######## design 1 ########
<file path="config.mk">
export PLATFORM = sky130hd
export DESIGN_NAME = controller_emulator
export DESIGN_NICKNAME = d
export VERILOG_FILES = /design/src/rtl/controller_emulator.sv
export SDC_FILE = /design/constraint.sdc
export NUM_CORES = 1
export LEC_CHECK = 0
export CORE_UTILIZATION = 36
export DETAILED_ROUTE_END_ITERATION = 10
export SYNTH_ARGS = -nofsm -noshare
export SYNTH_HDL_FRONTEND = slang
export SYNTH_SLANG_ARGS = --single-unit
</file>
<file path="constraint.sdc">
create_clock -name clk -period 3.5 [get_ports clk]
set_clock_uncertainty 0.1 [all_clocks]
set_input_delay 1.05 -clock clk [delete_from_list [all_inputs] [get_ports clk]]
set_output_delay 1.05 -clock clk [all_outputs]
set_load 0.02 [all_outputs]
</file>
<file path="src/rtl/controller_emulator.sv">
// controller_emulator
//
// Emulates a console game-pad: the console raises latch to capture the
// current button state, then clocks the bits out one per pulse rising edge,
// most significant button first.  Output data is active-low (0 = pressed).
// After the last real bit the shift register is full of 1 fill bits, so the
// pad keeps reporting "pressed" until the next latch, as real hardware does.
//
// Build option:
//   CONTROLLER_EMULATOR_SNES_16BIT_EN  defined   -> 16-bit frame from buttons_i[15:0]
//                                      undefined -> 8-bit frame from buttons_i[15:8]
//
// Parameters:
//   SYNC_STAGES   flip-flop stages on each asynchronous console input (2..4)
//
// Ports:
//   clk           system clock, all state changes on its rising edge
//   rst           synchronous, active-high reset
//   buttons_i     button states, 1 = pressed, bit 15 sent first
//   latch_i       console latch (asynchronous to clk)
//   pulse_i       console data clock (asynchronous to clk), rising edge = next bit
//   serial_no     registered serial data to console, active-low
//   busy_o        high while a frame is being shifted out
//   frame_done_o  one-cycle pulse when the last frame bit has been consumed
//   bit_count_o   pulse edges consumed in the current frame

module controller_emulator #(
   parameter int SYNC_STAGES = 2
) (
   input  logic        clk,
   input  logic        rst,
   input  logic [15:0] buttons_i,
   input  logic        latch_i,
   input  logic        pulse_i,
   output logic        serial_no,
   output logic        busy_o,
   output logic        frame_done_o,
   output logic [4:0]  bit_count_o
);

`ifdef CONTROLLER_EMULATOR_SNES_16BIT_EN
   localparam int N = 16;
`else
   localparam int N = 8;
`endif
   localparam int CW = $clog2(N + 1);

   typedef enum logic [1:0] {IDLE, LATCH, SHIFT, DONE} state_t;

   state_t          state_reg, state_next;
   logic [N-1:0]    sreg_reg, sreg_next;
   logic [CW-1:0]   count_reg, count_next;
   logic            serial_no_reg;
   logic            frame_done_reg, frame_done_next;
   logic [N-1:0]    load_value;

   // ------------------------------------------------------------------
   // Active button bits
   // ------------------------------------------------------------------
`ifdef CONTROLLER_EMULATOR_SNES_16BIT_EN
   assign load_value = buttons_i;
`else
   logic unused_buttons;
   assign load_value     = buttons_i[15:8];
   assign unused_buttons = ^buttons_i[7:0];
`endif

   // ------------------------------------------------------------------
   // Input synchronizers plus one extra registered copy for edge detection
   // ------------------------------------------------------------------
   logic [SYNC_STAGES-1:0] latch_sync_reg, pulse_sync_reg;
   logic                   latch_d_reg, pulse_d_reg;
   logic                   latch_s, pulse_s;
   logic                   latch_rise, latch_fall, pulse_rise;

   always_ff @(posedge clk) begin
      if (rst) begin
         latch_sync_reg <= '0;
         pulse_sync_reg <= '0;
         latch_d_reg    <= 1'b0;
         pulse_d_reg    <= 1'b0;
      end else begin
         latch_sync_reg <= {latch_sync_reg[SYNC_STAGES-2:0], latch_i};
         pulse_sync_reg <= {pulse_sync_reg[SYNC_STAGES-2:0], pulse_i};
         latch_d_reg    <= latch_s;
         pulse_d_reg    <= pulse_s;
      end
   end

   assign latch_s    = latch_sync_reg[SYNC_STAGES-1];
   assign pulse_s    = pulse_sync_reg[SYNC_STAGES-1];
   assign latch_rise = latch_s & ~latch_d_reg;
   assign latch_fall = ~latch_s & latch_d_reg;
   assign pulse_rise = pulse_s & ~pulse_d_reg;

   // ------------------------------------------------------------------
   // FSM: state register
   // ------------------------------------------------------------------
   always_ff @(posedge clk) begin
      if (rst) begin
         state_reg <= IDLE;
      end else begin
         state_reg <= state_next;
      end
   end

   // ------------------------------------------------------------------
   // FSM: next state (a latch rising edge outranks any pulse edge)
   // ------------------------------------------------------------------
   always_comb begin
      state_next = state_reg;
      case (state_reg)
         IDLE:  if (latch_rise) state_next = LATCH;
         LATCH: if (latch_fall) state_next = SHIFT;
         SHIFT: begin
            if (latch_rise)
               state_next = LATCH;
            else if (pulse_rise && count_reg == CW'(N - 1))
               state_next = DONE;
         end
         DONE:  if (latch_rise) state_next = LATCH;
         default: state_next = IDLE;
      endcase
   end

   // ------------------------------------------------------------------
   // FSM: outputs
   // ------------------------------------------------------------------
   always_comb begin
      busy_o = (state_reg == SHIFT);
   end

   // ------------------------------------------------------------------
   // Shift register and bit counter
   // ------------------------------------------------------------------
   always_comb begin
      sreg_next       = sreg_reg;
      count_next      = count_reg;
      frame_done_next = 1'b0;
      if (state_next == LATCH) begin
         // Entering or staying in LATCH implies latch_s is high: keep
         // sampling the buttons so the frame reflects the latest state.
         sreg_next  = load_value;
         count_next = '0;
      end else begin
         case (state_reg)
            IDLE: begin
               sreg_next  = '0;
               count_next = '0;
            end
            SHIFT: begin
               if (pulse_rise) begin
                  sreg_next  = {sreg_reg[N-2:0], 1'b1};
                  count_next = count_reg + CW'(1);
                  frame_done_next = (state_next == DONE);
               end
            end
            default: ;
         endcase
      end
   end

   always_ff @(posedge clk) begin
      if (rst) begin
         sreg_reg       <= '0;
         count_reg      <= '0;
         serial_no_reg  <= 1'b1;
         frame_done_reg <= 1'b0;
      end else begin
         sreg_reg       <= sreg_next;
         count_reg      <= count_next;
         // Registered copy of the current head bit; while latch is still
         // high this already presents the first button on the pin.
         serial_no_reg  <= ~sreg_reg[N-1];
         frame_done_reg <= frame_done_next;
      end
   end

   assign serial_no    = serial_no_reg;
   assign frame_done_o = frame_done_reg;
   assign bit_count_o  = 5'(count_reg);

endmodule

</file>
######## design 2 ########
--- src/rtl/decode_queue.sv ---
`default_nettype none
// ============================================================================
//  Module   : decode_queue (with package decode_queue_pkg)
//  Purpose  : Decoded-instruction queue between fetch and execute. Each
//             pushed instruction is decoded to an rv32i_control word and
//             stored with its instr/pc in a circular buffer. Entries are
//             popped with a valid/ready handshake. Illegal encodings are
//             flagged and still queued in program order.
//  Revision : 1.0  initial release
// ============================================================================

package decode_queue_pkg;

    // Major opcodes
    localparam logic [6:0] OP_LUI   = 7'b0110111;
    localparam logic [6:0] OP_AUIPC = 7'b0010111;
    localparam logic [6:0] OP_JAL   = 7'b1101111;
    localparam logic [6:0] OP_JALR  = 7'b1100111;
    localparam logic [6:0] OP_BR    = 7'b1100011;
    localparam logic [6:0] OP_LOAD  = 7'b0000011;
    localparam logic [6:0] OP_STORE = 7'b0100011;
    localparam logic [6:0] OP_IMM   = 7'b0010011;
    localparam logic [6:0] OP_REG   = 7'b0110011;
    localparam logic [6:0] OP_CSR   = 7'b1110011;

    // ALU operation select
    localparam logic [2:0] ALU_ADD = 3'b000;
    localparam logic [2:0] ALU_SLL = 3'b001;
    localparam logic [2:0] ALU_SRA = 3'b010;
    localparam logic [2:0] ALU_SUB = 3'b011;
    localparam logic [2:0] ALU_XOR = 3'b100;
    localparam logic [2:0] ALU_SRL = 3'b101;
    localparam logic [2:0] ALU_OR  = 3'b110;
    localparam logic [2:0] ALU_AND = 3'b111;

    // Comparator operation select (same encoding as branch funct3)
    localparam logic [2:0] CMP_BEQ  = 3'b000;
    localparam logic [2:0] CMP_BNE  = 3'b001;
    localparam logic [2:0] CMP_BLT  = 3'b100;
    localparam logic [2:0] CMP_BGE  = 3'b101;
    localparam logic [2:0] CMP_BLTU = 3'b110;
    localparam logic [2:0] CMP_BGEU = 3'b111;

    // ALU operand muxes
    localparam logic       ALUMUX1_RS1 = 1'b0;
    localparam logic       ALUMUX1_PC  = 1'b1;
    localparam logic [2:0] ALUMUX2_I   = 3'd0;
    localparam logic [2:0] ALUMUX2_U   = 3'd1;
    localparam logic [2:0] ALUMUX2_B   = 3'd2;
    localparam logic [2:0] ALUMUX2_S   = 3'd3;
    localparam logic [2:0] ALUMUX2_J   = 3'd4;
    localparam logic [2:0] ALUMUX2_RS2 = 3'd5;

    // Comparator operand mux
    localparam logic       CMPMUX_RS2 = 1'b0;
    localparam logic       CMPMUX_I   = 1'b1;

    // Register-file write-data mux
    localparam logic [3:0] RFMUX_ALU   = 4'd0;
    localparam logic [3:0] RFMUX_BR_EN = 4'd1;
    localparam logic [3:0] RFMUX_U_IMM = 4'd2;
    localparam logic [3:0] RFMUX_LW    = 4'd3;
    localparam logic [3:0] RFMUX_PC4   = 4'd4;
    localparam logic [3:0] RFMUX_LB    = 4'd5;
    localparam logic [3:0] RFMUX_LBU   = 4'd6;
    localparam logic [3:0] RFMUX_LH    = 4'd7;
    localparam logic [3:0] RFMUX_LHU   = 4'd8;

    typedef struct packed {
        logic [6:0] opcode;
        logic [2:0] funct3;
        logic [2:0] aluop;
        logic [2:0] cmpop;
        logic       alumux1_sel;
        logic [2:0] alumux2_sel;
        logic       cmpmux_sel;
        logic [3:0] regfilemux_sel;
        logic       load_regfile;
        logic       icache_read;
        logic       dcache_read;
        logic       dcache_write;
        logic       jal_enable;
        logic       jalr_enable;
        logic       branch_enable;
        logic       forward_cmp;
        logic       m_enable;
    } rv32i_control;

endpackage

module decode_queue
    import decode_queue_pkg::*;
#(
    parameter int DEPTH = 4,
    parameter int M_EXT = 1,
    parameter int XLEN  = 32
) (
    input  logic                             clk,
    input  logic                             rst_n,
    input  logic                             flush,
    input  logic                             in_valid,
    output logic                             in_ready,
    input  logic [31:0]                      in_instr,
    input  logic [XLEN-1:0]                  in_pc,
    output logic                             out_valid,
    input  logic                             out_ready,
    output logic [$bits(rv32i_control)-1:0]  out_ctrl,
    output logic [31:0]                      out_instr,
    output logic [XLEN-1:0]                  out_pc,
    output logic                             out_illegal,
    output logic [$clog2(DEPTH+1)-1:0]       count
);

    localparam int              PW         = (DEPTH > 1) ? $clog2(DEPTH) : 1;
    localparam int              CW         = $clog2(DEPTH+1);
    localparam logic [CW-1:0]   FULL_COUNT = CW'(DEPTH);

    // ------------------------------------------------------------------
    // Decoder
    // ------------------------------------------------------------------
    logic [6:0]   dec_opcode;
    logic [2:0]   dec_funct3;
    logic [6:0]   dec_funct7;
    rv32i_control dec_ctrl;
    logic         dec_illegal;

    assign dec_opcode = in_instr[6:0];
    assign dec_funct3 = in_instr[14:12];
    assign dec_funct7 = in_instr[31:25];

    // Decode the incoming instruction; illegal encodings collapse to a
    // control word carrying only opcode/funct3 so nothing downstream fires.
    always_comb begin
        dec_illegal             = 1'b0;
        dec_ctrl                = '0;
        dec_ctrl.opcode         = dec_opcode;
        dec_ctrl.funct3         = dec_funct3;
        dec_ctrl.aluop          = dec_funct3;
        dec_ctrl.cmpop          = CMP_BEQ;
        dec_ctrl.alumux1_sel    = ALUMUX1_RS1;
        dec_ctrl.alumux2_sel    = ALUMUX2_I;
        dec_ctrl.cmpmux_sel     = CMPMUX_RS2;
        dec_ctrl.regfilemux_sel = RFMUX_ALU;
        dec_ctrl.icache_read    = 1'b1;

        case (dec_opcode)
            OP_LUI: begin
                dec_ctrl.load_regfile   = 1'b1;
                dec_ctrl.regfilemux_sel = RFMUX_U_IMM;
            end
            OP_AUIPC: begin
                dec_ctrl.aluop        = ALU_ADD;
                dec_ctrl.alumux1_sel  = ALUMUX1_PC;
                dec_ctrl.alumux2_sel  = ALUMUX2_U;
                dec_ctrl.load_regfile = 1'b1;
            end
            OP_JAL: begin
                dec_ctrl.aluop          = ALU_ADD;
                dec_ctrl.alumux1_sel    = ALUMUX1_PC;
                dec_ctrl.alumux2_sel    = ALUMUX2_J;
                dec_ctrl.regfilemux_sel = RFMUX_PC4;
                dec_ctrl.load_regfile   = 1'b1;
                dec_ctrl.jal_enable     = 1'b1;
            end
            OP_JALR: begin
                dec_ctrl.aluop          = ALU_ADD;
                dec_ctrl.regfilemux_sel = RFMUX_PC4;
                dec_ctrl.load_regfile   = 1'b1;
                dec_ctrl.jalr_enable    = 1'b1;
            end
            OP_BR: begin
                if (dec_funct3 == 3'b010 || dec_funct3 == 3'b011) begin
                    dec_illegal = 1'b1;
                end
                dec_ctrl.cmpop         = dec_funct3;
                dec_ctrl.aluop         = ALU_ADD;
                dec_ctrl.alumux1_sel   = ALUMUX1_PC;
                dec_ctrl.alumux2_sel   = ALUMUX2_B;
                dec_ctrl.branch_enable = 1'b1;
            end
            OP_LOAD: begin
                dec_ctrl.aluop        = ALU_ADD;
                dec_ctrl.dcache_read  = 1'b1;
                dec_ctrl.load_regfile = 1'b1;
                case (dec_funct3)
                    3'b000:  dec_ctrl.regfilemux_sel = RFMUX_LB;
                    3'b001:  dec_ctrl.regfilemux_sel = RFMUX_LH;
                    3'b010:  dec_ctrl.regfilemux_sel = RFMUX_LW;
                    3'b100:  dec_ctrl.regfilemux_sel = RFMUX_LBU;
                    3'b101:  dec_ctrl.regfilemux_sel = RFMUX_LHU;
                    default: dec_illegal = 1'b1;
                endcase
            end
            OP_STORE: begin
                if (dec_funct3 > 3'b010) begin
                    dec_illegal = 1'b1;
                end
                dec_ctrl.aluop        = ALU_ADD;
                dec_ctrl.alumux2_sel  = ALUMUX2_S;
                dec_ctrl.dcache_write = 1'b1;
            end
            OP_IMM: begin
                dec_ctrl.load_regfile = 1'b1;
                case (dec_funct3)
                    3'b001: begin
                        // slli carries no funct7 variants
                        if (dec_funct7 != 7'b0000000) begin
                            dec_illegal = 1'b1;
                        end
                    end
                    3'b101: begin
                        if (dec_funct7 == 7'b0100000) begin
                            dec_ctrl.aluop = ALU_SRA;
                        end else if (dec_funct7 != 7'b0000000) begin
                            dec_illegal = 1'b1;
                        end
                    end
                    3'b010, 3'b011: begin
                        dec_ctrl.cmpop          = (dec_funct3 == 3'b010) ? CMP_BLT : CMP_BLTU;
                        dec_ctrl.cmpmux_sel     = CMPMUX_I;
                        dec_ctrl.regfilemux_sel = RFMUX_BR_EN;
                        dec_ctrl.forward_cmp    = 1'b1;
                    end
                    default: ;
                endcase
            end
            OP_REG: begin
                dec_ctrl.load_regfile = 1'b1;
                dec_ctrl.alumux2_sel  = ALUMUX2_RS2;
                if (dec_funct7 == 7'b0000001) begin
                    if (M_EXT != 0) begin
                        dec_ctrl.m_enable = 1'b1;
                    end else begin
                        dec_illegal = 1'b1;
                    end
                end else if (dec_funct7 == 7'b0100000) begin
                    // Only add->sub and srl->sra have an alternate form
                    if (dec_funct3 == 3'b000) begin
                        dec_ctrl.aluop = ALU_SUB;
                    end else if (dec_funct3 == 3'b101) begin
                        dec_ctrl.aluop = ALU_SRA;
                    end else begin
                        dec_illegal = 1'b1;
                    end
                end else if (dec_funct7 == 7'b0000000) begin
                    if (dec_funct3 == 3'b010 || dec_funct3 == 3'b011) begin
                        dec_ctrl.cmpop          = (dec_funct3 == 3'b010) ? CMP_BLT : CMP_BLTU;
                        dec_ctrl.cmpmux_sel     = CMPMUX_RS2;
                        dec_ctrl.regfilemux_sel = RFMUX_BR_EN;
                        dec_ctrl.forward_cmp    = 1'b1;
                    end
                end else begin
                    dec_illegal = 1'b1;
                end
            end
            default: dec_illegal = 1'b1;
        endcase

        if (dec_illegal) begin
            dec_ctrl        = '0;
            dec_ctrl.opcode = dec_opcode;
            dec_ctrl.funct3 = dec_funct3;
        end
    end

    // ------------------------------------------------------------------
    // Queue control
    // ------------------------------------------------------------------
    logic [PW-1:0] wr_ptr_q, wr_ptr_d;
    logic [PW-1:0] rd_ptr_q, rd_ptr_d;
    logic [CW-1:0] count_q,  count_d;
    logic          do_push;
    logic          do_pop;

    assign in_ready  = (count_q != FULL_COUNT);
    assign out_valid = (count_q != '0);
    assign count     = count_q;

    // Flush dominates, so handshakes that coincide with it are discarded.
    assign do_push = in_valid  & in_ready  & ~flush;
    assign do_pop  = out_valid & out_ready & ~flush;

    // Next pointer/occupancy; pointers wrap naturally since DEPTH is 2^PW.
    always_comb begin
        wr_ptr_d = wr_ptr_q;
        rd_ptr_d = rd_ptr_q;
        count_d  = count_q;
        if (flush) begin
            wr_ptr_d = '0;
            rd_ptr_d = '0;
            count_d  = '0;
        end else begin
            if (do_push) begin
                wr_ptr_d = wr_ptr_q + PW'(1);
            end
            if (do_pop) begin
                rd_ptr_d = rd_ptr_q + PW'(1);
            end
            case ({do_push, do_pop})
                2'b10:   count_d = count_q + CW'(1);
                2'b01:   count_d = count_q - CW'(1);
                default: count_d = count_q;
            endcase
        end
    end

    // Pointer and occupancy registers.
    always_ff @(posedge clk or negedge rst_n) begin
        if (!rst_n) begin
            wr_ptr_q <= '0;
            rd_ptr_q <= '0;
            count_q  <= '0;
        end else begin
            wr_ptr_q <= wr_ptr_d;
            rd_ptr_q <= rd_ptr_d;
            count_q  <= count_d;
        end
    end

    // ------------------------------------------------------------------
    // Entry storage
    // ------------------------------------------------------------------
    rv32i_control    ctrl_mem_q  [DEPTH];
    logic [31:0]     instr_mem_q [DEPTH];
    logic [XLEN-1:0] pc_mem_q    [DEPTH];
    logic            ill_mem_q   [DEPTH];

    // Capture the decoded entry at the write pointer on an accepted push.
    always_ff @(posedge clk or negedge rst_n) begin
        if (!rst_n) begin
            for (int i = 0; i < DEPTH; i++) begin
                ctrl_mem_q[i]  <= '0;
                instr_mem_q[i] <= '0;
                pc_mem_q[i]    <= '0;
                ill_mem_q[i]   <= 1'b0;
            end
        end else if (do_push) begin
            ctrl_mem_q[wr_ptr_q]  <= dec_ctrl;
            instr_mem_q[wr_ptr_q] <= in_instr;
            pc_mem_q[wr_ptr_q]    <= in_pc;
            ill_mem_q[wr_ptr_q]   <= dec_illegal;
        end
    end

    // Head outputs come straight from storage and read as zero when empty.
    assign out_ctrl    = out_valid ? ctrl_mem_q[rd_ptr_q]  : '0;
    assign out_instr   = out_valid ? instr_mem_q[rd_ptr_q] : '0;
    assign out_pc      = out_valid ? pc_mem_q[rd_ptr_q]    : '0;
    assign out_illegal = out_valid ? ill_mem_q[rd_ptr_q]   : 1'b0;

endmodule

`default_nettype wire

--- config.mk ---
export PLATFORM = sky130hd
export DESIGN_NAME = decode_queue
export DESIGN_NICKNAME = d
export VERILOG_FILES = /design/src/rtl/decode_queue.sv
export SDC_FILE = /design/constraint.sdc
export NUM_CORES = 1
export LEC_CHECK = 0
export ABC_CLOCK_PERIOD_IN_PS = 2900
export CAP_MARGIN = 40
export CORE_AREA = 2 2 264 266
export DETAILED_ROUTE_END_ITERATION = 8
export DIE_AREA = 0 0 266 268
export SYNTH_ARGS = -nofsm -noshare
export SYNTH_HDL_FRONTEND = slang
export SYNTH_SLANG_ARGS = --single-unit
export TNS_END_PERCENT = 50
--- constraint.sdc ---
create_clock -name clk -period 2.9 [get_ports clk]
set_input_delay 0.58 -clock clk [delete_from_list [all_inputs] [get_ports clk]]
set_output_delay 0.58 -clock clk [all_outputs]
set_load 0.05 [all_outputs]
######## design 3 ########
`src/rtl/dbg_trace_pkg.sv`:
```
// Shared state encoding for the debug trace capture block.
package dbg_trace_pkg;

    localparam logic [1:0] STATE_IDLE  = 2'd0;
    localparam logic [1:0] STATE_ARMED = 2'd1;
    localparam logic [1:0] STATE_POST  = 2'd2;
    localparam logic [1:0] STATE_DONE  = 2'd3;

    typedef enum logic [1:0] {
        IDLE  = STATE_IDLE,
        ARMED = STATE_ARMED,
        POST  = STATE_POST,
        DONE  = STATE_DONE
    } state_e;

endpackage

```
`src/rtl/dbg_trace_ram.sv`:
```
// Trace storage: one write port, one registered read port, read-before-write, no reset.
// Latency 1 cycle on read; no backpressure.
module dbg_trace_ram #(
    parameter int DATA_W = 32,
    parameter int DEPTH  = 64,
    parameter int ADDR_W = $clog2(DEPTH)
) (
    input  logic              clk,
    input  logic              we,
    input  logic [ADDR_W-1:0] waddr,
    input  logic [DATA_W-1:0] wdata,
    input  logic [ADDR_W-1:0] raddr,
    output logic [DATA_W-1:0] rdata
);

    logic [DATA_W-1:0] mem [DEPTH];

    always_ff @(posedge clk) begin
        if (we) begin
            mem[waddr] <= wdata;
        end
        rdata <= mem[raddr];
    end

endmodule

```
`src/rtl/dbg_trace_capture.sv`:
```
// Live probe mux plus triggered circular trace of one channel, read back oldest-first.
// Latency 1 cycle on live and read data; no backpressure, capture runs every cycle.
module dbg_trace_capture
    import dbg_trace_pkg::*;
#(
    parameter int DATA_W = 32,
    parameter int NUM_CH = 16,
    parameter int DEPTH  = 64,
    parameter int SEL_W  = $clog2(NUM_CH),
    parameter int ADDR_W = $clog2(DEPTH)
) (
    input  logic                     clk,
    input  logic                     i_reset_n,
    input  logic [NUM_CH*DATA_W-1:0] i_ch_data,
    input  logic [SEL_W-1:0]         i_select,
    input  logic                     i_arm,
    input  logic                     i_abort,
    input  logic                     i_trig,
    input  logic [ADDR_W-1:0]        i_post_cnt,
    input  logic [ADDR_W-1:0]        i_rd_addr,
    output logic [DATA_W-1:0]        o_live_data,
    output logic [DATA_W-1:0]        o_rd_data,
    output logic [1:0]               o_state,
    output logic                     o_done,
    output logic [ADDR_W:0]          o_valid_cnt
);

    localparam int CNT_W = ADDR_W + 1;

    state_e            state;
    logic [SEL_W-1:0]  cap_sel;
    logic [ADDR_W-1:0] wr_ptr;
    logic [ADDR_W-1:0] post_rem;
    logic [CNT_W-1:0]  valid_cnt;
    logic              wrapped;
    logic              rd_ok;
    logic [DATA_W-1:0] live_mux;
    logic [DATA_W-1:0] cap_mux;
    logic [DATA_W-1:0] ram_q;
    logic [ADDR_W-1:0] rd_phys;
    logic              wr_en;

    // Out-of-range selects match no channel and fall through to zero.
    always_comb begin
        live_mux = '0;
        cap_mux  = '0;
        for (int k = 0; k < NUM_CH; k++) begin
            if (i_select == SEL_W'(k)) live_mux = i_ch_data[k*DATA_W +: DATA_W];
            if (cap_sel  == SEL_W'(k)) cap_mux  = i_ch_data[k*DATA_W +: DATA_W];
        end
    end

    assign wr_en   = !i_abort && !i_arm && (state == ARMED || state == POST);
    assign rd_phys = wrapped ? (wr_ptr + i_rd_addr) : i_rd_addr;

    always_ff @(posedge clk or negedge i_reset_n) begin
        if (!i_reset_n) begin
            state       <= IDLE;
            cap_sel     <= '0;
            wr_ptr      <= '0;
            post_rem    <= '0;
            valid_cnt   <= '0;
            wrapped     <= 1'b0;
            rd_ok       <= 1'b0;
            o_live_data <= '0;
        end else begin
            o_live_data <= live_mux;
            rd_ok       <= 1'b1;
            if (i_abort) begin
                state <= IDLE;
            end else if (i_arm) begin
                state     <= ARMED;
                cap_sel   <= i_select;
                post_rem  <= i_post_cnt;
                wr_ptr    <= '0;
                valid_cnt <= '0;
                wrapped   <= 1'b0;
            end else if (wr_en) begin
                wr_ptr <= wr_ptr + ADDR_W'(1);
                if (wr_ptr == ADDR_W'(DEPTH - 1)) wrapped <= 1'b1;
                if (valid_cnt != CNT_W'(DEPTH)) valid_cnt <= valid_cnt + CNT_W'(1);
                if (state == ARMED) begin
                    if (i_trig) state <= (post_rem == '0) ? DONE : POST;
                end else begin
                    post_rem <= post_rem - ADDR_W'(1);
                    if (post_rem <= ADDR_W'(1)) state <= DONE;
                end
            end
        end
    end

    // The RAM output register has no reset; gate it so read data is zero until the first edge after reset.
    assign o_rd_data   = rd_ok ? ram_q : '0;
    assign o_state     = state;
    assign o_done      = (state == DONE);
    assign o_valid_cnt = valid_cnt;

    dbg_trace_ram #(
        .DATA_W (DATA_W),
        .DEPTH  (DEPTH),
        .ADDR_W (ADDR_W)
    ) u_ram (
        .clk   (clk),
        .we    (wr_en),
        .waddr (wr_ptr),
        .wdata (cap_mux),
        .raddr (rd_phys),
        .rdata (ram_q)
    );

endmodule

```
`config.mk`:
```
export PLATFORM = sky130hd
export DESIGN_NAME = dbg_trace_capture
export DESIGN_NICKNAME = d
export VERILOG_FILES = /design/src/rtl/dbg_trace_pkg.sv /design/src/rtl/dbg_trace_ram.sv /design/src/rtl/dbg_trace_capture.sv
export SDC_FILE = /design/constraint.sdc
export NUM_CORES = 2
export LEC_CHECK = 0
export CORE_ASPECT_RATIO = 1.75
export CORE_UTILIZATION = 59
export DETAILED_ROUTE_END_ITERATION = 10
export GPL_ROUTABILITY_DRIVEN = 0
export PLACE_DENSITY = 0.8
export SLEW_MARGIN = 0
export SYNTH_ARGS = -nofsm -noshare
export SYNTH_HDL_FRONTEND = slang
export SYNTH_SLANG_ARGS = --single-unit
```
`constraint.sdc`:
```
create_clock -name clk -period 6 [get_ports clk]
set_clock_uncertainty 0.2 [all_clocks]
set_input_delay 0.9 -clock clk [delete_from_list [all_inputs] [get_ports clk]]
set_output_delay 0.9 -clock clk [all_outputs]
set_load 0.03 [all_outputs]
```
Fig. 1: design 3, the metal 2 layer
Scale: 1 px per um.
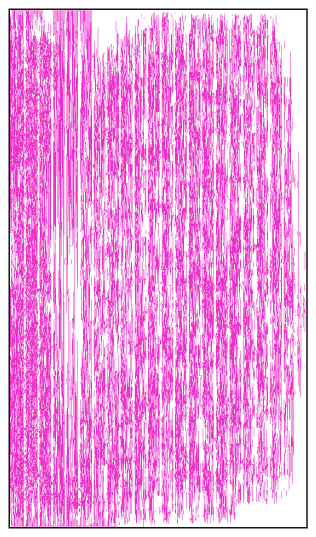
nets with wire on the layer: 5608
share of all routed wire: 50%
main direction: vertical

==> reports/qor.txt, design 3 <==
Synth Net Count -> 5498
I/O Pins -> 607
xor+xnor area frac -> 0.108%
outcome -> complete, but fails checks
flip-flops -> 2139
routed wl met2 -> 152 mm
Seq/total area -> 60.8%
tapcells inserted -> 1995
nonclk inv count -> 45
WL final -> 302 mm
P_leak -> 33.5 nW
Seq group -> 0.0180 W
Synth top area share -> 68.8%
first-pass iteration count of the detailed router -> 11
Power Clock -> 0.0115 W
Comb power frac -> 13.4%
r2r worst-path depth -> 10
# DRC -> 21
area leader, netlist -> edfxtp_1
number of DRC markers in iteration 0 -> 7580
slew at the pin closest to its max-slew limit -> 1.44 ns
crit path launch -> cap_sel[1]
Post-Layout Inst Area -> 105000 um^2
number of enable flip-flop cells -> 2048
Top delay family on crit path -> AND-OR/OR-AND gates
met2 Usage GRT -> 67.3%
Worst IR Drop VDD -> 0.247 mV
vias in the first global route -> 56.0k
grt ovf -> 0
register-to-register path setup slack -> 0.66 ns
Final WS setup -> 0.659 ns
post-layout utilization of the core -> 69.7%
pin count of the biggest net entering global routing -> 103
Top cells excl fill/tap -> edfxtp_1 (2048), clkdlybuf4s50_1 (601), mux4_2 (549)
part of the power in registers -> 52.8%
hold crit path type -> primary input to async pin
area fraction in mux cells -> 15.9%
failing checks -> design-rule violations, max-capacitance violations
sequential fraction of the synthesis area -> 71.2%
routed length on met3 -> 33.1 mm
share of layout cells above drive strength 1 -> 20.6%
yosys adder share -> 0.204%
fill count -> 9132
cts hold-fix bufs -> 1
Data buffer area share -> 7.40%
Max-Cap Viols -> 1
clock share of power -> 33.8%
Final Hold Fails -> 0
Register Area -> 63600 um^2
CTS root buffer -> clkbuf_16
PortBufs -> 606
Arr. time, crit path -> 5.55 ns
site row count -> 188
Core Area -> 150000 um^2
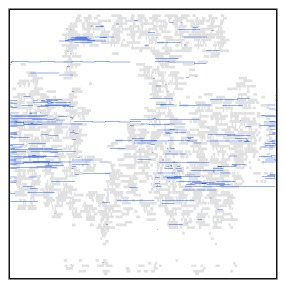
Fig. 2. M3 wires (design 2).
Scale: 1 px per um.
share of all routed wire: 6.6%
wire length on this layer: 3600 um
main direction: horizontal
nets with wire on the layer: 187
Global Route met3 Usage: 3.26%
WL final: 54.8 mm
Vias: 13.5k

==> reports/qor.txt, design 2 <==
outcome -> complete, but fails checks
failing checks -> negative hold slack
CTS resizes -> 118
Max-Cap Viols -> 0
Post-Layout Inst Area -> 22300 um^2
top-count cell post-synth -> nand2_1
Slew HR -> 55.9%
crit-path cells -> buf_12 > buf_12 > buf_16 > mux4_2 > and2_4 > buf_6
part of the power in registers -> 33.5%
Logic area -> 7550 um^2
Comb power frac -> 42.2%
Hold Slack -> -0.00164 ns
antenna-violating nets left -> 0
Final Hold Fails -> 1
flip-flops -> 363
AND/OR/NAND/NOR Cells, Area Fraction -> 24.9%
grt ovf -> 0
Worst Skew -> 0.0164 ns
Register Area -> 9090 um^2
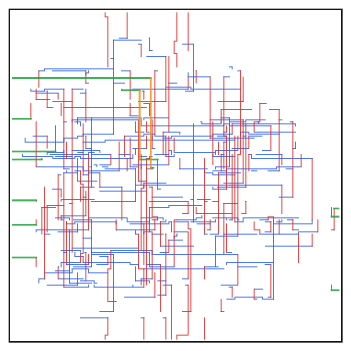
Fig. 3. Metal layers overlaid (design 1).
Scale: 6 px per um.
legend:
  blue:
    layer: M1
    wire_length: 938 um
  green:
    layer: M3
    wire_length: 58.9 um
  orange:
    layer: M4
    wire_length: 26.5 um
  red:
    layer: M2
    wire_length: 921 um
GRT Total Usage: 15.4%
WL/cell: 13.0 um
Vias: 800
WL final: 1.94 mm

==> reports/qor.txt, design 1 <==
Inserted Clock Buffers -> 3
Final WS setup -> 0.663 ns
met2 Usage GRT -> 24.1%
top logic cell by instance count in the layout -> dfxtp_1
P&R area growth vs syn -> 21.6%
fp util -> 39.7%
routed wl met2 -> 920 um
Logic area -> 526 um^2
dpl ws -> 0.832 ns
multi-input gate count -> 72
Worst Min Path Start -> sreg_reg[7]
CTS resizes -> 0
area leader, netlist -> dfxtp_1
Worst IR Drop VDD -> 0.321 mV
part of the power in registers -> 56.6%
Clk pin slew, worst setup/hold paths -> 0.12 ns
htree depth -> 1
slew at the pin closest to its max-slew limit -> 0.589 ns
Worst Path Class, Setup -> flop to primary output
Tmin final -> 2.84 ns
flip-flops -> 22
I/O Pins -> 28
post-layout utilization of the core -> 48.2%
Signal buffers -> 19
outcome -> complete, no violations
top-count cell post-synth -> dfxtp_1
Synth Net Count -> 127
YS warnings -> 0
clock share of power -> 29.9%
Async SR Flop Fraction -> 0%
tally of OpenROAD warnings -> 36
Complex Gates by Area -> 12.8%
Commonest cells post-synth -> dfxtp_1 (22), nand2_1 (8), nor2b_1 (7), nor3_1 (7), a221o_1 (6)
Arr. time, crit path -> 1.69 ns
yosys synthesis chip area -> 1020 um^2
dominant register cell -> dfxtp_1
Nets -> 145
max reg flops -> 8
Max Clk Rate -> 353 MHz
grt ovf -> 0
yosys adder share -> 4.91%
first-pass GRT wire length -> 3.25 mm
Post-Layout Inst Area -> 1240 um^2
GR peak layer -> met2
clock buffer count -> 4
CP endpoint kind -> primary output
antenna violations before repair -> 0
Highest Signal Layer -> met4
syn_area_per_cell -> 9.89 um^2
Seq/total area -> 35.6%
r2r startpoint -> state_reg[0]
ant diodes -> 0
top cells, area -> dfxtp_1 (43%), a221o_1 (5.9%), ha_1 (4.9%), nor2b_1 (4.3%), nor3_1 (3.4%)
hold crit path type -> flop to flop
Mapped Cells -> 103
CTS max path bufs -> 2
Core Area -> 2570 um^2
Power Clock -> 0.000139 W
pin count of the biggest net entering global routing -> 16
Dominant comb cell -> simple AND/OR/NAND/NOR gates
clk sinks -> 22
worst hold path cell count -> 1
crit path launch -> state_reg[0]
die boundary width -> 55.2 um
Pwr top -> sequential cells
Setup violations, final -> 0
antenna-violating nets left -> 0
tapcells inserted -> 30
nonclk inv count -> 3
setup TNS -> 0 ns

==> layout pictures side by side <==
Floorplan with the power grid.
panel A
Scale: 1 px per um. Pins as bars on the die edge. Tap cells in grey.
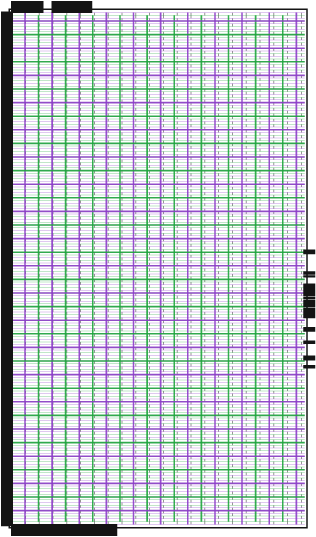
panel B
Scale: 1.5 px per um. Pins as bars on the die edge. Tap cells in grey.
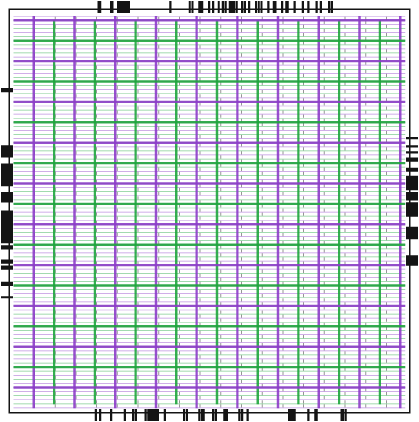
panel C
Scale: 6 px per um. Pins as bars on the die edge. Tap cells in grey.
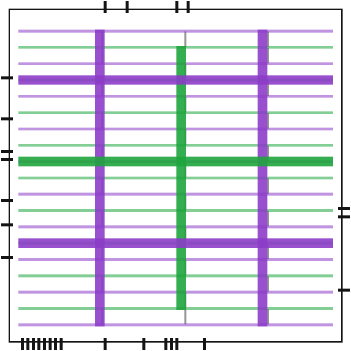
- smallest die: panel C
- fewest pins: panel C
Panel A is design 3.
Panel B is design 2.
Panel C is design 1.


######## design 4 ########
### src/rtl/dct_mac_pkg.sv
// Shared types and default sizing for the fdct MAC sequencer.
package dct_mac_pkg;

    localparam int unsigned TAPS_DEF     = 8;
    localparam int unsigned MULT_LAT_DEF = 2;
    localparam int unsigned IDX_W_DEF    = 3;

    typedef enum logic [1:0] {
        IDLE,
        FEED,
        DRAIN,
        HOLD
    } state_e;

    typedef struct packed {
        logic valid;
        logic first;
        logic last;
    } tap_tag_t;

endpackage

### src/rtl/dct_mac_tap_delay.sv
// Tap tag shift register, time-aligned to the multiplier pipeline depth.
module dct_mac_tap_delay
    import dct_mac_pkg::*;
#(
    parameter int unsigned DEPTH = MULT_LAT_DEF
) (
    input  logic     clk_i,
    input  logic     rst_ni,
    input  logic     ena_i,
    input  tap_tag_t tag_i,
    output tap_tag_t tag_o
);

    tap_tag_t stage_q [DEPTH];

    always_ff @(posedge clk_i or negedge rst_ni) begin
        if (!rst_ni) begin
            for (int unsigned i = 0; i < DEPTH; i++) begin
                stage_q[i] <= '0;
            end
        end else if (ena_i) begin
            stage_q[0] <= tag_i;
            for (int unsigned i = 1; i < DEPTH; i++) begin
                stage_q[i] <= stage_q[i-1];
            end
        end
    end

    assign tag_o = stage_q[DEPTH-1];

endmodule

### src/rtl/dct_mac_sequencer.sv
// Sequences one fdct MAC unit: tap issue, accumulator strobes and result handshake.
module dct_mac_sequencer
    import dct_mac_pkg::*;
#(
    parameter int unsigned TAPS     = TAPS_DEF,
    parameter int unsigned MULT_LAT = MULT_LAT_DEF,
    parameter int unsigned IDX_W    = IDX_W_DEF
) (
    input  logic             clk_i,
    input  logic             rst_ni,
    input  logic             ena_i,
    input  logic             start_i,
    output logic             busy_o,
    input  logic             din_valid_i,
    output logic             din_ready_o,
    output logic [IDX_W-1:0] coef_idx_o,
    output logic             acc_ld_o,
    output logic             acc_en_o,
    output logic             out_valid_o,
    input  logic             out_ready_i
);

    localparam logic [IDX_W-1:0] LAST_IDX = IDX_W'(TAPS - 1);

    state_e           state_q, state_d;
    logic [IDX_W-1:0] cnt_q, cnt_d;
    logic             issue;
    logic             last_tap;
    tap_tag_t         tag_in;
    tap_tag_t         tag_out;

    assign issue    = ena_i && (state_q == FEED) && din_valid_i;
    assign last_tap = (cnt_q == LAST_IDX);

    always_comb begin
        tag_in       = '0;
        tag_in.valid = issue;
        tag_in.first = issue && (cnt_q == '0);
        tag_in.last  = issue && last_tap;
    end

    dct_mac_tap_delay #(
        .DEPTH (MULT_LAT)
    ) u_tap_delay (
        .clk_i  (clk_i),
        .rst_ni (rst_ni),
        .ena_i  (ena_i),
        .tag_i  (tag_in),
        .tag_o  (tag_out)
    );

    // Next-state and tap counter; everything freezes while ena_i is low.
    always_comb begin
        state_d = state_q;
        cnt_d   = cnt_q;
        if (ena_i) begin
            if (issue) begin
                cnt_d = last_tap ? '0 : cnt_q + IDX_W'(1);
            end
            case (state_q)
                IDLE:    if (start_i) state_d = FEED;
                FEED:    if (issue && last_tap) state_d = DRAIN;
                DRAIN:   if (tag_out.valid && tag_out.last) state_d = HOLD;
                HOLD:    if (out_ready_i) state_d = start_i ? FEED : IDLE;
                default: state_d = IDLE;
            endcase
        end
    end

    always_ff @(posedge clk_i or negedge rst_ni) begin
        if (!rst_ni) begin
            state_q <= IDLE;
            cnt_q   <= '0;
        end else begin
            state_q <= state_d;
            cnt_q   <= cnt_d;
        end
    end

    // Strobes are gated by ena_i so a frozen pipeline never touches the accumulator.
    assign busy_o      = (state_q != IDLE);
    assign din_ready_o = ena_i && (state_q == FEED);
    assign coef_idx_o  = cnt_q;
    assign acc_en_o    = ena_i && tag_out.valid;
    assign acc_ld_o    = ena_i && tag_out.valid && tag_out.first;
    assign out_valid_o = (state_q == HOLD);

endmodule

### config.mk
export PLATFORM = sky130hd
export DESIGN_NAME = dct_mac_sequencer
export DESIGN_NICKNAME = d
export VERILOG_FILES = /design/src/rtl/dct_mac_pkg.sv /design/src/rtl/dct_mac_tap_delay.sv /design/src/rtl/dct_mac_sequencer.sv
export SDC_FILE = /design/constraint.sdc
export NUM_CORES = 1
export LEC_CHECK = 0
export ABC_AREA = 1
export ABC_CLOCK_PERIOD_IN_PS = 1400
export CELL_PAD_IN_SITES_DETAIL_PLACEMENT = 1
export CELL_PAD_IN_SITES_GLOBAL_PLACEMENT = 2
export CORE_MARGIN = 2
export CORE_UTILIZATION = 25
export CTS_CLUSTER_SIZE = 16
export DETAILED_ROUTE_END_ITERATION = 8
export PLACE_DENSITY_LB_ADDON = 0.1
export SLEW_MARGIN = 25
export SYNTH_ARGS = -nofsm -noshare
export SYNTH_HDL_FRONTEND = slang
export SYNTH_SLANG_ARGS = --single-unit
### constraint.sdc
create_clock -name clk_i -period 1.4 [get_ports clk_i]
set_clock_uncertainty 0.1 [all_clocks]
set_input_delay 0.28 -clock clk_i [delete_from_list [all_inputs] [get_ports clk_i]]
set_output_delay 0.28 -clock clk_i [all_outputs]
set_load 0.01 [all_outputs]
######## design 5 ########
File: src/rtl/cdb_pkg.sv
// Shared types and helpers for the CDB write-port arbiter.
// Age compares are made relative to the ROB head so that index wrap-around is handled.
package cdb_pkg;

  localparam int ROB_SIZE = 8;
  localparam int ROB_IXW  = $clog2(ROB_SIZE);
  localparam int N_REQ    = 4;
  localparam int GNT_W    = $clog2(N_REQ);

  localparam int REQ_ALU  = 0;
  localparam int REQ_MUL  = 1;
  localparam int REQ_DIV  = 2;
  localparam int REQ_LOAD = 3;

  typedef struct packed {
    logic [ROB_IXW-1:0] rob_ix;
    logic [31:0]        value;
    logic [31:0]        dest;
  } cdb_result_t;

  function automatic logic [ROB_IXW-1:0] age(input logic [ROB_IXW-1:0] ix,
                                             input logic [ROB_IXW-1:0] head);
    return ix - head;
  endfunction

  function automatic logic is_younger(input logic [ROB_IXW-1:0] ix,
                                      input logic [ROB_IXW-1:0] branch_ix,
                                      input logic [ROB_IXW-1:0] head);
    return age(ix, head) > age(branch_ix, head);
  endfunction

endpackage

File: src/rtl/cdb_arbiter_if.sv
// Requester, flush and broadcast signals of the CDB arbiter.
// The slave modport is the arbiter; master is the FU/ROB side.
interface cdb_arbiter_if;
  import cdb_pkg::*;

  logic [N_REQ-1:0]         fu_valid_in;
  logic [N_REQ-1:0]         fu_ready_out;
  logic [N_REQ*ROB_IXW-1:0] fu_rob_ix_in;
  logic [N_REQ*32-1:0]      fu_value_in;
  logic [N_REQ*32-1:0]      fu_dest_in;
  logic [ROB_IXW-1:0]       rob_head_ix_in;
  logic                     flush_in;
  logic [ROB_IXW-1:0]       flush_branch_ix_in;
  logic                     cdb_hold_in;
  logic                     cdb_valid_out;
  logic [ROB_IXW-1:0]       cdb_rob_ix_out;
  logic [31:0]              cdb_value_out;
  logic [31:0]              cdb_dest_out;
  logic [GNT_W-1:0]         grant_ix_out;

  modport slave (
    input  fu_valid_in, fu_rob_ix_in, fu_value_in, fu_dest_in,
    input  rob_head_ix_in, flush_in, flush_branch_ix_in, cdb_hold_in,
    output fu_ready_out, cdb_valid_out, cdb_rob_ix_out, cdb_value_out,
    output cdb_dest_out, grant_ix_out
  );

  modport master (
    output fu_valid_in, fu_rob_ix_in, fu_value_in, fu_dest_in,
    output rob_head_ix_in, flush_in, flush_branch_ix_in, cdb_hold_in,
    input  fu_ready_out, cdb_valid_out, cdb_rob_ix_out, cdb_value_out,
    input  cdb_dest_out, grant_ix_out
  );

endinterface

File: src/rtl/cdb_slot.sv
// One-entry holding register for a single requester's result.
// A load wins over drain/squash so a same-cycle refill keeps the slot occupied.
module cdb_slot
  import cdb_pkg::*;
(
  input  logic        clk_in,
  input  logic        rst_n_in,
  input  logic        i_load,
  input  logic        i_drain,
  input  logic        i_squash,
  input  cdb_result_t i_data,
  output logic        o_valid,
  output cdb_result_t o_data
);

  logic        r_valid;
  cdb_result_t r_data;

  always_ff @(posedge clk_in or negedge rst_n_in) begin
    if (!rst_n_in) begin
      r_valid <= 1'b0;
      r_data  <= '0;
    end else if (i_load) begin
      r_valid <= 1'b1;
      r_data  <= i_data;
    end else if (i_drain || i_squash) begin
      r_valid <= 1'b0;
    end
  end

  assign o_valid = r_valid;
  assign o_data  = r_data;

endmodule

File: src/rtl/cdb_arbiter.sv
// Round-robin arbiter sharing the ROB's single CDB write port between N_REQ units.
// Results are parked in per-requester slots and broadcast through a registered output.
module cdb_arbiter
  import cdb_pkg::*;
(
  input  logic         clk_in,
  input  logic         rst_n_in,
  cdb_arbiter_if.slave bus
);

  cdb_result_t      w_fu_data   [N_REQ];
  cdb_result_t      w_slot_data [N_REQ];
  logic [N_REQ-1:0] w_slot_v;
  logic [N_REQ-1:0] w_load;
  logic [N_REQ-1:0] w_squash;
  logic [N_REQ-1:0] w_ready;
  logic [N_REQ-1:0] w_gnt_vec;
  logic             w_found;
  logic             w_gnt_v;
  logic [GNT_W-1:0] w_gnt_ix;
  logic [GNT_W-1:0] w_rr_nxt;

  logic             r_cdb_v;
  cdb_result_t      r_cdb;
  logic [GNT_W-1:0] r_gnt_ix;
  logic [GNT_W-1:0] r_rr_ptr;

  for (genvar i = 0; i < N_REQ; i++) begin : g_slot
    assign w_fu_data[i] = {bus.fu_rob_ix_in[i*ROB_IXW +: ROB_IXW],
                           bus.fu_value_in[i*32 +: 32],
                           bus.fu_dest_in[i*32 +: 32]};

    assign w_ready[i] = !w_slot_v[i] || w_gnt_vec[i];

    // Younger handshakes during a flush complete but are dropped.
    assign w_load[i] = bus.fu_valid_in[i] && w_ready[i] &&
                       !(bus.flush_in && is_younger(w_fu_data[i].rob_ix,
                                                    bus.flush_branch_ix_in,
                                                    bus.rob_head_ix_in));

    assign w_squash[i] = bus.flush_in && w_slot_v[i] &&
                         is_younger(w_slot_data[i].rob_ix, bus.flush_branch_ix_in,
                                    bus.rob_head_ix_in);

    cdb_slot u_slot (
      .clk_in   (clk_in),
      .rst_n_in (rst_n_in),
      .i_load   (w_load[i]),
      .i_drain  (w_gnt_vec[i]),
      .i_squash (w_squash[i]),
      .i_data   (w_fu_data[i]),
      .o_valid  (w_slot_v[i]),
      .o_data   (w_slot_data[i])
    );
  end

  always_comb begin
    int t;
    w_found  = 1'b0;
    w_gnt_ix = '0;
    for (int k = 0; k < N_REQ; k++) begin
      t = int'(r_rr_ptr) + k;
      if (t >= N_REQ) t = t - N_REQ;
      if (!w_found && w_slot_v[GNT_W'(t)]) begin
        w_found  = 1'b1;
        w_gnt_ix = GNT_W'(t);
      end
    end
  end

  assign w_gnt_v   = w_found && !bus.cdb_hold_in && !bus.flush_in;
  assign w_gnt_vec = w_gnt_v ? (N_REQ'(1) << w_gnt_ix) : '0;
  assign w_rr_nxt  = (w_gnt_ix == GNT_W'(N_REQ - 1)) ? '0 : w_gnt_ix + 1'b1;

  always_ff @(posedge clk_in or negedge rst_n_in) begin
    if (!rst_n_in) begin
      r_cdb_v  <= 1'b0;
      r_cdb    <= '0;
      r_gnt_ix <= '0;
      r_rr_ptr <= '0;
    end else if (w_gnt_v) begin
      r_cdb_v  <= 1'b1;
      r_cdb    <= w_slot_data[w_gnt_ix];
      r_gnt_ix <= w_gnt_ix;
      r_rr_ptr <= w_rr_nxt;
    end else if (bus.flush_in && r_cdb_v &&
                 is_younger(r_cdb.rob_ix, bus.flush_branch_ix_in, bus.rob_head_ix_in)) begin
      r_cdb_v <= 1'b0;
    end else if (!bus.cdb_hold_in) begin
      r_cdb_v <= 1'b0;
    end
  end

  assign bus.fu_ready_out   = w_ready;
  assign bus.cdb_valid_out  = r_cdb_v;
  assign bus.cdb_rob_ix_out = r_cdb.rob_ix;
  assign bus.cdb_value_out  = r_cdb.value;
  assign bus.cdb_dest_out   = r_cdb.dest;
  assign bus.grant_ix_out   = r_gnt_ix;

endmodule

File: src/flat_wrapper.sv
// flat-port wrapper written by rule: the top's interface ports become plain ports
module cdb_arbiter_flat import cdb_pkg::*;
  (clk_in, rst_n_in, bus_fu_valid_in, bus_fu_rob_ix_in, bus_fu_value_in, bus_fu_dest_in, bus_rob_head_ix_in, bus_flush_in, bus_flush_branch_ix_in, bus_cdb_hold_in, bus_fu_ready_out, bus_cdb_valid_out, bus_cdb_rob_ix_out, bus_cdb_value_out, bus_cdb_dest_out, bus_grant_ix_out);
  cdb_arbiter_if bus_i ();
  input  logic clk_in;
  input  logic rst_n_in;
  input wire logic [$bits(bus_i.fu_valid_in)-1:0] bus_fu_valid_in;
  input wire logic [$bits(bus_i.fu_rob_ix_in)-1:0] bus_fu_rob_ix_in;
  input wire logic [$bits(bus_i.fu_value_in)-1:0] bus_fu_value_in;
  input wire logic [$bits(bus_i.fu_dest_in)-1:0] bus_fu_dest_in;
  input wire logic [$bits(bus_i.rob_head_ix_in)-1:0] bus_rob_head_ix_in;
  input wire logic [$bits(bus_i.flush_in)-1:0] bus_flush_in;
  input wire logic [$bits(bus_i.flush_branch_ix_in)-1:0] bus_flush_branch_ix_in;
  input wire logic [$bits(bus_i.cdb_hold_in)-1:0] bus_cdb_hold_in;
  output wire logic [$bits(bus_i.fu_ready_out)-1:0] bus_fu_ready_out;
  output wire logic [$bits(bus_i.cdb_valid_out)-1:0] bus_cdb_valid_out;
  output wire logic [$bits(bus_i.cdb_rob_ix_out)-1:0] bus_cdb_rob_ix_out;
  output wire logic [$bits(bus_i.cdb_value_out)-1:0] bus_cdb_value_out;
  output wire logic [$bits(bus_i.cdb_dest_out)-1:0] bus_cdb_dest_out;
  output wire logic [$bits(bus_i.grant_ix_out)-1:0] bus_grant_ix_out;
  assign bus_i.fu_valid_in = bus_fu_valid_in;
  assign bus_i.fu_rob_ix_in = bus_fu_rob_ix_in;
  assign bus_i.fu_value_in = bus_fu_value_in;
  assign bus_i.fu_dest_in = bus_fu_dest_in;
  assign bus_i.rob_head_ix_in = bus_rob_head_ix_in;
  assign bus_i.flush_in = bus_flush_in;
  assign bus_i.flush_branch_ix_in = bus_flush_branch_ix_in;
  assign bus_i.cdb_hold_in = bus_cdb_hold_in;
  assign bus_fu_ready_out = bus_i.fu_ready_out;
  assign bus_cdb_valid_out = bus_i.cdb_valid_out;
  assign bus_cdb_rob_ix_out = bus_i.cdb_rob_ix_out;
  assign bus_cdb_value_out = bus_i.cdb_value_out;
  assign bus_cdb_dest_out = bus_i.cdb_dest_out;
  assign bus_grant_ix_out = bus_i.grant_ix_out;
  cdb_arbiter u_core (.clk_in(clk_in), .rst_n_in(rst_n_in), .bus(bus_i));
endmodule
File: config.mk
export PLATFORM = sky130hd
export DESIGN_NAME = cdb_arbiter_flat
export DESIGN_NICKNAME = d
export VERILOG_FILES = /design/src/rtl/cdb_pkg.sv /design/src/rtl/cdb_arbiter_if.sv /design/src/rtl/cdb_slot.sv /design/src/rtl/cdb_arbiter.sv /design/src/flat_wrapper.sv
export SDC_FILE = /design/constraint.sdc
export NUM_CORES = 1
export LEC_CHECK = 0
export CAP_MARGIN = 20
export CORE_ASPECT_RATIO = 0.7
export CORE_MARGIN = 5
export CORE_UTILIZATION = 40
export CTS_BUF_LIST = sky130_fd_sc_hd__clkbuf_16
export DETAILED_ROUTE_END_ITERATION = 7
export GPL_TIMING_DRIVEN = 0
export MAX_ROUTING_LAYER = met4
export PLACE_DENSITY = 0.68
export SYNTH_ARGS = -nofsm -noshare
export SYNTH_HDL_FRONTEND = slang
export SYNTH_HIERARCHICAL = 1
export SYNTH_SLANG_ARGS = --single-unit
export TNS_END_PERCENT = 20
File: constraint.sdc
create_clock -name clk_in -period 2.7 [get_ports clk_in]
set_input_delay 0.54 -clock clk_in [delete_from_list [all_inputs] [get_ports clk_in]]
set_output_delay 0.54 -clock clk_in [all_outputs]
set_load 0.1 [all_outputs]
######## design 6 ########
## config.mk

```make
export PLATFORM = sky130hd
export DESIGN_NAME = pipe_skid_stage
export DESIGN_NICKNAME = d
export VERILOG_FILES = /design/src/rtl/pipe_skid_stage.sv
export SDC_FILE = /design/constraint.sdc
export NUM_CORES = 1
export LEC_CHECK = 0
export CAP_MARGIN = 10
export CORE_ASPECT_RATIO = 1.5
export CORE_MARGIN = 1
export CORE_UTILIZATION = 47
export DETAILED_ROUTE_END_ITERATION = 12
export PLACE_DENSITY = 0.74
export SYNTH_ARGS = -nofsm -noshare
export SYNTH_HDL_FRONTEND = slang
export SYNTH_SLANG_ARGS = --single-unit
```

## constraint.sdc

```tcl
create_clock -name clk -period 3.36 [get_ports clk]
set_clock_uncertainty 0.2 [all_clocks]
set_input_delay 0.336 -clock clk [delete_from_list [all_inputs] [get_ports clk]]
set_output_delay 0.336 -clock clk [all_outputs]
set_load 0.02 [all_outputs]
```

## src/rtl/pipe_skid_stage.sv

```systemverilog
// rtl/pipe_skid_stage.sv - two-entry skid buffer pipeline stage with stall and flush
module pipe_skid_stage #(
    parameter int              DW       = 16,
    parameter int              CW       = 8,
    parameter logic [DW-1:0]   RST_DATA = '0
) (
    input  logic          clk,
    input  logic          rst_n,
    input  logic          flush,
    input  logic          stall,
    input  logic          in_valid,
    output logic          in_ready,
    input  logic [DW-1:0] in_data,
    input  logic [CW-1:0] in_ctrl,
    output logic          out_valid,
    input  logic          out_ready,
    output logic [DW-1:0] out_data,
    output logic [CW-1:0] out_ctrl,
    output logic [1:0]    occ
);

    typedef enum logic [1:0] {
        EMPTY = 2'd0,
        ONE   = 2'd1,
        FULL  = 2'd2
    } state_t;

    state_t        state;
    logic [DW-1:0] main_data;
    logic [CW-1:0] main_ctrl;
    logic [DW-1:0] skid_data;
    logic [CW-1:0] skid_ctrl;
    logic          accept;
    logic          drain;

    // Handshakes are functions of held state and stall only, so in_ready never waits on out_ready.
    assign in_ready  = (state != FULL) && !stall;
    assign out_valid = (state != EMPTY) && !stall;
    assign accept    = in_valid && in_ready;
    assign drain     = out_valid && out_ready;

    always_ff @(posedge clk or negedge rst_n) begin
        if (!rst_n) begin
            state     <= EMPTY;
            main_data <= RST_DATA;
            main_ctrl <= '0;
            skid_data <= RST_DATA;
            skid_ctrl <= '0;
        end else if (flush) begin
            // Payload is kept so out_data still shows the last head; control is squashed.
            state     <= EMPTY;
            main_ctrl <= '0;
            skid_ctrl <= '0;
        end else begin
            case (state)
                EMPTY: begin
                    if (accept) begin
                        state     <= ONE;
                        main_data <= in_data;
                        main_ctrl <= in_ctrl;
                    end
                end
                ONE: begin
                    if (accept && drain) begin
                        main_data <= in_data;
                        main_ctrl <= in_ctrl;
                    end else if (accept) begin
                        state     <= FULL;
                        skid_data <= in_data;
                        skid_ctrl <= in_ctrl;
                    end else if (drain) begin
                        state <= EMPTY;
                    end
                end
                FULL: begin
                    if (drain) begin
                        state     <= ONE;
                        main_data <= skid_data;
                        main_ctrl <= skid_ctrl;
                    end
                end
                default: state <= EMPTY;
            endcase
        end
    end

    assign out_data = main_data;
    assign out_ctrl = out_valid ? main_ctrl : '0;
    assign occ      = state;

endmodule

```

######## design 7 ########
### config.mk
export PLATFORM = sky130hd
export DESIGN_NAME = window_fetch_ctrl
export DESIGN_NICKNAME = d
export VERILOG_FILES = /design/src/rtl/window_fetch_ctrl.sv
export SDC_FILE = /design/constraint.sdc
export NUM_CORES = 1
export LEC_CHECK = 0
export CORE_ASPECT_RATIO = 1.25
export CORE_MARGIN = 8
export CORE_UTILIZATION = 48
export DETAILED_ROUTE_END_ITERATION = 10
export PLACE_DENSITY = 0.81
export SETUP_SLACK_MARGIN = 0.4
export SYNTH_ARGS = -nofsm -noshare
export SYNTH_HDL_FRONTEND = slang
export SYNTH_SLANG_ARGS = --single-unit
export TNS_END_PERCENT = 5
### constraint.sdc
create_clock -name clk -period 4 [get_ports clk]
set_input_delay 0.6 -clock clk [delete_from_list [all_inputs] [get_ports clk]]
set_output_delay 0.6 -clock clk [all_outputs]
set_load 0.03 [all_outputs]
### src/rtl/window_fetch_ctrl.sv
// Fetch/command controller for a 3x3 window buffer: walks interior window centres
// in serpentine order, loads pixels from image memory and hands each window downstream.
module window_fetch_ctrl #(
  parameter int IMG_W   = 8,
  parameter int IMG_H   = 8,
  parameter int ADDR_W  = 16,
  parameter int COORD_W = 8
) (
  input  logic               clk,
  input  logic               rst,
  input  logic               start,
  output logic               busy,
  output logic               mem_req,
  output logic [ADDR_W-1:0]  mem_addr,
  input  logic               mem_rvalid,
  input  logic [7:0]         mem_rdata,
  output logic               start_read,
  output logic               start_shift,
  output logic [1:0]         shift_direc,
  output logic [3:0]         count,
  output logic [7:0]         data_r,
  input  logic               read_done,
  input  logic               shift_done,
  output logic               window_valid,
  output logic [COORD_W-1:0] win_row,
  output logic [COORD_W-1:0] win_col,
  input  logic               window_ack,
  output logic               frame_done,
  output logic               proto_err
);

  typedef enum logic [2:0] {
    S_IDLE, S_FETCH_REQ, S_FETCH_WAIT, S_WRITE, S_PRESENT, S_SHIFT, S_DONE
  } state_t;

  localparam logic [1:0] DIR_LOAD  = 2'b00;
  localparam logic [1:0] DIR_RIGHT = 2'b01;
  localparam logic [1:0] DIR_LEFT  = 2'b10;
  localparam logic [1:0] DIR_DOWN  = 2'b11;

  localparam logic [COORD_W-1:0] LP_ONE      = COORD_W'(1);
  localparam logic [COORD_W-1:0] LP_COL_R    = COORD_W'(IMG_W - 2);
  localparam logic [COORD_W-1:0] LP_ROW_LAST = COORD_W'(IMG_H - 2);
  localparam logic [ADDR_W-1:0]  LP_W        = ADDR_W'(IMG_W);

  state_t               r_state, w_next_state;
  logic [COORD_W-1:0]   r_row, r_col;
  logic [3:0]           r_count;
  logic [1:0]           r_direc;
  logic                 r_move_right;
  logic [7:0]           r_pix;
  logic                 r_proto_err;

  logic [1:0]           w_roff, w_coff;
  logic [COORD_W-1:0]   w_fetch_row, w_fetch_col;
  logic [ADDR_W-1:0]    w_addr;
  logic [3:0]           w_last_count;
  logic                 w_row_end, w_last_win;
  logic [1:0]           w_next_direc;

  // Offset of the fetched pixel from the window's top-left corner (r-1, c-1).
  always_comb begin
    w_roff = 2'd0;
    w_coff = 2'd0;
    case (r_direc)
      DIR_LOAD: begin
        if (r_count < 4'd3) begin
          w_roff = 2'd0;
          w_coff = r_count[1:0];
        end else if (r_count < 4'd6) begin
          w_roff = 2'd1;
          w_coff = 2'(r_count - 4'd3);
        end else begin
          w_roff = 2'd2;
          w_coff = 2'(r_count - 4'd6);
        end
      end
      DIR_RIGHT: begin w_roff = r_count[1:0]; w_coff = 2'd2;         end
      DIR_LEFT:  begin w_roff = r_count[1:0]; w_coff = 2'd0;         end
      default:   begin w_roff = 2'd2;         w_coff = r_count[1:0]; end
    endcase
  end

  assign w_fetch_row  = r_row + COORD_W'(w_roff) - LP_ONE;
  assign w_fetch_col  = r_col + COORD_W'(w_coff) - LP_ONE;
  assign w_addr       = ADDR_W'(w_fetch_row) * LP_W + ADDR_W'(w_fetch_col);
  assign w_last_count = (r_direc == DIR_LOAD) ? 4'd8 : 4'd2;
  assign w_row_end    = r_move_right ? (r_col == LP_COL_R) : (r_col == LP_ONE);
  assign w_last_win   = w_row_end && (r_row == LP_ROW_LAST);
  assign w_next_direc = w_row_end ? DIR_DOWN : (r_move_right ? DIR_RIGHT : DIR_LEFT);

  // NOTE: sequential state uses non-blocking assignments so every register
  // samples pre-edge values regardless of process evaluation order.
  always_ff @(posedge clk) begin
    if (rst) r_state <= S_IDLE;
    else     r_state <= w_next_state;
  end

  // NOTE: every signal written here gets a default first, so no path leaves
  // one unassigned and no latch is inferred.
  always_comb begin
    w_next_state = r_state;
    busy         = (r_state != S_IDLE);
    mem_req      = 1'b0;
    mem_addr     = '0;
    start_read   = 1'b0;
    start_shift  = 1'b0;
    shift_direc  = 2'b00;
    count        = 4'd0;
    data_r       = 8'd0;
    window_valid = 1'b0;
    win_row      = '0;
    win_col      = '0;
    frame_done   = 1'b0;
    proto_err    = r_proto_err;
    case (r_state)
      S_IDLE: if (start) w_next_state = S_FETCH_REQ;
      S_FETCH_REQ: begin
        mem_req      = 1'b1;
        mem_addr     = w_addr;
        w_next_state = S_FETCH_WAIT;
      end
      S_FETCH_WAIT: if (mem_rvalid) w_next_state = S_WRITE;
      S_WRITE: begin
        start_read   = 1'b1;
        shift_direc  = r_direc;
        count        = r_count;
        data_r       = r_pix;
        w_next_state = (r_count == w_last_count) ? S_PRESENT : S_FETCH_REQ;
      end
      S_PRESENT: begin
        window_valid = 1'b1;
        win_row      = r_row;
        win_col      = r_col;
        if (window_ack) w_next_state = w_last_win ? S_DONE : S_SHIFT;
      end
      S_SHIFT: begin
        start_shift  = 1'b1;
        shift_direc  = w_next_direc;
        w_next_state = S_FETCH_REQ;
      end
      S_DONE: begin
        frame_done   = 1'b1;
        w_next_state = S_IDLE;
      end
      default: w_next_state = S_IDLE;
    endcase
  end

  always_ff @(posedge clk) begin
    if (rst) begin
      r_row        <= '0;
      r_col        <= '0;
      r_count      <= 4'd0;
      r_direc      <= DIR_LOAD;
      r_move_right <= 1'b0;
      r_pix        <= 8'd0;
      r_proto_err  <= 1'b0;
    end else begin
      case (r_state)
        S_IDLE: if (start) begin
          r_row        <= LP_ONE;
          r_col        <= LP_ONE;
          r_count      <= 4'd0;
          r_direc      <= DIR_LOAD;
          r_move_right <= 1'b1;
          r_proto_err  <= 1'b0;
        end
        S_FETCH_WAIT: if (mem_rvalid) r_pix <= mem_rdata;
        S_WRITE: begin
          if (!read_done) r_proto_err <= 1'b1;
          if (r_count != w_last_count) r_count <= r_count + 4'd1;
        end
        S_SHIFT: begin
          if (!shift_done) r_proto_err <= 1'b1;
          r_direc <= w_next_direc;
          r_count <= 4'd0;
          case (w_next_direc)
            DIR_RIGHT: r_col <= r_col + LP_ONE;
            DIR_LEFT:  r_col <= r_col - LP_ONE;
            default: begin
              r_row        <= r_row + LP_ONE;
              r_move_right <= ~r_move_right;
            end
          endcase
        end
        default: ;
      endcase
    end
  end

endmodule

Fig. 4: design 5, floorplan with the power grid
Scale: 1.5 px per um. Pins as bars on the die edge. Tap cells in grey.
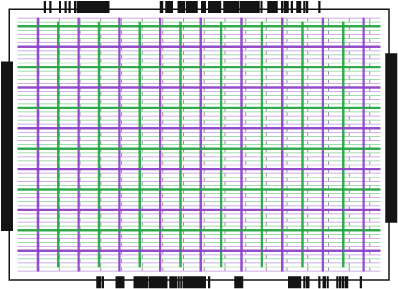
legend:
  green:
    net: VDD
  purple:
    net: VSS
signal pins: 356
tap cells: 544

==> reports/qor.txt, design 5 <==
outcome -> complete, but fails checks
failing checks -> negative setup slack
Worst Hold End -> u_core/g_slot[3].u_slot/o_data[64]
Complex Gates by Area -> 9.98%
Mapped Cells -> 1227
tapcells inserted -> 544
die boundary width -> 252 um
clk sinks -> 344
Arr. time, crit path -> 3.40 ns
slowest CP cell -> fa_2
CTS root buffer -> clkbuf_16
vias per inst -> 5.36
Post-Layout Inst Area -> 24200 um^2
YS warnings -> 6
Seq group -> 0.00943 W
CTS resizes -> 283
Max Clk Rate -> 333 MHz
type of element launching the critical path -> primary input
Final WS setup -> -0.303 ns
area leader, netlist -> dfrtp_1
routed wl met2 -> 25.6 mm
Distinct cells, synth -> 38
dpl ws -> -1.84 ns
CTS max path bufs -> 3
RSZ-0062 raised after global routing -> true
Final Max Tran Viols -> 0
fin crit share -> 111%
Synth top area share -> 52.4%
fp util -> 40.2%
cts hold-fix bufs -> 1
register-to-register path setup slack -> -0.16 ns
worst hold path cell count -> 2
Setup violations, final -> 275
grt ovf -> 0
flip-flops -> 344
pin count of the biggest net entering global routing -> 116
CP endpoint kind -> flop
WL/cell -> 23.8 um
worst reg2reg path endpoint -> u_core/g_slot[2].u_slot/o_data[50]
clock share of power -> 15.0%
Pwr top -> combinational cells
met2 Usage GRT -> 36.4%
Power Clock -> 0.00501 W
postcts setup bufs -> 37
Global Route met3 Usage -> 5.97%
Slew HR -> 27.4%
CP Depth -> 18
Logic area -> 8130 um^2
chip area -> 45300 um^2
top cell category -> flip-flops and latches
Top cells excl fill/tap -> clkdlybuf4s50_1 (341), dfrtp_1 (339), mux2_4 (254)
slew at the pin closest to its max-slew limit -> 1.08 ns
CP max FO -> 5
Switching Share -> 41.4%
Cell Area, Synth -> 16400 um^2
Top delay family on crit path -> buffers and inverters
multi-input gate count -> 762
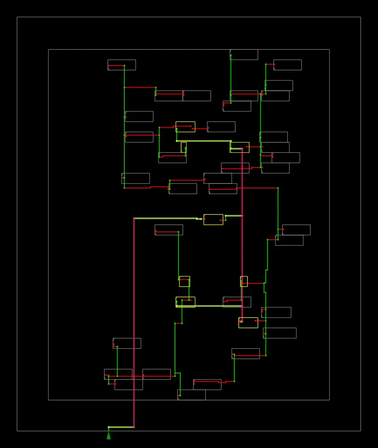
Fig. 5. Clock nets (design 7).
Worst Skew: 0.0102 ns
clock buffer count: 6
clk sinks: 35

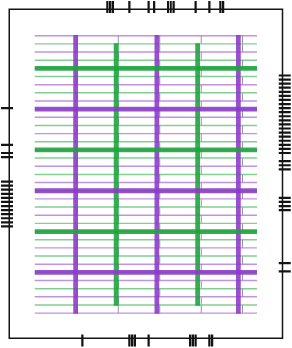
Fig. 6. Floorplan with the power grid (design 7).
Scale: 3 px per um. Pins as bars on the die edge. Tap cells in grey.
legend:
  green:
    net: VDD
  purple:
    net: VSS
rows: 34
met5 straps: 6
signal pins: 68
die boundary width: 90.6 um
Die Height: 109 um

==> reports/qor.txt, design 7 <==
Max-Cap Viols -> 0
Seq group -> 0.000413 W
type of element launching the critical path -> flop
outcome -> complete, but fails checks
max incr delay on CP -> 0.41 ns
WL final -> 8.89 mm
Arr. time, crit path -> 4.33 ns
GR peak layer -> met2
Cell Area, Synth -> 3340 um^2
number of DRC markers in iteration 0 -> 100
area fraction in mux cells -> 4.58%
Post-Layout Cell Count -> 598
met1 wire length -> 3.63 mm
fp util -> 48.7%
antenna-violating nets left -> 0
postcts setup bufs -> 1
Final WS setup -> -0.931 ns
yosys cell count -> 416
tally of OpenROAD warnings -> 48
cell area after placement -> 4300 um^2
Complex Gates by Area -> 17.0%
GRT Total Usage -> 17.5%
htree depth -> 2
chip area -> 9890 um^2
PortBufs -> 63
post-layout utilization of the core -> 65.4%
Post-Place Cells -> 588
Worst Hold End -> proto_err
multi-input gate count -> 325
Int Power -> 0.00107 W
Inserted Clock Buffers -> 5
P_leak -> 1.89 nW
Required @ worst endpoint -> 3.40 ns
# DRC -> 0
Power Clock -> 0.000264 W
Setup violations, final -> 8
failing checks -> negative setup slack
Register Area -> 706 um^2
xor+xnor area frac -> 6.04%
Switching Share -> 42.9%
Critical Path Sink -> mem_addr[9]
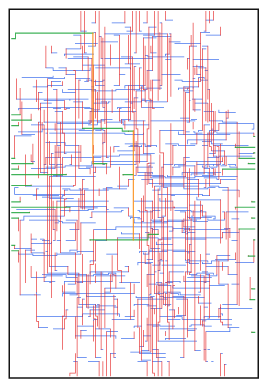
Fig. 7. Metal layers overlaid (design 6).
Scale: 4 px per um.
legend:
  green:
    layer: M3
    wire_length: 152 um
  orange:
    layer: M4
    wire_length: 59.8 um
  red:
    layer: M2
    wire_length: 2630 um
  blue:
    layer: M1
    wire_length: 1990 um

==> reports/qor.txt, design 6 <==
outcome -> complete, no violations
vias in the first global route -> 1721
Final WS setup -> 0.539 ns
hold crit path type -> flop to flop
PD cells -> 725 nW/um^2
nonclk inv count -> 2
die boundary width -> 61.9 um
Data buffer area share -> 18.9%
ant diodes -> 0
Post-Layout Inst Area -> 3240 um^2
clock share of power -> 13.8%
Highest Signal Layer -> met4
r2r worst-path depth -> 6
Logic area -> 1200 um^2
Cell Area, Synth -> 2530 um^2
PortBufs -> 57
Worst Hold End -> skid_data[14]
multi-input gate count -> 135
Register Area -> 1250 um^2
grt ovf -> 0
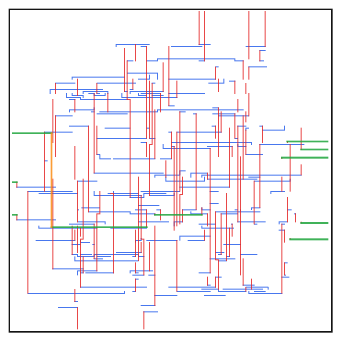
Fig. 8. Metal layers overlaid (design 4).
Scale: 6 px per um.
legend:
  orange:
    layer: M4
    wire_length: 15.6 um
  red:
    layer: M2
    wire_length: 705 um
  blue:
    layer: M1
    wire_length: 692 um
  green:
    layer: M3
    wire_length: 60.7 um

==> reports/qor.txt, design 4 <==
yosys synthesis chip area -> 613 um^2
AND/OR/NAND/NOR Cells, Area Fraction -> 17.1%
CP endpoint kind -> primary output
top logic cell by instance count in the layout -> buf_4
Worst IR Drop VDD -> 0.932 mV
ant diodes -> 0
first-pass iteration count of the detailed router -> 2
Core Area -> 2280 um^2
failing checks -> negative setup slack
clk sinks -> 11
clock network area share -> 2.60%
outcome -> complete, but fails checks
Power Total -> 0.00175 W
Async SR Flop Fraction -> 100%
routed wl met2 -> 704 um
fill count -> 279
fin crit share -> 107%
top cells, area -> dfrtp_1 (45%), ha_1 (16%), inv_1 (9.8%), nand2_1 (7.3%), nand3_1 (5.7%)
P_leak -> 0.492 nW
RSZ-0062 raised after global routing -> true
tapcells inserted -> 28
htree depth -> 1
Max-Cap Viols -> 0
PD cells -> 1730 nW/um^2
hold crit path type -> primary input to async pin
crit-path cells -> buf_6 > ha_4 > buf_6
number of DRC markers in iteration 0 -> 1
Setup violations, final -> 5
routability cong. -> 0.698
GR peak layer -> met2
M1 GR Usage -> 17.2%
CTS root buffer -> clkbuf_4
vias per inst -> 4.28
Final Max Tran Viols -> 0
PortBufs -> 13
number of enable flip-flop cells -> 0
area fraction in mux cells -> 0%
nonclk inv count -> 16
tally of OpenROAD warnings -> 33
met1 wire length -> 691 um
Final WS setup -> -0.100 ns
Pwr top -> combinational cells
crit path launch -> state_q[0]
Post-Layout Cell Count -> 132
Arr. time, crit path -> 1.12 ns
cts hold-fix bufs -> 0
slowest CP cell -> dfrtp_2

==> notes/layouts.md <==
Pictures saved along the way, in no particular order.

The metal 2 layer.
shot_01.png
Scale: 2 px per um.
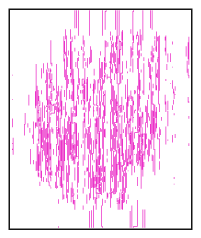
shot_02.png
Scale: 3 px per um.
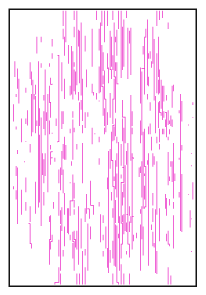
shot_03.png
Scale: 4 px per um.
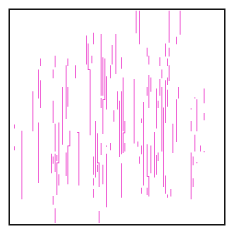
shot_04.png
Scale: 1 px per um.
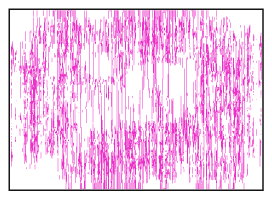
The one with the largest die is shot_04.png.
shot_01.png: design 7
shot_04.png: design 5
shot_03.png: design 4
shot_02.png: design 6


######## design 8 ########
Fig. 9: design 8, metal layers overlaid
Scale: 2 px per um.
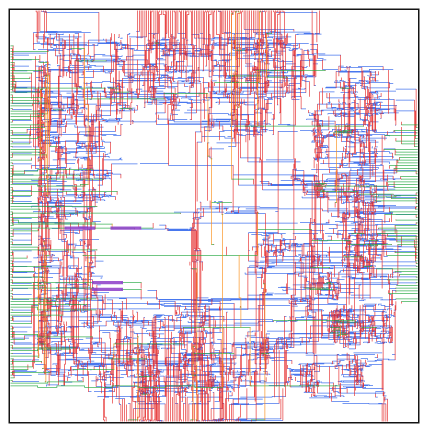

===== src/rtl/fw_pkg.sv =====
// Shared types and widths for the firewall transaction arbiter.
package fw_pkg;

   localparam int unsigned ADDR_W = 16;
   localparam int unsigned CMD_W  = 4;
   localparam int unsigned DATA_W = 32;

   // Arbiter sequencing: grant, present to filter, read verdict, then forward or drop.
   typedef enum logic [2:0] {
      IDLE  = 3'd0,
      ISSUE = 3'd1,
      EVAL  = 3'd2,
      FWD   = 3'd3,
      DROP  = 3'd4
   } state_t;

   // One bus transaction as seen by the filter and the downstream port.
   typedef struct packed {
      logic [ADDR_W-1:0] addr;
      logic [CMD_W-1:0]  cmd;
      logic [DATA_W-1:0] data;
   } txn_t;

endpackage


===== src/rtl/fw_rr_arbiter.sv =====
// Combinational round-robin pick: first set request at or after ptr, wrapping.
module fw_rr_arbiter #(
   parameter int unsigned  NUM_REQ = 4,
   localparam int unsigned IDX_W   = $clog2(NUM_REQ)
) (
   input  logic [NUM_REQ-1:0] req,
   input  logic [IDX_W-1:0]   ptr,
   output logic [NUM_REQ-1:0] grant_c,
   output logic [IDX_W-1:0]   idx_c,
   output logic               any_c
);

   logic [IDX_W-1:0] cand;

   // Scan requesters starting at ptr; the first hit wins.
   always_comb begin
      grant_c = '0;
      idx_c   = '0;
      any_c   = 1'b0;
      cand    = '0;
      for (int unsigned k = 0; k < NUM_REQ; k++) begin
         cand = IDX_W'((32'(ptr) + k) % NUM_REQ);
         if (!any_c && req[cand]) begin
            grant_c[cand] = 1'b1;
            idx_c         = cand;
            any_c         = 1'b1;
         end
      end
   end

endmodule


===== src/rtl/fw_txn_arbiter.sv =====
// Shares one packet filter between NUM_REQ requesters; forwards clean txns,
// drops and counts violating ones, and locks out repeat offenders.
module fw_txn_arbiter
   import fw_pkg::*;
#(
   parameter int unsigned  NUM_REQ     = 4,
   parameter int unsigned  LOCK_THRESH = 3,
   parameter int unsigned  CNT_W       = 16,
   localparam int unsigned SRC_W       = $clog2(NUM_REQ)
) (
   input  logic                      clk,
   input  logic                      rst,
   input  logic [NUM_REQ-1:0]        req_valid,
   output logic [NUM_REQ-1:0]        req_ready,
   input  logic [ADDR_W*NUM_REQ-1:0] req_addr,
   input  logic [CMD_W*NUM_REQ-1:0]  req_cmd,
   input  logic [DATA_W*NUM_REQ-1:0] req_data,
   output logic [ADDR_W-1:0]         flt_addr,
   output logic [CMD_W-1:0]          flt_cmd,
   output logic [DATA_W-1:0]         flt_data,
   input  logic                      flt_violation,
   output logic                      out_valid,
   input  logic                      out_ready,
   output logic [ADDR_W-1:0]         out_addr,
   output logic [CMD_W-1:0]          out_cmd,
   output logic [DATA_W-1:0]         out_data,
   output logic [SRC_W-1:0]          out_src,
   output logic                      drop_pulse,
   output logic [NUM_REQ-1:0]        lock_status,
   input  logic [NUM_REQ-1:0]        unlock,
   output logic [CNT_W-1:0]          viol_total
);

   // Per-requester violation counter width; threshold never exceeds 15.
   localparam int unsigned LCNT_W = 4;

   state_t             state_q, state_d;
   logic [SRC_W-1:0]   rr_ptr_q, src_q, out_src_q, rr_idx, next_ptr;
   logic [NUM_REQ-1:0] eligible, rr_grant, lock_q;
   logic               rr_any, out_valid_q, drop_q;
   txn_t               req_txn [NUM_REQ];
   txn_t               grant_txn, txn_q, flt_q, out_q;
   logic [LCNT_W-1:0]  viol_cnt_q [NUM_REQ];
   logic [CNT_W-1:0]   total_q;

   // Split the flat request buses into per-requester transactions.
   for (genvar i = 0; i < NUM_REQ; i++) begin : g_unpack
      assign req_txn[i] = {req_addr[ADDR_W*i +: ADDR_W],
                           req_cmd[CMD_W*i +: CMD_W],
                           req_data[DATA_W*i +: DATA_W]};
   end

   assign eligible  = req_valid & ~lock_q;
   assign grant_txn = req_txn[rr_idx];
   assign next_ptr  = SRC_W'((32'(rr_idx) + 32'd1) % NUM_REQ);

   fw_rr_arbiter #(
      .NUM_REQ (NUM_REQ)
   ) u_rr (
      .req     (eligible),
      .ptr     (rr_ptr_q),
      .grant_c (rr_grant),
      .idx_c   (rr_idx),
      .any_c   (rr_any)
   );

   // State register.
   always_ff @(posedge clk or posedge rst) begin
      if (rst) state_q <= IDLE;
      else     state_q <= state_d;
   end

   // Next state and the same-cycle accept pulse to the granted requester.
   always_comb begin
      state_d   = state_q;
      req_ready = '0;
      case (state_q)
         IDLE: begin
            if (rr_any) begin
               state_d   = ISSUE;
               req_ready = rr_grant;
            end
         end
         ISSUE:   state_d = EVAL;
         EVAL:    state_d = flt_violation ? DROP : FWD;
         FWD:     if (out_ready) state_d = IDLE;
         DROP:    state_d = IDLE;
         default: state_d = IDLE;
      endcase
   end

   // Txn latch, filter drive, downstream port, drop pulse and total count.
   always_ff @(posedge clk or posedge rst) begin
      if (rst) begin
         rr_ptr_q    <= '0;
         src_q       <= '0;
         txn_q       <= '0;
         flt_q       <= '0;
         out_q       <= '0;
         out_src_q   <= '0;
         out_valid_q <= 1'b0;
         drop_q      <= 1'b0;
         total_q     <= '0;
      end else begin
         case (state_q)
            IDLE: begin
               if (rr_any) begin
                  txn_q    <= grant_txn;
                  flt_q    <= grant_txn;
                  src_q    <= rr_idx;
                  rr_ptr_q <= next_ptr;
               end
            end
            EVAL: begin
               flt_q     <= '0;
               out_src_q <= src_q;
               if (flt_violation) begin
                  drop_q <= 1'b1;
               end else begin
                  out_valid_q <= 1'b1;
                  out_q       <= txn_q;
               end
            end
            FWD: begin
               if (out_ready) begin
                  out_valid_q <= 1'b0;
                  out_q       <= '0;
               end
            end
            DROP: begin
               drop_q <= 1'b0;
               if (total_q != '1) total_q <= total_q + CNT_W'(1);
            end
            default: ;
         endcase
      end
   end

   // Per-requester violation counts and lockout; software unlock wins over a drop.
   always_ff @(posedge clk or posedge rst) begin
      if (rst) begin
         lock_q <= '0;
         for (int unsigned i = 0; i < NUM_REQ; i++) viol_cnt_q[i] <= '0;
      end else begin
         for (int unsigned i = 0; i < NUM_REQ; i++) begin
            if (unlock[i]) begin
               viol_cnt_q[i] <= '0;
               lock_q[i]     <= 1'b0;
            end else if (state_q == DROP && src_q == SRC_W'(i)) begin
               if (viol_cnt_q[i] != LCNT_W'(LOCK_THRESH))
                  viol_cnt_q[i] <= viol_cnt_q[i] + LCNT_W'(1);
               if (viol_cnt_q[i] + LCNT_W'(1) >= LCNT_W'(LOCK_THRESH))
                  lock_q[i] <= 1'b1;
            end
         end
      end
   end

   assign flt_addr    = flt_q.addr;
   assign flt_cmd     = flt_q.cmd;
   assign flt_data    = flt_q.data;
   assign out_valid   = out_valid_q;
   assign out_addr    = out_q.addr;
   assign out_cmd     = out_q.cmd;
   assign out_data    = out_q.data;
   assign out_src     = out_src_q;
   assign drop_pulse  = drop_q;
   assign lock_status = lock_q;
   assign viol_total  = total_q;

endmodule


===== config.mk =====
export PLATFORM = sky130hd
export DESIGN_NAME = fw_txn_arbiter
export DESIGN_NICKNAME = d
export VERILOG_FILES = /design/src/rtl/fw_pkg.sv /design/src/rtl/fw_rr_arbiter.sv /design/src/rtl/fw_txn_arbiter.sv
export SDC_FILE = /design/constraint.sdc
export NUM_CORES = 1
export LEC_CHECK = 0
export ABC_AREA = 1
export CAP_MARGIN = 20
export CELL_PAD_IN_SITES_DETAIL_PLACEMENT = 0
export CELL_PAD_IN_SITES_GLOBAL_PLACEMENT = 1
export CORE_AREA = 8 8 196 198
export DETAILED_ROUTE_END_ITERATION = 12
export DIE_AREA = 0 0 204 206
export GPL_TIMING_DRIVEN = 1
export PLACE_DENSITY = 0.8
export SLEW_MARGIN = 10
export SYNTH_ARGS = -nofsm -noshare
export SYNTH_HDL_FRONTEND = slang
export SYNTH_HIERARCHICAL = 1
export SYNTH_SLANG_ARGS = --single-unit

===== constraint.sdc =====
create_clock -name clk -period 5.8 [get_ports clk]
set_input_delay 0.58 -clock clk [delete_from_list [all_inputs] [get_ports clk]]
set_output_delay 0.58 -clock clk [all_outputs]
set_load 0.03 [all_outputs]

######## design 9 ########
<file path="src/rtl/hub75_pkg.sv">
// hub75_pkg: shared types and defaults for the HUB75 receive-side model.
//   DEF_WIDTH  columns per row (shift-register depth)
//   DEF_ROWS   scan rows addressed by ABC (framebuffer holds 2*DEF_ROWS)
//   pixel_t    {r,g,b}
//   rgb_pair_t {top, bot} as presented on the rgb pins {R1,G1,B1,R2,G2,B2}
//   row_t      one framebuffer row at the default width
package hub75_pkg;

    localparam int unsigned DEF_WIDTH = 32;
    localparam int unsigned DEF_ROWS  = 8;

    typedef struct packed {
        logic r;
        logic g;
        logic b;
    } pixel_t;

    typedef struct packed {
        pixel_t top;
        pixel_t bot;
    } rgb_pair_t;

    typedef pixel_t [DEF_WIDTH-1:0] row_t;

endpackage

</file>
<file path="src/rtl/hub75_sync_edge.sv">
// hub75_sync_edge: W-bit 2-flop synchronizer with optional rising-edge detect.
//   clk    system clock
//   reset  asynchronous, active-high; clears every stage
//   d      asynchronous inputs
//   q      synchronized inputs (2 flops)
//   rise   per-bit rising edge of q (EDGE=1), constant 0 when EDGE=0
// With EDGE=0 no third stage is built (sync-only form).
module hub75_sync_edge #(
    parameter int unsigned W    = 1,
    parameter bit          EDGE = 1'b1
) (
    input  logic         clk,
    input  logic         reset,
    input  logic [W-1:0] d,
    output logic [W-1:0] q,
    output logic [W-1:0] rise
);

    logic [W-1:0] s1;
    logic [W-1:0] s2;

    always_ff @(posedge clk or posedge reset) begin
        if (reset) begin
            s1 <= '0;
            s2 <= '0;
        end else begin
            s1 <= d;
            s2 <= s1;
        end
    end

    assign q = s2;

    generate
        if (EDGE) begin : g_edge
            logic [W-1:0] s3;

            // Third stage resets to 0 so an input already high at reset
            // release reads as one edge, never a spurious repeat.
            always_ff @(posedge clk or posedge reset) begin
                if (reset) s3 <= '0;
                else       s3 <= s2;
            end

            assign rise = s2 & ~s3;
        end else begin : g_no_edge
            assign rise = '0;
        end
    endgenerate

endmodule

</file>
<file path="src/rtl/hub75_rx.sv">
// hub75_rx: receive-side model of a 1/N-scan HUB75 panel stream.
// Samples sclk/rgb/lat/oe/abc, rebuilds each shifted row and commits it into
// a 2*ROWS x WIDTH framebuffer on every rising edge of lat.
//   clk, reset        system clock (>= 4x sclk), async active-high reset
//   sclk, rgb         shift clock and {R1,G1,B1,R2,G2,B2} data
//   lat, oe, abc      latch (commit), active-low enable, scan row address
//   rd_row, rd_col    framebuffer read address; rd_pix returned 1 clk later
//   row_valid         1-clk pulse per commit; row_addr holds its abc
//   frame_done        1-clk pulse on commit of row ROWS-1
//   short_row         1-clk pulse on commit with fewer than WIDTH shifts
//   ontime            oe-low clk count of the last row period
// Build option: define HUB75_RX_ONTIME_EN to build the ontime counter;
// otherwise ontime is tied to 0.
module hub75_rx
    import hub75_pkg::*;
#(
    parameter int unsigned WIDTH = DEF_WIDTH,
    parameter int unsigned ROWS  = DEF_ROWS
) (
    input  logic                      clk,
    input  logic                      reset,
    input  logic                      sclk,
    input  logic [5:0]                rgb,
    input  logic                      lat,
    input  logic                      oe,
    input  logic [$clog2(ROWS)-1:0]   abc,
    input  logic [$clog2(2*ROWS)-1:0] rd_row,
    input  logic [$clog2(WIDTH)-1:0]  rd_col,
    output logic [2:0]                rd_pix,
    output logic                      row_valid,
    output logic [$clog2(ROWS)-1:0]   row_addr,
    output logic                      frame_done,
    output logic                      short_row,
    output logic [15:0]               ontime
);

    localparam int unsigned AW = $clog2(ROWS);
    localparam int unsigned RW = $clog2(2*ROWS);
    localparam int unsigned CW = $clog2(WIDTH+1);
    localparam int unsigned DW = 1 + 6 + AW;

    typedef pixel_t [WIDTH-1:0] line_t;

    // Synchronizers: every input sees the same 2-flop delay, so rgb/abc/oe
    // stay aligned with the sclk/lat edges derived from them.
    logic [1:0]    edge_unused_q;
    logic [1:0]    edge_rise;
    logic [DW-1:0] dat_q;
    logic [DW-1:0] dat_unused_rise;

    hub75_sync_edge #(
        .W    (2),
        .EDGE (1'b1)
    ) u_sync_edge (
        .clk   (clk),
        .reset (reset),
        .d     ({sclk, lat}),
        .q     (edge_unused_q),
        .rise  (edge_rise)
    );

    hub75_sync_edge #(
        .W    (DW),
        .EDGE (1'b0)
    ) u_sync_dat (
        .clk   (clk),
        .reset (reset),
        .d     ({oe, rgb, abc}),
        .q     (dat_q),
        .rise  (dat_unused_rise)
    );

    logic          sclk_rise;
    logic          lat_rise;
    logic          oe_s;
    rgb_pair_t     rgb_s;
    logic [AW-1:0] abc_s;

    assign sclk_rise             = edge_rise[1];
    assign lat_rise              = edge_rise[0];
    assign {oe_s, rgb_s, abc_s}  = dat_q;

    // Shift state
    line_t         sh_top;
    line_t         sh_bot;
    logic [CW-1:0] cnt;
    line_t         top_n;
    line_t         bot_n;
    logic [CW-1:0] cnt_n;

    // Shift is resolved first so a commit on the same cycle includes the new
    // pixel. Newest pixel enters at column 0; older ones move up and fall off
    // past column WIDTH-1.
    always_comb begin
        top_n = sh_top;
        bot_n = sh_bot;
        cnt_n = cnt;
        if (sclk_rise) begin
            top_n = {sh_top[WIDTH-2:0], rgb_s.top};
            bot_n = {sh_bot[WIDTH-2:0], rgb_s.bot};
            if (cnt != CW'(WIDTH)) cnt_n = cnt + 1'b1;
        end
    end

    logic [RW-1:0] top_idx;
    logic [RW-1:0] bot_idx;

    assign top_idx = RW'(abc_s);
    assign bot_idx = RW'(abc_s) + RW'(ROWS);

    line_t fb [2*ROWS];

    always_ff @(posedge clk or posedge reset) begin
        if (reset) begin
            sh_top     <= '0;
            sh_bot     <= '0;
            cnt        <= '0;
            rd_pix     <= '0;
            row_valid  <= 1'b0;
            row_addr   <= '0;
            frame_done <= 1'b0;
            short_row  <= 1'b0;
            for (int unsigned i = 0; i < 2*ROWS; i++) fb[i] <= '0;
        end else begin
            row_valid  <= 1'b0;
            frame_done <= 1'b0;
            short_row  <= 1'b0;
            rd_pix     <= fb[rd_row][rd_col];
            if (lat_rise) begin
                fb[top_idx] <= top_n;
                fb[bot_idx] <= bot_n;
                row_valid   <= 1'b1;
                row_addr    <= abc_s;
                short_row   <= (cnt_n < CW'(WIDTH));
                frame_done  <= (abc_s == AW'(ROWS-1));
                sh_top      <= '0;
                sh_bot      <= '0;
                cnt         <= '0;
            end else begin
                sh_top <= top_n;
                sh_bot <= bot_n;
                cnt    <= cnt_n;
            end
        end
    end

`ifdef HUB75_RX_ONTIME_EN
    logic [15:0] on_cnt;

    always_ff @(posedge clk or posedge reset) begin
        if (reset) begin
            on_cnt <= '0;
            ontime <= '0;
        end else if (lat_rise) begin
            ontime <= on_cnt;
            on_cnt <= '0;
        end else if (!oe_s && (on_cnt != '1)) begin
            on_cnt <= on_cnt + 1'b1;
        end
    end
`else
    logic unused_oe;

    assign unused_oe = oe_s;
    assign ontime    = '0;
`endif

endmodule

</file>
<file path="config.mk">
export PLATFORM = sky130hd
export DESIGN_NAME = hub75_rx
export DESIGN_NICKNAME = d
export VERILOG_FILES = /design/src/rtl/hub75_pkg.sv /design/src/rtl/hub75_sync_edge.sv /design/src/rtl/hub75_rx.sv
export SDC_FILE = /design/constraint.sdc
export NUM_CORES = 2
export LEC_CHECK = 0
export ABC_AREA = 1
export CAP_MARGIN = 30
export CORE_ASPECT_RATIO = 0.75
export CORE_MARGIN = 8
export CORE_UTILIZATION = 55
export DETAILED_ROUTE_END_ITERATION = 10
export DONT_BUFFER_PORTS = 1
export PLACE_DENSITY = 0.7
export SLEW_MARGIN = 20
export SYNTH_ARGS = -nofsm -noshare
export SYNTH_HDL_FRONTEND = slang
export SYNTH_HIERARCHICAL = 1
export SYNTH_SLANG_ARGS = --single-unit
</file>
<file path="constraint.sdc">
create_clock -name clk -period 174.2 [get_ports clk]
set_input_delay 43.55 -clock clk [delete_from_list [all_inputs] [get_ports clk]]
set_output_delay 43.55 -clock clk [all_outputs]
set_load 0.01 [all_outputs]
</file>
######## design 10 ########
--- src/rtl/rv_pkg.sv ---
// Shared RV32 pipeline definitions: result-select and ALU encodings plus the
// control-word layout carried from decode into execute.
package rv_pkg;

    localparam int RESULT_SRC_W  = 2;
    localparam int ALU_CTRL_W    = 4;
    localparam int FUNCT3_W      = 3;
    localparam int REG_IDX_W     = 5;

    typedef enum logic [RESULT_SRC_W-1:0] {
        RESULT_ALU  = 2'b00,
        RESULT_MEM  = 2'b01,
        RESULT_PC4  = 2'b10
    } result_src_e;

    typedef enum logic [ALU_CTRL_W-1:0] {
        ALU_ADD  = 4'b0000,
        ALU_SUB  = 4'b0001,
        ALU_AND  = 4'b0010,
        ALU_OR   = 4'b0011,
        ALU_XOR  = 4'b0100,
        ALU_SLT  = 4'b0101,
        ALU_SLL  = 4'b0110,
        ALU_SRL  = 4'b0111,
        ALU_SRA  = 4'b1000,
        ALU_SLTU = 4'b1001
    } alu_ctrl_e;

    typedef struct packed {
        logic                    reg_write;
        logic                    mem_write;
        logic                    branch;
        logic                    jump;
        logic                    jalr;
        logic                    alu_src;
        logic [RESULT_SRC_W-1:0] result_src;
        logic [ALU_CTRL_W-1:0]   alu_control;
    } ctrl_word_t;

    // A slot that is not a real instruction must not write, store or redirect.
    function automatic ctrl_word_t gate_ctrl(input ctrl_word_t cw, input logic valid);
        ctrl_word_t r;
        r = cw;
        if (!valid) begin
            r.reg_write = 1'b0;
            r.mem_write = 1'b0;
            r.branch    = 1'b0;
            r.jump      = 1'b0;
            r.jalr      = 1'b0;
        end else begin
            r = cw;
        end
        return r;
    endfunction

endpackage

--- src/rtl/id_ex_reg_if.sv ---
// Decode/execute boundary bundle: decode-side values, hazard controls and the
// execute-side registered copies.
interface id_ex_reg_if #(
    parameter int XLEN = 32,
    parameter int CNTW = 32
);
    import rv_pkg::*;

    logic                    StallE, FlushE;
    logic                    ValidD, RegWriteD, MemWriteD, BranchD, JumpD, JalrD, ALUSrcD;
    logic [RESULT_SRC_W-1:0] ResultSrcD;
    logic [ALU_CTRL_W-1:0]   ALUControlD;
    logic [FUNCT3_W-1:0]     Funct3D;
    logic [XLEN-1:0]         RD1D, RD2D, PCD, PCPlus4D, ImmExtD;
    logic [REG_IDX_W-1:0]    Rs1D, Rs2D, RdD;

    logic                    ValidE, RegWriteE, MemWriteE, BranchE, JumpE, JalrE, ALUSrcE;
    logic [RESULT_SRC_W-1:0] ResultSrcE;
    logic [ALU_CTRL_W-1:0]   ALUControlE;
    logic [FUNCT3_W-1:0]     Funct3E;
    logic [XLEN-1:0]         RD1E, RD2E, PCE, PCPlus4E, ImmExtE;
    logic [REG_IDX_W-1:0]    Rs1E, Rs2E, RdE;
    logic [CNTW-1:0]         BubbleCount;

    modport master (
        output StallE, FlushE, ValidD, RegWriteD, MemWriteD, BranchD, JumpD, JalrD,
               ALUSrcD, ResultSrcD, ALUControlD, Funct3D, RD1D, RD2D, PCD, PCPlus4D,
               ImmExtD, Rs1D, Rs2D, RdD,
        input  ValidE, RegWriteE, MemWriteE, BranchE, JumpE, JalrE, ALUSrcE,
               ResultSrcE, ALUControlE, Funct3E, RD1E, RD2E, PCE, PCPlus4E, ImmExtE,
               Rs1E, Rs2E, RdE, BubbleCount
    );

    modport slave (
        input  StallE, FlushE, ValidD, RegWriteD, MemWriteD, BranchD, JumpD, JalrD,
               ALUSrcD, ResultSrcD, ALUControlD, Funct3D, RD1D, RD2D, PCD, PCPlus4D,
               ImmExtD, Rs1D, Rs2D, RdD,
        output ValidE, RegWriteE, MemWriteE, BranchE, JumpE, JalrE, ALUSrcE,
               ResultSrcE, ALUControlE, Funct3E, RD1E, RD2E, PCE, PCPlus4E, ImmExtE,
               Rs1E, Rs2E, RdE, BubbleCount
    );
endinterface

--- src/rtl/id_ex_reg_pipe_field_reg.sv ---
// W-bit pipeline field register: synchronous reset, then clear, then enable.
module pipe_field_reg #(
    parameter int W = 1
) (
    input  logic         clk,
    input  logic         reset,
    input  logic         clr,
    input  logic         en,
    input  logic [W-1:0] d,
    output logic [W-1:0] q
);
    logic [W-1:0] q_d;
    logic [W-1:0] q_q;

    // Next value: clear beats load, otherwise hold.
    always_comb begin
        q_d = q_q;
        if (clr) begin
            q_d = '0;
        end else if (en) begin
            q_d = d;
        end else begin
            q_d = q_q;
        end
    end

    // State update with synchronous reset.
    always_ff @(posedge clk) begin
        if (reset) begin
            q_q <= '0;
        end else begin
            q_q <= q_d;
        end
    end

    assign q = q_q;
endmodule

--- src/rtl/id_ex_reg.sv ---
// Decode-to-execute pipeline register with hazard stall/flush and a count of
// inserted bubbles.
module id_ex_reg
    import rv_pkg::*;
#(
    parameter int XLEN = 32,
    parameter int CNTW = 32
) (
    input logic          clk,
    input logic          reset,
    id_ex_reg_if.slave   bus
);
    localparam int CTRL_W = $bits(ctrl_word_t) + FUNCT3_W + 1;
    localparam int DATA_W = 5 * XLEN;
    localparam int IDX_W  = 3 * REG_IDX_W;

    ctrl_word_t        ctrl_raw_s;
    ctrl_word_t        ctrl_gated_s;
    ctrl_word_t        ctrl_out_s;
    logic [CTRL_W-1:0] ctrl_q;
    logic [DATA_W-1:0] data_q;
    logic [IDX_W-1:0]  idx_q;
    logic              load_en_s;
    logic [CNTW-1:0]   bubble_count_d;
    logic [CNTW-1:0]   bubble_count_q;

    assign load_en_s = ~bus.StallE;

    // Assemble the decode control word and neutralise it for invalid slots.
    always_comb begin
        ctrl_raw_s = '{reg_write:   bus.RegWriteD,
                       mem_write:   bus.MemWriteD,
                       branch:      bus.BranchD,
                       jump:        bus.JumpD,
                       jalr:        bus.JalrD,
                       alu_src:     bus.ALUSrcD,
                       result_src:  bus.ResultSrcD,
                       alu_control: bus.ALUControlD};
        ctrl_gated_s = gate_ctrl(ctrl_raw_s, bus.ValidD);
    end

    pipe_field_reg #(.W(CTRL_W)) u_ctrl (
        .clk(clk), .reset(reset), .clr(bus.FlushE), .en(load_en_s),
        .d({bus.ValidD, bus.Funct3D, ctrl_gated_s}),
        .q(ctrl_q)
    );

    pipe_field_reg #(.W(DATA_W)) u_data (
        .clk(clk), .reset(reset), .clr(bus.FlushE), .en(load_en_s),
        .d({bus.RD1D, bus.RD2D, bus.PCD, bus.PCPlus4D, bus.ImmExtD}),
        .q(data_q)
    );

    // Clearing indices on a flush keeps forwarding comparisons from matching.
    pipe_field_reg #(.W(IDX_W)) u_idx (
        .clk(clk), .reset(reset), .clr(bus.FlushE), .en(load_en_s),
        .d({bus.Rs1D, bus.Rs2D, bus.RdD}),
        .q(idx_q)
    );

    assign ctrl_out_s  = ctrl_q[$bits(ctrl_word_t)-1:0];
    assign bus.ValidE      = ctrl_q[CTRL_W-1];
    assign bus.Funct3E     = ctrl_q[CTRL_W-2 -: FUNCT3_W];
    assign bus.RegWriteE   = ctrl_out_s.reg_write;
    assign bus.MemWriteE   = ctrl_out_s.mem_write;
    assign bus.BranchE     = ctrl_out_s.branch;
    assign bus.JumpE       = ctrl_out_s.jump;
    assign bus.JalrE       = ctrl_out_s.jalr;
    assign bus.ALUSrcE     = ctrl_out_s.alu_src;
    assign bus.ResultSrcE  = ctrl_out_s.result_src;
    assign bus.ALUControlE = ctrl_out_s.alu_control;

    assign {bus.RD1E, bus.RD2E, bus.PCE, bus.PCPlus4E, bus.ImmExtE} = data_q;
    assign {bus.Rs1E, bus.Rs2E, bus.RdE} = idx_q;

    // Bubble counter advances once per flush, wrapping freely.
    always_comb begin
        bubble_count_d = bubble_count_q;
        if (bus.FlushE) begin
            bubble_count_d = bubble_count_q + CNTW'(1);
        end else begin
            bubble_count_d = bubble_count_q;
        end
    end

    // Bubble counter state.
    always_ff @(posedge clk) begin
        if (reset) begin
            bubble_count_q <= '0;
        end else begin
            bubble_count_q <= bubble_count_d;
        end
    end

    assign bus.BubbleCount = bubble_count_q;
endmodule

--- src/flat_wrapper.sv ---
// flat-port wrapper written by rule: the top's interface ports become plain ports
module id_ex_reg_flat import rv_pkg::*;
#(
    parameter int XLEN = 32,
    parameter int CNTW = 32
)
  (clk, reset, bus_StallE, bus_FlushE, bus_ValidD, bus_RegWriteD, bus_MemWriteD, bus_BranchD, bus_JumpD, bus_JalrD, bus_ALUSrcD, bus_ResultSrcD, bus_ALUControlD, bus_Funct3D, bus_RD1D, bus_RD2D, bus_PCD, bus_PCPlus4D, bus_ImmExtD, bus_Rs1D, bus_Rs2D, bus_RdD, bus_ValidE, bus_RegWriteE, bus_MemWriteE, bus_BranchE, bus_JumpE, bus_JalrE, bus_ALUSrcE, bus_ResultSrcE, bus_ALUControlE, bus_Funct3E, bus_RD1E, bus_RD2E, bus_PCE, bus_PCPlus4E, bus_ImmExtE, bus_Rs1E, bus_Rs2E, bus_RdE, bus_BubbleCount);
  id_ex_reg_if #(.XLEN(XLEN), .CNTW(CNTW)) bus_i ();
  input logic clk;
  input logic reset;
  input wire logic [$bits(bus_i.StallE)-1:0] bus_StallE;
  input wire logic [$bits(bus_i.FlushE)-1:0] bus_FlushE;
  input wire logic [$bits(bus_i.ValidD)-1:0] bus_ValidD;
  input wire logic [$bits(bus_i.RegWriteD)-1:0] bus_RegWriteD;
  input wire logic [$bits(bus_i.MemWriteD)-1:0] bus_MemWriteD;
  input wire logic [$bits(bus_i.BranchD)-1:0] bus_BranchD;
  input wire logic [$bits(bus_i.JumpD)-1:0] bus_JumpD;
  input wire logic [$bits(bus_i.JalrD)-1:0] bus_JalrD;
  input wire logic [$bits(bus_i.ALUSrcD)-1:0] bus_ALUSrcD;
  input wire logic [$bits(bus_i.ResultSrcD)-1:0] bus_ResultSrcD;
  input wire logic [$bits(bus_i.ALUControlD)-1:0] bus_ALUControlD;
  input wire logic [$bits(bus_i.Funct3D)-1:0] bus_Funct3D;
  input wire logic [$bits(bus_i.RD1D)-1:0] bus_RD1D;
  input wire logic [$bits(bus_i.RD2D)-1:0] bus_RD2D;
  input wire logic [$bits(bus_i.PCD)-1:0] bus_PCD;
  input wire logic [$bits(bus_i.PCPlus4D)-1:0] bus_PCPlus4D;
  input wire logic [$bits(bus_i.ImmExtD)-1:0] bus_ImmExtD;
  input wire logic [$bits(bus_i.Rs1D)-1:0] bus_Rs1D;
  input wire logic [$bits(bus_i.Rs2D)-1:0] bus_Rs2D;
  input wire logic [$bits(bus_i.RdD)-1:0] bus_RdD;
  output wire logic [$bits(bus_i.ValidE)-1:0] bus_ValidE;
  output wire logic [$bits(bus_i.RegWriteE)-1:0] bus_RegWriteE;
  output wire logic [$bits(bus_i.MemWriteE)-1:0] bus_MemWriteE;
  output wire logic [$bits(bus_i.BranchE)-1:0] bus_BranchE;
  output wire logic [$bits(bus_i.JumpE)-1:0] bus_JumpE;
  output wire logic [$bits(bus_i.JalrE)-1:0] bus_JalrE;
  output wire logic [$bits(bus_i.ALUSrcE)-1:0] bus_ALUSrcE;
  output wire logic [$bits(bus_i.ResultSrcE)-1:0] bus_ResultSrcE;
  output wire logic [$bits(bus_i.ALUControlE)-1:0] bus_ALUControlE;
  output wire logic [$bits(bus_i.Funct3E)-1:0] bus_Funct3E;
  output wire logic [$bits(bus_i.RD1E)-1:0] bus_RD1E;
  output wire logic [$bits(bus_i.RD2E)-1:0] bus_RD2E;
  output wire logic [$bits(bus_i.PCE)-1:0] bus_PCE;
  output wire logic [$bits(bus_i.PCPlus4E)-1:0] bus_PCPlus4E;
  output wire logic [$bits(bus_i.ImmExtE)-1:0] bus_ImmExtE;
  output wire logic [$bits(bus_i.Rs1E)-1:0] bus_Rs1E;
  output wire logic [$bits(bus_i.Rs2E)-1:0] bus_Rs2E;
  output wire logic [$bits(bus_i.RdE)-1:0] bus_RdE;
  output wire logic [$bits(bus_i.BubbleCount)-1:0] bus_BubbleCount;
  assign bus_i.StallE = bus_StallE;
  assign bus_i.FlushE = bus_FlushE;
  assign bus_i.ValidD = bus_ValidD;
  assign bus_i.RegWriteD = bus_RegWriteD;
  assign bus_i.MemWriteD = bus_MemWriteD;
  assign bus_i.BranchD = bus_BranchD;
  assign bus_i.JumpD = bus_JumpD;
  assign bus_i.JalrD = bus_JalrD;
  assign bus_i.ALUSrcD = bus_ALUSrcD;
  assign bus_i.ResultSrcD = bus_ResultSrcD;
  assign bus_i.ALUControlD = bus_ALUControlD;
  assign bus_i.Funct3D = bus_Funct3D;
  assign bus_i.RD1D = bus_RD1D;
  assign bus_i.RD2D = bus_RD2D;
  assign bus_i.PCD = bus_PCD;
  assign bus_i.PCPlus4D = bus_PCPlus4D;
  assign bus_i.ImmExtD = bus_ImmExtD;
  assign bus_i.Rs1D = bus_Rs1D;
  assign bus_i.Rs2D = bus_Rs2D;
  assign bus_i.RdD = bus_RdD;
  assign bus_ValidE = bus_i.ValidE;
  assign bus_RegWriteE = bus_i.RegWriteE;
  assign bus_MemWriteE = bus_i.MemWriteE;
  assign bus_BranchE = bus_i.BranchE;
  assign bus_JumpE = bus_i.JumpE;
  assign bus_JalrE = bus_i.JalrE;
  assign bus_ALUSrcE = bus_i.ALUSrcE;
  assign bus_ResultSrcE = bus_i.ResultSrcE;
  assign bus_ALUControlE = bus_i.ALUControlE;
  assign bus_Funct3E = bus_i.Funct3E;
  assign bus_RD1E = bus_i.RD1E;
  assign bus_RD2E = bus_i.RD2E;
  assign bus_PCE = bus_i.PCE;
  assign bus_PCPlus4E = bus_i.PCPlus4E;
  assign bus_ImmExtE = bus_i.ImmExtE;
  assign bus_Rs1E = bus_i.Rs1E;
  assign bus_Rs2E = bus_i.Rs2E;
  assign bus_RdE = bus_i.RdE;
  assign bus_BubbleCount = bus_i.BubbleCount;
  id_ex_reg #(.XLEN(XLEN), .CNTW(CNTW)) u_core (.clk(clk), .reset(reset), .bus(bus_i));
endmodule
--- config.mk ---
export PLATFORM = sky130hd
export DESIGN_NAME = id_ex_reg_flat
export DESIGN_NICKNAME = d
export VERILOG_FILES = /design/src/rtl/rv_pkg.sv /design/src/rtl/id_ex_reg_if.sv /design/src/rtl/id_ex_reg_pipe_field_reg.sv /design/src/rtl/id_ex_reg.sv /design/src/flat_wrapper.sv
export SDC_FILE = /design/constraint.sdc
export NUM_CORES = 1
export LEC_CHECK = 0
export CORE_AREA = 8 8 157 159
export DETAILED_ROUTE_END_ITERATION = 10
export DIE_AREA = 0 0 165 167
export PLACE_DENSITY = 0.75
export SYNTH_ARGS = -nofsm -noshare
export SYNTH_HDL_FRONTEND = slang
export SYNTH_SLANG_ARGS = --single-unit
--- constraint.sdc ---
create_clock -name clk -period 2.58 [get_ports clk]
set_clock_uncertainty 0.1 [all_clocks]
set_input_delay 0.516 -clock clk [delete_from_list [all_inputs] [get_ports clk]]
set_output_delay 0.516 -clock clk [all_outputs]
set_load 0.01 [all_outputs]
Fig. 10: design 10, M3 wires
Scale: 1.5 px per um.
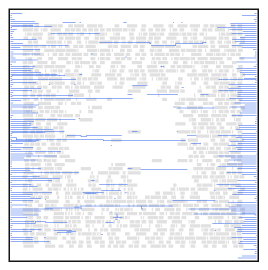
share of all routed wire: 13%
longest straight run: 61.6 um
main direction: horizontal
wire length on this layer: 3540 um
WL final: 27.8 mm
Global Route met3 Usage: 8.85%
Vias: 7291

==> reports/qor.txt, design 10 <==
Final WS setup -> 0.337 ns
Synth Net Count -> 1000
CTS max path bufs -> 3
Final Max Tran Viols -> 0
sequential fraction of the synthesis area -> 54.7%
routed length on met3 -> 3.54 mm
slew at the pin closest to its max-slew limit -> 0.502 ns
outcome -> complete, no violations
r2r worst-path depth -> 5
Worst Path Class, Setup -> flop to flop
Buf/Inv on CP -> 0
max reg flops -> 160
CP max FO -> 13
hold crit path type -> primary input to flop
Commonest cells post-synth -> dfxtp_1 (223), nor2_1 (210), mux2i_1 (186)
CP endpoint kind -> flop
Logic area -> 3480 um^2
multi-input combinational area share -> 25.8%
Post-Layout Cell Count -> 1518
Int Power -> 0.00612 W
register-to-register path setup slack -> 0.34 ns
number of enable flip-flop cells -> 0
top cell category -> flip-flops and latches
Worst Hold End -> u_core.u_data.q[63]
flip-flops -> 223
slowest CP cell -> nand4_1
PD cells -> 587 nW/um^2
Cell Area, Synth -> 8160 um^2
Pwr top -> sequential cells
top cells, area -> dfxtp_1 (55%), mux2i_1 (23%), nor2_1 (9.7%), clkbuf_1 (1.8%), a21oi_1 (0.98%)
cts hold-fix bufs -> 0
fill count -> 1848
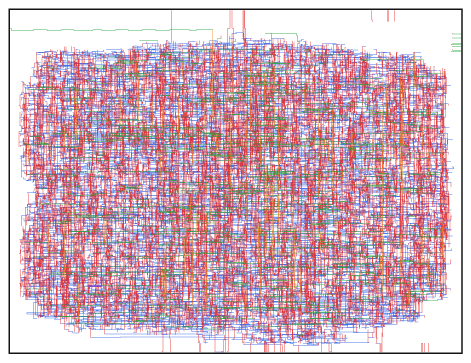
Fig. 11. Metal layers overlaid (design 9).
Scale: 1 px per um.
legend:
  orange:
    layer: M4
    wire_length: 5310 um
  purple:
    layer: M5
    wire_length: 12.9 um
  green:
    layer: M3
    wire_length: 16400 um
  red:
    layer: M2
    wire_length: 97.3 mm
  blue:
    layer: M1
    wire_length: 93.4 mm

==> reports/qor.txt, design 9 <==
PortBufs -> 0
Top delay family on crit path -> buffers and inverters
Power Clock -> 0.000372 W
failing checks -> max-slew violations
syn_area_per_cell -> 8.56 um^2
clock share of power -> 34.9%
Top cells excl fill/tap -> dfrtp_1 (1767), nor2_1 (1734), nand2_1 (1616)
r2r worst-path depth -> 8
CP max FO -> 769
postcts setup bufs -> 0
Switching Share -> 27.2%
clock latency (worst-skew pair) -> 0.80 ns
Hold Slack -> 0.349 ns
nonclk inv count -> 30
first-pass iteration count of the detailed router -> 5
post-layout utilization of the core -> 59.4%
hold crit path type -> flop to flop
Data buffer area share -> 1.51%
antenna violations before repair -> 1
outcome -> complete, but fails checks
ant diodes -> 1
part of the power in registers -> 50.2%
Post-Place Cells -> 10.4k
top cell category -> flip-flops and latches
routability cong. -> 0.762
Final Max Tran Viols -> 728
grt ovf -> 0
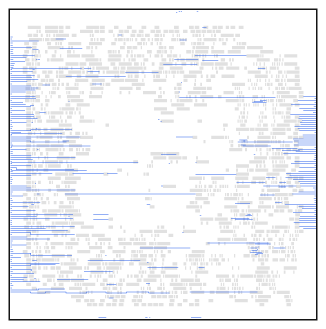
Fig. 12. M3 wires (design 8).
Scale: 1.5 px per um.
longest straight run: 87.2 um
share of all routed wire: 8.7%

## Picture notes: Fig. 9
legend:
  red:
    layer: M2
    wire_length: 17400 um
  blue:
    layer: M1
    wire_length: 16000 um
  orange:
    layer: M4
    wire_length: 1240 um
  green:
    layer: M3
    wire_length: 3310 um
  purple:
    layer: M5
    wire_length: 55.2 um

==> reports/qor.txt, design 8 <==
post-layout utilization of the core -> 42.9%
slowest CP cell -> clkinv_2
outcome -> complete, no violations
P_comb -> 0.00603 W
clk sinks -> 203
register-to-register path setup slack -> 1.49 ns
Worst IR Drop VDD -> 0.500 mV
Async SR Flop Fraction -> 100%
part of the power in registers -> 23.0%
Complex Gates by Area -> 19.2%
Required @ worst endpoint -> 6.16 ns
number of enable flip-flop cells -> 0
area fraction in mux cells -> 0%
clock buffer count -> 33
sequential fraction of the synthesis area -> 48.8%
Global Route met3 Usage -> 6.13%
PortBufs -> 351
WL/cell -> 18.3 um
fin crit share -> 74.3%
Buf/Inv on CP -> 4
grt ovf -> 0
M1 GR Usage -> 21.5%
Int Power -> 0.00500 W
yosys cell count -> 1283
Distinct cells, synth -> 31
routability cong. -> 0.845
xor+xnor area frac -> 1.01%
Seq/total area -> 33.6%
PD cells -> 657 nW/um^2
Max-Cap Viols -> 0
CTS root buffer -> clkbuf_16
worst reg2reg path endpoint -> txn_q[49]
Power Clock -> 0.00160 W
Signal buffers -> 363
crit path launch -> rr_ptr_q[1]
RSZ-0062 raised after global routing -> false
Final WS setup -> 1.49 ns
Worst Hold End -> out_src[0]
clock network area share -> 5.57%
area leader, netlist -> dfrtp_1
Comb power frac -> 60.8%

==> gallery <==
The metal 2 layer.
(a)
Scale: 1.5 px per um.
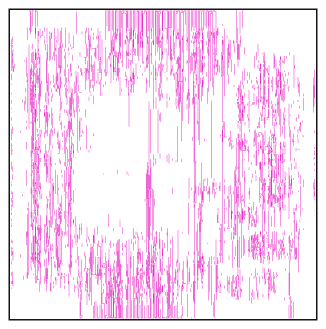
(b)
Scale: 1.5 px per um.
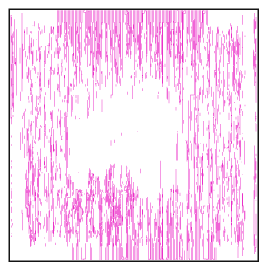
(c)
Scale: 1 px per um.
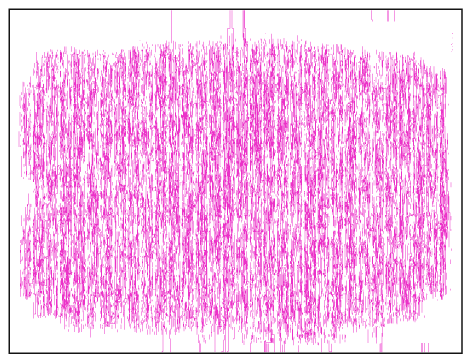
design 10 -> (b)
design 8 -> (a)
design 9 -> (c)
- smallest die: (b)
- largest die: (c)

Key to (c):
main direction: vertical
share of all routed wire: 46%
wire length on this layer: 97.3 mm
longest straight run: 109 um


######## design 11 ########
Fig. 13: design 11, clock nets
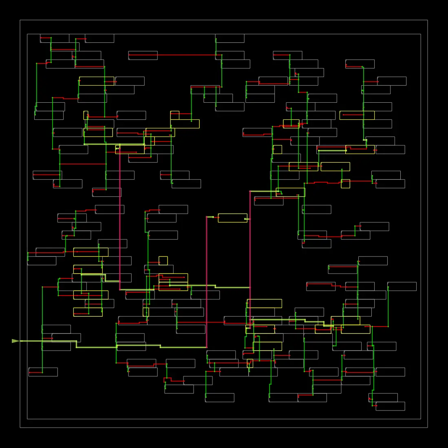

[config.mk]
export PLATFORM = sky130hd
export DESIGN_NAME = load_store_unit
export DESIGN_NICKNAME = d
export VERILOG_FILES = /design/src/rtl/lsu_pkg.sv /design/src/rtl/lsu_lane_align.sv /design/src/rtl/load_store_unit.sv
export SDC_FILE = /design/constraint.sdc
export NUM_CORES = 1
export LEC_CHECK = 0
export CORE_MARGIN = 2
export CORE_UTILIZATION = 43
export DETAILED_ROUTE_END_ITERATION = 12
export PLACE_DENSITY = 0.77
export SETUP_SLACK_MARGIN = 0.02
export SYNTH_ARGS = -nofsm -noshare
export SYNTH_HDL_FRONTEND = slang
export SYNTH_SLANG_ARGS = --single-unit
[constraint.sdc]
create_clock -name clk -period 4.4 [get_ports clk]
set_input_delay 0.88 -clock clk [delete_from_list [all_inputs] [get_ports clk]]
set_output_delay 0.88 -clock clk [all_outputs]
set_load 0.01 [all_outputs]
[src/rtl/lsu_pkg.sv]
// Shared encodings for the load/store unit: funct3 access sizes and FSM states.
package lsu_pkg;

    localparam logic [2:0] F3_B  = 3'b000;
    localparam logic [2:0] F3_H  = 3'b001;
    localparam logic [2:0] F3_W  = 3'b010;
    localparam logic [2:0] F3_BU = 3'b100;
    localparam logic [2:0] F3_HU = 3'b101;

    typedef enum logic [2:0] {
        StIdle,
        StLoad,
        StSw,
        StRmwRd,
        StRmwWr,
        StFault,
        StResp
    } lsu_state_e;

endpackage

[src/rtl/lsu_lane_align.sv]
// Combinational lane handling: extract/extend a load lane from a word, and merge
// a sub-word store into a word.
module lsu_lane_align
    import lsu_pkg::*;
(
    input  logic [2:0]  op,
    input  logic [1:0]  addr_lo,
    input  logic [31:0] word,
    input  logic [15:0] wdata,
    output logic [31:0] load_data,
    output logic [31:0] store_data
);

    logic [7:0]  lane_b;
    logic [15:0] lane_h;

    always_comb begin
        lane_b = word[{addr_lo, 3'b000} +: 8];
        lane_h = addr_lo[1] ? word[31:16] : word[15:0];

        case (op)
            F3_B:    load_data = {{24{lane_b[7]}}, lane_b};
            F3_BU:   load_data = {24'h0, lane_b};
            F3_H:    load_data = {{16{lane_h[15]}}, lane_h};
            F3_HU:   load_data = {16'h0, lane_h};
            default: load_data = word;
        endcase

        store_data = word;
        case (op)
            F3_B: store_data[{addr_lo, 3'b000} +: 8] = wdata[7:0];
            F3_H: begin
                if (addr_lo[1]) store_data[31:16] = wdata;
                else            store_data[15:0]  = wdata;
            end
            default: ;
        endcase
    end

endmodule

[src/rtl/load_store_unit.sv]
// Bridges single load/store requests onto a word-only memory port; sub-word stores
// are done as read-modify-write, and faulting requests never touch memory.
module load_store_unit
    import lsu_pkg::*;
#(
    parameter int unsigned MEM_IDX_W = 8
) (
    input  logic        clk,
    input  logic        reset,
    input  logic        req_valid,
    output logic        req_ready,
    input  logic        req_store,
    input  logic [2:0]  req_op,
    input  logic [31:0] req_addr,
    input  logic [31:0] req_wdata,
    output logic        resp_valid,
    output logic [31:0] resp_rdata,
    output logic        resp_fault,
    output logic        mem_read,
    output logic        mem_write,
    output logic [31:0] mem_address,
    output logic [31:0] mem_write_data,
    input  logic [31:0] mem_read_data
);

    lsu_state_e  state_q, state_d;
    logic        store_q;
    logic [2:0]  op_q;
    logic [31:0] addr_q;
    logic [31:0] wdata_q;
    logic [31:0] merge_q;
    logic [31:0] rdata_q;
    logic        req_fault;
    logic        op_fault;
    logic [31:0] load_data;
    logic [31:0] store_data;

    // Misalignment and op legality depend on direction: BU/HU exist for loads only.
    always_comb begin
        case (req_op)
            F3_B:    op_fault = 1'b0;
            F3_H:    op_fault = req_addr[0];
            F3_W:    op_fault = |req_addr[1:0];
            F3_BU:   op_fault = req_store;
            F3_HU:   op_fault = req_store | req_addr[0];
            default: op_fault = 1'b1;
        endcase
        req_fault = op_fault || ((req_addr >> (MEM_IDX_W + 2)) != '0);
    end

    always_ff @(posedge clk or posedge reset) begin
        if (reset) state_q <= StIdle;
        else       state_q <= state_d;
    end

    always_comb begin
        state_d = state_q;
        case (state_q)
            StIdle: begin
                if (req_valid) begin
                    if (req_fault)         state_d = StFault;
                    else if (!req_store)   state_d = StLoad;
                    else if (req_op == F3_W) state_d = StSw;
                    else                   state_d = StRmwRd;
                end
            end
            StLoad:           state_d = StResp;
            StSw:             state_d = StResp;
            StRmwRd:          state_d = StRmwWr;
            StRmwWr:          state_d = StResp;
            StFault, StResp:  state_d = StIdle;
            default:          state_d = StIdle;
        endcase
    end

    always_comb begin
        req_ready      = (state_q == StIdle);
        mem_read       = (state_q == StLoad) || (state_q == StRmwRd);
        mem_write      = (state_q == StSw) || (state_q == StRmwWr);
        mem_address    = (mem_read || mem_write) ? {addr_q[31:2], 2'b00} : 32'h0;
        mem_write_data = 32'h0;
        if (state_q == StSw)    mem_write_data = wdata_q;
        if (state_q == StRmwWr) mem_write_data = merge_q;
        resp_valid     = (state_q == StFault) || (state_q == StResp);
        resp_fault     = (state_q == StFault);
        resp_rdata     = rdata_q;
    end

    always_ff @(posedge clk or posedge reset) begin
        if (reset) begin
            store_q <= 1'b0;
            op_q    <= 3'b000;
            addr_q  <= 32'h0;
            wdata_q <= 32'h0;
            merge_q <= 32'h0;
            rdata_q <= 32'h0;
        end else begin
            if (req_valid && req_ready) begin
                store_q <= req_store;
                op_q    <= req_op;
                addr_q  <= req_addr;
                wdata_q <= req_wdata;
            end
            if (state_q == StRmwRd) merge_q <= store_data;
            // Only the LOAD->RESP edge loads data, so rdata is zero outside the RESP pulse.
            rdata_q <= (state_q == StLoad) ? load_data : 32'h0;
        end
    end

    lsu_lane_align u_lane_align (
        .op         (op_q),
        .addr_lo    (addr_q[1:0]),
        .word       (mem_read_data),
        .wdata      (wdata_q[15:0]),
        .load_data  (load_data),
        .store_data (store_data)
    );

endmodule

######## design 12 ########
**config.mk**
```make
export PLATFORM = sky130hd
export DESIGN_NAME = v810_fetch
export DESIGN_NICKNAME = d
export VERILOG_FILES = /design/src/rtl/v810_pkg.sv /design/src/rtl/v810_fetch_queue.sv /design/src/rtl/v810_fetch.sv
export SDC_FILE = /design/constraint.sdc
export NUM_CORES = 1
export LEC_CHECK = 0
export CAP_MARGIN = 20
export CORE_MARGIN = 2
export CORE_UTILIZATION = 35
export CTS_CLUSTER_DIAMETER = 120
export DETAILED_ROUTE_END_ITERATION = 7
export REMOVE_ABC_BUFFERS = 1
export SLEW_MARGIN = 20
export SYNTH_ARGS = -nofsm -noshare
export SYNTH_HDL_FRONTEND = slang
export SYNTH_SLANG_ARGS = --single-unit
```
**constraint.sdc**
```tcl
create_clock -name CLK -period 7.2 [get_ports CLK]
set_clock_uncertainty 0.2 [all_clocks]
set_input_delay 1.44 -clock CLK [delete_from_list [all_inputs] [get_ports CLK]]
set_output_delay 1.44 -clock CLK [all_outputs]
set_load 0.02 [all_outputs]
```
**src/rtl/v810_pkg.sv**
```systemverilog
// Shared V810 fetch definitions: reset vector, prefetch queue entry and the
// instruction length decode used by the fetch unit.
package v810_pkg;

  localparam logic [31:0] V810_RESET_VECTOR = 32'hFFFF_FFF0;

  // One buffered halfword together with the halfword address it was fetched from.
  typedef struct packed {
    logic [15:0] hw;
    logic [31:1] addr;
  } v810_fq_entry_t;

  // Opcodes 6'h28 and above use the 32-bit format; Bcond (6'h20-6'h27) stays short.
  function automatic logic v810_is_long(input logic [5:0] op);
    return op[5] & (op[4] | op[3]);
  endfunction

endpackage

```
**src/rtl/v810_fetch_queue.sv**
```systemverilog
// Circular halfword prefetch queue: push one entry, pop zero to two entries,
// and flush, all in a single cycle.
module v810_fetch_queue
  import v810_pkg::*;
#(
  parameter int unsigned DEPTH = 4
) (
  input  logic                       i_clk,
  input  logic                       i_rst,
  input  logic                       i_push,
  input  v810_fq_entry_t             i_push_data,
  input  logic [1:0]                 i_pop_n,
  input  logic                       i_flush,
  output logic [$clog2(DEPTH):0]     o_count,
  output v810_fq_entry_t             o_head0,
  output logic [15:0]                o_head1_hw
);

  localparam int unsigned PtrW = $clog2(DEPTH);
  localparam int unsigned CntW = PtrW + 1;

  v810_fq_entry_t  r_mem [DEPTH];
  logic [PtrW-1:0] r_head;
  logic [PtrW-1:0] r_tail;
  logic [CntW-1:0] r_count;

  logic [PtrW-1:0] w_head_next;
  logic [PtrW-1:0] w_tail_next;
  logic [CntW-1:0] w_count_next;
  logic [PtrW-1:0] w_head1_idx;
  logic            w_write;

  assign w_write     = i_push & ~i_flush;
  assign w_head1_idx = r_head + PtrW'(1);

  always_comb begin
    w_head_next  = r_head;
    w_tail_next  = r_tail;
    w_count_next = r_count;
    if (i_flush) begin
      w_head_next  = '0;
      w_tail_next  = '0;
      w_count_next = '0;
    end else begin
      // Power-of-two depth lets the pointers wrap by plain overflow.
      w_head_next  = r_head + PtrW'(i_pop_n);
      w_tail_next  = r_tail + PtrW'(i_push);
      w_count_next = r_count + CntW'(i_push) - CntW'(i_pop_n);
    end
  end

  always_ff @(posedge i_clk or posedge i_rst) begin
    if (i_rst) begin
      r_head  <= '0;
      r_tail  <= '0;
      r_count <= '0;
    end else begin
      r_head  <= w_head_next;
      r_tail  <= w_tail_next;
      r_count <= w_count_next;
    end
  end

  // Storage needs no reset; count gates every read.
  always_ff @(posedge i_clk) begin
    if (w_write) begin
      r_mem[r_tail] <= i_push_data;
    end
  end

  assign o_count    = r_count;
  assign o_head0    = r_mem[r_head];
  assign o_head1_hw = r_mem[w_head1_idx].hw;

endmodule

```
**src/rtl/v810_fetch.sv**
```systemverilog
// V810 instruction fetch unit: drives the halfword bus, buffers halfwords and
// presents whole 16/32-bit instructions, with branch redirect and clock enable.
module v810_fetch
  import v810_pkg::*;
#(
  parameter int unsigned DEPTH    = 4,
  parameter logic [31:0] RESET_PC = V810_RESET_VECTOR
) (
  input  logic        CLK,
  input  logic        RESET,
  input  logic        CE,
  output logic [31:0] IA,
  output logic        IREQ,
  input  logic        IACK,
  input  logic [15:0] ID,
  input  logic        BR_VALID,
  input  logic [30:0] BR_TARGET,
  output logic        INST_VALID,
  input  logic        INST_READY,
  output logic [31:0] INST,
  output logic        INST_LONG,
  output logic [30:0] INST_PC
);

  localparam int unsigned CntW = $clog2(DEPTH) + 1;

  logic [31:1]     r_fpc;
  logic [31:1]     w_fpc_next;
  logic [CntW-1:0] w_count;
  v810_fq_entry_t  w_head0;
  logic [15:0]     w_head1_hw;
  v810_fq_entry_t  w_push_data;
  logic            w_redirect;
  logic            w_accept;
  logic            w_long;
  logic            w_pop;
  logic [1:0]      w_pop_n;

  assign w_redirect = CE & BR_VALID;
  assign w_accept   = CE & IREQ & IACK & ~BR_VALID;
  assign w_long     = v810_is_long(w_head0.hw[15:10]);
  // A redirect discards any pop in the same cycle.
  assign w_pop      = CE & INST_VALID & INST_READY & ~BR_VALID;
  assign w_pop_n    = w_pop ? (w_long ? 2'd2 : 2'd1) : 2'd0;

  assign w_push_data.hw   = ID;
  assign w_push_data.addr = r_fpc;

  always_comb begin
    w_fpc_next = r_fpc;
    if (w_redirect) begin
      w_fpc_next = BR_TARGET;
    end else if (w_accept) begin
      w_fpc_next = r_fpc + 31'd1;
    end
  end

  always_ff @(posedge CLK or posedge RESET) begin
    if (RESET) begin
      r_fpc <= RESET_PC[31:1];
    end else begin
      r_fpc <= w_fpc_next;
    end
  end

  v810_fetch_queue #(
    .DEPTH (DEPTH)
  ) u_queue (
    .i_clk       (CLK),
    .i_rst       (RESET),
    .i_push      (w_accept),
    .i_push_data (w_push_data),
    .i_pop_n     (w_pop_n),
    .i_flush     (w_redirect),
    .o_count     (w_count),
    .o_head0     (w_head0),
    .o_head1_hw  (w_head1_hw)
  );

  assign IA         = {r_fpc, 1'b0};
  assign IREQ       = (w_count < CntW'(DEPTH));
  assign INST_VALID = ((w_count >= CntW'(1)) & ~w_long) | ((w_count >= CntW'(2)) & w_long);
  assign INST_LONG  = w_long;
  assign INST       = w_long ? {w_head0.hw, w_head1_hw} : {16'h0000, w_head0.hw};
  assign INST_PC    = w_head0.addr;

endmodule

```
######## design 13 ########
File: src/rtl/demux1to2_stream.sv
// demux1to2_stream: registered 1-to-2 stream demultiplexer.
//
// Accepts one WIDTH-bit word per cycle on a valid/ready input and steers it,
// by in_sel, into one of two single-entry output registers (port A, port B).
// Each port has its own valid/ready handshake, so backpressure on one port
// stalls only the input words that select it.
//
// Ports:
//   clk, rst_n               clock, asynchronous active-low reset
//   in_valid/in_ready        input handshake (in_ready is combinational)
//   in_sel                   0 = port A, 1 = port B
//   in_data                  input word
//   a_valid/a_ready/a_data   port A output stream (registered)
//   b_valid/b_ready/b_data   port B output stream (registered)
//   a_count/b_count          delivered-word counters, 8-bit wrapping
//                            (present only when DEMUX_STATS_EN is defined)
//
// Optional feature macro: DEMUX_STATS_EN

// Single-entry output register with a 2-state EMPTY/FULL FSM.
module demux1to2_port #(
  parameter int WIDTH = 8
) (
  input  logic             clk,
  input  logic             rst_n,
  input  logic             load,     // input transfer targeting this port
  input  logic [WIDTH-1:0] data_in,
  input  logic             ready,    // consumer takes the word
  output logic             valid,
  output logic [WIDTH-1:0] data
);

  typedef enum logic {EMPTY = 1'b0, FULL = 1'b1} state_t;

  state_t           state_q, state_d;
  logic [WIDTH-1:0] data_q;

  always_ff @(posedge clk or negedge rst_n) begin
    if (!rst_n) state_q <= EMPTY;
    else        state_q <= state_d;
  end

  // A load wins over a drain: refilling in the same cycle as the consumer
  // takes the word keeps the port FULL with no bubble.
  always_comb begin
    state_d = state_q;
    case (state_q)
      EMPTY:   if (load) state_d = FULL;
      FULL: begin
        if (load)       state_d = FULL;
        else if (ready) state_d = EMPTY;
      end
      default: state_d = EMPTY;
    endcase
  end

  // Data only changes on load, so it is stable while FULL and keeps the
  // last word after draining.
  always_ff @(posedge clk or negedge rst_n) begin
    if (!rst_n)    data_q <= '0;
    else if (load) data_q <= data_in;
  end

  assign valid = (state_q == FULL);
  assign data  = data_q;

endmodule

module demux1to2_stream #(
  parameter int WIDTH = 8
) (
  input  logic             clk,
  input  logic             rst_n,
  input  logic             in_valid,
  output logic             in_ready,
  input  logic             in_sel,
  input  logic [WIDTH-1:0] in_data,
  output logic             a_valid,
  input  logic             a_ready,
  output logic [WIDTH-1:0] a_data,
  output logic             b_valid,
  input  logic             b_ready,
`ifdef DEMUX_STATS_EN
  output logic [7:0]       a_count,
  output logic [7:0]       b_count,
`endif
  output logic [WIDTH-1:0] b_data
);

  localparam int NUM_PORTS = 2;

  // Index 0 = port A, index 1 = port B.
  logic [NUM_PORTS-1:0]            ready_v;
  logic [NUM_PORTS-1:0]            valid_v;
  logic [NUM_PORTS-1:0]            open_v;
  logic [NUM_PORTS-1:0]            load_v;
  logic [NUM_PORTS-1:0][WIDTH-1:0] data_v;
  logic                            in_xfer;

  assign ready_v = {b_ready, a_ready};

  // A port can take a word if it is empty or draining this cycle; in_ready
  // looks only at the selected port.
  assign open_v   = ~valid_v | ready_v;
  assign in_ready = open_v[in_sel];
  assign in_xfer  = in_valid & in_ready;

  for (genvar g = 0; g < NUM_PORTS; g++) begin : g_port
    assign load_v[g] = in_xfer & (in_sel == 1'(g));

    demux1to2_port #(.WIDTH(WIDTH)) u_port (
      .clk     (clk),
      .rst_n   (rst_n),
      .load    (load_v[g]),
      .data_in (in_data),
      .ready   (ready_v[g]),
      .valid   (valid_v[g]),
      .data    (data_v[g])
    );
  end

  assign a_valid = valid_v[0];
  assign a_data  = data_v[0];
  assign b_valid = valid_v[1];
  assign b_data  = data_v[1];

`ifdef DEMUX_STATS_EN
  logic [NUM_PORTS-1:0][7:0] cnt_q;

  // Counts completed output transfers; wraps naturally at 8 bits.
  for (genvar g = 0; g < NUM_PORTS; g++) begin : g_cnt
    always_ff @(posedge clk or negedge rst_n) begin
      if (!rst_n)                       cnt_q[g] <= '0;
      else if (valid_v[g] & ready_v[g]) cnt_q[g] <= cnt_q[g] + 8'd1;
    end
  end

  assign a_count = cnt_q[0];
  assign b_count = cnt_q[1];
`endif

endmodule

File: config.mk
export PLATFORM = sky130hd
export DESIGN_NAME = demux1to2_stream
export DESIGN_NICKNAME = d
export VERILOG_FILES = /design/src/rtl/demux1to2_stream.sv
export SDC_FILE = /design/constraint.sdc
export NUM_CORES = 1
export LEC_CHECK = 0
export ABC_CLOCK_PERIOD_IN_PS = 1200
export CAP_MARGIN = 20
export CORE_MARGIN = 2
export CORE_UTILIZATION = 41
export CTS_BUF_LIST = sky130_fd_sc_hd__clkbuf_2 sky130_fd_sc_hd__clkbuf_4 sky130_fd_sc_hd__clkbuf_8
export CTS_CLUSTER_SIZE = 30
export DETAILED_ROUTE_END_ITERATION = 8
export DONT_BUFFER_PORTS = 1
export GPL_TIMING_DRIVEN = 0
export MAX_ROUTING_LAYER = met4
export PLACE_DENSITY_LB_ADDON = 0.3
export SKIP_LAST_GASP = 1
export SLEW_MARGIN = 0
export SYNTH_ARGS = -nofsm -noshare
export SYNTH_HDL_FRONTEND = slang
export SYNTH_SLANG_ARGS = --single-unit
export TNS_END_PERCENT = 100
File: constraint.sdc
create_clock -name clk -period 1.2 [get_ports clk]
set_clock_uncertainty 0.1 [all_clocks]
set_input_delay 0.24 -clock clk [delete_from_list [all_inputs] [get_ports clk]]
set_output_delay 0.24 -clock clk [all_outputs]
set_load 0.1 [all_outputs]
Fig. 14: design 12, clock nets
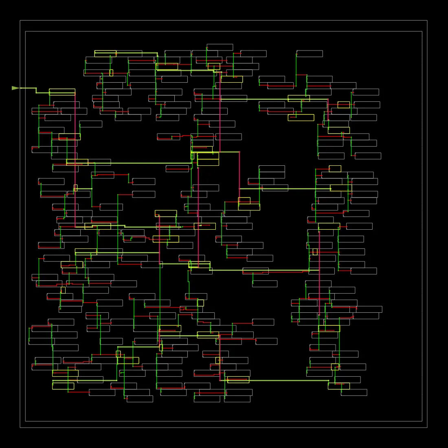
clk sinks: 226
clock buffer count: 31
clock latency (worst-skew pair): 0.52 ns
flip-flops: 226

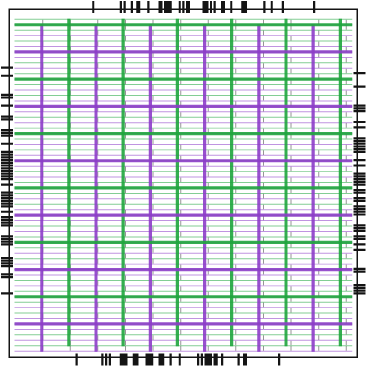
Fig. 15. Floorplan with the power grid (design 12).
Scale: 2 px per um. Pins as bars on the die edge. Tap cells in grey.
legend:
  green:
    net: VDD
  purple:
    net: VSS
met4 straps: 12
met1 rails: 62

==> reports/qor.txt, design 12 <==
Hold Slack -> 0.366 ns
Setup violations, final -> 0
r2r startpoint -> u_queue.r_head[0]
grt ovf -> 0
routability cong. -> 0.722
WL/cell -> 19.2 um
M1 GR Usage -> 21.9%
Die Height -> 173 um
Mapped Cells -> 693
CP max FO -> 70
AND/OR/NAND/NOR Cells, Area Fraction -> 9.64%
fin crit share -> 88.5%
outcome -> complete, no violations
YS warnings -> 0
Synth top area share -> 56.3%
Max-Cap Viols -> 0
routed wl met2 -> 10.9 mm
slew at the pin closest to its max-slew limit -> 0.905 ns
xor+xnor area frac -> 1.31%
first-pass GRT wire length -> 36.8 mm
htree depth -> 1
Async SR Flop Fraction -> 16.8%
die boundary width -> 173 um
Post-Place Cells -> 1185
CTS resizes -> 0
Complex Gates by Area -> 10.0%
setup TNS -> 0 ns
Register Area -> 6640 um^2
tally of OpenROAD warnings -> 25
Psw -> 0.00136 W
worst hold path cell count -> 2
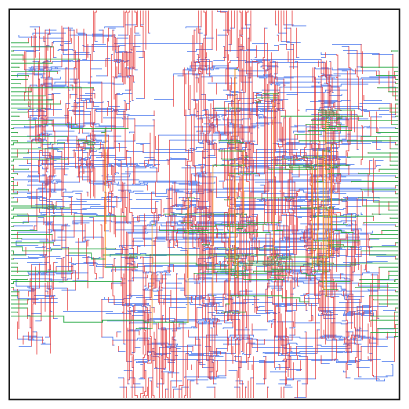
Fig. 16. Metal layers overlaid (design 11).
Scale: 3 px per um.
legend:
  blue:
    layer: M1
    wire_length: 8140 um
  green:
    layer: M3
    wire_length: 2020 um
  orange:
    layer: M4
    wire_length: 583 um
  red:
    layer: M2
    wire_length: 9940 um
GRT Total Usage: 25.0%
WL final: 20.7 mm
Vias: 5725
WL/cell: 20.9 um

## Picture notes: Fig. 13
clk sinks: 134
clock buffer count: 20

==> reports/qor.txt, design 11 <==
CTS root buffer -> clkbuf_16
site row count -> 45
part of the power in registers -> 33.0%
clock network area share -> 6.87%
Nets -> 876
P_comb -> 0.00303 W
routed length on met3 -> 2.02 mm
Core Area -> 15300 um^2
AND/OR/NAND/NOR Cells, Area Fraction -> 13.9%
met2 Usage GRT -> 41.7%
PD cells -> 720 nW/um^2
Max Clk Rate -> 302 MHz
CTS tree -> done
Signal buffers -> 208
# DRC -> 0
setup TNS -> 0 ns
Commonest cells post-synth -> dfrtp_1 (134), mux2_2 (65), and2_1 (44)
Global Route met3 Usage -> 7.47%
CP Depth -> 4
Final Hold Fails -> 0
chip area -> 16800 um^2
Complex Gates by Area -> 17.2%
P&R area growth vs syn -> 40.7%
cts hold-fix bufs -> 0
syn_area_per_cell -> 11.6 um^2
antenna-violating nets left -> 0
htree depth -> 4
Register Area -> 3350 um^2
r2r startpoint -> addr_q[1]
routability cong. -> 0.898
yosys synthesis chip area -> 6780 um^2
top cells, area -> dfrtp_1 (49%), mux2_2 (11%), a22o_1 (4.1%), and2_1 (4.1%), mux4_2 (2.7%)
P_leak -> 3.94 nW
Highest Signal Layer -> met4
share of layout cells above drive strength 1 -> 16.5%
multi-input gate count -> 396
clock latency (worst-skew pair) -> 0.42 ns
first-pass GRT wire length -> 31.9 mm
die boundary width -> 130 um
outcome -> complete, no violations
Seq/total area -> 35.1%
xor+xnor area frac -> 0.129%
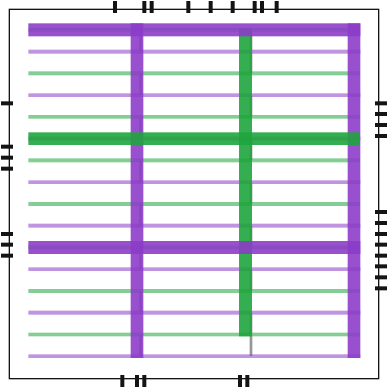
Fig. 17. Floorplan with the power grid (design 13).
Scale: 8 px per um. Pins as bars on the die edge. Tap cells in grey.
legend:
  green:
    net: VDD
  purple:
    net: VSS
met5 straps: 3
signal pins: 33

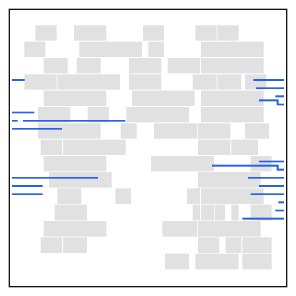
Fig. 18. M3 wires (design 13).
Scale: 6 px per um.
longest straight run: 16.8 um
main direction: horizontal

==> reports/qor.txt, design 13 <==
Complex Gates by Area -> 1.38%
Final Hold Fails -> 18
htree depth -> 1
failing checks -> negative hold slack, negative setup slack
r2r startpoint -> g_port[1].u_port.valid
Register Area -> 518 um^2
outcome -> complete, but fails checks
post-layout utilization of the core -> 61.3%
routed length on met3 -> 109 um
YS warnings -> 0
Pwr top -> sequential cells
clock network area share -> 2.17%
worst reg2reg path endpoint -> g_port[1].u_port.data[0]
Hold Slack -> -0.0156 ns
Worst IR Drop VDD -> 1.08 mV
Setup violations, final -> 35
xor+xnor area frac -> 0%
Final WS setup -> -0.823 ns
Arr. time, crit path -> 1.68 ns
grt ovf -> 0

######## design 14 ########
==> src/rtl/encoder_pkg.sv <==
// rtl/encoder_pkg.sv - shared types, sizes and helpers for the round-robin encoder
// Purpose: default sizes, FSM state type and index-to-one-hot helper.
// Ports: none (package).
package encoder_pkg;

  localparam int N_DEFAULT = 16;
  localparam int W_DEFAULT = 4;

  typedef enum logic {
    IDLE = 1'b0,
    HOLD = 1'b1
  } state_t;

  function automatic logic [N_DEFAULT-1:0] idx_to_onehot(input logic [W_DEFAULT-1:0] idx);
    logic [N_DEFAULT-1:0] oh;
    oh      = '0;
    oh[idx] = 1'b1;
    return oh;
  endfunction

endpackage

==> src/rtl/rr_pick.sv <==
// rtl/rr_pick.sv - combinational rotating-priority winner select
// Purpose: pick the lowest candidate at or above ptr, else wrap to the lowest below ptr.
// Ports:
//   cand   in  N  candidate lines
//   ptr    in  W  priority pointer (highest-priority position)
//   any    out 1  at least one candidate present
//   idx    out W  winning index (don't-care when any=0)
//   onehot out N  one-hot of idx, zero when any=0
module rr_pick
  import encoder_pkg::*;
#(
  parameter int N = N_DEFAULT,
  parameter int W = W_DEFAULT
) (
  input  logic [N-1:0] cand,
  input  logic [W-1:0] ptr,
  output logic         any,
  output logic [W-1:0] idx,
  output logic [N-1:0] onehot
);

  logic [2*N-1:0]       w_dbl;
  logic                 w_found;
  logic [W-1:0]         w_idx;
  logic [W_DEFAULT-1:0] w_idx_ext;
  logic [N_DEFAULT-1:0] w_oh_full;

  // Scanning {cand,cand} from ptr upward covers the wrap case without a
  // second priority chain: bits below ptr in the upper copy are the wrapped
  // candidates. Position k maps back to index k mod N (N is a power of two).
  always_comb begin
    w_dbl   = {cand, cand};
    w_found = 1'b0;
    w_idx   = '0;
    for (int k = 0; k < 2*N; k++) begin
      if (!w_found && w_dbl[k] && (k >= int'(ptr))) begin
        w_found = 1'b1;
        w_idx   = W'(k);
      end
    end
  end

  assign w_idx_ext = W_DEFAULT'(w_idx);
  assign w_oh_full = idx_to_onehot(w_idx_ext);

  assign any    = |cand;
  assign idx    = w_idx;
  assign onehot = any ? w_oh_full[N-1:0] : '0;

endmodule

==> src/rtl/encoder_16_4_rr.sv <==
// rtl/encoder_16_4_rr.sv - registered 16-to-4 round-robin encoder with valid/ready and ack
// Purpose: commit one requester per grant with rotating priority, hold it until
//          accepted, and pulse ack back to the granted source on the handshake.
// Ports:
//   clk        in  1  system clock, rising edge
//   rst        in  1  asynchronous reset, active-high
//   req        in  N  level-sensitive request lines, bit i = source i
//   out_ready  in  1  downstream accepts the current grant
//   out_valid  out 1  a grant is committed
//   out_idx    out W  binary index of the granted line
//   out_onehot out N  one-hot of out_idx, zero when not valid
//   ack        out N  one-hot pulse on the handshake cycle
module encoder_16_4_rr
  import encoder_pkg::*;
#(
  parameter int N = N_DEFAULT,
  parameter int W = W_DEFAULT
) (
  input  logic         clk,
  input  logic         rst,
  input  logic [N-1:0] req,
  input  logic         out_ready,
  output logic         out_valid,
  output logic [W-1:0] out_idx,
  output logic [N-1:0] out_onehot,
  output logic [N-1:0] ack
);

  state_t       r_state;
  logic [W-1:0] r_ptr;
  logic         r_valid;
  logic [W-1:0] r_idx;
  logic [N-1:0] r_onehot;

  state_t       w_nxt_state;
  logic [W-1:0] w_nxt_ptr;
  logic         w_nxt_valid;
  logic [W-1:0] w_nxt_idx;
  logic [N-1:0] w_nxt_onehot;

  logic         w_hs;
  logic [W-1:0] w_ptr_adv;
  logic [N-1:0] w_cand;
  logic [W-1:0] w_pick_ptr;
  logic         w_any;
  logic [W-1:0] w_win_idx;
  logic [N-1:0] w_win_onehot;

  assign w_hs      = r_valid & out_ready;
  // W-bit add wraps N-1 back to 0.
  assign w_ptr_adv = r_idx + W'(1);

  // In HOLD the picker only matters on a handshake, where the just-granted
  // line is excluded and priority starts right after it (the updated ptr).
  assign w_cand     = (r_state == HOLD) ? (req & ~r_onehot) : req;
  assign w_pick_ptr = (r_state == HOLD) ? w_ptr_adv : r_ptr;

  rr_pick #(
    .N (N),
    .W (W)
  ) u_pick (
    .cand   (w_cand),
    .ptr    (w_pick_ptr),
    .any    (w_any),
    .idx    (w_win_idx),
    .onehot (w_win_onehot)
  );

  always_comb begin
    w_nxt_state  = r_state;
    w_nxt_ptr    = r_ptr;
    w_nxt_valid  = r_valid;
    w_nxt_idx    = r_idx;
    w_nxt_onehot = r_onehot;
    case (r_state)
      IDLE: begin
        if (w_any) begin
          w_nxt_state  = HOLD;
          w_nxt_valid  = 1'b1;
          w_nxt_idx    = w_win_idx;
          w_nxt_onehot = w_win_onehot;
        end
      end
      HOLD: begin
        // Without a handshake everything is held: a committed grant is
        // never withdrawn, whatever req does.
        if (w_hs) begin
          w_nxt_ptr = w_ptr_adv;
          if (w_any) begin
            w_nxt_idx    = w_win_idx;
            w_nxt_onehot = w_win_onehot;
          end else begin
            w_nxt_state  = IDLE;
            w_nxt_valid  = 1'b0;
            w_nxt_idx    = '0;
            w_nxt_onehot = '0;
          end
        end
      end
      default: begin
        w_nxt_state  = IDLE;
        w_nxt_valid  = 1'b0;
        w_nxt_idx    = '0;
        w_nxt_onehot = '0;
      end
    endcase
  end

  always_ff @(posedge clk or posedge rst) begin
    if (rst) begin
      r_state  <= IDLE;
      r_ptr    <= '0;
      r_valid  <= 1'b0;
      r_idx    <= '0;
      r_onehot <= '0;
    end else begin
      r_state  <= w_nxt_state;
      r_ptr    <= w_nxt_ptr;
      r_valid  <= w_nxt_valid;
      r_idx    <= w_nxt_idx;
      r_onehot <= w_nxt_onehot;
    end
  end

  assign out_valid  = r_valid;
  assign out_idx    = r_idx;
  assign out_onehot = r_onehot;
  // Driven from registered state, so reset clears it without a clock edge.
  assign ack        = w_hs ? r_onehot : '0;

endmodule
==> config.mk <==
export PLATFORM = sky130hd
export DESIGN_NAME = encoder_16_4_rr
export DESIGN_NICKNAME = d
export VERILOG_FILES = /design/src/rtl/encoder_pkg.sv /design/src/rtl/rr_pick.sv /design/src/rtl/encoder_16_4_rr.sv
export SDC_FILE = /design/constraint.sdc
export NUM_CORES = 1
export LEC_CHECK = 0
export CORE_ASPECT_RATIO = 0.6
export CORE_MARGIN = 5
export CORE_UTILIZATION = 45
export CTS_CLUSTER_DIAMETER = 60
export DETAILED_ROUTE_END_ITERATION = 7
export PLACE_DENSITY = 0.73
export SLEW_MARGIN = 20
export SYNTH_ARGS = -nofsm -noshare
export SYNTH_HDL_FRONTEND = slang
export SYNTH_SLANG_ARGS = --single-unit
==> constraint.sdc <==
create_clock -name clk -period 7.6 [get_ports clk]
set_input_delay 0.76 -clock clk [delete_from_list [all_inputs] [get_ports clk]]
set_output_delay 0.76 -clock clk [all_outputs]
set_load 0.02 [all_outputs]
######## design 15 ########
File: config.mk
export PLATFORM = sky130hd
export DESIGN_NAME = alu_issue_ctrl
export DESIGN_NICKNAME = d
export VERILOG_FILES = /design/src/rtl/alu_issue_ctrl.sv
export SDC_FILE = /design/constraint.sdc
export NUM_CORES = 1
export LEC_CHECK = 0
export ABC_AREA = 1
export CORE_MARGIN = 2
export CORE_UTILIZATION = 25
export DETAILED_ROUTE_END_ITERATION = 10
export SETUP_SLACK_MARGIN = 0.02
export SLEW_MARGIN = 20
export SYNTH_ARGS = -nofsm -noshare
export SYNTH_HDL_FRONTEND = slang
export SYNTH_SLANG_ARGS = --single-unit
File: constraint.sdc
create_clock -name clk -period 1.9 [get_ports clk]
set_input_delay 0.38 -clock clk [delete_from_list [all_inputs] [get_ports clk]]
set_output_delay 0.38 -clock clk [all_outputs]
set_load 0.02 [all_outputs]
File: src/rtl/alu_issue_ctrl.sv
// Issue-side controller for a combinational 32-bit ALU.
// It accepts one op per handshake, runs one or two ALU passes, and returns the
// result and flag over a valid/ready channel. SUB and the equality compares
// negate B on the first pass, then add A to the negated value on the second.
//
// state  | meaning
// -------+---------------------------------------------------------------
// IDLE   | waiting for in_valid; in_ready=1
// P1     | first ALU pass; operands and controls come from the accepted op
// P2     | second pass of SUB/BEQ/BNE: in1=A, in2=-B, plain add
// DONE   | result held on out_*; leaves on out_ready
module alu_issue_ctrl #(
  parameter int DATA_W = 32,
  parameter int OP_W   = 4
) (
  input  logic              clk,
  input  logic              rst_n,
  input  logic              in_valid,
  output logic              in_ready,
  input  logic [OP_W-1:0]   in_op,
  input  logic [DATA_W-1:0] in_a,
  input  logic [DATA_W-1:0] in_b,
  output logic [DATA_W-1:0] alu_in1,
  output logic [DATA_W-1:0] alu_in2,
  output logic [1:0]        alu_op,
  output logic [2:0]        alu_setflag,
  output logic              alu_lor,
  output logic              alu_arith,
  output logic              alu_twoc,
  input  logic [DATA_W-1:0] alu_result,
  input  logic              alu_zero,
  output logic              out_valid,
  input  logic              out_ready,
  output logic [DATA_W-1:0] out_result,
  output logic              out_flag,
  output logic              out_illegal
);

  localparam logic [OP_W-1:0] OP_ADD  = OP_W'(0);
  localparam logic [OP_W-1:0] OP_SUB  = OP_W'(1);
  localparam logic [OP_W-1:0] OP_AND  = OP_W'(2);
  localparam logic [OP_W-1:0] OP_OR   = OP_W'(3);
  localparam logic [OP_W-1:0] OP_SLL  = OP_W'(4);
  localparam logic [OP_W-1:0] OP_SRL  = OP_W'(5);
  localparam logic [OP_W-1:0] OP_SRA  = OP_W'(6);
  localparam logic [OP_W-1:0] OP_NEG  = OP_W'(7);
  localparam logic [OP_W-1:0] OP_BEQ  = OP_W'(8);
  localparam logic [OP_W-1:0] OP_BNE  = OP_W'(9);
  localparam logic [OP_W-1:0] OP_BLTZ = OP_W'(10);
  localparam logic [OP_W-1:0] OP_BGEZ = OP_W'(11);
  localparam logic [OP_W-1:0] OP_ILL0 = OP_W'(12);

  typedef enum logic [1:0] {
    S_IDLE = 2'd0,
    S_P1   = 2'd1,
    S_P2   = 2'd2,
    S_DONE = 2'd3
  } state_t;

  state_t            state_q, state_d;
  logic [OP_W-1:0]   op_q, op_d;
  logic [DATA_W-1:0] in1_q, in1_d, in2_q, in2_d;
  logic [1:0]        aop_q, aop_d;
  logic [2:0]        setflag_q, setflag_d;
  logic              lor_q, lor_d, arith_q, arith_d, twoc_q, twoc_d;
  logic [DATA_W-1:0] res_q, res_d;
  logic              flag_q, flag_d, ill_q, ill_d;

  logic              two_pass_q;
  logic              flag_op_q;

  assign two_pass_q = (op_q == OP_SUB) || (op_q == OP_BEQ) || (op_q == OP_BNE);
  // Only the compare/branch ops report the ALU flag; others return 0.
  assign flag_op_q  = (op_q >= OP_BEQ) && (op_q < OP_ILL0);

  // State register and all datapath registers.
  always_ff @(posedge clk or negedge rst_n) begin
    if (!rst_n) begin
      state_q   <= S_IDLE;
      op_q      <= '0;
      in1_q     <= '0;
      in2_q     <= '0;
      aop_q     <= 2'b00;
      setflag_q <= 3'b000;
      lor_q     <= 1'b0;
      arith_q   <= 1'b0;
      twoc_q    <= 1'b0;
      res_q     <= '0;
      flag_q    <= 1'b0;
      ill_q     <= 1'b0;
    end else begin
      state_q   <= state_d;
      op_q      <= op_d;
      in1_q     <= in1_d;
      in2_q     <= in2_d;
      aop_q     <= aop_d;
      setflag_q <= setflag_d;
      lor_q     <= lor_d;
      arith_q   <= arith_d;
      twoc_q    <= twoc_d;
      res_q     <= res_d;
      flag_q    <= flag_d;
      ill_q     <= ill_d;
    end
  end

  // Next-state, pass sequencing and result capture.
  always_comb begin
    state_d   = state_q;
    op_d      = op_q;
    in1_d     = in1_q;
    in2_d     = in2_q;
    aop_d     = aop_q;
    setflag_d = setflag_q;
    lor_d     = lor_q;
    arith_d   = arith_q;
    twoc_d    = twoc_q;
    res_d     = res_q;
    flag_d    = flag_q;
    ill_d     = ill_q;

    case (state_q)
      S_IDLE: begin
        if (in_valid) begin
          op_d = in_op;
          if (in_op >= OP_ILL0) begin
            // Unassigned op: skip the ALU entirely, ALU controls untouched.
            state_d = S_DONE;
            res_d   = '0;
            flag_d  = 1'b0;
            ill_d   = 1'b1;
          end else begin
            state_d   = S_P1;
            ill_d     = 1'b0;
            in1_d     = in_a;
            in2_d     = in_b;
            aop_d     = 2'b00;
            setflag_d = 3'b000;
            lor_d     = 1'b0;
            arith_d   = 1'b0;
            twoc_d    = 1'b0;
            case (in_op)
              OP_SUB, OP_NEG, OP_BEQ, OP_BNE: twoc_d = 1'b1;
              OP_AND: aop_d = 2'b01;
              OP_OR:  aop_d = 2'b10;
              OP_SLL: aop_d = 2'b11;
              OP_SRL: begin
                aop_d = 2'b11;
                lor_d = 1'b1;
              end
              OP_SRA: begin
                aop_d   = 2'b11;
                lor_d   = 1'b1;
                arith_d = 1'b1;
              end
              OP_BLTZ: begin
                in2_d     = '0;
                setflag_d = 3'b011;
              end
              OP_BGEZ: begin
                in2_d     = '0;
                setflag_d = 3'b100;
              end
              default: ;
            endcase
          end
        end
      end
      S_P1: begin
        if (two_pass_q) begin
          // Negated B becomes in2 of the add pass; in1 still holds A.
          in2_d   = alu_result;
          twoc_d  = 1'b0;
          state_d = S_P2;
          if (op_q == OP_BEQ)      setflag_d = 3'b001;
          else if (op_q == OP_BNE) setflag_d = 3'b010;
          else                     setflag_d = 3'b000;
        end else begin
          res_d     = alu_result;
          flag_d    = flag_op_q & alu_zero;
          setflag_d = 3'b000;
          state_d   = S_DONE;
        end
      end
      S_P2: begin
        res_d     = alu_result;
        flag_d    = flag_op_q & alu_zero;
        setflag_d = 3'b000;
        state_d   = S_DONE;
      end
      S_DONE: begin
        if (out_ready) state_d = S_IDLE;
      end
      default: state_d = S_IDLE;
    endcase
  end

  assign in_ready    = (state_q == S_IDLE);
  assign out_valid   = (state_q == S_DONE);
  assign out_result  = res_q;
  assign out_flag    = flag_q;
  assign out_illegal = ill_q;
  assign alu_in1     = in1_q;
  assign alu_in2     = in2_q;
  assign alu_op      = aop_q;
  assign alu_setflag = setflag_q;
  assign alu_lor     = lor_q;
  assign alu_arith   = arith_q;
  assign alu_twoc    = twoc_q;

endmodule
######## design 16 ########
$ cat src/rtl/ps2_direction_decoder.sv
// PS/2 keyboard receiver with glitch filter and timeout, feeding a scan-code decoder
// that turns arrow/WASD make codes into a one-hot heading. A heading never reverses directly.
module ps2_direction_decoder #(
   parameter int unsigned FILTER_LEN     = 8,
   parameter int unsigned TIMEOUT_CYCLES = 131072
) (
   input  logic       clk_100MHz,
   input  logic       reset,
   input  logic       ps2_clk,
   input  logic       ps2_data,
   output logic [3:0] direction,
   output logic [7:0] scan_code,
   output logic       code_valid,
   output logic       frame_err
);

   localparam int unsigned FW = $clog2(FILTER_LEN + 1);
   localparam int unsigned TW = $clog2(TIMEOUT_CYCLES + 1);

   typedef enum logic [1:0] {
      S_IDLE,
      S_DATA,
      S_PARITY,
      S_STOP
   } state_t;

   logic          clk_s1_q, clk_s2_q, data_s1_q, data_s2_q;
   logic          clk_filt_q, clk_filt_d;
   logic [FW-1:0] filt_cnt_q, filt_cnt_d;
   logic          fall;

   state_t        state_q, state_d;
   logic [2:0]    bit_cnt_q, bit_cnt_d;
   logic [7:0]    shift_q, shift_d;
   logic          par_ok_q, par_ok_d;
   logic [TW-1:0] to_cnt_q, to_cnt_d;
   logic [7:0]    scan_q, scan_d;
   logic          cv_q, cv_d;
   logic          fe_q, fe_d;

   logic          ext_q, ext_d, brk_q, brk_d;
   logic [3:0]    dir_q, dir_d;
   logic [3:0]    heading;
   logic [3:0]    opposite;

   // Synchronizers and the filtered clock idle high, so a released reset never looks like an edge.
   // NOTE: non-blocking assignments in clocked blocks so every register samples pre-edge values.
   always_ff @(posedge clk_100MHz) begin
      if (reset) begin
         clk_s1_q   <= 1'b1;
         clk_s2_q   <= 1'b1;
         data_s1_q  <= 1'b1;
         data_s2_q  <= 1'b1;
         clk_filt_q <= 1'b1;
         filt_cnt_q <= '0;
      end else begin
         clk_s1_q   <= ps2_clk;
         clk_s2_q   <= clk_s1_q;
         data_s1_q  <= ps2_data;
         data_s2_q  <= data_s1_q;
         clk_filt_q <= clk_filt_d;
         filt_cnt_q <= filt_cnt_d;
      end
   end

   // NOTE: every always_comb output gets a default first, so no path can infer a latch.
   always_comb begin
      clk_filt_d = clk_filt_q;
      filt_cnt_d = '0;
      if (clk_s2_q != clk_filt_q) begin
         if (filt_cnt_q == FW'(FILTER_LEN - 1)) begin
            clk_filt_d = clk_s2_q;
         end else begin
            filt_cnt_d = filt_cnt_q + FW'(1);
         end
      end
   end

   assign fall = clk_filt_q & ~clk_filt_d;

   always_ff @(posedge clk_100MHz) begin
      if (reset) begin
         state_q   <= S_IDLE;
         bit_cnt_q <= '0;
         shift_q   <= '0;
         par_ok_q  <= 1'b0;
         to_cnt_q  <= '0;
         scan_q    <= '0;
         cv_q      <= 1'b0;
         fe_q      <= 1'b0;
      end else begin
         state_q   <= state_d;
         bit_cnt_q <= bit_cnt_d;
         shift_q   <= shift_d;
         par_ok_q  <= par_ok_d;
         to_cnt_q  <= to_cnt_d;
         scan_q    <= scan_d;
         cv_q      <= cv_d;
         fe_q      <= fe_d;
      end
   end

   always_comb begin
      state_d   = state_q;
      bit_cnt_d = bit_cnt_q;
      shift_d   = shift_q;
      par_ok_d  = par_ok_q;
      to_cnt_d  = '0;
      scan_d    = scan_q;
      cv_d      = 1'b0;
      fe_d      = 1'b0;

      if (state_q != S_IDLE && !fall) begin
         to_cnt_d = to_cnt_q + TW'(1);
      end

      unique case (state_q)
         S_IDLE: begin
            if (fall) begin
               if (!data_s2_q) begin
                  state_d   = S_DATA;
                  bit_cnt_d = '0;
               end else begin
                  fe_d = 1'b1;
               end
            end
         end
         S_DATA: begin
            if (fall) begin
               shift_d   = {data_s2_q, shift_q[7:1]};
               bit_cnt_d = bit_cnt_q + 3'd1;
               if (bit_cnt_q == 3'd7) begin
                  state_d = S_PARITY;
               end
            end
         end
         S_PARITY: begin
            if (fall) begin
               par_ok_d = ^{shift_q, data_s2_q};
               state_d  = S_STOP;
            end
         end
         S_STOP: begin
            if (fall) begin
               state_d = S_IDLE;
               if (par_ok_q && data_s2_q) begin
                  scan_d = shift_q;
                  cv_d   = 1'b1;
               end else begin
                  fe_d = 1'b1;
               end
            end
         end
         default: state_d = S_IDLE;
      endcase

      // A stalled partial frame is dropped so the next start bit resynchronises the receiver.
      if (state_q != S_IDLE && !fall && to_cnt_q == TW'(TIMEOUT_CYCLES - 1)) begin
         state_d  = S_IDLE;
         fe_d     = 1'b1;
         to_cnt_d = '0;
      end
   end

   always_ff @(posedge clk_100MHz) begin
      if (reset) begin
         ext_q <= 1'b0;
         brk_q <= 1'b0;
         dir_q <= '0;
      end else begin
         ext_q <= ext_d;
         brk_q <= brk_d;
         dir_q <= dir_d;
      end
   end

   assign opposite = {dir_q[2], dir_q[3], dir_q[0], dir_q[1]};

   always_comb begin
      ext_d   = ext_q;
      brk_d   = brk_q;
      dir_d   = dir_q;
      heading = '0;
      if (cv_q) begin
         unique case (scan_q)
            8'hE0: ext_d = 1'b1;
            8'hF0: brk_d = 1'b1;
            default: begin
               unique case ({ext_q, scan_q})
                  9'h175, 9'h01D: heading = 4'b0001;
                  9'h172, 9'h01B: heading = 4'b0010;
                  9'h16B, 9'h01C: heading = 4'b0100;
                  9'h174, 9'h023: heading = 4'b1000;
                  default:        heading = 4'b0000;
               endcase
               // Releases are swallowed; a reversal would make the snake run into itself.
               if (!brk_q && heading != 4'b0000 && heading != opposite) begin
                  dir_d = heading;
               end
               ext_d = 1'b0;
               brk_d = 1'b0;
            end
         endcase
      end
   end

   assign direction  = dir_q;
   assign scan_code  = scan_q;
   assign code_valid = cv_q;
   assign frame_err  = fe_q;

endmodule

$ cat config.mk
export PLATFORM = sky130hd
export DESIGN_NAME = ps2_direction_decoder
export DESIGN_NICKNAME = d
export VERILOG_FILES = /design/src/rtl/ps2_direction_decoder.sv
export SDC_FILE = /design/constraint.sdc
export NUM_CORES = 1
export LEC_CHECK = 0
export CAP_MARGIN = 10
export CORE_MARGIN = 8
export CORE_UTILIZATION = 55
export CTS_BUF_LIST = sky130_fd_sc_hd__clkbuf_4
export DETAILED_ROUTE_END_ITERATION = 8
export PLACE_DENSITY = 0.75
export SYNTH_ARGS = -nofsm -noshare
export SYNTH_HDL_FRONTEND = slang
export SYNTH_SLANG_ARGS = --single-unit
$ cat constraint.sdc
create_clock -name clk_100MHz -period 3 [get_ports clk_100MHz]
set_input_delay 0.9 -clock clk_100MHz [delete_from_list [all_inputs] [get_ports clk_100MHz]]
set_output_delay 0.9 -clock clk_100MHz [all_outputs]
set_load 0.01 [all_outputs]
######## design 17 ########
## config.mk

```make
export PLATFORM = sky130hd
export DESIGN_NAME = vga_fb_reader
export DESIGN_NICKNAME = d
export VERILOG_FILES = /design/src/rtl/vga_fb_reader.sv
export SDC_FILE = /design/constraint.sdc
export NUM_CORES = 1
export LEC_CHECK = 0
export ABC_AREA = 1
export CAP_MARGIN = 10
export CELL_PAD_IN_SITES_DETAIL_PLACEMENT = 2
export CELL_PAD_IN_SITES_GLOBAL_PLACEMENT = 2
export CORE_UTILIZATION = 42
export DETAILED_ROUTE_END_ITERATION = 10
export PLACE_DENSITY = 0.83
export SETUP_SLACK_MARGIN = 0.5
export SLEW_MARGIN = 20
export SYNTH_ARGS = -nofsm -noshare
export SYNTH_HDL_FRONTEND = slang
export SYNTH_SLANG_ARGS = --single-unit
```

## constraint.sdc

```tcl
create_clock -name sys_clk -period 3.92 [get_ports sys_clk]
set_clock_uncertainty 0.15 [all_clocks]
set_input_delay 0.392 -clock sys_clk [delete_from_list [all_inputs] [get_ports sys_clk]]
set_output_delay 0.392 -clock sys_clk [all_outputs]
set_load 0.005 [all_outputs]
```

## src/rtl/vga_fb_reader.sv

```systemverilog
// Framebuffer reader: fetches pixel bursts from memory into a FIFO and hands
// RGB565 words to the VGA driver on request, restarting at address 0 each frame.
module vga_fb_reader #(
  parameter int FIFO_DEPTH  = 64,
  parameter int BURST_LEN   = 16,
  parameter int FRAME_WORDS = 307200,
  parameter int ADDR_W      = 19
) (
  input  logic                          sys_clk,
  input  logic                          rst,
  input  logic                          data_req,
  output logic [15:0]                   data,
  input  logic                          v_sync,
  output logic                          rd_req,
  output logic [ADDR_W-1:0]             rd_addr,
  input  logic                          rd_ack,
  input  logic                          rd_valid,
  input  logic [15:0]                   rd_data,
  output logic                          underflow,
  output logic [$clog2(FIFO_DEPTH):0]   fifo_level
);

  localparam int PW = $clog2(FIFO_DEPTH);
  localparam int LW = PW + 1;
  localparam int BW = $clog2(BURST_LEN) + 1;
  localparam logic [LW-1:0] REQ_THRESH = LW'(FIFO_DEPTH - BURST_LEN);
  localparam logic [LW-1:0] FULL_LVL   = LW'(FIFO_DEPTH);
  localparam logic [BW-1:0] LAST_BEAT  = BW'(BURST_LEN - 1);

  typedef enum logic [1:0] {IDLE, REQ, RECV, FLUSH} state_t;
  state_t state, state_nxt;

  logic [15:0]       mem [FIFO_DEPTH];
  logic [PW-1:0]     wr_ptr, rd_ptr;
  logic [ADDR_W-1:0] addr_cnt;
  logic [BW-1:0]     beat_cnt;
  logic              v_sync_p1, flush_pend;
  logic              frame_start, fifo_empty, pop, push, last_beat, ack_live, in_burst;

  function automatic logic [ADDR_W-1:0] step_addr(input logic [ADDR_W-1:0] a);
    logic [ADDR_W:0] nxt;
    nxt = {1'b0, a} + (ADDR_W+1)'(BURST_LEN);
    if (nxt >= (ADDR_W+1)'(FRAME_WORDS)) return '0;
    return nxt[ADDR_W-1:0];
  endfunction

  assign frame_start = v_sync_p1 & ~v_sync;
  assign fifo_empty  = (fifo_level == '0);
  assign pop         = data_req & ~fifo_empty;
  assign in_burst    = (state == RECV) | (state == FLUSH);
  assign push        = rd_valid & (state == RECV) & (fifo_level != FULL_LVL);
  assign last_beat   = rd_valid & in_burst & (beat_cnt == LAST_BEAT);
  // A burst already flagged for flushing must not move the address away from 0.
  assign ack_live    = (state == REQ) & rd_ack & ~flush_pend & ~frame_start;

  always_ff @(posedge sys_clk or posedge rst) begin
    if (rst) state <= IDLE;
    else     state <= state_nxt;
  end

  always_comb begin
    state_nxt = state;
    unique case (state)
      IDLE:    if (!frame_start && fifo_level <= REQ_THRESH) state_nxt = REQ;
      REQ:     if (rd_ack) state_nxt = (flush_pend | frame_start) ? FLUSH : RECV;
      RECV:    if (last_beat) state_nxt = IDLE;
               else if (frame_start) state_nxt = FLUSH;
      FLUSH:   if (last_beat) state_nxt = IDLE;
      default: state_nxt = IDLE;
    endcase
  end

  always_comb begin
    rd_req = (state == REQ);
  end

  always_ff @(posedge sys_clk or posedge rst) begin
    if (rst) begin
      v_sync_p1  <= 1'b1;
      flush_pend <= 1'b0;
      rd_addr    <= '0;
      addr_cnt   <= '0;
      beat_cnt   <= '0;
      wr_ptr     <= '0;
      rd_ptr     <= '0;
      fifo_level <= '0;
      data       <= '0;
      underflow  <= 1'b0;
    end else begin
      v_sync_p1 <= v_sync;
      if (state != REQ || rd_ack) flush_pend <= 1'b0;
      else if (frame_start)       flush_pend <= 1'b1;
      if (state == IDLE && state_nxt == REQ) rd_addr <= addr_cnt;
      if (frame_start)   addr_cnt <= '0;
      else if (ack_live) addr_cnt <= step_addr(addr_cnt);
      if (rd_valid && in_burst) beat_cnt <= last_beat ? '0 : beat_cnt + BW'(1);
      // Pop reads the pre-flush head even when the FIFO is emptied this cycle.
      if (data_req) data <= fifo_empty ? 16'h0000 : mem[rd_ptr];
      if (frame_start) begin
        wr_ptr     <= '0;
        rd_ptr     <= '0;
        fifo_level <= '0;
        underflow  <= 1'b0;
      end else begin
        if (push) wr_ptr <= wr_ptr + PW'(1);
        if (pop)  rd_ptr <= rd_ptr + PW'(1);
        fifo_level <= fifo_level + LW'(push) - LW'(pop);
        if (data_req && fifo_empty) underflow <= 1'b1;
      end
    end
  end

  always_ff @(posedge sys_clk) begin
    if (push && !frame_start) mem[wr_ptr] <= rd_data;
  end

endmodule

```


==> gallery <==
M3 wires.
Plate I
Scale: 1 px per um.
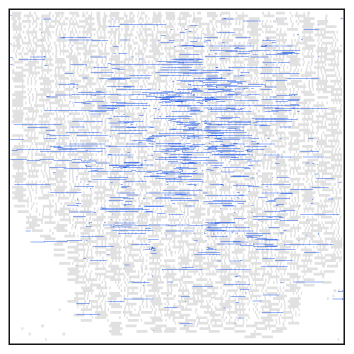
Plate II
Scale: 2 px per um.
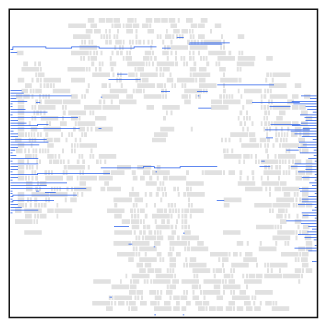
Plate III
Scale: 3 px per um.
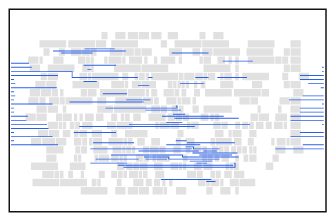
Plate IV
Scale: 3 px per um.
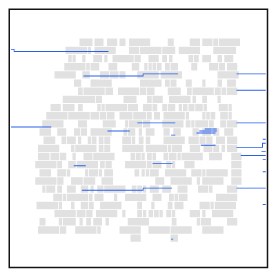
Design 17 is Plate I.
Design 14 is Plate III.
Design 15 is Plate II.
Design 16 is Plate IV.
Of these, largest die: Plate I

Fig. 19: design 17, metal layers overlaid
Scale: 1 px per um.
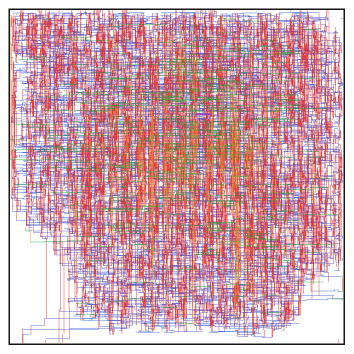
legend:
  purple:
    layer: M5
    wire_length: 13.8 um
  orange:
    layer: M4
    wire_length: 9360 um
  red:
    layer: M2
    wire_length: 89.7 mm
  green:
    layer: M3
    wire_length: 10500 um
  blue:
    layer: M1
    wire_length: 67.7 mm
WL/cell: 29.6 um
WL final: 177 mm
Vias: 34.4k
GRT Total Usage: 31.8%

==> reports/qor.txt, design 17 <==
area leader, netlist -> edfxtp_1
Power Clock -> 0.0111 W
part of the power in registers -> 41.1%
Mapped Cells -> 4372
nonclk inv count -> 186
Top delay family on crit path -> adder cells
crit path launch -> fifo_level[4]
fp util -> 42.4%
P&R area growth vs syn -> 14.0%
CP endpoint kind -> flop
Inserted Clock Buffers -> 117
Int Power -> 0.0212 W
max incr delay on CP -> 0.44 ns
xor+xnor area frac -> 0.0948%
Final WS setup -> 0.607 ns
die boundary width -> 334 um
share of layout cells above drive strength 1 -> 8.41%
outcome -> complete, no violations
setup TNS -> 0 ns
yosys cell count -> 4372
clock buffer count -> 160
Seq/total area -> 62.0%
site row count -> 121
worst reg2reg path endpoint -> fifo_level[6]
Commonest cells post-synth -> nand2_1 (2149), edfxtp_1 (1024), nand3_1 (473)
ant diodes -> 1
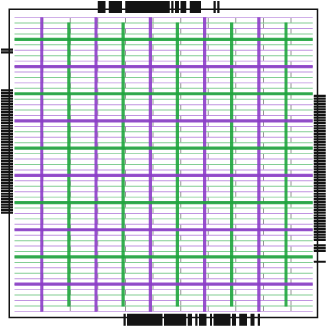
Fig. 20. Floorplan with the power grid (design 15).
Scale: 2 px per um. Pins as bars on the die edge. Tap cells in grey.
legend:
  purple:
    net: VSS
  green:
    net: VDD
met5 straps: 10
met4 straps: 10
Core Area: 21900 um^2
Worst IR Drop VDD: 1.05 mV
Die Height: 153 um
die boundary width: 153 um

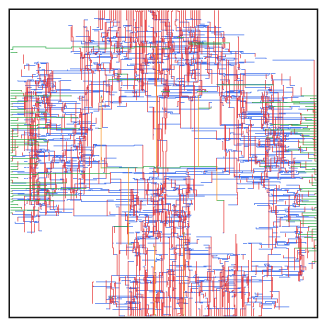
Fig. 21. Metal layers overlaid (design 15).
Scale: 2 px per um.
legend:
  green:
    layer: M3
    wire_length: 1200 um
  blue:
    layer: M1
    wire_length: 7920 um
  orange:
    layer: M4
    wire_length: 263 um
  red:
    layer: M2
    wire_length: 8310 um
WL/cell: 14.0 um
Vias: 5390
WL final: 17.7 mm
GRT Total Usage: 14.9%

==> reports/qor.txt, design 15 <==
clock network area share -> 3.64%
Seq/total area -> 33.1%
nonclk inv count -> 83
fin crit share -> 92.5%
Switching Share -> 45.4%
clock share of power -> 13.7%
Worst Skew -> 0.00846 ns
fill count -> 2294
Final Hold Fails -> 0
CP endpoint kind -> primary output
Power Clock -> 0.00198 W
Max-Cap Viols -> 0
Arr. time, crit path -> 1.38 ns
PortBufs -> 212
vias in the first global route -> 5385
tapcells inserted -> 280
Dominant comb cell -> simple AND/OR/NAND/NOR gates
yosys cell count -> 773
Critical Path Sink -> out_result[1]
postcts setup bufs -> 0
AND/OR/NAND/NOR Cells, Area Fraction -> 36.7%
sequential fraction of the synthesis area -> 50.2%
yosys adder share -> 0.897%
P_comb -> 0.00849 W
type of element launching the critical path -> flop
CTS root buffer -> clkbuf_16
Pwr top -> combinational cells
top cells, area -> dfrtp_1 (50%), nand2_1 (26%), nand3_1 (6.5%), inv_1 (5.5%), nor2_1 (2.9%)
Synth top area share -> 50.2%
outcome -> complete, no violations
Complex Gates by Area -> 1.88%
Logic area -> 2240 um^2
tally of OpenROAD warnings -> 30
site row count -> 54
PD cells -> 1710 nW/um^2
r2r worst-path depth -> 10
Seq group -> 0.00400 W
top logic cell by instance count in the layout -> nand2_1
post-layout utilization of the core -> 38.7%
met2 Usage GRT -> 24.7%
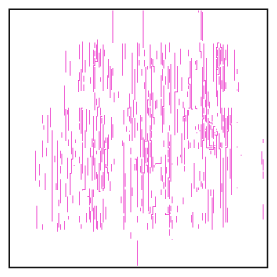
Fig. 22. The metal 2 layer (design 16).
Scale: 3 px per um.
nets with wire on the layer: 260
wire length on this layer: 2190 um
share of all routed wire: 47%
WL final: 4.63 mm
Vias: 1996

==> reports/qor.txt, design 16 <==
Distinct cells, synth -> 45
slowest CP cell -> clkdlybuf4s50_1
routability cong. -> 0.877
max incr delay on CP -> 0.59 ns
fp util -> 56.7%
Synth top area share -> 42.9%
M1 GR Usage -> 15.5%
Die Height -> 85.6 um
register-to-register path setup slack -> 0.77 ns
Post-Layout Cell Count -> 369
worst reg2reg path endpoint -> scan_code[4]
part of the power in registers -> 58.4%
clock share of power -> 40.1%
Final Hold Fails -> 0
AND/OR/NAND/NOR Cells, Area Fraction -> 28.0%
Global Route met3 Usage -> 3.44%
Power Total -> 0.00130 W
Signal buffers -> 20
yosys adder share -> 3.76%
multi-input combinational area share -> 47.6%
nonclk inv count -> 8
Final Max Tran Viols -> 0
Worst Path Class, Setup -> flop to primary output
Worst IR Drop VDD -> 0.296 mV
htree depth -> 3
YS warnings -> 0
met1 wire length -> 2.16 mm
PD cells -> 437 nW/um^2
crit path launch -> scan_code[4]
CP max FO -> 7
clock buffer count -> 11
share of layout cells above drive strength 1 -> 11.4%
I/O Pins -> 18
CTS max path bufs -> 2
first-pass iteration count of the detailed router -> 4
r2r worst-path depth -> 7
ant diodes -> 0
PortBufs -> 17
Psw -> 0.000272 W
crit-path cells -> clkdlybuf4s50_1
Worst Hold End -> data_s2_q
Top delay family on crit path -> buffers and inverters
Arr. time, crit path -> 1.46 ns
Comb power frac -> 1.5%
outcome -> complete, no violations
grt ovf -> 0
Logic area -> 1420 um^2
Power Clock -> 0.000523 W
hold crit path type -> flop to flop
worst hold path cell count -> 1
Hold Slack -> 0.406 ns
Clk pin slew, worst setup/hold paths -> 0.09 ns
slew at the pin closest to its max-slew limit -> 0.461 ns
CP Depth -> 1
die boundary width -> 85.6 um
Largest Register -> to_cnt_q
Seq group -> 0.000761 W
Core Area -> 4690 um^2
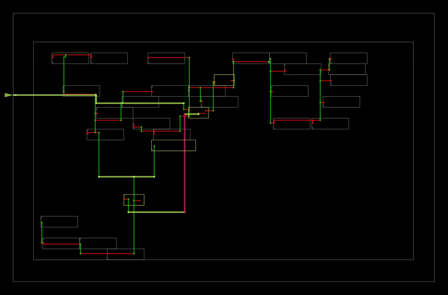
Fig. 23. Clock nets (design 14).
Inserted Clock Buffers: 3
clock latency (worst-skew pair): 0.28 ns
flip-flops: 26
clk sinks: 26
Power Clock: 0.000121 W

==> reports/qor.txt, design 14 <==
slowest CP cell -> nor4b_2
routed wl met2 -> 3.08 mm
outcome -> complete, no violations
Distinct cells, synth -> 72
CTS max path bufs -> 2
Final Max Tran Viols -> 0
vias in the first global route -> 2328
number of enable flip-flop cells -> 0
Die Height -> 67.0 um
GRT Total Usage -> 22.8%
Commonest cells post-synth -> nand2_1 (45), dfrtp_1 (26), nor2_1 (17)
CTS root buffer -> clkbuf_8
Top cells excl fill/tap -> clkdlybuf4s50_1 (55), nand2_1 (45), dfrtp_1 (26)
P_comb -> 0.000781 W
clock buffer count -> 3
Global Route met3 Usage -> 8.71%
Clk pin slew, worst setup/hold paths -> 0.10 ns
pin count of the biggest net entering global routing -> 53
CP max FO -> 9
Data buffer area share -> 18.2%
Pwr top -> combinational cells
yosys adder share -> 0.513%
M1 GR Usage -> 34.6%
max reg flops -> 16
routed length on met3 -> 959 um

######## design 18 ########
Fig. 24: design 18, M3 wires
Scale: 2 px per um.
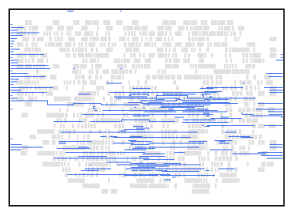

### config.mk
export PLATFORM = sky130hd
export DESIGN_NAME = rf_wb_scheduler
export DESIGN_NICKNAME = d
export VERILOG_FILES = /design/src/rtl/rv_rf_pkg.sv /design/src/rtl/rf_scoreboard.sv /design/src/rtl/rf_wb_scheduler.sv
export SDC_FILE = /design/constraint.sdc
export NUM_CORES = 1
export LEC_CHECK = 0
export ABC_AREA = 1
export CAP_MARGIN = 20
export CORE_ASPECT_RATIO = 0.7
export CORE_MARGIN = 3
export CORE_UTILIZATION = 35
export DETAILED_ROUTE_END_ITERATION = 8
export PLACE_DENSITY_LB_ADDON = 0.15
export SYNTH_ARGS = -nofsm -noshare
export SYNTH_HDL_FRONTEND = slang
export SYNTH_HIERARCHICAL = 1
export SYNTH_SLANG_ARGS = --single-unit
### constraint.sdc
create_clock -name clk -period 4.13 [get_ports clk]
set_clock_uncertainty 0.2 [all_clocks]
set_input_delay 0.6195 -clock clk [delete_from_list [all_inputs] [get_ports clk]]
set_output_delay 0.6195 -clock clk [all_outputs]
set_load 0.02 [all_outputs]
### src/rtl/rv_rf_pkg.sv
// Shared types and constants for the regfile writeback scheduler.
package rv_rf_pkg;

   localparam int XLEN = 32;

   typedef logic [4:0] regaddr_t;

   localparam regaddr_t REG_X0 = '0;

   typedef enum logic {
      ARB_PIPE  = 1'b0,
      ARB_FORCE = 1'b1
   } arb_state_t;

endpackage

### src/rtl/rf_scoreboard.sv
// Pending-register scoreboard for in-flight MDU ops: set on accepted issue,
// cleared on MDU grant, with decode lookups and an issue-accept check.
module rf_scoreboard
   import rv_rf_pkg::*;
#(
   parameter int NREG = 32
) (
   input  logic     clk,
   input  logic     rst,
   input  logic     iss_valid,
   input  regaddr_t iss_rd,
   output logic     iss_ok,
   input  logic     clr_en,
   input  regaddr_t clr_rd,
   input  regaddr_t rs1,
   input  regaddr_t rs2,
   input  regaddr_t id_rd,
   input  regaddr_t chk_rd,
   output logic     pend_rs1,
   output logic     pend_rs2,
   output logic     pend_id_rd,
   output logic     pend_chk
);

   logic [NREG-1:0] pending_q;
   logic [NREG-1:0] pending_d;
   logic            set_en;

   assign iss_ok = iss_valid && (!pending_q[iss_rd] || (iss_rd == REG_X0));
   assign set_en = iss_ok && (iss_rd != REG_X0);

   // Set and clear never collide on one rd: iss_ok is low while that rd is pending.
   always_comb begin
      pending_d = pending_q;
      if (set_en) pending_d[iss_rd] = 1'b1;
      if (clr_en) pending_d[clr_rd] = 1'b0;
      pending_d[0] = 1'b0;
   end

   always_ff @(posedge clk or posedge rst) begin
      if (rst) pending_q <= '0;
      else     pending_q <= pending_d;
   end

   assign pend_rs1   = pending_q[rs1];
   assign pend_rs2   = pending_q[rs2];
   assign pend_id_rd = pending_q[id_rd];
   assign pend_chk   = pending_q[chk_rd];

endmodule

### src/rtl/rf_wb_scheduler.sv
// Regfile write-port arbiter between pipeline writeback and the MDU, with
// hazard scoreboard. Define RF_WB_FWD_EN to add same-cycle MDU forwarding.
module rf_wb_scheduler #(
   parameter int XLEN     = rv_rf_pkg::XLEN,
   parameter int NREG     = 32,
   parameter int MAX_WAIT = 4
) (
   input  logic                          clk,
   input  logic                          rst,
   input  logic                          wb_valid,
   input  rv_rf_pkg::regaddr_t           wb_rd,
   input  logic [XLEN-1:0]               wb_data,
   output logic                          wb_stall,
   input  logic                          mdu_valid,
   input  rv_rf_pkg::regaddr_t           mdu_rd,
   input  logic [XLEN-1:0]               mdu_data,
   output logic                          mdu_ready,
   input  logic                          iss_valid,
   input  rv_rf_pkg::regaddr_t           iss_rd,
   output logic                          iss_ok,
   input  rv_rf_pkg::regaddr_t           rs1,
   input  rv_rf_pkg::regaddr_t           rs2,
   input  rv_rf_pkg::regaddr_t           id_rd,
   output logic                          hazard,
   output logic                          rf_reg_write,
   output rv_rf_pkg::regaddr_t           rf_rd,
   output logic [XLEN-1:0]               rf_wd,
   output logic                          sb_err,
`ifdef RF_WB_FWD_EN
   output logic                          fwd_rs1,
   output logic                          fwd_rs2,
   output logic [XLEN-1:0]               fwd_data,
`endif
   output rv_rf_pkg::arb_state_t         dbg_state,
   output logic [$clog2(MAX_WAIT+1)-1:0] dbg_wait_cnt
);
   import rv_rf_pkg::*;

   localparam int WCW = $clog2(MAX_WAIT + 1);
   typedef logic [WCW-1:0] wcnt_t;
   localparam wcnt_t WAIT_LAST = wcnt_t'(MAX_WAIT - 1);
   localparam wcnt_t WAIT_MAX  = wcnt_t'(MAX_WAIT);

   arb_state_t state_q, state_d;
   wcnt_t      wait_q, wait_d;
   logic       sb_err_q, sb_err_d;
   logic       pipe_req, mdu_grant;
   logic       pend_rs1, pend_rs2, pend_id_rd, pend_chk;

   rf_scoreboard #(.NREG(NREG)) u_sb (
      .clk        (clk),
      .rst        (rst),
      .iss_valid  (iss_valid),
      .iss_rd     (iss_rd),
      .iss_ok     (iss_ok),
      .clr_en     (mdu_grant),
      .clr_rd     (mdu_rd),
      .rs1        (rs1),
      .rs2        (rs2),
      .id_rd      (id_rd),
      .chk_rd     (mdu_rd),
      .pend_rs1   (pend_rs1),
      .pend_rs2   (pend_rs2),
      .pend_id_rd (pend_id_rd),
      .pend_chk   (pend_chk)
   );

   // Valid/ready: an MDU result transfers in a cycle where mdu_valid && mdu_ready;
   // the MDU holds mdu_rd/mdu_data stable until then. A pipeline write to x0 never claims the port.
   always_comb begin
      state_d      = state_q;
      wait_d       = wait_q;
      wb_stall     = 1'b0;
      mdu_ready    = 1'b0;
      rf_reg_write = 1'b0;
      rf_rd        = REG_X0;
      rf_wd        = '0;
      pipe_req     = wb_valid && (wb_rd != REG_X0);

      case (state_q)
         ARB_FORCE: begin
            wb_stall  = 1'b1;
            mdu_ready = mdu_valid;
         end
         default: mdu_ready = mdu_valid && !pipe_req;
      endcase

      mdu_grant = mdu_valid && mdu_ready;

      if (mdu_grant) begin
         if (mdu_rd != REG_X0) begin
            rf_reg_write = 1'b1;
            rf_rd        = mdu_rd;
            rf_wd        = mdu_data;
         end
      end else if (pipe_req && (state_q == ARB_PIPE)) begin
         rf_reg_write = 1'b1;
         rf_rd        = wb_rd;
         rf_wd        = wb_data;
      end

      if (state_q == ARB_FORCE) begin
         state_d = ARB_PIPE;
         wait_d  = '0;
      end else if (!mdu_valid || mdu_grant) begin
         wait_d = '0;
      end else begin
         if (wait_q >= WAIT_LAST) state_d = ARB_FORCE;
         if (wait_q != WAIT_MAX)  wait_d  = wait_q + wcnt_t'(1);
      end

      sb_err_d = sb_err_q || (mdu_valid && !pend_chk && (mdu_rd != REG_X0));
   end

   always_ff @(posedge clk or posedge rst) begin
      if (rst) begin
         state_q  <= ARB_PIPE;
         wait_q   <= '0;
         sb_err_q <= 1'b0;
      end else begin
         state_q  <= state_d;
         wait_q   <= wait_d;
         sb_err_q <= sb_err_d;
      end
   end

`ifdef RF_WB_FWD_EN
   // An operand matching this cycle's MDU grant takes the result from the bypass instead of stalling.
   assign fwd_rs1  = mdu_grant && (mdu_rd == rs1) && (rs1 != REG_X0);
   assign fwd_rs2  = mdu_grant && (mdu_rd == rs2) && (rs2 != REG_X0);
   assign fwd_data = mdu_data;
   assign hazard   = (pend_rs1 && !fwd_rs1) || (pend_rs2 && !fwd_rs2) || pend_id_rd;
`else
   assign hazard   = pend_rs1 || pend_rs2 || pend_id_rd;
`endif

   assign sb_err       = sb_err_q;
   assign dbg_state    = state_q;
   assign dbg_wait_cnt = wait_q;

endmodule

######## design 19 ########
--- src/rtl/seg7_pkg.sv ---
// Shared types and constants for the 4-digit 7-segment clock scanner.
// Segment patterns are active-low, bit 0..6 = a..g (dp is handled by the top).
package seg7_pkg;

   typedef enum logic [0:0] {
      S_BLANK = 1'b0,
      S_DRIVE = 1'b1
   } scan_state_t;

   typedef logic [1:0] dig_idx_t;

   typedef struct packed {
      logic [7:0] hours;
      logic [7:0] minutes;
      logic       colon;
      logic [3:0] blink_mask;
   } snap_t;

   localparam logic [6:0] SEG_0     = 7'h40;
   localparam logic [6:0] SEG_1     = 7'h79;
   localparam logic [6:0] SEG_2     = 7'h24;
   localparam logic [6:0] SEG_3     = 7'h30;
   localparam logic [6:0] SEG_4     = 7'h19;
   localparam logic [6:0] SEG_5     = 7'h12;
   localparam logic [6:0] SEG_6     = 7'h02;
   localparam logic [6:0] SEG_7     = 7'h78;
   localparam logic [6:0] SEG_8     = 7'h00;
   localparam logic [6:0] SEG_9     = 7'h10;
   localparam logic [6:0] SEG_DASH  = 7'h3F;
   localparam logic [6:0] SEG_BLANK = 7'h7F;

   localparam logic [7:0] SEG8_OFF  = 8'hFF;
   localparam logic [3:0] DIG_OFF   = 4'hF;

   // Active-low one-cold digit enable for a digit index.
   function automatic logic [3:0] dig_select(input dig_idx_t idx);
      logic [3:0] sel;
      case (idx)
         2'd0:    sel = 4'hE;
         2'd1:    sel = 4'hD;
         2'd2:    sel = 4'hB;
         2'd3:    sel = 4'h7;
         default: sel = 4'hF;
      endcase
      return sel;
   endfunction

endpackage

--- src/rtl/seg7_decode.sv ---
// Combinational BCD-to-7-segment decoder; non-BCD nibbles show a dash.
module seg7_decode
   import seg7_pkg::*;
(
   input  logic [3:0] bcd,
   output logic [6:0] seg
);

   // Map each nibble to its active-low a..g pattern.
   always_comb begin
      seg = SEG_DASH;
      case (bcd)
         4'd0:    seg = SEG_0;
         4'd1:    seg = SEG_1;
         4'd2:    seg = SEG_2;
         4'd3:    seg = SEG_3;
         4'd4:    seg = SEG_4;
         4'd5:    seg = SEG_5;
         4'd6:    seg = SEG_6;
         4'd7:    seg = SEG_7;
         4'd8:    seg = SEG_8;
         4'd9:    seg = SEG_9;
         default: seg = SEG_DASH;
      endcase
   end

endmodule

--- src/rtl/seg7_clock_scan.sv ---
// Multiplexed 4-digit clock display scanner (HH:MM) with per-frame input
// snapshot, dead time between digits and per-digit blinking.
// Optional build macro SEG7_LZ_BLANK_EN: blank the hours-tens digit when it
// is zero instead of showing "0".
// All outputs are registered; the output registers are loaded from the
// next-state values so they change on the same edge as state/idx.
module seg7_clock_scan
   import seg7_pkg::*;
#(
   parameter int unsigned REFRESH_DIV  = 50000,
   parameter int unsigned DEAD_CYCLES  = 4,
   parameter int unsigned BLINK_FRAMES = 250
)
(
   input  logic       i_clk,
   input  logic       i_reset,
   input  logic [7:0] i_hours,
   input  logic [7:0] i_minutes,
   input  logic       i_colon,
   input  logic [3:0] i_blink_mask,
   output logic [7:0] o_seg,
   output logic [3:0] o_dig,
   output logic       o_frame
);

   // One prescaler serves both states, so it is as wide as the larger need.
   localparam int RW_RAW = $clog2(REFRESH_DIV);
   localparam int DW_RAW = $clog2(DEAD_CYCLES);
   localparam int FW_RAW = $clog2(BLINK_FRAMES);
   localparam int PW_MAX = (RW_RAW > DW_RAW) ? RW_RAW : DW_RAW;
   localparam int PW     = (PW_MAX > 0) ? PW_MAX : 1;
   localparam int FW     = (FW_RAW > 0) ? FW_RAW : 1;

   localparam logic [PW-1:0] DRIVE_LAST = PW'((REFRESH_DIV > 0) ? REFRESH_DIV - 1 : 0);
   localparam logic [PW-1:0] DEAD_LAST  = PW'((DEAD_CYCLES > 0) ? DEAD_CYCLES - 1 : 0);
   localparam logic [PW-1:0] CNT_ONE    = PW'(1);
   localparam logic [PW-1:0] CNT_ZERO   = PW'(0);
   localparam logic [FW-1:0] FRAME_LAST = FW'((BLINK_FRAMES > 0) ? BLINK_FRAMES - 1 : 0);
   localparam logic [FW-1:0] FRM_ONE    = FW'(1);
   localparam logic [FW-1:0] FRM_ZERO   = FW'(0);
   localparam bit            SKIP_BLANK = (DEAD_CYCLES == 0);

`ifdef SEG7_LZ_BLANK_EN
   localparam bit LZ_BLANK = 1'b1;
`else
   localparam bit LZ_BLANK = 1'b0;
`endif

   scan_state_t   state;
   scan_state_t   state_n;
   dig_idx_t      idx;
   dig_idx_t      idx_n;
   logic [PW-1:0] cnt;
   logic [PW-1:0] cnt_n;
   logic          restart;
   logic          frame_start;
   logic [FW-1:0] fcnt;
   logic [FW-1:0] fcnt_n;
   logic          phase;
   logic          phase_n;
   snap_t         snap;
   snap_t         snap_n;
   logic [3:0]    nibble;
   logic [6:0]    dec_seg;
   logic [7:0]    seg_n;
   logic [3:0]    dig_n;

   // State, digit index, prescaler and restart flag registers.
   always_ff @(posedge i_clk) begin
      if (i_reset) begin
         state   <= S_BLANK;
         idx     <= 2'd0;
         cnt     <= CNT_ZERO;
         restart <= 1'b1;
      end else begin
         state   <= state_n;
         idx     <= idx_n;
         cnt     <= cnt_n;
         restart <= 1'b0;
      end
   end

   // Next-state logic: dead time then drive per digit, restart after reset.
   always_comb begin
      state_n     = state;
      idx_n       = idx;
      cnt_n       = cnt + CNT_ONE;
      frame_start = 1'b0;
      if (restart) begin
         state_n     = SKIP_BLANK ? S_DRIVE : S_BLANK;
         idx_n       = 2'd0;
         cnt_n       = CNT_ZERO;
         frame_start = 1'b1;
      end else begin
         case (state)
            S_BLANK: begin
               if (cnt == DEAD_LAST) begin
                  state_n = S_DRIVE;
                  cnt_n   = CNT_ZERO;
               end else begin
                  state_n = S_BLANK;
               end
            end
            S_DRIVE: begin
               if (cnt == DRIVE_LAST) begin
                  state_n     = SKIP_BLANK ? S_DRIVE : S_BLANK;
                  idx_n       = idx + 2'd1;
                  cnt_n       = CNT_ZERO;
                  frame_start = (idx == 2'd3);
               end else begin
                  state_n = S_DRIVE;
               end
            end
            default: begin
               state_n = S_BLANK;
               idx_n   = 2'd0;
               cnt_n   = CNT_ZERO;
            end
         endcase
      end
   end

   // Next snapshot: inputs are captured only at the start of a frame.
   always_comb begin
      if (frame_start) begin
         snap_n = '{hours: i_hours, minutes: i_minutes,
                    colon: i_colon, blink_mask: i_blink_mask};
      end else begin
         snap_n = snap;
      end
   end

   // Next frame counter and blink phase; the post-reset frame is frame 0.
   always_comb begin
      fcnt_n  = fcnt;
      phase_n = phase;
      if (frame_start && !restart) begin
         if (fcnt == FRAME_LAST) begin
            fcnt_n  = FRM_ZERO;
            phase_n = ~phase;
         end else begin
            fcnt_n  = fcnt + FRM_ONE;
         end
      end else begin
         fcnt_n  = fcnt;
         phase_n = phase;
      end
   end

   // Snapshot, frame counter and blink phase registers.
   always_ff @(posedge i_clk) begin
      if (i_reset) begin
         snap  <= '0;
         fcnt  <= FRM_ZERO;
         phase <= 1'b0;
      end else begin
         snap  <= snap_n;
         fcnt  <= fcnt_n;
         phase <= phase_n;
      end
   end

   // Select the BCD nibble for the digit about to be driven.
   always_comb begin
      nibble = 4'h0;
      case (idx_n)
         2'd0:    nibble = snap_n.minutes[3:0];
         2'd1:    nibble = snap_n.minutes[7:4];
         2'd2:    nibble = snap_n.hours[3:0];
         2'd3:    nibble = snap_n.hours[7:4];
         default: nibble = 4'h0;
      endcase
   end

   seg7_decode u_decode (
      .bcd (nibble),
      .seg (dec_seg)
   );

   // Output pattern for the next cycle: blanking, blink, leading zero, dp.
   always_comb begin
      seg_n = SEG8_OFF;
      dig_n = DIG_OFF;
      if (state_n == S_DRIVE) begin
         dig_n = dig_select(idx_n);
         if (phase_n && snap_n.blink_mask[idx_n]) begin
            seg_n = SEG8_OFF;
         end else if (LZ_BLANK && (idx_n == 2'd3) && (snap_n.hours[7:4] == 4'h0)) begin
            seg_n = SEG8_OFF;
         end else begin
            seg_n = {~(snap_n.colon && (idx_n == 2'd2)), dec_seg};
         end
      end else begin
         seg_n = SEG8_OFF;
         dig_n = DIG_OFF;
      end
   end

   // Registered outputs.
   always_ff @(posedge i_clk) begin
      if (i_reset) begin
         o_seg   <= SEG8_OFF;
         o_dig   <= DIG_OFF;
         o_frame <= 1'b0;
      end else begin
         o_seg   <= seg_n;
         o_dig   <= dig_n;
         o_frame <= frame_start;
      end
   end

endmodule

--- config.mk ---
export PLATFORM = sky130hd
export DESIGN_NAME = seg7_clock_scan
export DESIGN_NICKNAME = d
export VERILOG_FILES = /design/src/rtl/seg7_pkg.sv /design/src/rtl/seg7_decode.sv /design/src/rtl/seg7_clock_scan.sv
export SDC_FILE = /design/constraint.sdc
export NUM_CORES = 1
export LEC_CHECK = 0
export ABC_AREA = 1
export CAP_MARGIN = 20
export CORE_UTILIZATION = 36
export CTS_CLUSTER_DIAMETER = 40
export DETAILED_ROUTE_END_ITERATION = 10
export HOLD_SLACK_MARGIN = 0.15
export PLACE_DENSITY = 0.59
export SYNTH_ARGS = -nofsm -noshare
export SYNTH_HDL_FRONTEND = slang
export SYNTH_SLANG_ARGS = --single-unit
--- constraint.sdc ---
create_clock -name i_clk -period 2.2 [get_ports i_clk]
set_input_delay 0.33 -clock i_clk [delete_from_list [all_inputs] [get_ports i_clk]]
set_output_delay 0.33 -clock i_clk [all_outputs]
set_load 0.005 [all_outputs]
######## design 20 ########
<file path="config.mk">
export PLATFORM = sky130hd
export DESIGN_NAME = seq_controller
export DESIGN_NICKNAME = d
export VERILOG_FILES = /design/src/rtl/seq_controller.sv
export SDC_FILE = /design/constraint.sdc
export NUM_CORES = 1
export LEC_CHECK = 0
export ABC_AREA = 1
export CAP_MARGIN = 20
export CORE_MARGIN = 8
export CORE_UTILIZATION = 27
export CTS_CLUSTER_SIZE = 16
export DETAILED_ROUTE_END_ITERATION = 8
export REMOVE_ABC_BUFFERS = 1
export SLEW_MARGIN = 20
export SYNTH_ARGS = -nofsm -noshare
export SYNTH_HDL_FRONTEND = slang
export SYNTH_SLANG_ARGS = --single-unit
</file>
<file path="constraint.sdc">
create_clock -name clk -period 2.4 [get_ports clk]
set_input_delay 0.48 -clock clk [delete_from_list [all_inputs] [get_ports clk]]
set_output_delay 0.48 -clock clk [all_outputs]
set_load 0.02 [all_outputs]
</file>
<file path="src/rtl/seq_controller.sv">
// VeriRISC sequencing controller: integrated 8-phase sequencer, memory wait-state stalls,
// resumable HALTED state and illegal-opcode trapping. Strobes decode from registered state.
module seq_controller #(
  parameter int unsigned OPC_WIDTH = 3,
  parameter bit          WAIT_EN   = 1'b1
) (
  input  logic                 clk,
  input  logic                 rst,
  input  logic [OPC_WIDTH-1:0] opcode,
  input  logic                 zero,
  input  logic                 mem_ready,
  input  logic                 run,
  output logic [2:0]           phase,
  output logic                 sel,
  output logic                 rd,
  output logic                 ld_ir,
  output logic                 inc_pc,
  output logic                 halt,
  output logic                 ld_pc,
  output logic                 data_e,
  output logic                 ld_ac,
  output logic                 wr,
  output logic                 halted,
  output logic                 illegal
);

  typedef enum logic [0:0] {
    StRun,
    StHalted
  } state_e;

  typedef enum logic [2:0] {
    OpHlt,
    OpSkz,
    OpAdd,
    OpAnd,
    OpXor,
    OpLda,
    OpSto,
    OpJmp
  } opc_e;

  state_e     state_q, state_d;
  logic [2:0] phase_q, phase_d;
  logic       illegal_q, illegal_d;

  opc_e base_op;
  logic illegal_op;
  logic is_alu;
  logic is_hlt;
  logic is_skz;
  logic is_sto;
  logic is_jmp;
  logic stall;

  assign base_op = opc_e'(opcode[2:0]);

  // Any set bit above the base 3-bit field marks the opcode as illegal.
  if (OPC_WIDTH > 3) begin : g_wide_opc
    assign illegal_op = |opcode[OPC_WIDTH-1:3];
  end else begin : g_base_opc
    assign illegal_op = 1'b0;
  end

  assign is_alu = !illegal_op && (base_op inside {OpAdd, OpAnd, OpXor, OpLda});
  assign is_hlt = illegal_op || (base_op == OpHlt);
  assign is_skz = !illegal_op && (base_op == OpSkz);
  assign is_sto = !illegal_op && (base_op == OpSto);
  assign is_jmp = !illegal_op && (base_op == OpJmp);

  // Strobe decode
  always_comb begin
    sel    = 1'b0;
    rd     = 1'b0;
    ld_ir  = 1'b0;
    inc_pc = 1'b0;
    halt   = 1'b0;
    ld_pc  = 1'b0;
    data_e = 1'b0;
    ld_ac  = 1'b0;
    wr     = 1'b0;
    if (state_q == StRun) begin
      unique case (phase_q)
        3'd0: begin
          sel = 1'b1;
        end
        3'd1: begin
          sel = 1'b1;
          rd  = 1'b1;
        end
        3'd2, 3'd3: begin
          sel   = 1'b1;
          rd    = 1'b1;
          ld_ir = 1'b1;
        end
        3'd4: begin
          inc_pc = 1'b1;
          halt   = is_hlt;
        end
        3'd5: begin
          rd = is_alu;
        end
        3'd6: begin
          rd     = is_alu;
          inc_pc = is_skz && zero;
          ld_pc  = is_jmp;
          data_e = is_sto;
        end
        3'd7: begin
          rd     = is_alu;
          ld_ac  = is_alu;
          data_e = is_sto;
          wr     = is_sto;
          ld_pc  = is_jmp;
        end
        default: begin
          sel = 1'b0;
        end
      endcase
    end
  end

  // A read in progress holds the whole controller until memory answers.
  assign stall = WAIT_EN && rd && !mem_ready;

  // Next-state logic
  always_comb begin
    state_d   = state_q;
    phase_d   = phase_q;
    illegal_d = illegal_q;
    unique case (state_q)
      StRun: begin
        if (!stall) begin
          if (halt) begin
            state_d   = StHalted;
            phase_d   = 3'd0;
            illegal_d = illegal_op;
          end else begin
            phase_d = phase_q + 3'd1;
          end
        end
      end
      StHalted: begin
        if (run) begin
          state_d   = StRun;
          phase_d   = 3'd0;
          illegal_d = 1'b0;
        end
      end
      default: begin
        state_d = StRun;
        phase_d = 3'd0;
      end
    endcase
  end

  always_ff @(posedge clk or negedge rst) begin
    if (!rst) begin
      state_q   <= StRun;
      phase_q   <= 3'd0;
      illegal_q <= 1'b0;
    end else begin
      state_q   <= state_d;
      phase_q   <= phase_d;
      illegal_q <= illegal_d;
    end
  end

  assign phase   = phase_q;
  assign halted  = (state_q == StHalted);
  assign illegal = illegal_q;

endmodule

</file>
######## design 21 ########
$ cat config.mk
export PLATFORM = sky130hd
export DESIGN_NAME = mod_dds
export DESIGN_NICKNAME = d
export VERILOG_FILES = /design/src/rtl/mod_dds_pkg.sv /design/src/rtl/mod_dds_sine_lut_q.sv /design/src/rtl/mod_dds.sv
export SDC_FILE = /design/constraint.sdc
export NUM_CORES = 2
export LEC_CHECK = 0
export ABC_AREA = 1
export CORE_UTILIZATION = 50
export DETAILED_ROUTE_END_ITERATION = 7
export PLACE_DENSITY = 0.75
export SLEW_MARGIN = 20
export SYNTH_ARGS = -nofsm -noshare
export SYNTH_HDL_FRONTEND = slang
export SYNTH_SLANG_ARGS = --single-unit
$ cat constraint.sdc
create_clock -name clk_in -period 7.95 [get_ports clk_in]
set_input_delay 1.1925 -clock clk_in [delete_from_list [all_inputs] [get_ports clk_in]]
set_output_delay 1.1925 -clock clk_in [all_outputs]
set_load 0.02 [all_outputs]
$ cat src/rtl/mod_dds_pkg.sv
// Shared definitions for the modulated DDS: mode encoding and controller state encoding.
package mod_dds_pkg;

    localparam logic [1:0] MODE_CW = 2'd0;
    localparam logic [1:0] MODE_FM = 2'd1;
    localparam logic [1:0] MODE_PM = 2'd2;
    localparam logic [1:0] MODE_AM = 2'd3;

    typedef enum logic [1:0] {
        ST_IDLE   = 2'd0,
        ST_RUN    = 2'd1,
        ST_SWITCH = 2'd2
    } dds_state_e;

endpackage

$ cat src/rtl/mod_dds_sine_lut_q.sv
// Quarter-wave sine table, combinational read; entry k spans 0..pi/2 inclusive over the table.
module sine_lut_q #(
    parameter int LUT_AW = 8,
    parameter int LUT_DW = 14
) (
    input  logic [LUT_AW-1:0] addr,
    output logic [LUT_DW-1:0] data
);

    localparam int  DEPTH = 2 ** LUT_AW;
    localparam real PI    = 3.14159265358979323846;
    localparam real AMP   = (2.0 ** (LUT_DW - 1)) - 1.0;

    logic [LUT_DW-1:0] rom_s [DEPTH];

    for (genvar k = 0; k < DEPTH; k++) begin : g_rom
        localparam real ANGLE = PI * k / (2.0 * (DEPTH - 1));
        assign rom_s[k] = LUT_DW'($rtoi(AMP * $sin(ANGLE) + 0.5));
    end

    assign data = rom_s[addr];

endmodule

$ cat src/rtl/mod_dds.sv
// Phase-accumulator DDS with CW/FM/PM/AM modulation and wrap-synchronised mode switching.
module mod_dds
    import mod_dds_pkg::*;
#(
    parameter int INPUT_WIDTH  = 12,
    parameter int PHASE_WIDTH  = 32,
    parameter int OUTPUT_WIDTH = 12,
    parameter int LUT_AW       = 8,
    parameter int LUT_DW       = 14
) (
    input  logic                                  clk_in,
    input  logic                                  RST,
    input  logic signed [INPUT_WIDTH-1:0]         wave_in,
    input  logic                                  wave_valid,
    input  logic [PHASE_WIDTH-INPUT_WIDTH-1:0]    move_fre,
    input  logic [PHASE_WIDTH-1:0]                center_fre,
    input  logic [1:0]                            mode,
    input  logic                                  out_en,
    input  logic                                  phase_clr,
    output logic signed [OUTPUT_WIDTH-1:0]        FM_wave,
    output logic                                  wave_valid_out,
    output logic [1:0]                            mode_act
);

    localparam int PROD_W = PHASE_WIDTH + 1;
    localparam int SUM_W  = PHASE_WIDTH + 2;
    localparam int TOP_W  = LUT_AW + 2;
    localparam int AM_W   = OUTPUT_WIDTH + INPUT_WIDTH + 1;

    dds_state_e                    state_r, state_nxt_s;
    logic [1:0]                    mode_act_r, mode_act_nxt_s;
    logic signed [INPUT_WIDTH-1:0] wave_r;
    logic signed [PROD_W-1:0]      prod_r, wave_ext_s, gain_ext_s;
    logic signed [SUM_W-1:0]       fm_sum_s;
    logic [PHASE_WIDTH-1:0]        freq_r, freq_nxt_s, acc_r, phase_s;
    logic [PHASE_WIDTH:0]          acc_sum_s;
    logic                          wrap_s;
    logic [INPUT_WIDTH-1:0]        gain_s, gain1_r, gain2_r;
    logic [TOP_W-1:0]              phase_top_r;
    logic                          am1_r, am2_r, vld1_r, vld2_r;
    logic [LUT_AW-1:0]             lut_addr_s;
    logic [LUT_DW-1:0]             lut_data_s;
    logic signed [OUTPUT_WIDTH-1:0] mag_s, sample_s, sample_r;
    logic signed [AM_W-1:0]        am_a_s, am_b_s, am_prod_s;

    assign wave_ext_s = PROD_W'(wave_r);
    assign gain_ext_s = PROD_W'({1'b0, move_fre});
    assign fm_sum_s   = $signed({2'b00, center_fre}) + SUM_W'(prod_r);
    assign acc_sum_s  = {1'b0, acc_r} + {1'b0, freq_r};
    // A clear on the wrap cycle suppresses the wrap, so a pending switch stays pending
    assign wrap_s     = acc_sum_s[PHASE_WIDTH] & ~phase_clr;
    assign gain_s     = {~wave_r[INPUT_WIDTH-1], wave_r[INPUT_WIDTH-2:0]};
    assign phase_s    = (mode_act_r == MODE_PM) ? acc_r + prod_r[PHASE_WIDTH-1:0] : acc_r;
    assign mode_act   = mode_act_r;

    // Frequency word: saturated FM sum, otherwise the carrier word
    always_comb begin
        freq_nxt_s = center_fre;
        if (mode_act_r == MODE_FM) begin
            if (fm_sum_s[SUM_W-1]) begin
                freq_nxt_s = {PHASE_WIDTH{1'b0}};
            end else if (fm_sum_s[SUM_W-2:PHASE_WIDTH] != 1'b0) begin
                freq_nxt_s = {PHASE_WIDTH{1'b1}};
            end else begin
                freq_nxt_s = fm_sum_s[PHASE_WIDTH-1:0];
            end
        end else begin
            freq_nxt_s = center_fre;
        end
    end

    // Controller next state and applied-mode update
    always_comb begin
        state_nxt_s    = state_r;
        mode_act_nxt_s = mode_act_r;
        case (state_r)
            ST_IDLE: begin
                if (out_en) begin
                    state_nxt_s    = ST_RUN;
                    mode_act_nxt_s = mode;
                end else begin
                    state_nxt_s = ST_IDLE;
                end
            end
            ST_RUN: begin
                if (!out_en) begin
                    state_nxt_s = ST_IDLE;
                end else if (mode != mode_act_r) begin
                    state_nxt_s = ST_SWITCH;
                end else begin
                    state_nxt_s = ST_RUN;
                end
            end
            ST_SWITCH: begin
                if (!out_en) begin
                    state_nxt_s = ST_IDLE;
                end else if (mode == mode_act_r) begin
                    state_nxt_s = ST_RUN;
                end else if (wrap_s) begin
                    state_nxt_s    = ST_RUN;
                    mode_act_nxt_s = mode;
                end else begin
                    state_nxt_s = ST_SWITCH;
                end
            end
            default: begin
                state_nxt_s    = ST_IDLE;
                mode_act_nxt_s = MODE_CW;
            end
        endcase
    end

    // Controller, modulation front end and phase accumulator
    always_ff @(posedge clk_in) begin
        if (RST) begin
            state_r    <= ST_IDLE;
            mode_act_r <= MODE_CW;
            wave_r     <= {INPUT_WIDTH{1'b0}};
            prod_r     <= {PROD_W{1'b0}};
            freq_r     <= {PHASE_WIDTH{1'b0}};
            acc_r      <= {PHASE_WIDTH{1'b0}};
        end else begin
            state_r    <= state_nxt_s;
            mode_act_r <= mode_act_nxt_s;
            if (wave_valid) begin
                wave_r <= wave_in;
            end else begin
                wave_r <= wave_r;
            end
            prod_r <= wave_ext_s * gain_ext_s;
            freq_r <= freq_nxt_s;
            if (!out_en || (state_r == ST_IDLE) || phase_clr) begin
                acc_r <= {PHASE_WIDTH{1'b0}};
            end else begin
                acc_r <= acc_sum_s[PHASE_WIDTH-1:0];
            end
        end
    end

    assign lut_addr_s = phase_top_r[LUT_AW-1:0] ^ {LUT_AW{phase_top_r[LUT_AW]}};

    sine_lut_q #(
        .LUT_AW (LUT_AW),
        .LUT_DW (LUT_DW)
    ) u_lut (
        .addr (lut_addr_s),
        .data (lut_data_s)
    );

    assign mag_s     = OUTPUT_WIDTH'(lut_data_s >> (LUT_DW - OUTPUT_WIDTH));
    assign sample_s  = phase_top_r[TOP_W-1] ? -mag_s : mag_s;
    assign am_a_s    = AM_W'(sample_r);
    assign am_b_s    = AM_W'({1'b0, gain2_r});
    assign am_prod_s = am_a_s * am_b_s;

    // Phase and sample stages; AM gain and validity tag travel with each sample
    always_ff @(posedge clk_in) begin
        if (RST) begin
            phase_top_r <= {TOP_W{1'b0}};
            gain1_r     <= {INPUT_WIDTH{1'b0}};
            am1_r       <= 1'b0;
            vld1_r      <= 1'b0;
            sample_r    <= {OUTPUT_WIDTH{1'b0}};
            gain2_r     <= {INPUT_WIDTH{1'b0}};
            am2_r       <= 1'b0;
            vld2_r      <= 1'b0;
        end else begin
            phase_top_r <= TOP_W'(phase_s >> (PHASE_WIDTH - TOP_W));
            gain1_r     <= gain_s;
            am1_r       <= (mode_act_r == MODE_AM);
            vld1_r      <= (state_r != ST_IDLE);
            sample_r    <= sample_s;
            gain2_r     <= gain1_r;
            am2_r       <= am1_r;
            vld2_r      <= vld1_r;
        end
    end

    // Output register: AM scaling or plain sample, forced to zero when not tagged valid
    always_ff @(posedge clk_in) begin
        if (RST) begin
            FM_wave        <= {OUTPUT_WIDTH{1'b0}};
            wave_valid_out <= 1'b0;
        end else if (!vld2_r) begin
            FM_wave        <= {OUTPUT_WIDTH{1'b0}};
            wave_valid_out <= 1'b0;
        end else if (am2_r) begin
            FM_wave        <= OUTPUT_WIDTH'(am_prod_s >>> INPUT_WIDTH);
            wave_valid_out <= 1'b1;
        end else begin
            FM_wave        <= sample_r;
            wave_valid_out <= 1'b1;
        end
    end

endmodule

Fig. 25: design 19, metal layers overlaid
Scale: 4 px per um.
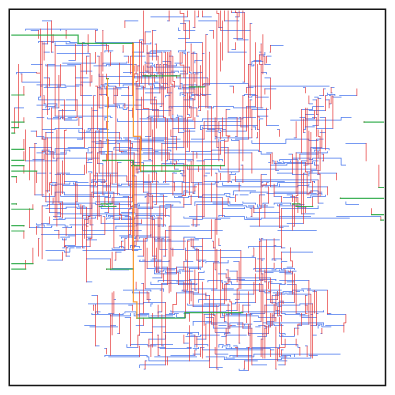
legend:
  orange:
    layer: M4
    wire_length: 93.2 um
  blue:
    layer: M1
    wire_length: 3460 um
  green:
    layer: M3
    wire_length: 201 um
  red:
    layer: M2
    wire_length: 3510 um
GRT Total Usage: 17.1%
WL/cell: 11.7 um
Vias: 2841
WL final: 7.26 mm

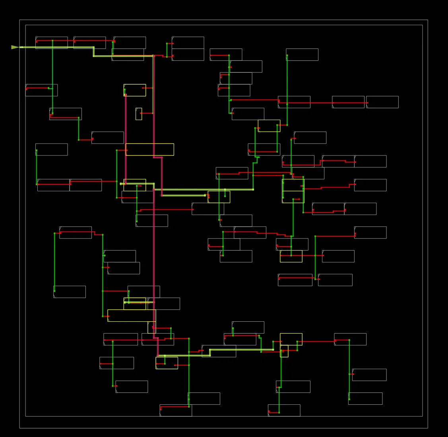
Fig. 26. Clock nets (design 19).
clock buffer count: 11
Inserted Clock Buffers: 9
Power Clock: 0.00110 W
clk sinks: 63

==> reports/qor.txt, design 19 <==
outcome -> complete, but fails checks
failing checks -> negative setup slack
part of the power in registers -> 45.9%
CTS root buffer -> clkbuf_8
area leader, netlist -> dfxtp_1
nonclk inv count -> 59
Highest Signal Layer -> met4
tally of OpenROAD warnings -> 34
Distinct cells, synth -> 36
register-to-register path setup slack -> -0.06 ns
Register Area -> 1270 um^2
vias per inst -> 4.58
Top cells excl fill/tap -> nand2_1 (69), dfxtp_1 (55), buf_4 (53)
htree depth -> 3
type of element launching the critical path -> flop
vias in the first global route -> 2637
r2r startpoint -> cnt[0]
Seq/total area -> 28.6%
Die Height -> 93.7 um
post-layout utilization of the core -> 54.5%
most frequent CP cell -> nand3_1
multi-input gate count -> 281
CTS max path bufs -> 2
Arr. time, crit path -> 2.48 ns
Worst IR Drop VDD -> 0.350 mV
Synth top area share -> 41.7%
Cell Area, Synth -> 3030 um^2
Complex Gates by Area -> 6.37%
Final WS setup -> -0.0586 ns
Mapped Cells -> 410
GR peak layer -> met2
Worst Hold End -> fcnt[7]
Top delay family on crit path -> simple AND/OR/NAND/NOR gates
antenna-violating nets left -> 0
tapcells inserted -> 105
M1 GR Usage -> 21.4%
Hold Slack -> 0.480 ns
routed wl met2 -> 3.51 mm
flip-flops -> 63
Final Hold Fails -> 0
cts hold-fix bufs -> 0
clock network area share -> 4.75%
# DRC -> 0
Synth flops -> 63
routed length on met3 -> 200 um
Logic area -> 1750 um^2
top-count cell post-synth -> nand2_1
crit-path cells -> ha_4 > nand3_4 > nor2_4 > nand4_4 > nand2_8 > buf_12 > buf_6 > o21ai_2 > nand2_1 > nand4_1 > ha_2 > inv_1 > nand3_1 > nand3_1 > nand3_1
top cell category -> multi-input combinational cells
max incr delay on CP -> 0.35 ns
number of DRC markers in iteration 0 -> 84
Slew HR -> 76.9%
Buf/Inv on CP -> 3
Setup violations, final -> 5
fin crit share -> 103%
clock share of power -> 42.9%
xor+xnor area frac -> 2.32%
Worst Path Class, Setup -> flop to flop
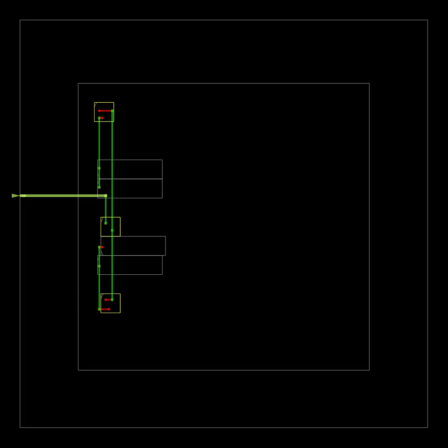
Fig. 27. Clock nets (design 20).
flip-flops: 4
clk sinks: 4
clock buffer count: 3

==> reports/qor.txt, design 20 <==
outcome -> complete, no violations
Seq/total area -> 13.8%
Required @ worst endpoint -> 1.92 ns
Dominant comb cell -> simple AND/OR/NAND/NOR gates
r2r startpoint -> phase[0]
fin crit share -> 92.5%
ant diodes -> 0
Die Height -> 58.0 um
site row count -> 15
Post-Place Cells -> 106
Power Clock -> 0.0000791 W
P&R area growth vs syn -> 52.6%
Post-Layout Inst Area -> 726 um^2
Vias -> 457
Int Power -> 0.000437 W
syn_area_per_cell -> 7.10 um^2
YS warnings -> 0
WL final -> 1.16 mm
clock network area share -> 3.10%
PortBufs -> 20
Worst Skew -> 0.000345 ns
top cell category -> multi-input combinational cells
top-count cell post-synth -> nand2_1
Pwr top -> combinational cells
post-layout utilization of the core -> 43.0%
CP max FO -> 3
RSZ-0062 raised after global routing -> false
Switching Share -> 48.7%
Signal buffers -> 25
GRT Total Usage -> 7.63%
worst reg2reg path endpoint -> phase[1]
most frequent CP cell -> nand2_1
top logic cell by instance count in the layout -> nand2_1
PD cells -> 1170 nW/um^2
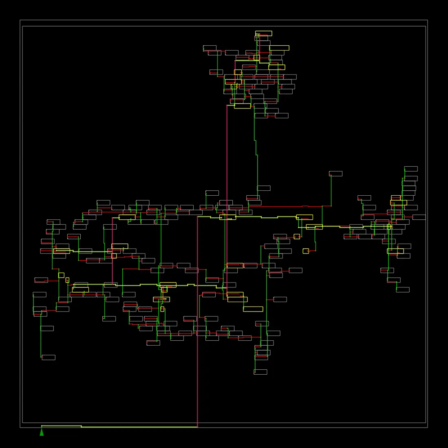
Fig. 28. Clock nets (design 21).
clock latency (worst-skew pair): 0.46 ns
clk sinks: 176
Inserted Clock Buffers: 17
clock buffer count: 18
Worst Skew: 0.00933 ns

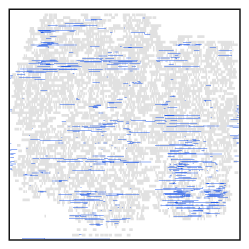
Fig. 29. M3 wires (design 21).
Scale: 1 px per um.
main direction: horizontal
wire length on this layer: 4530 um
longest straight run: 65.3 um

==> reports/qor.txt, design 21 <==
outcome -> complete, no violations
yosys cell count -> 3735
postcts setup bufs -> 0
Final WS setup -> 1.48 ns
Arr. time, crit path -> 6.82 ns
Max Clk Rate -> 155 MHz
part of the power in registers -> 23.5%
Tmin final -> 6.47 ns
die boundary width -> 229 um
Psw -> 0.00245 W
Global Route met3 Usage -> 3.09%
Data buffer area share -> 3.40%
Dominant comb cell -> adder cells
cell area after placement -> 27000 um^2
routed length on met3 -> 4.53 mm
GRT Total Usage -> 27.0%
Synth Net Count -> 4365
Synth top area share -> 21.9%
r2r startpoint -> wave_r[3]
top logic cell by instance count in the layout -> nand2_1
Setup violations, final -> 0
Required @ worst endpoint -> 8.30 ns
Post-Layout Cell Count -> 4408
type of element launching the critical path -> primary input
fin crit share -> 81.4%
RSZ-0062 raised after global routing -> false
vias in the first global route -> 22.7k
CTS max path bufs -> 2
top cell category -> multi-input combinational cells
register-to-register path setup slack -> 2.05 ns
post-layout utilization of the core -> 54.6%
first-pass iteration count of the detailed router -> 6
dominant register cell -> dfxtp_1
Seq group -> 0.00118 W
top cells, area -> fa_1 (22%), dfxtp_1 (14%), nand2_1 (13%), ha_1 (13%), inv_1 (11%)
Pwr top -> combinational cells
fill count -> 4927
Worst Hold End -> gain2_r[6]
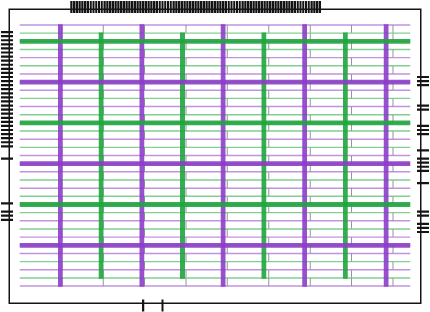
Fig. 30. Floorplan with the power grid (design 18).
Scale: 3 px per um. Pins as bars on the die edge. Tap cells in grey.
legend:
  purple:
    net: VSS
  green:
    net: VDD
met1 rails: 33
rows: 32
tap cells: 153
met5 straps: 6

## Picture notes: Fig. 24
wire length on this layer: 2040 um
share of all routed wire: 12%
main direction: horizontal
nets with wire on the layer: 131
longest straight run: 65.3 um
Global Route met3 Usage: 8.07%
Vias: 5532
WL final: 16.8 mm

==> reports/qor.txt, design 18 <==
syn_area_per_cell -> 5.48 um^2
routed length on met3 -> 2.04 mm
vias in the first global route -> 5093
first-pass GRT wire length -> 26.3 mm
YS warnings -> 6
nonclk inv count -> 112
Psw -> 0.000675 W
max incr delay on CP -> 0.54 ns
Arr. time, crit path -> 3.03 ns
die boundary width -> 137 um
routed wl met2 -> 7.31 mm
Worst Path Class, Setup -> primary input to primary output
yosys cell count -> 763
Final WS setup -> 0.284 ns
Synth flops -> 36
antenna violations before repair -> 0
Comb power frac -> 42.4%
postcts setup bufs -> 0
site row count -> 32
CTS root buffer -> clkbuf_16
Die Height -> 97.5 um
clk sinks -> 36
ant diodes -> 0
r2r startpoint -> u_sb/pending_q[28]
crit path launch -> rs2[0]
CTS max path bufs -> 2
number of DRC markers in iteration 0 -> 650
hold crit path type -> flop to flop
multi-input gate count -> 580
outcome -> complete, no violations
# DRC -> 0
vias per inst -> 5.26
I/O Pins -> 146
sequential fraction of the synthesis area -> 21.5%
number of enable flip-flop cells -> 0
Synth Net Count -> 865
fin crit share -> 93.1%
Worst Min Path Start -> sb_err
P_leak -> 2.86 nW
clock latency (worst-skew pair) -> 0.29 ns
flip-flops -> 36
Top cells excl fill/tap -> nand2_1 (193), clkdlybuf4s50_1 (145), inv_1 (108)
top cells, area -> dfrtp_1 (22%), nand2_1 (17%), nand3_1 (12%), a21oi_1 (11%), o21ai_0 (11%)
CP max FO -> 22
Seq group -> 0.000534 W
Synth top area share -> 21.5%
Clk pin slew, worst setup/hold paths -> 0.06 ns
Post-Layout Inst Area -> 5890 um^2
P_comb -> 0.000687 W
cts hold-fix bufs -> 0
Core Area -> 11300 um^2
clock network area share -> 2.53%
RSZ-0062 raised after global routing -> false
register-to-register path setup slack -> 1.92 ns


==> layout pictures side by side <==
M3 wires.
image #1
Scale: 4 px per um.
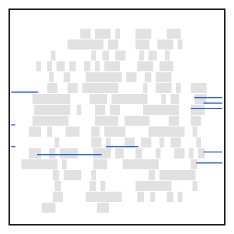
image #2
Scale: 1 px per um.
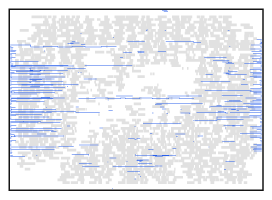
image #3
Scale: 1 px per um.
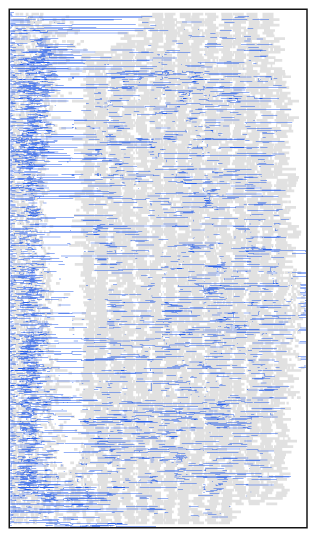
image #4
Scale: 4 px per um.
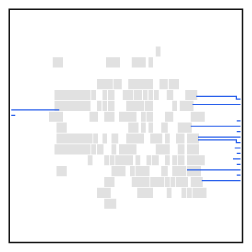
image #5
Scale: 2 px per um.
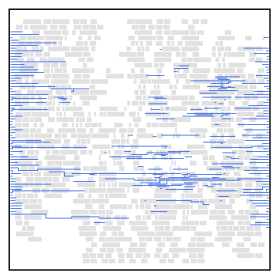
image #6
Scale: 3 px per um.
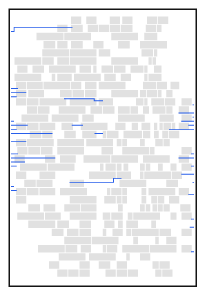
The one with the largest die is image #3.
The one with the smallest die is image #1.
design 11: image #5
design 4: image #1
design 20: image #4
design 5: image #2
design 6: image #6
design 3: image #3

Key to image #6:
main direction: horizontal
longest straight run: 19.3 um
wire length on this layer: 152 um
nets with wire on the layer: 31
share of all routed wire: 3.1%


==> gallery <==
Clock nets.
picture 1
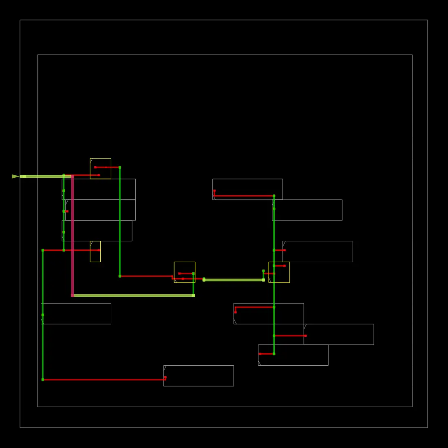
picture 2
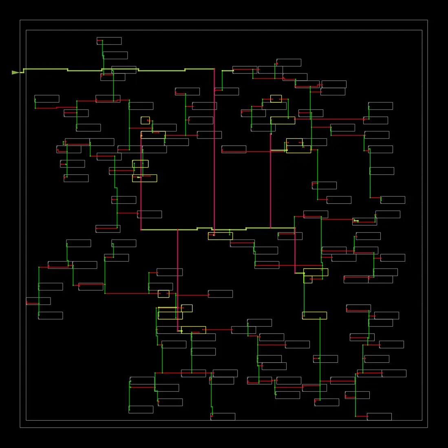
picture 3
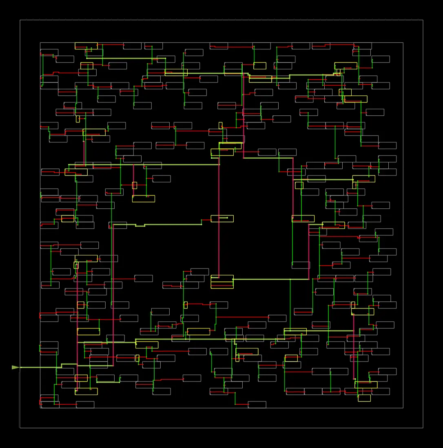
picture 4
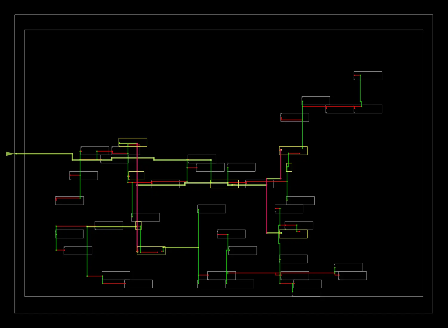
picture 5
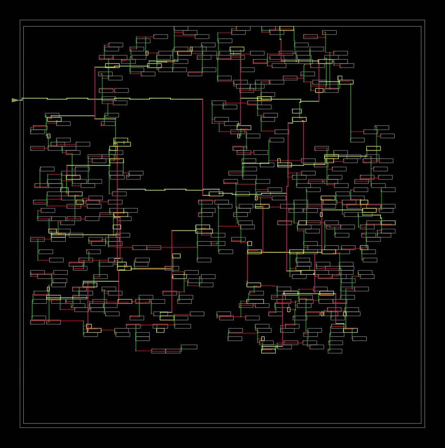
picture 6
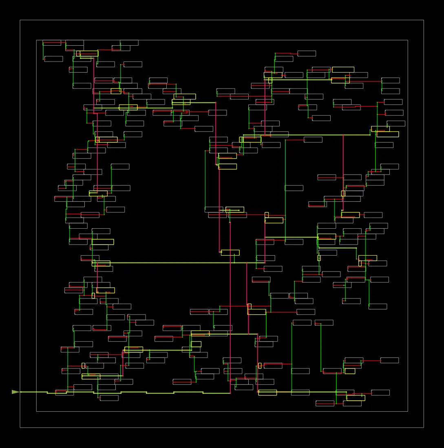
Of these, most sequential cells: picture 5
Of these, fewest sequential cells: picture 1
- design 4 = picture 1
- design 15 = picture 2
- design 18 = picture 4
- design 2 = picture 5
- design 10 = picture 3
- design 8 = picture 6

Power figures rest on the tool's default switching activity, not on a simulated workload.
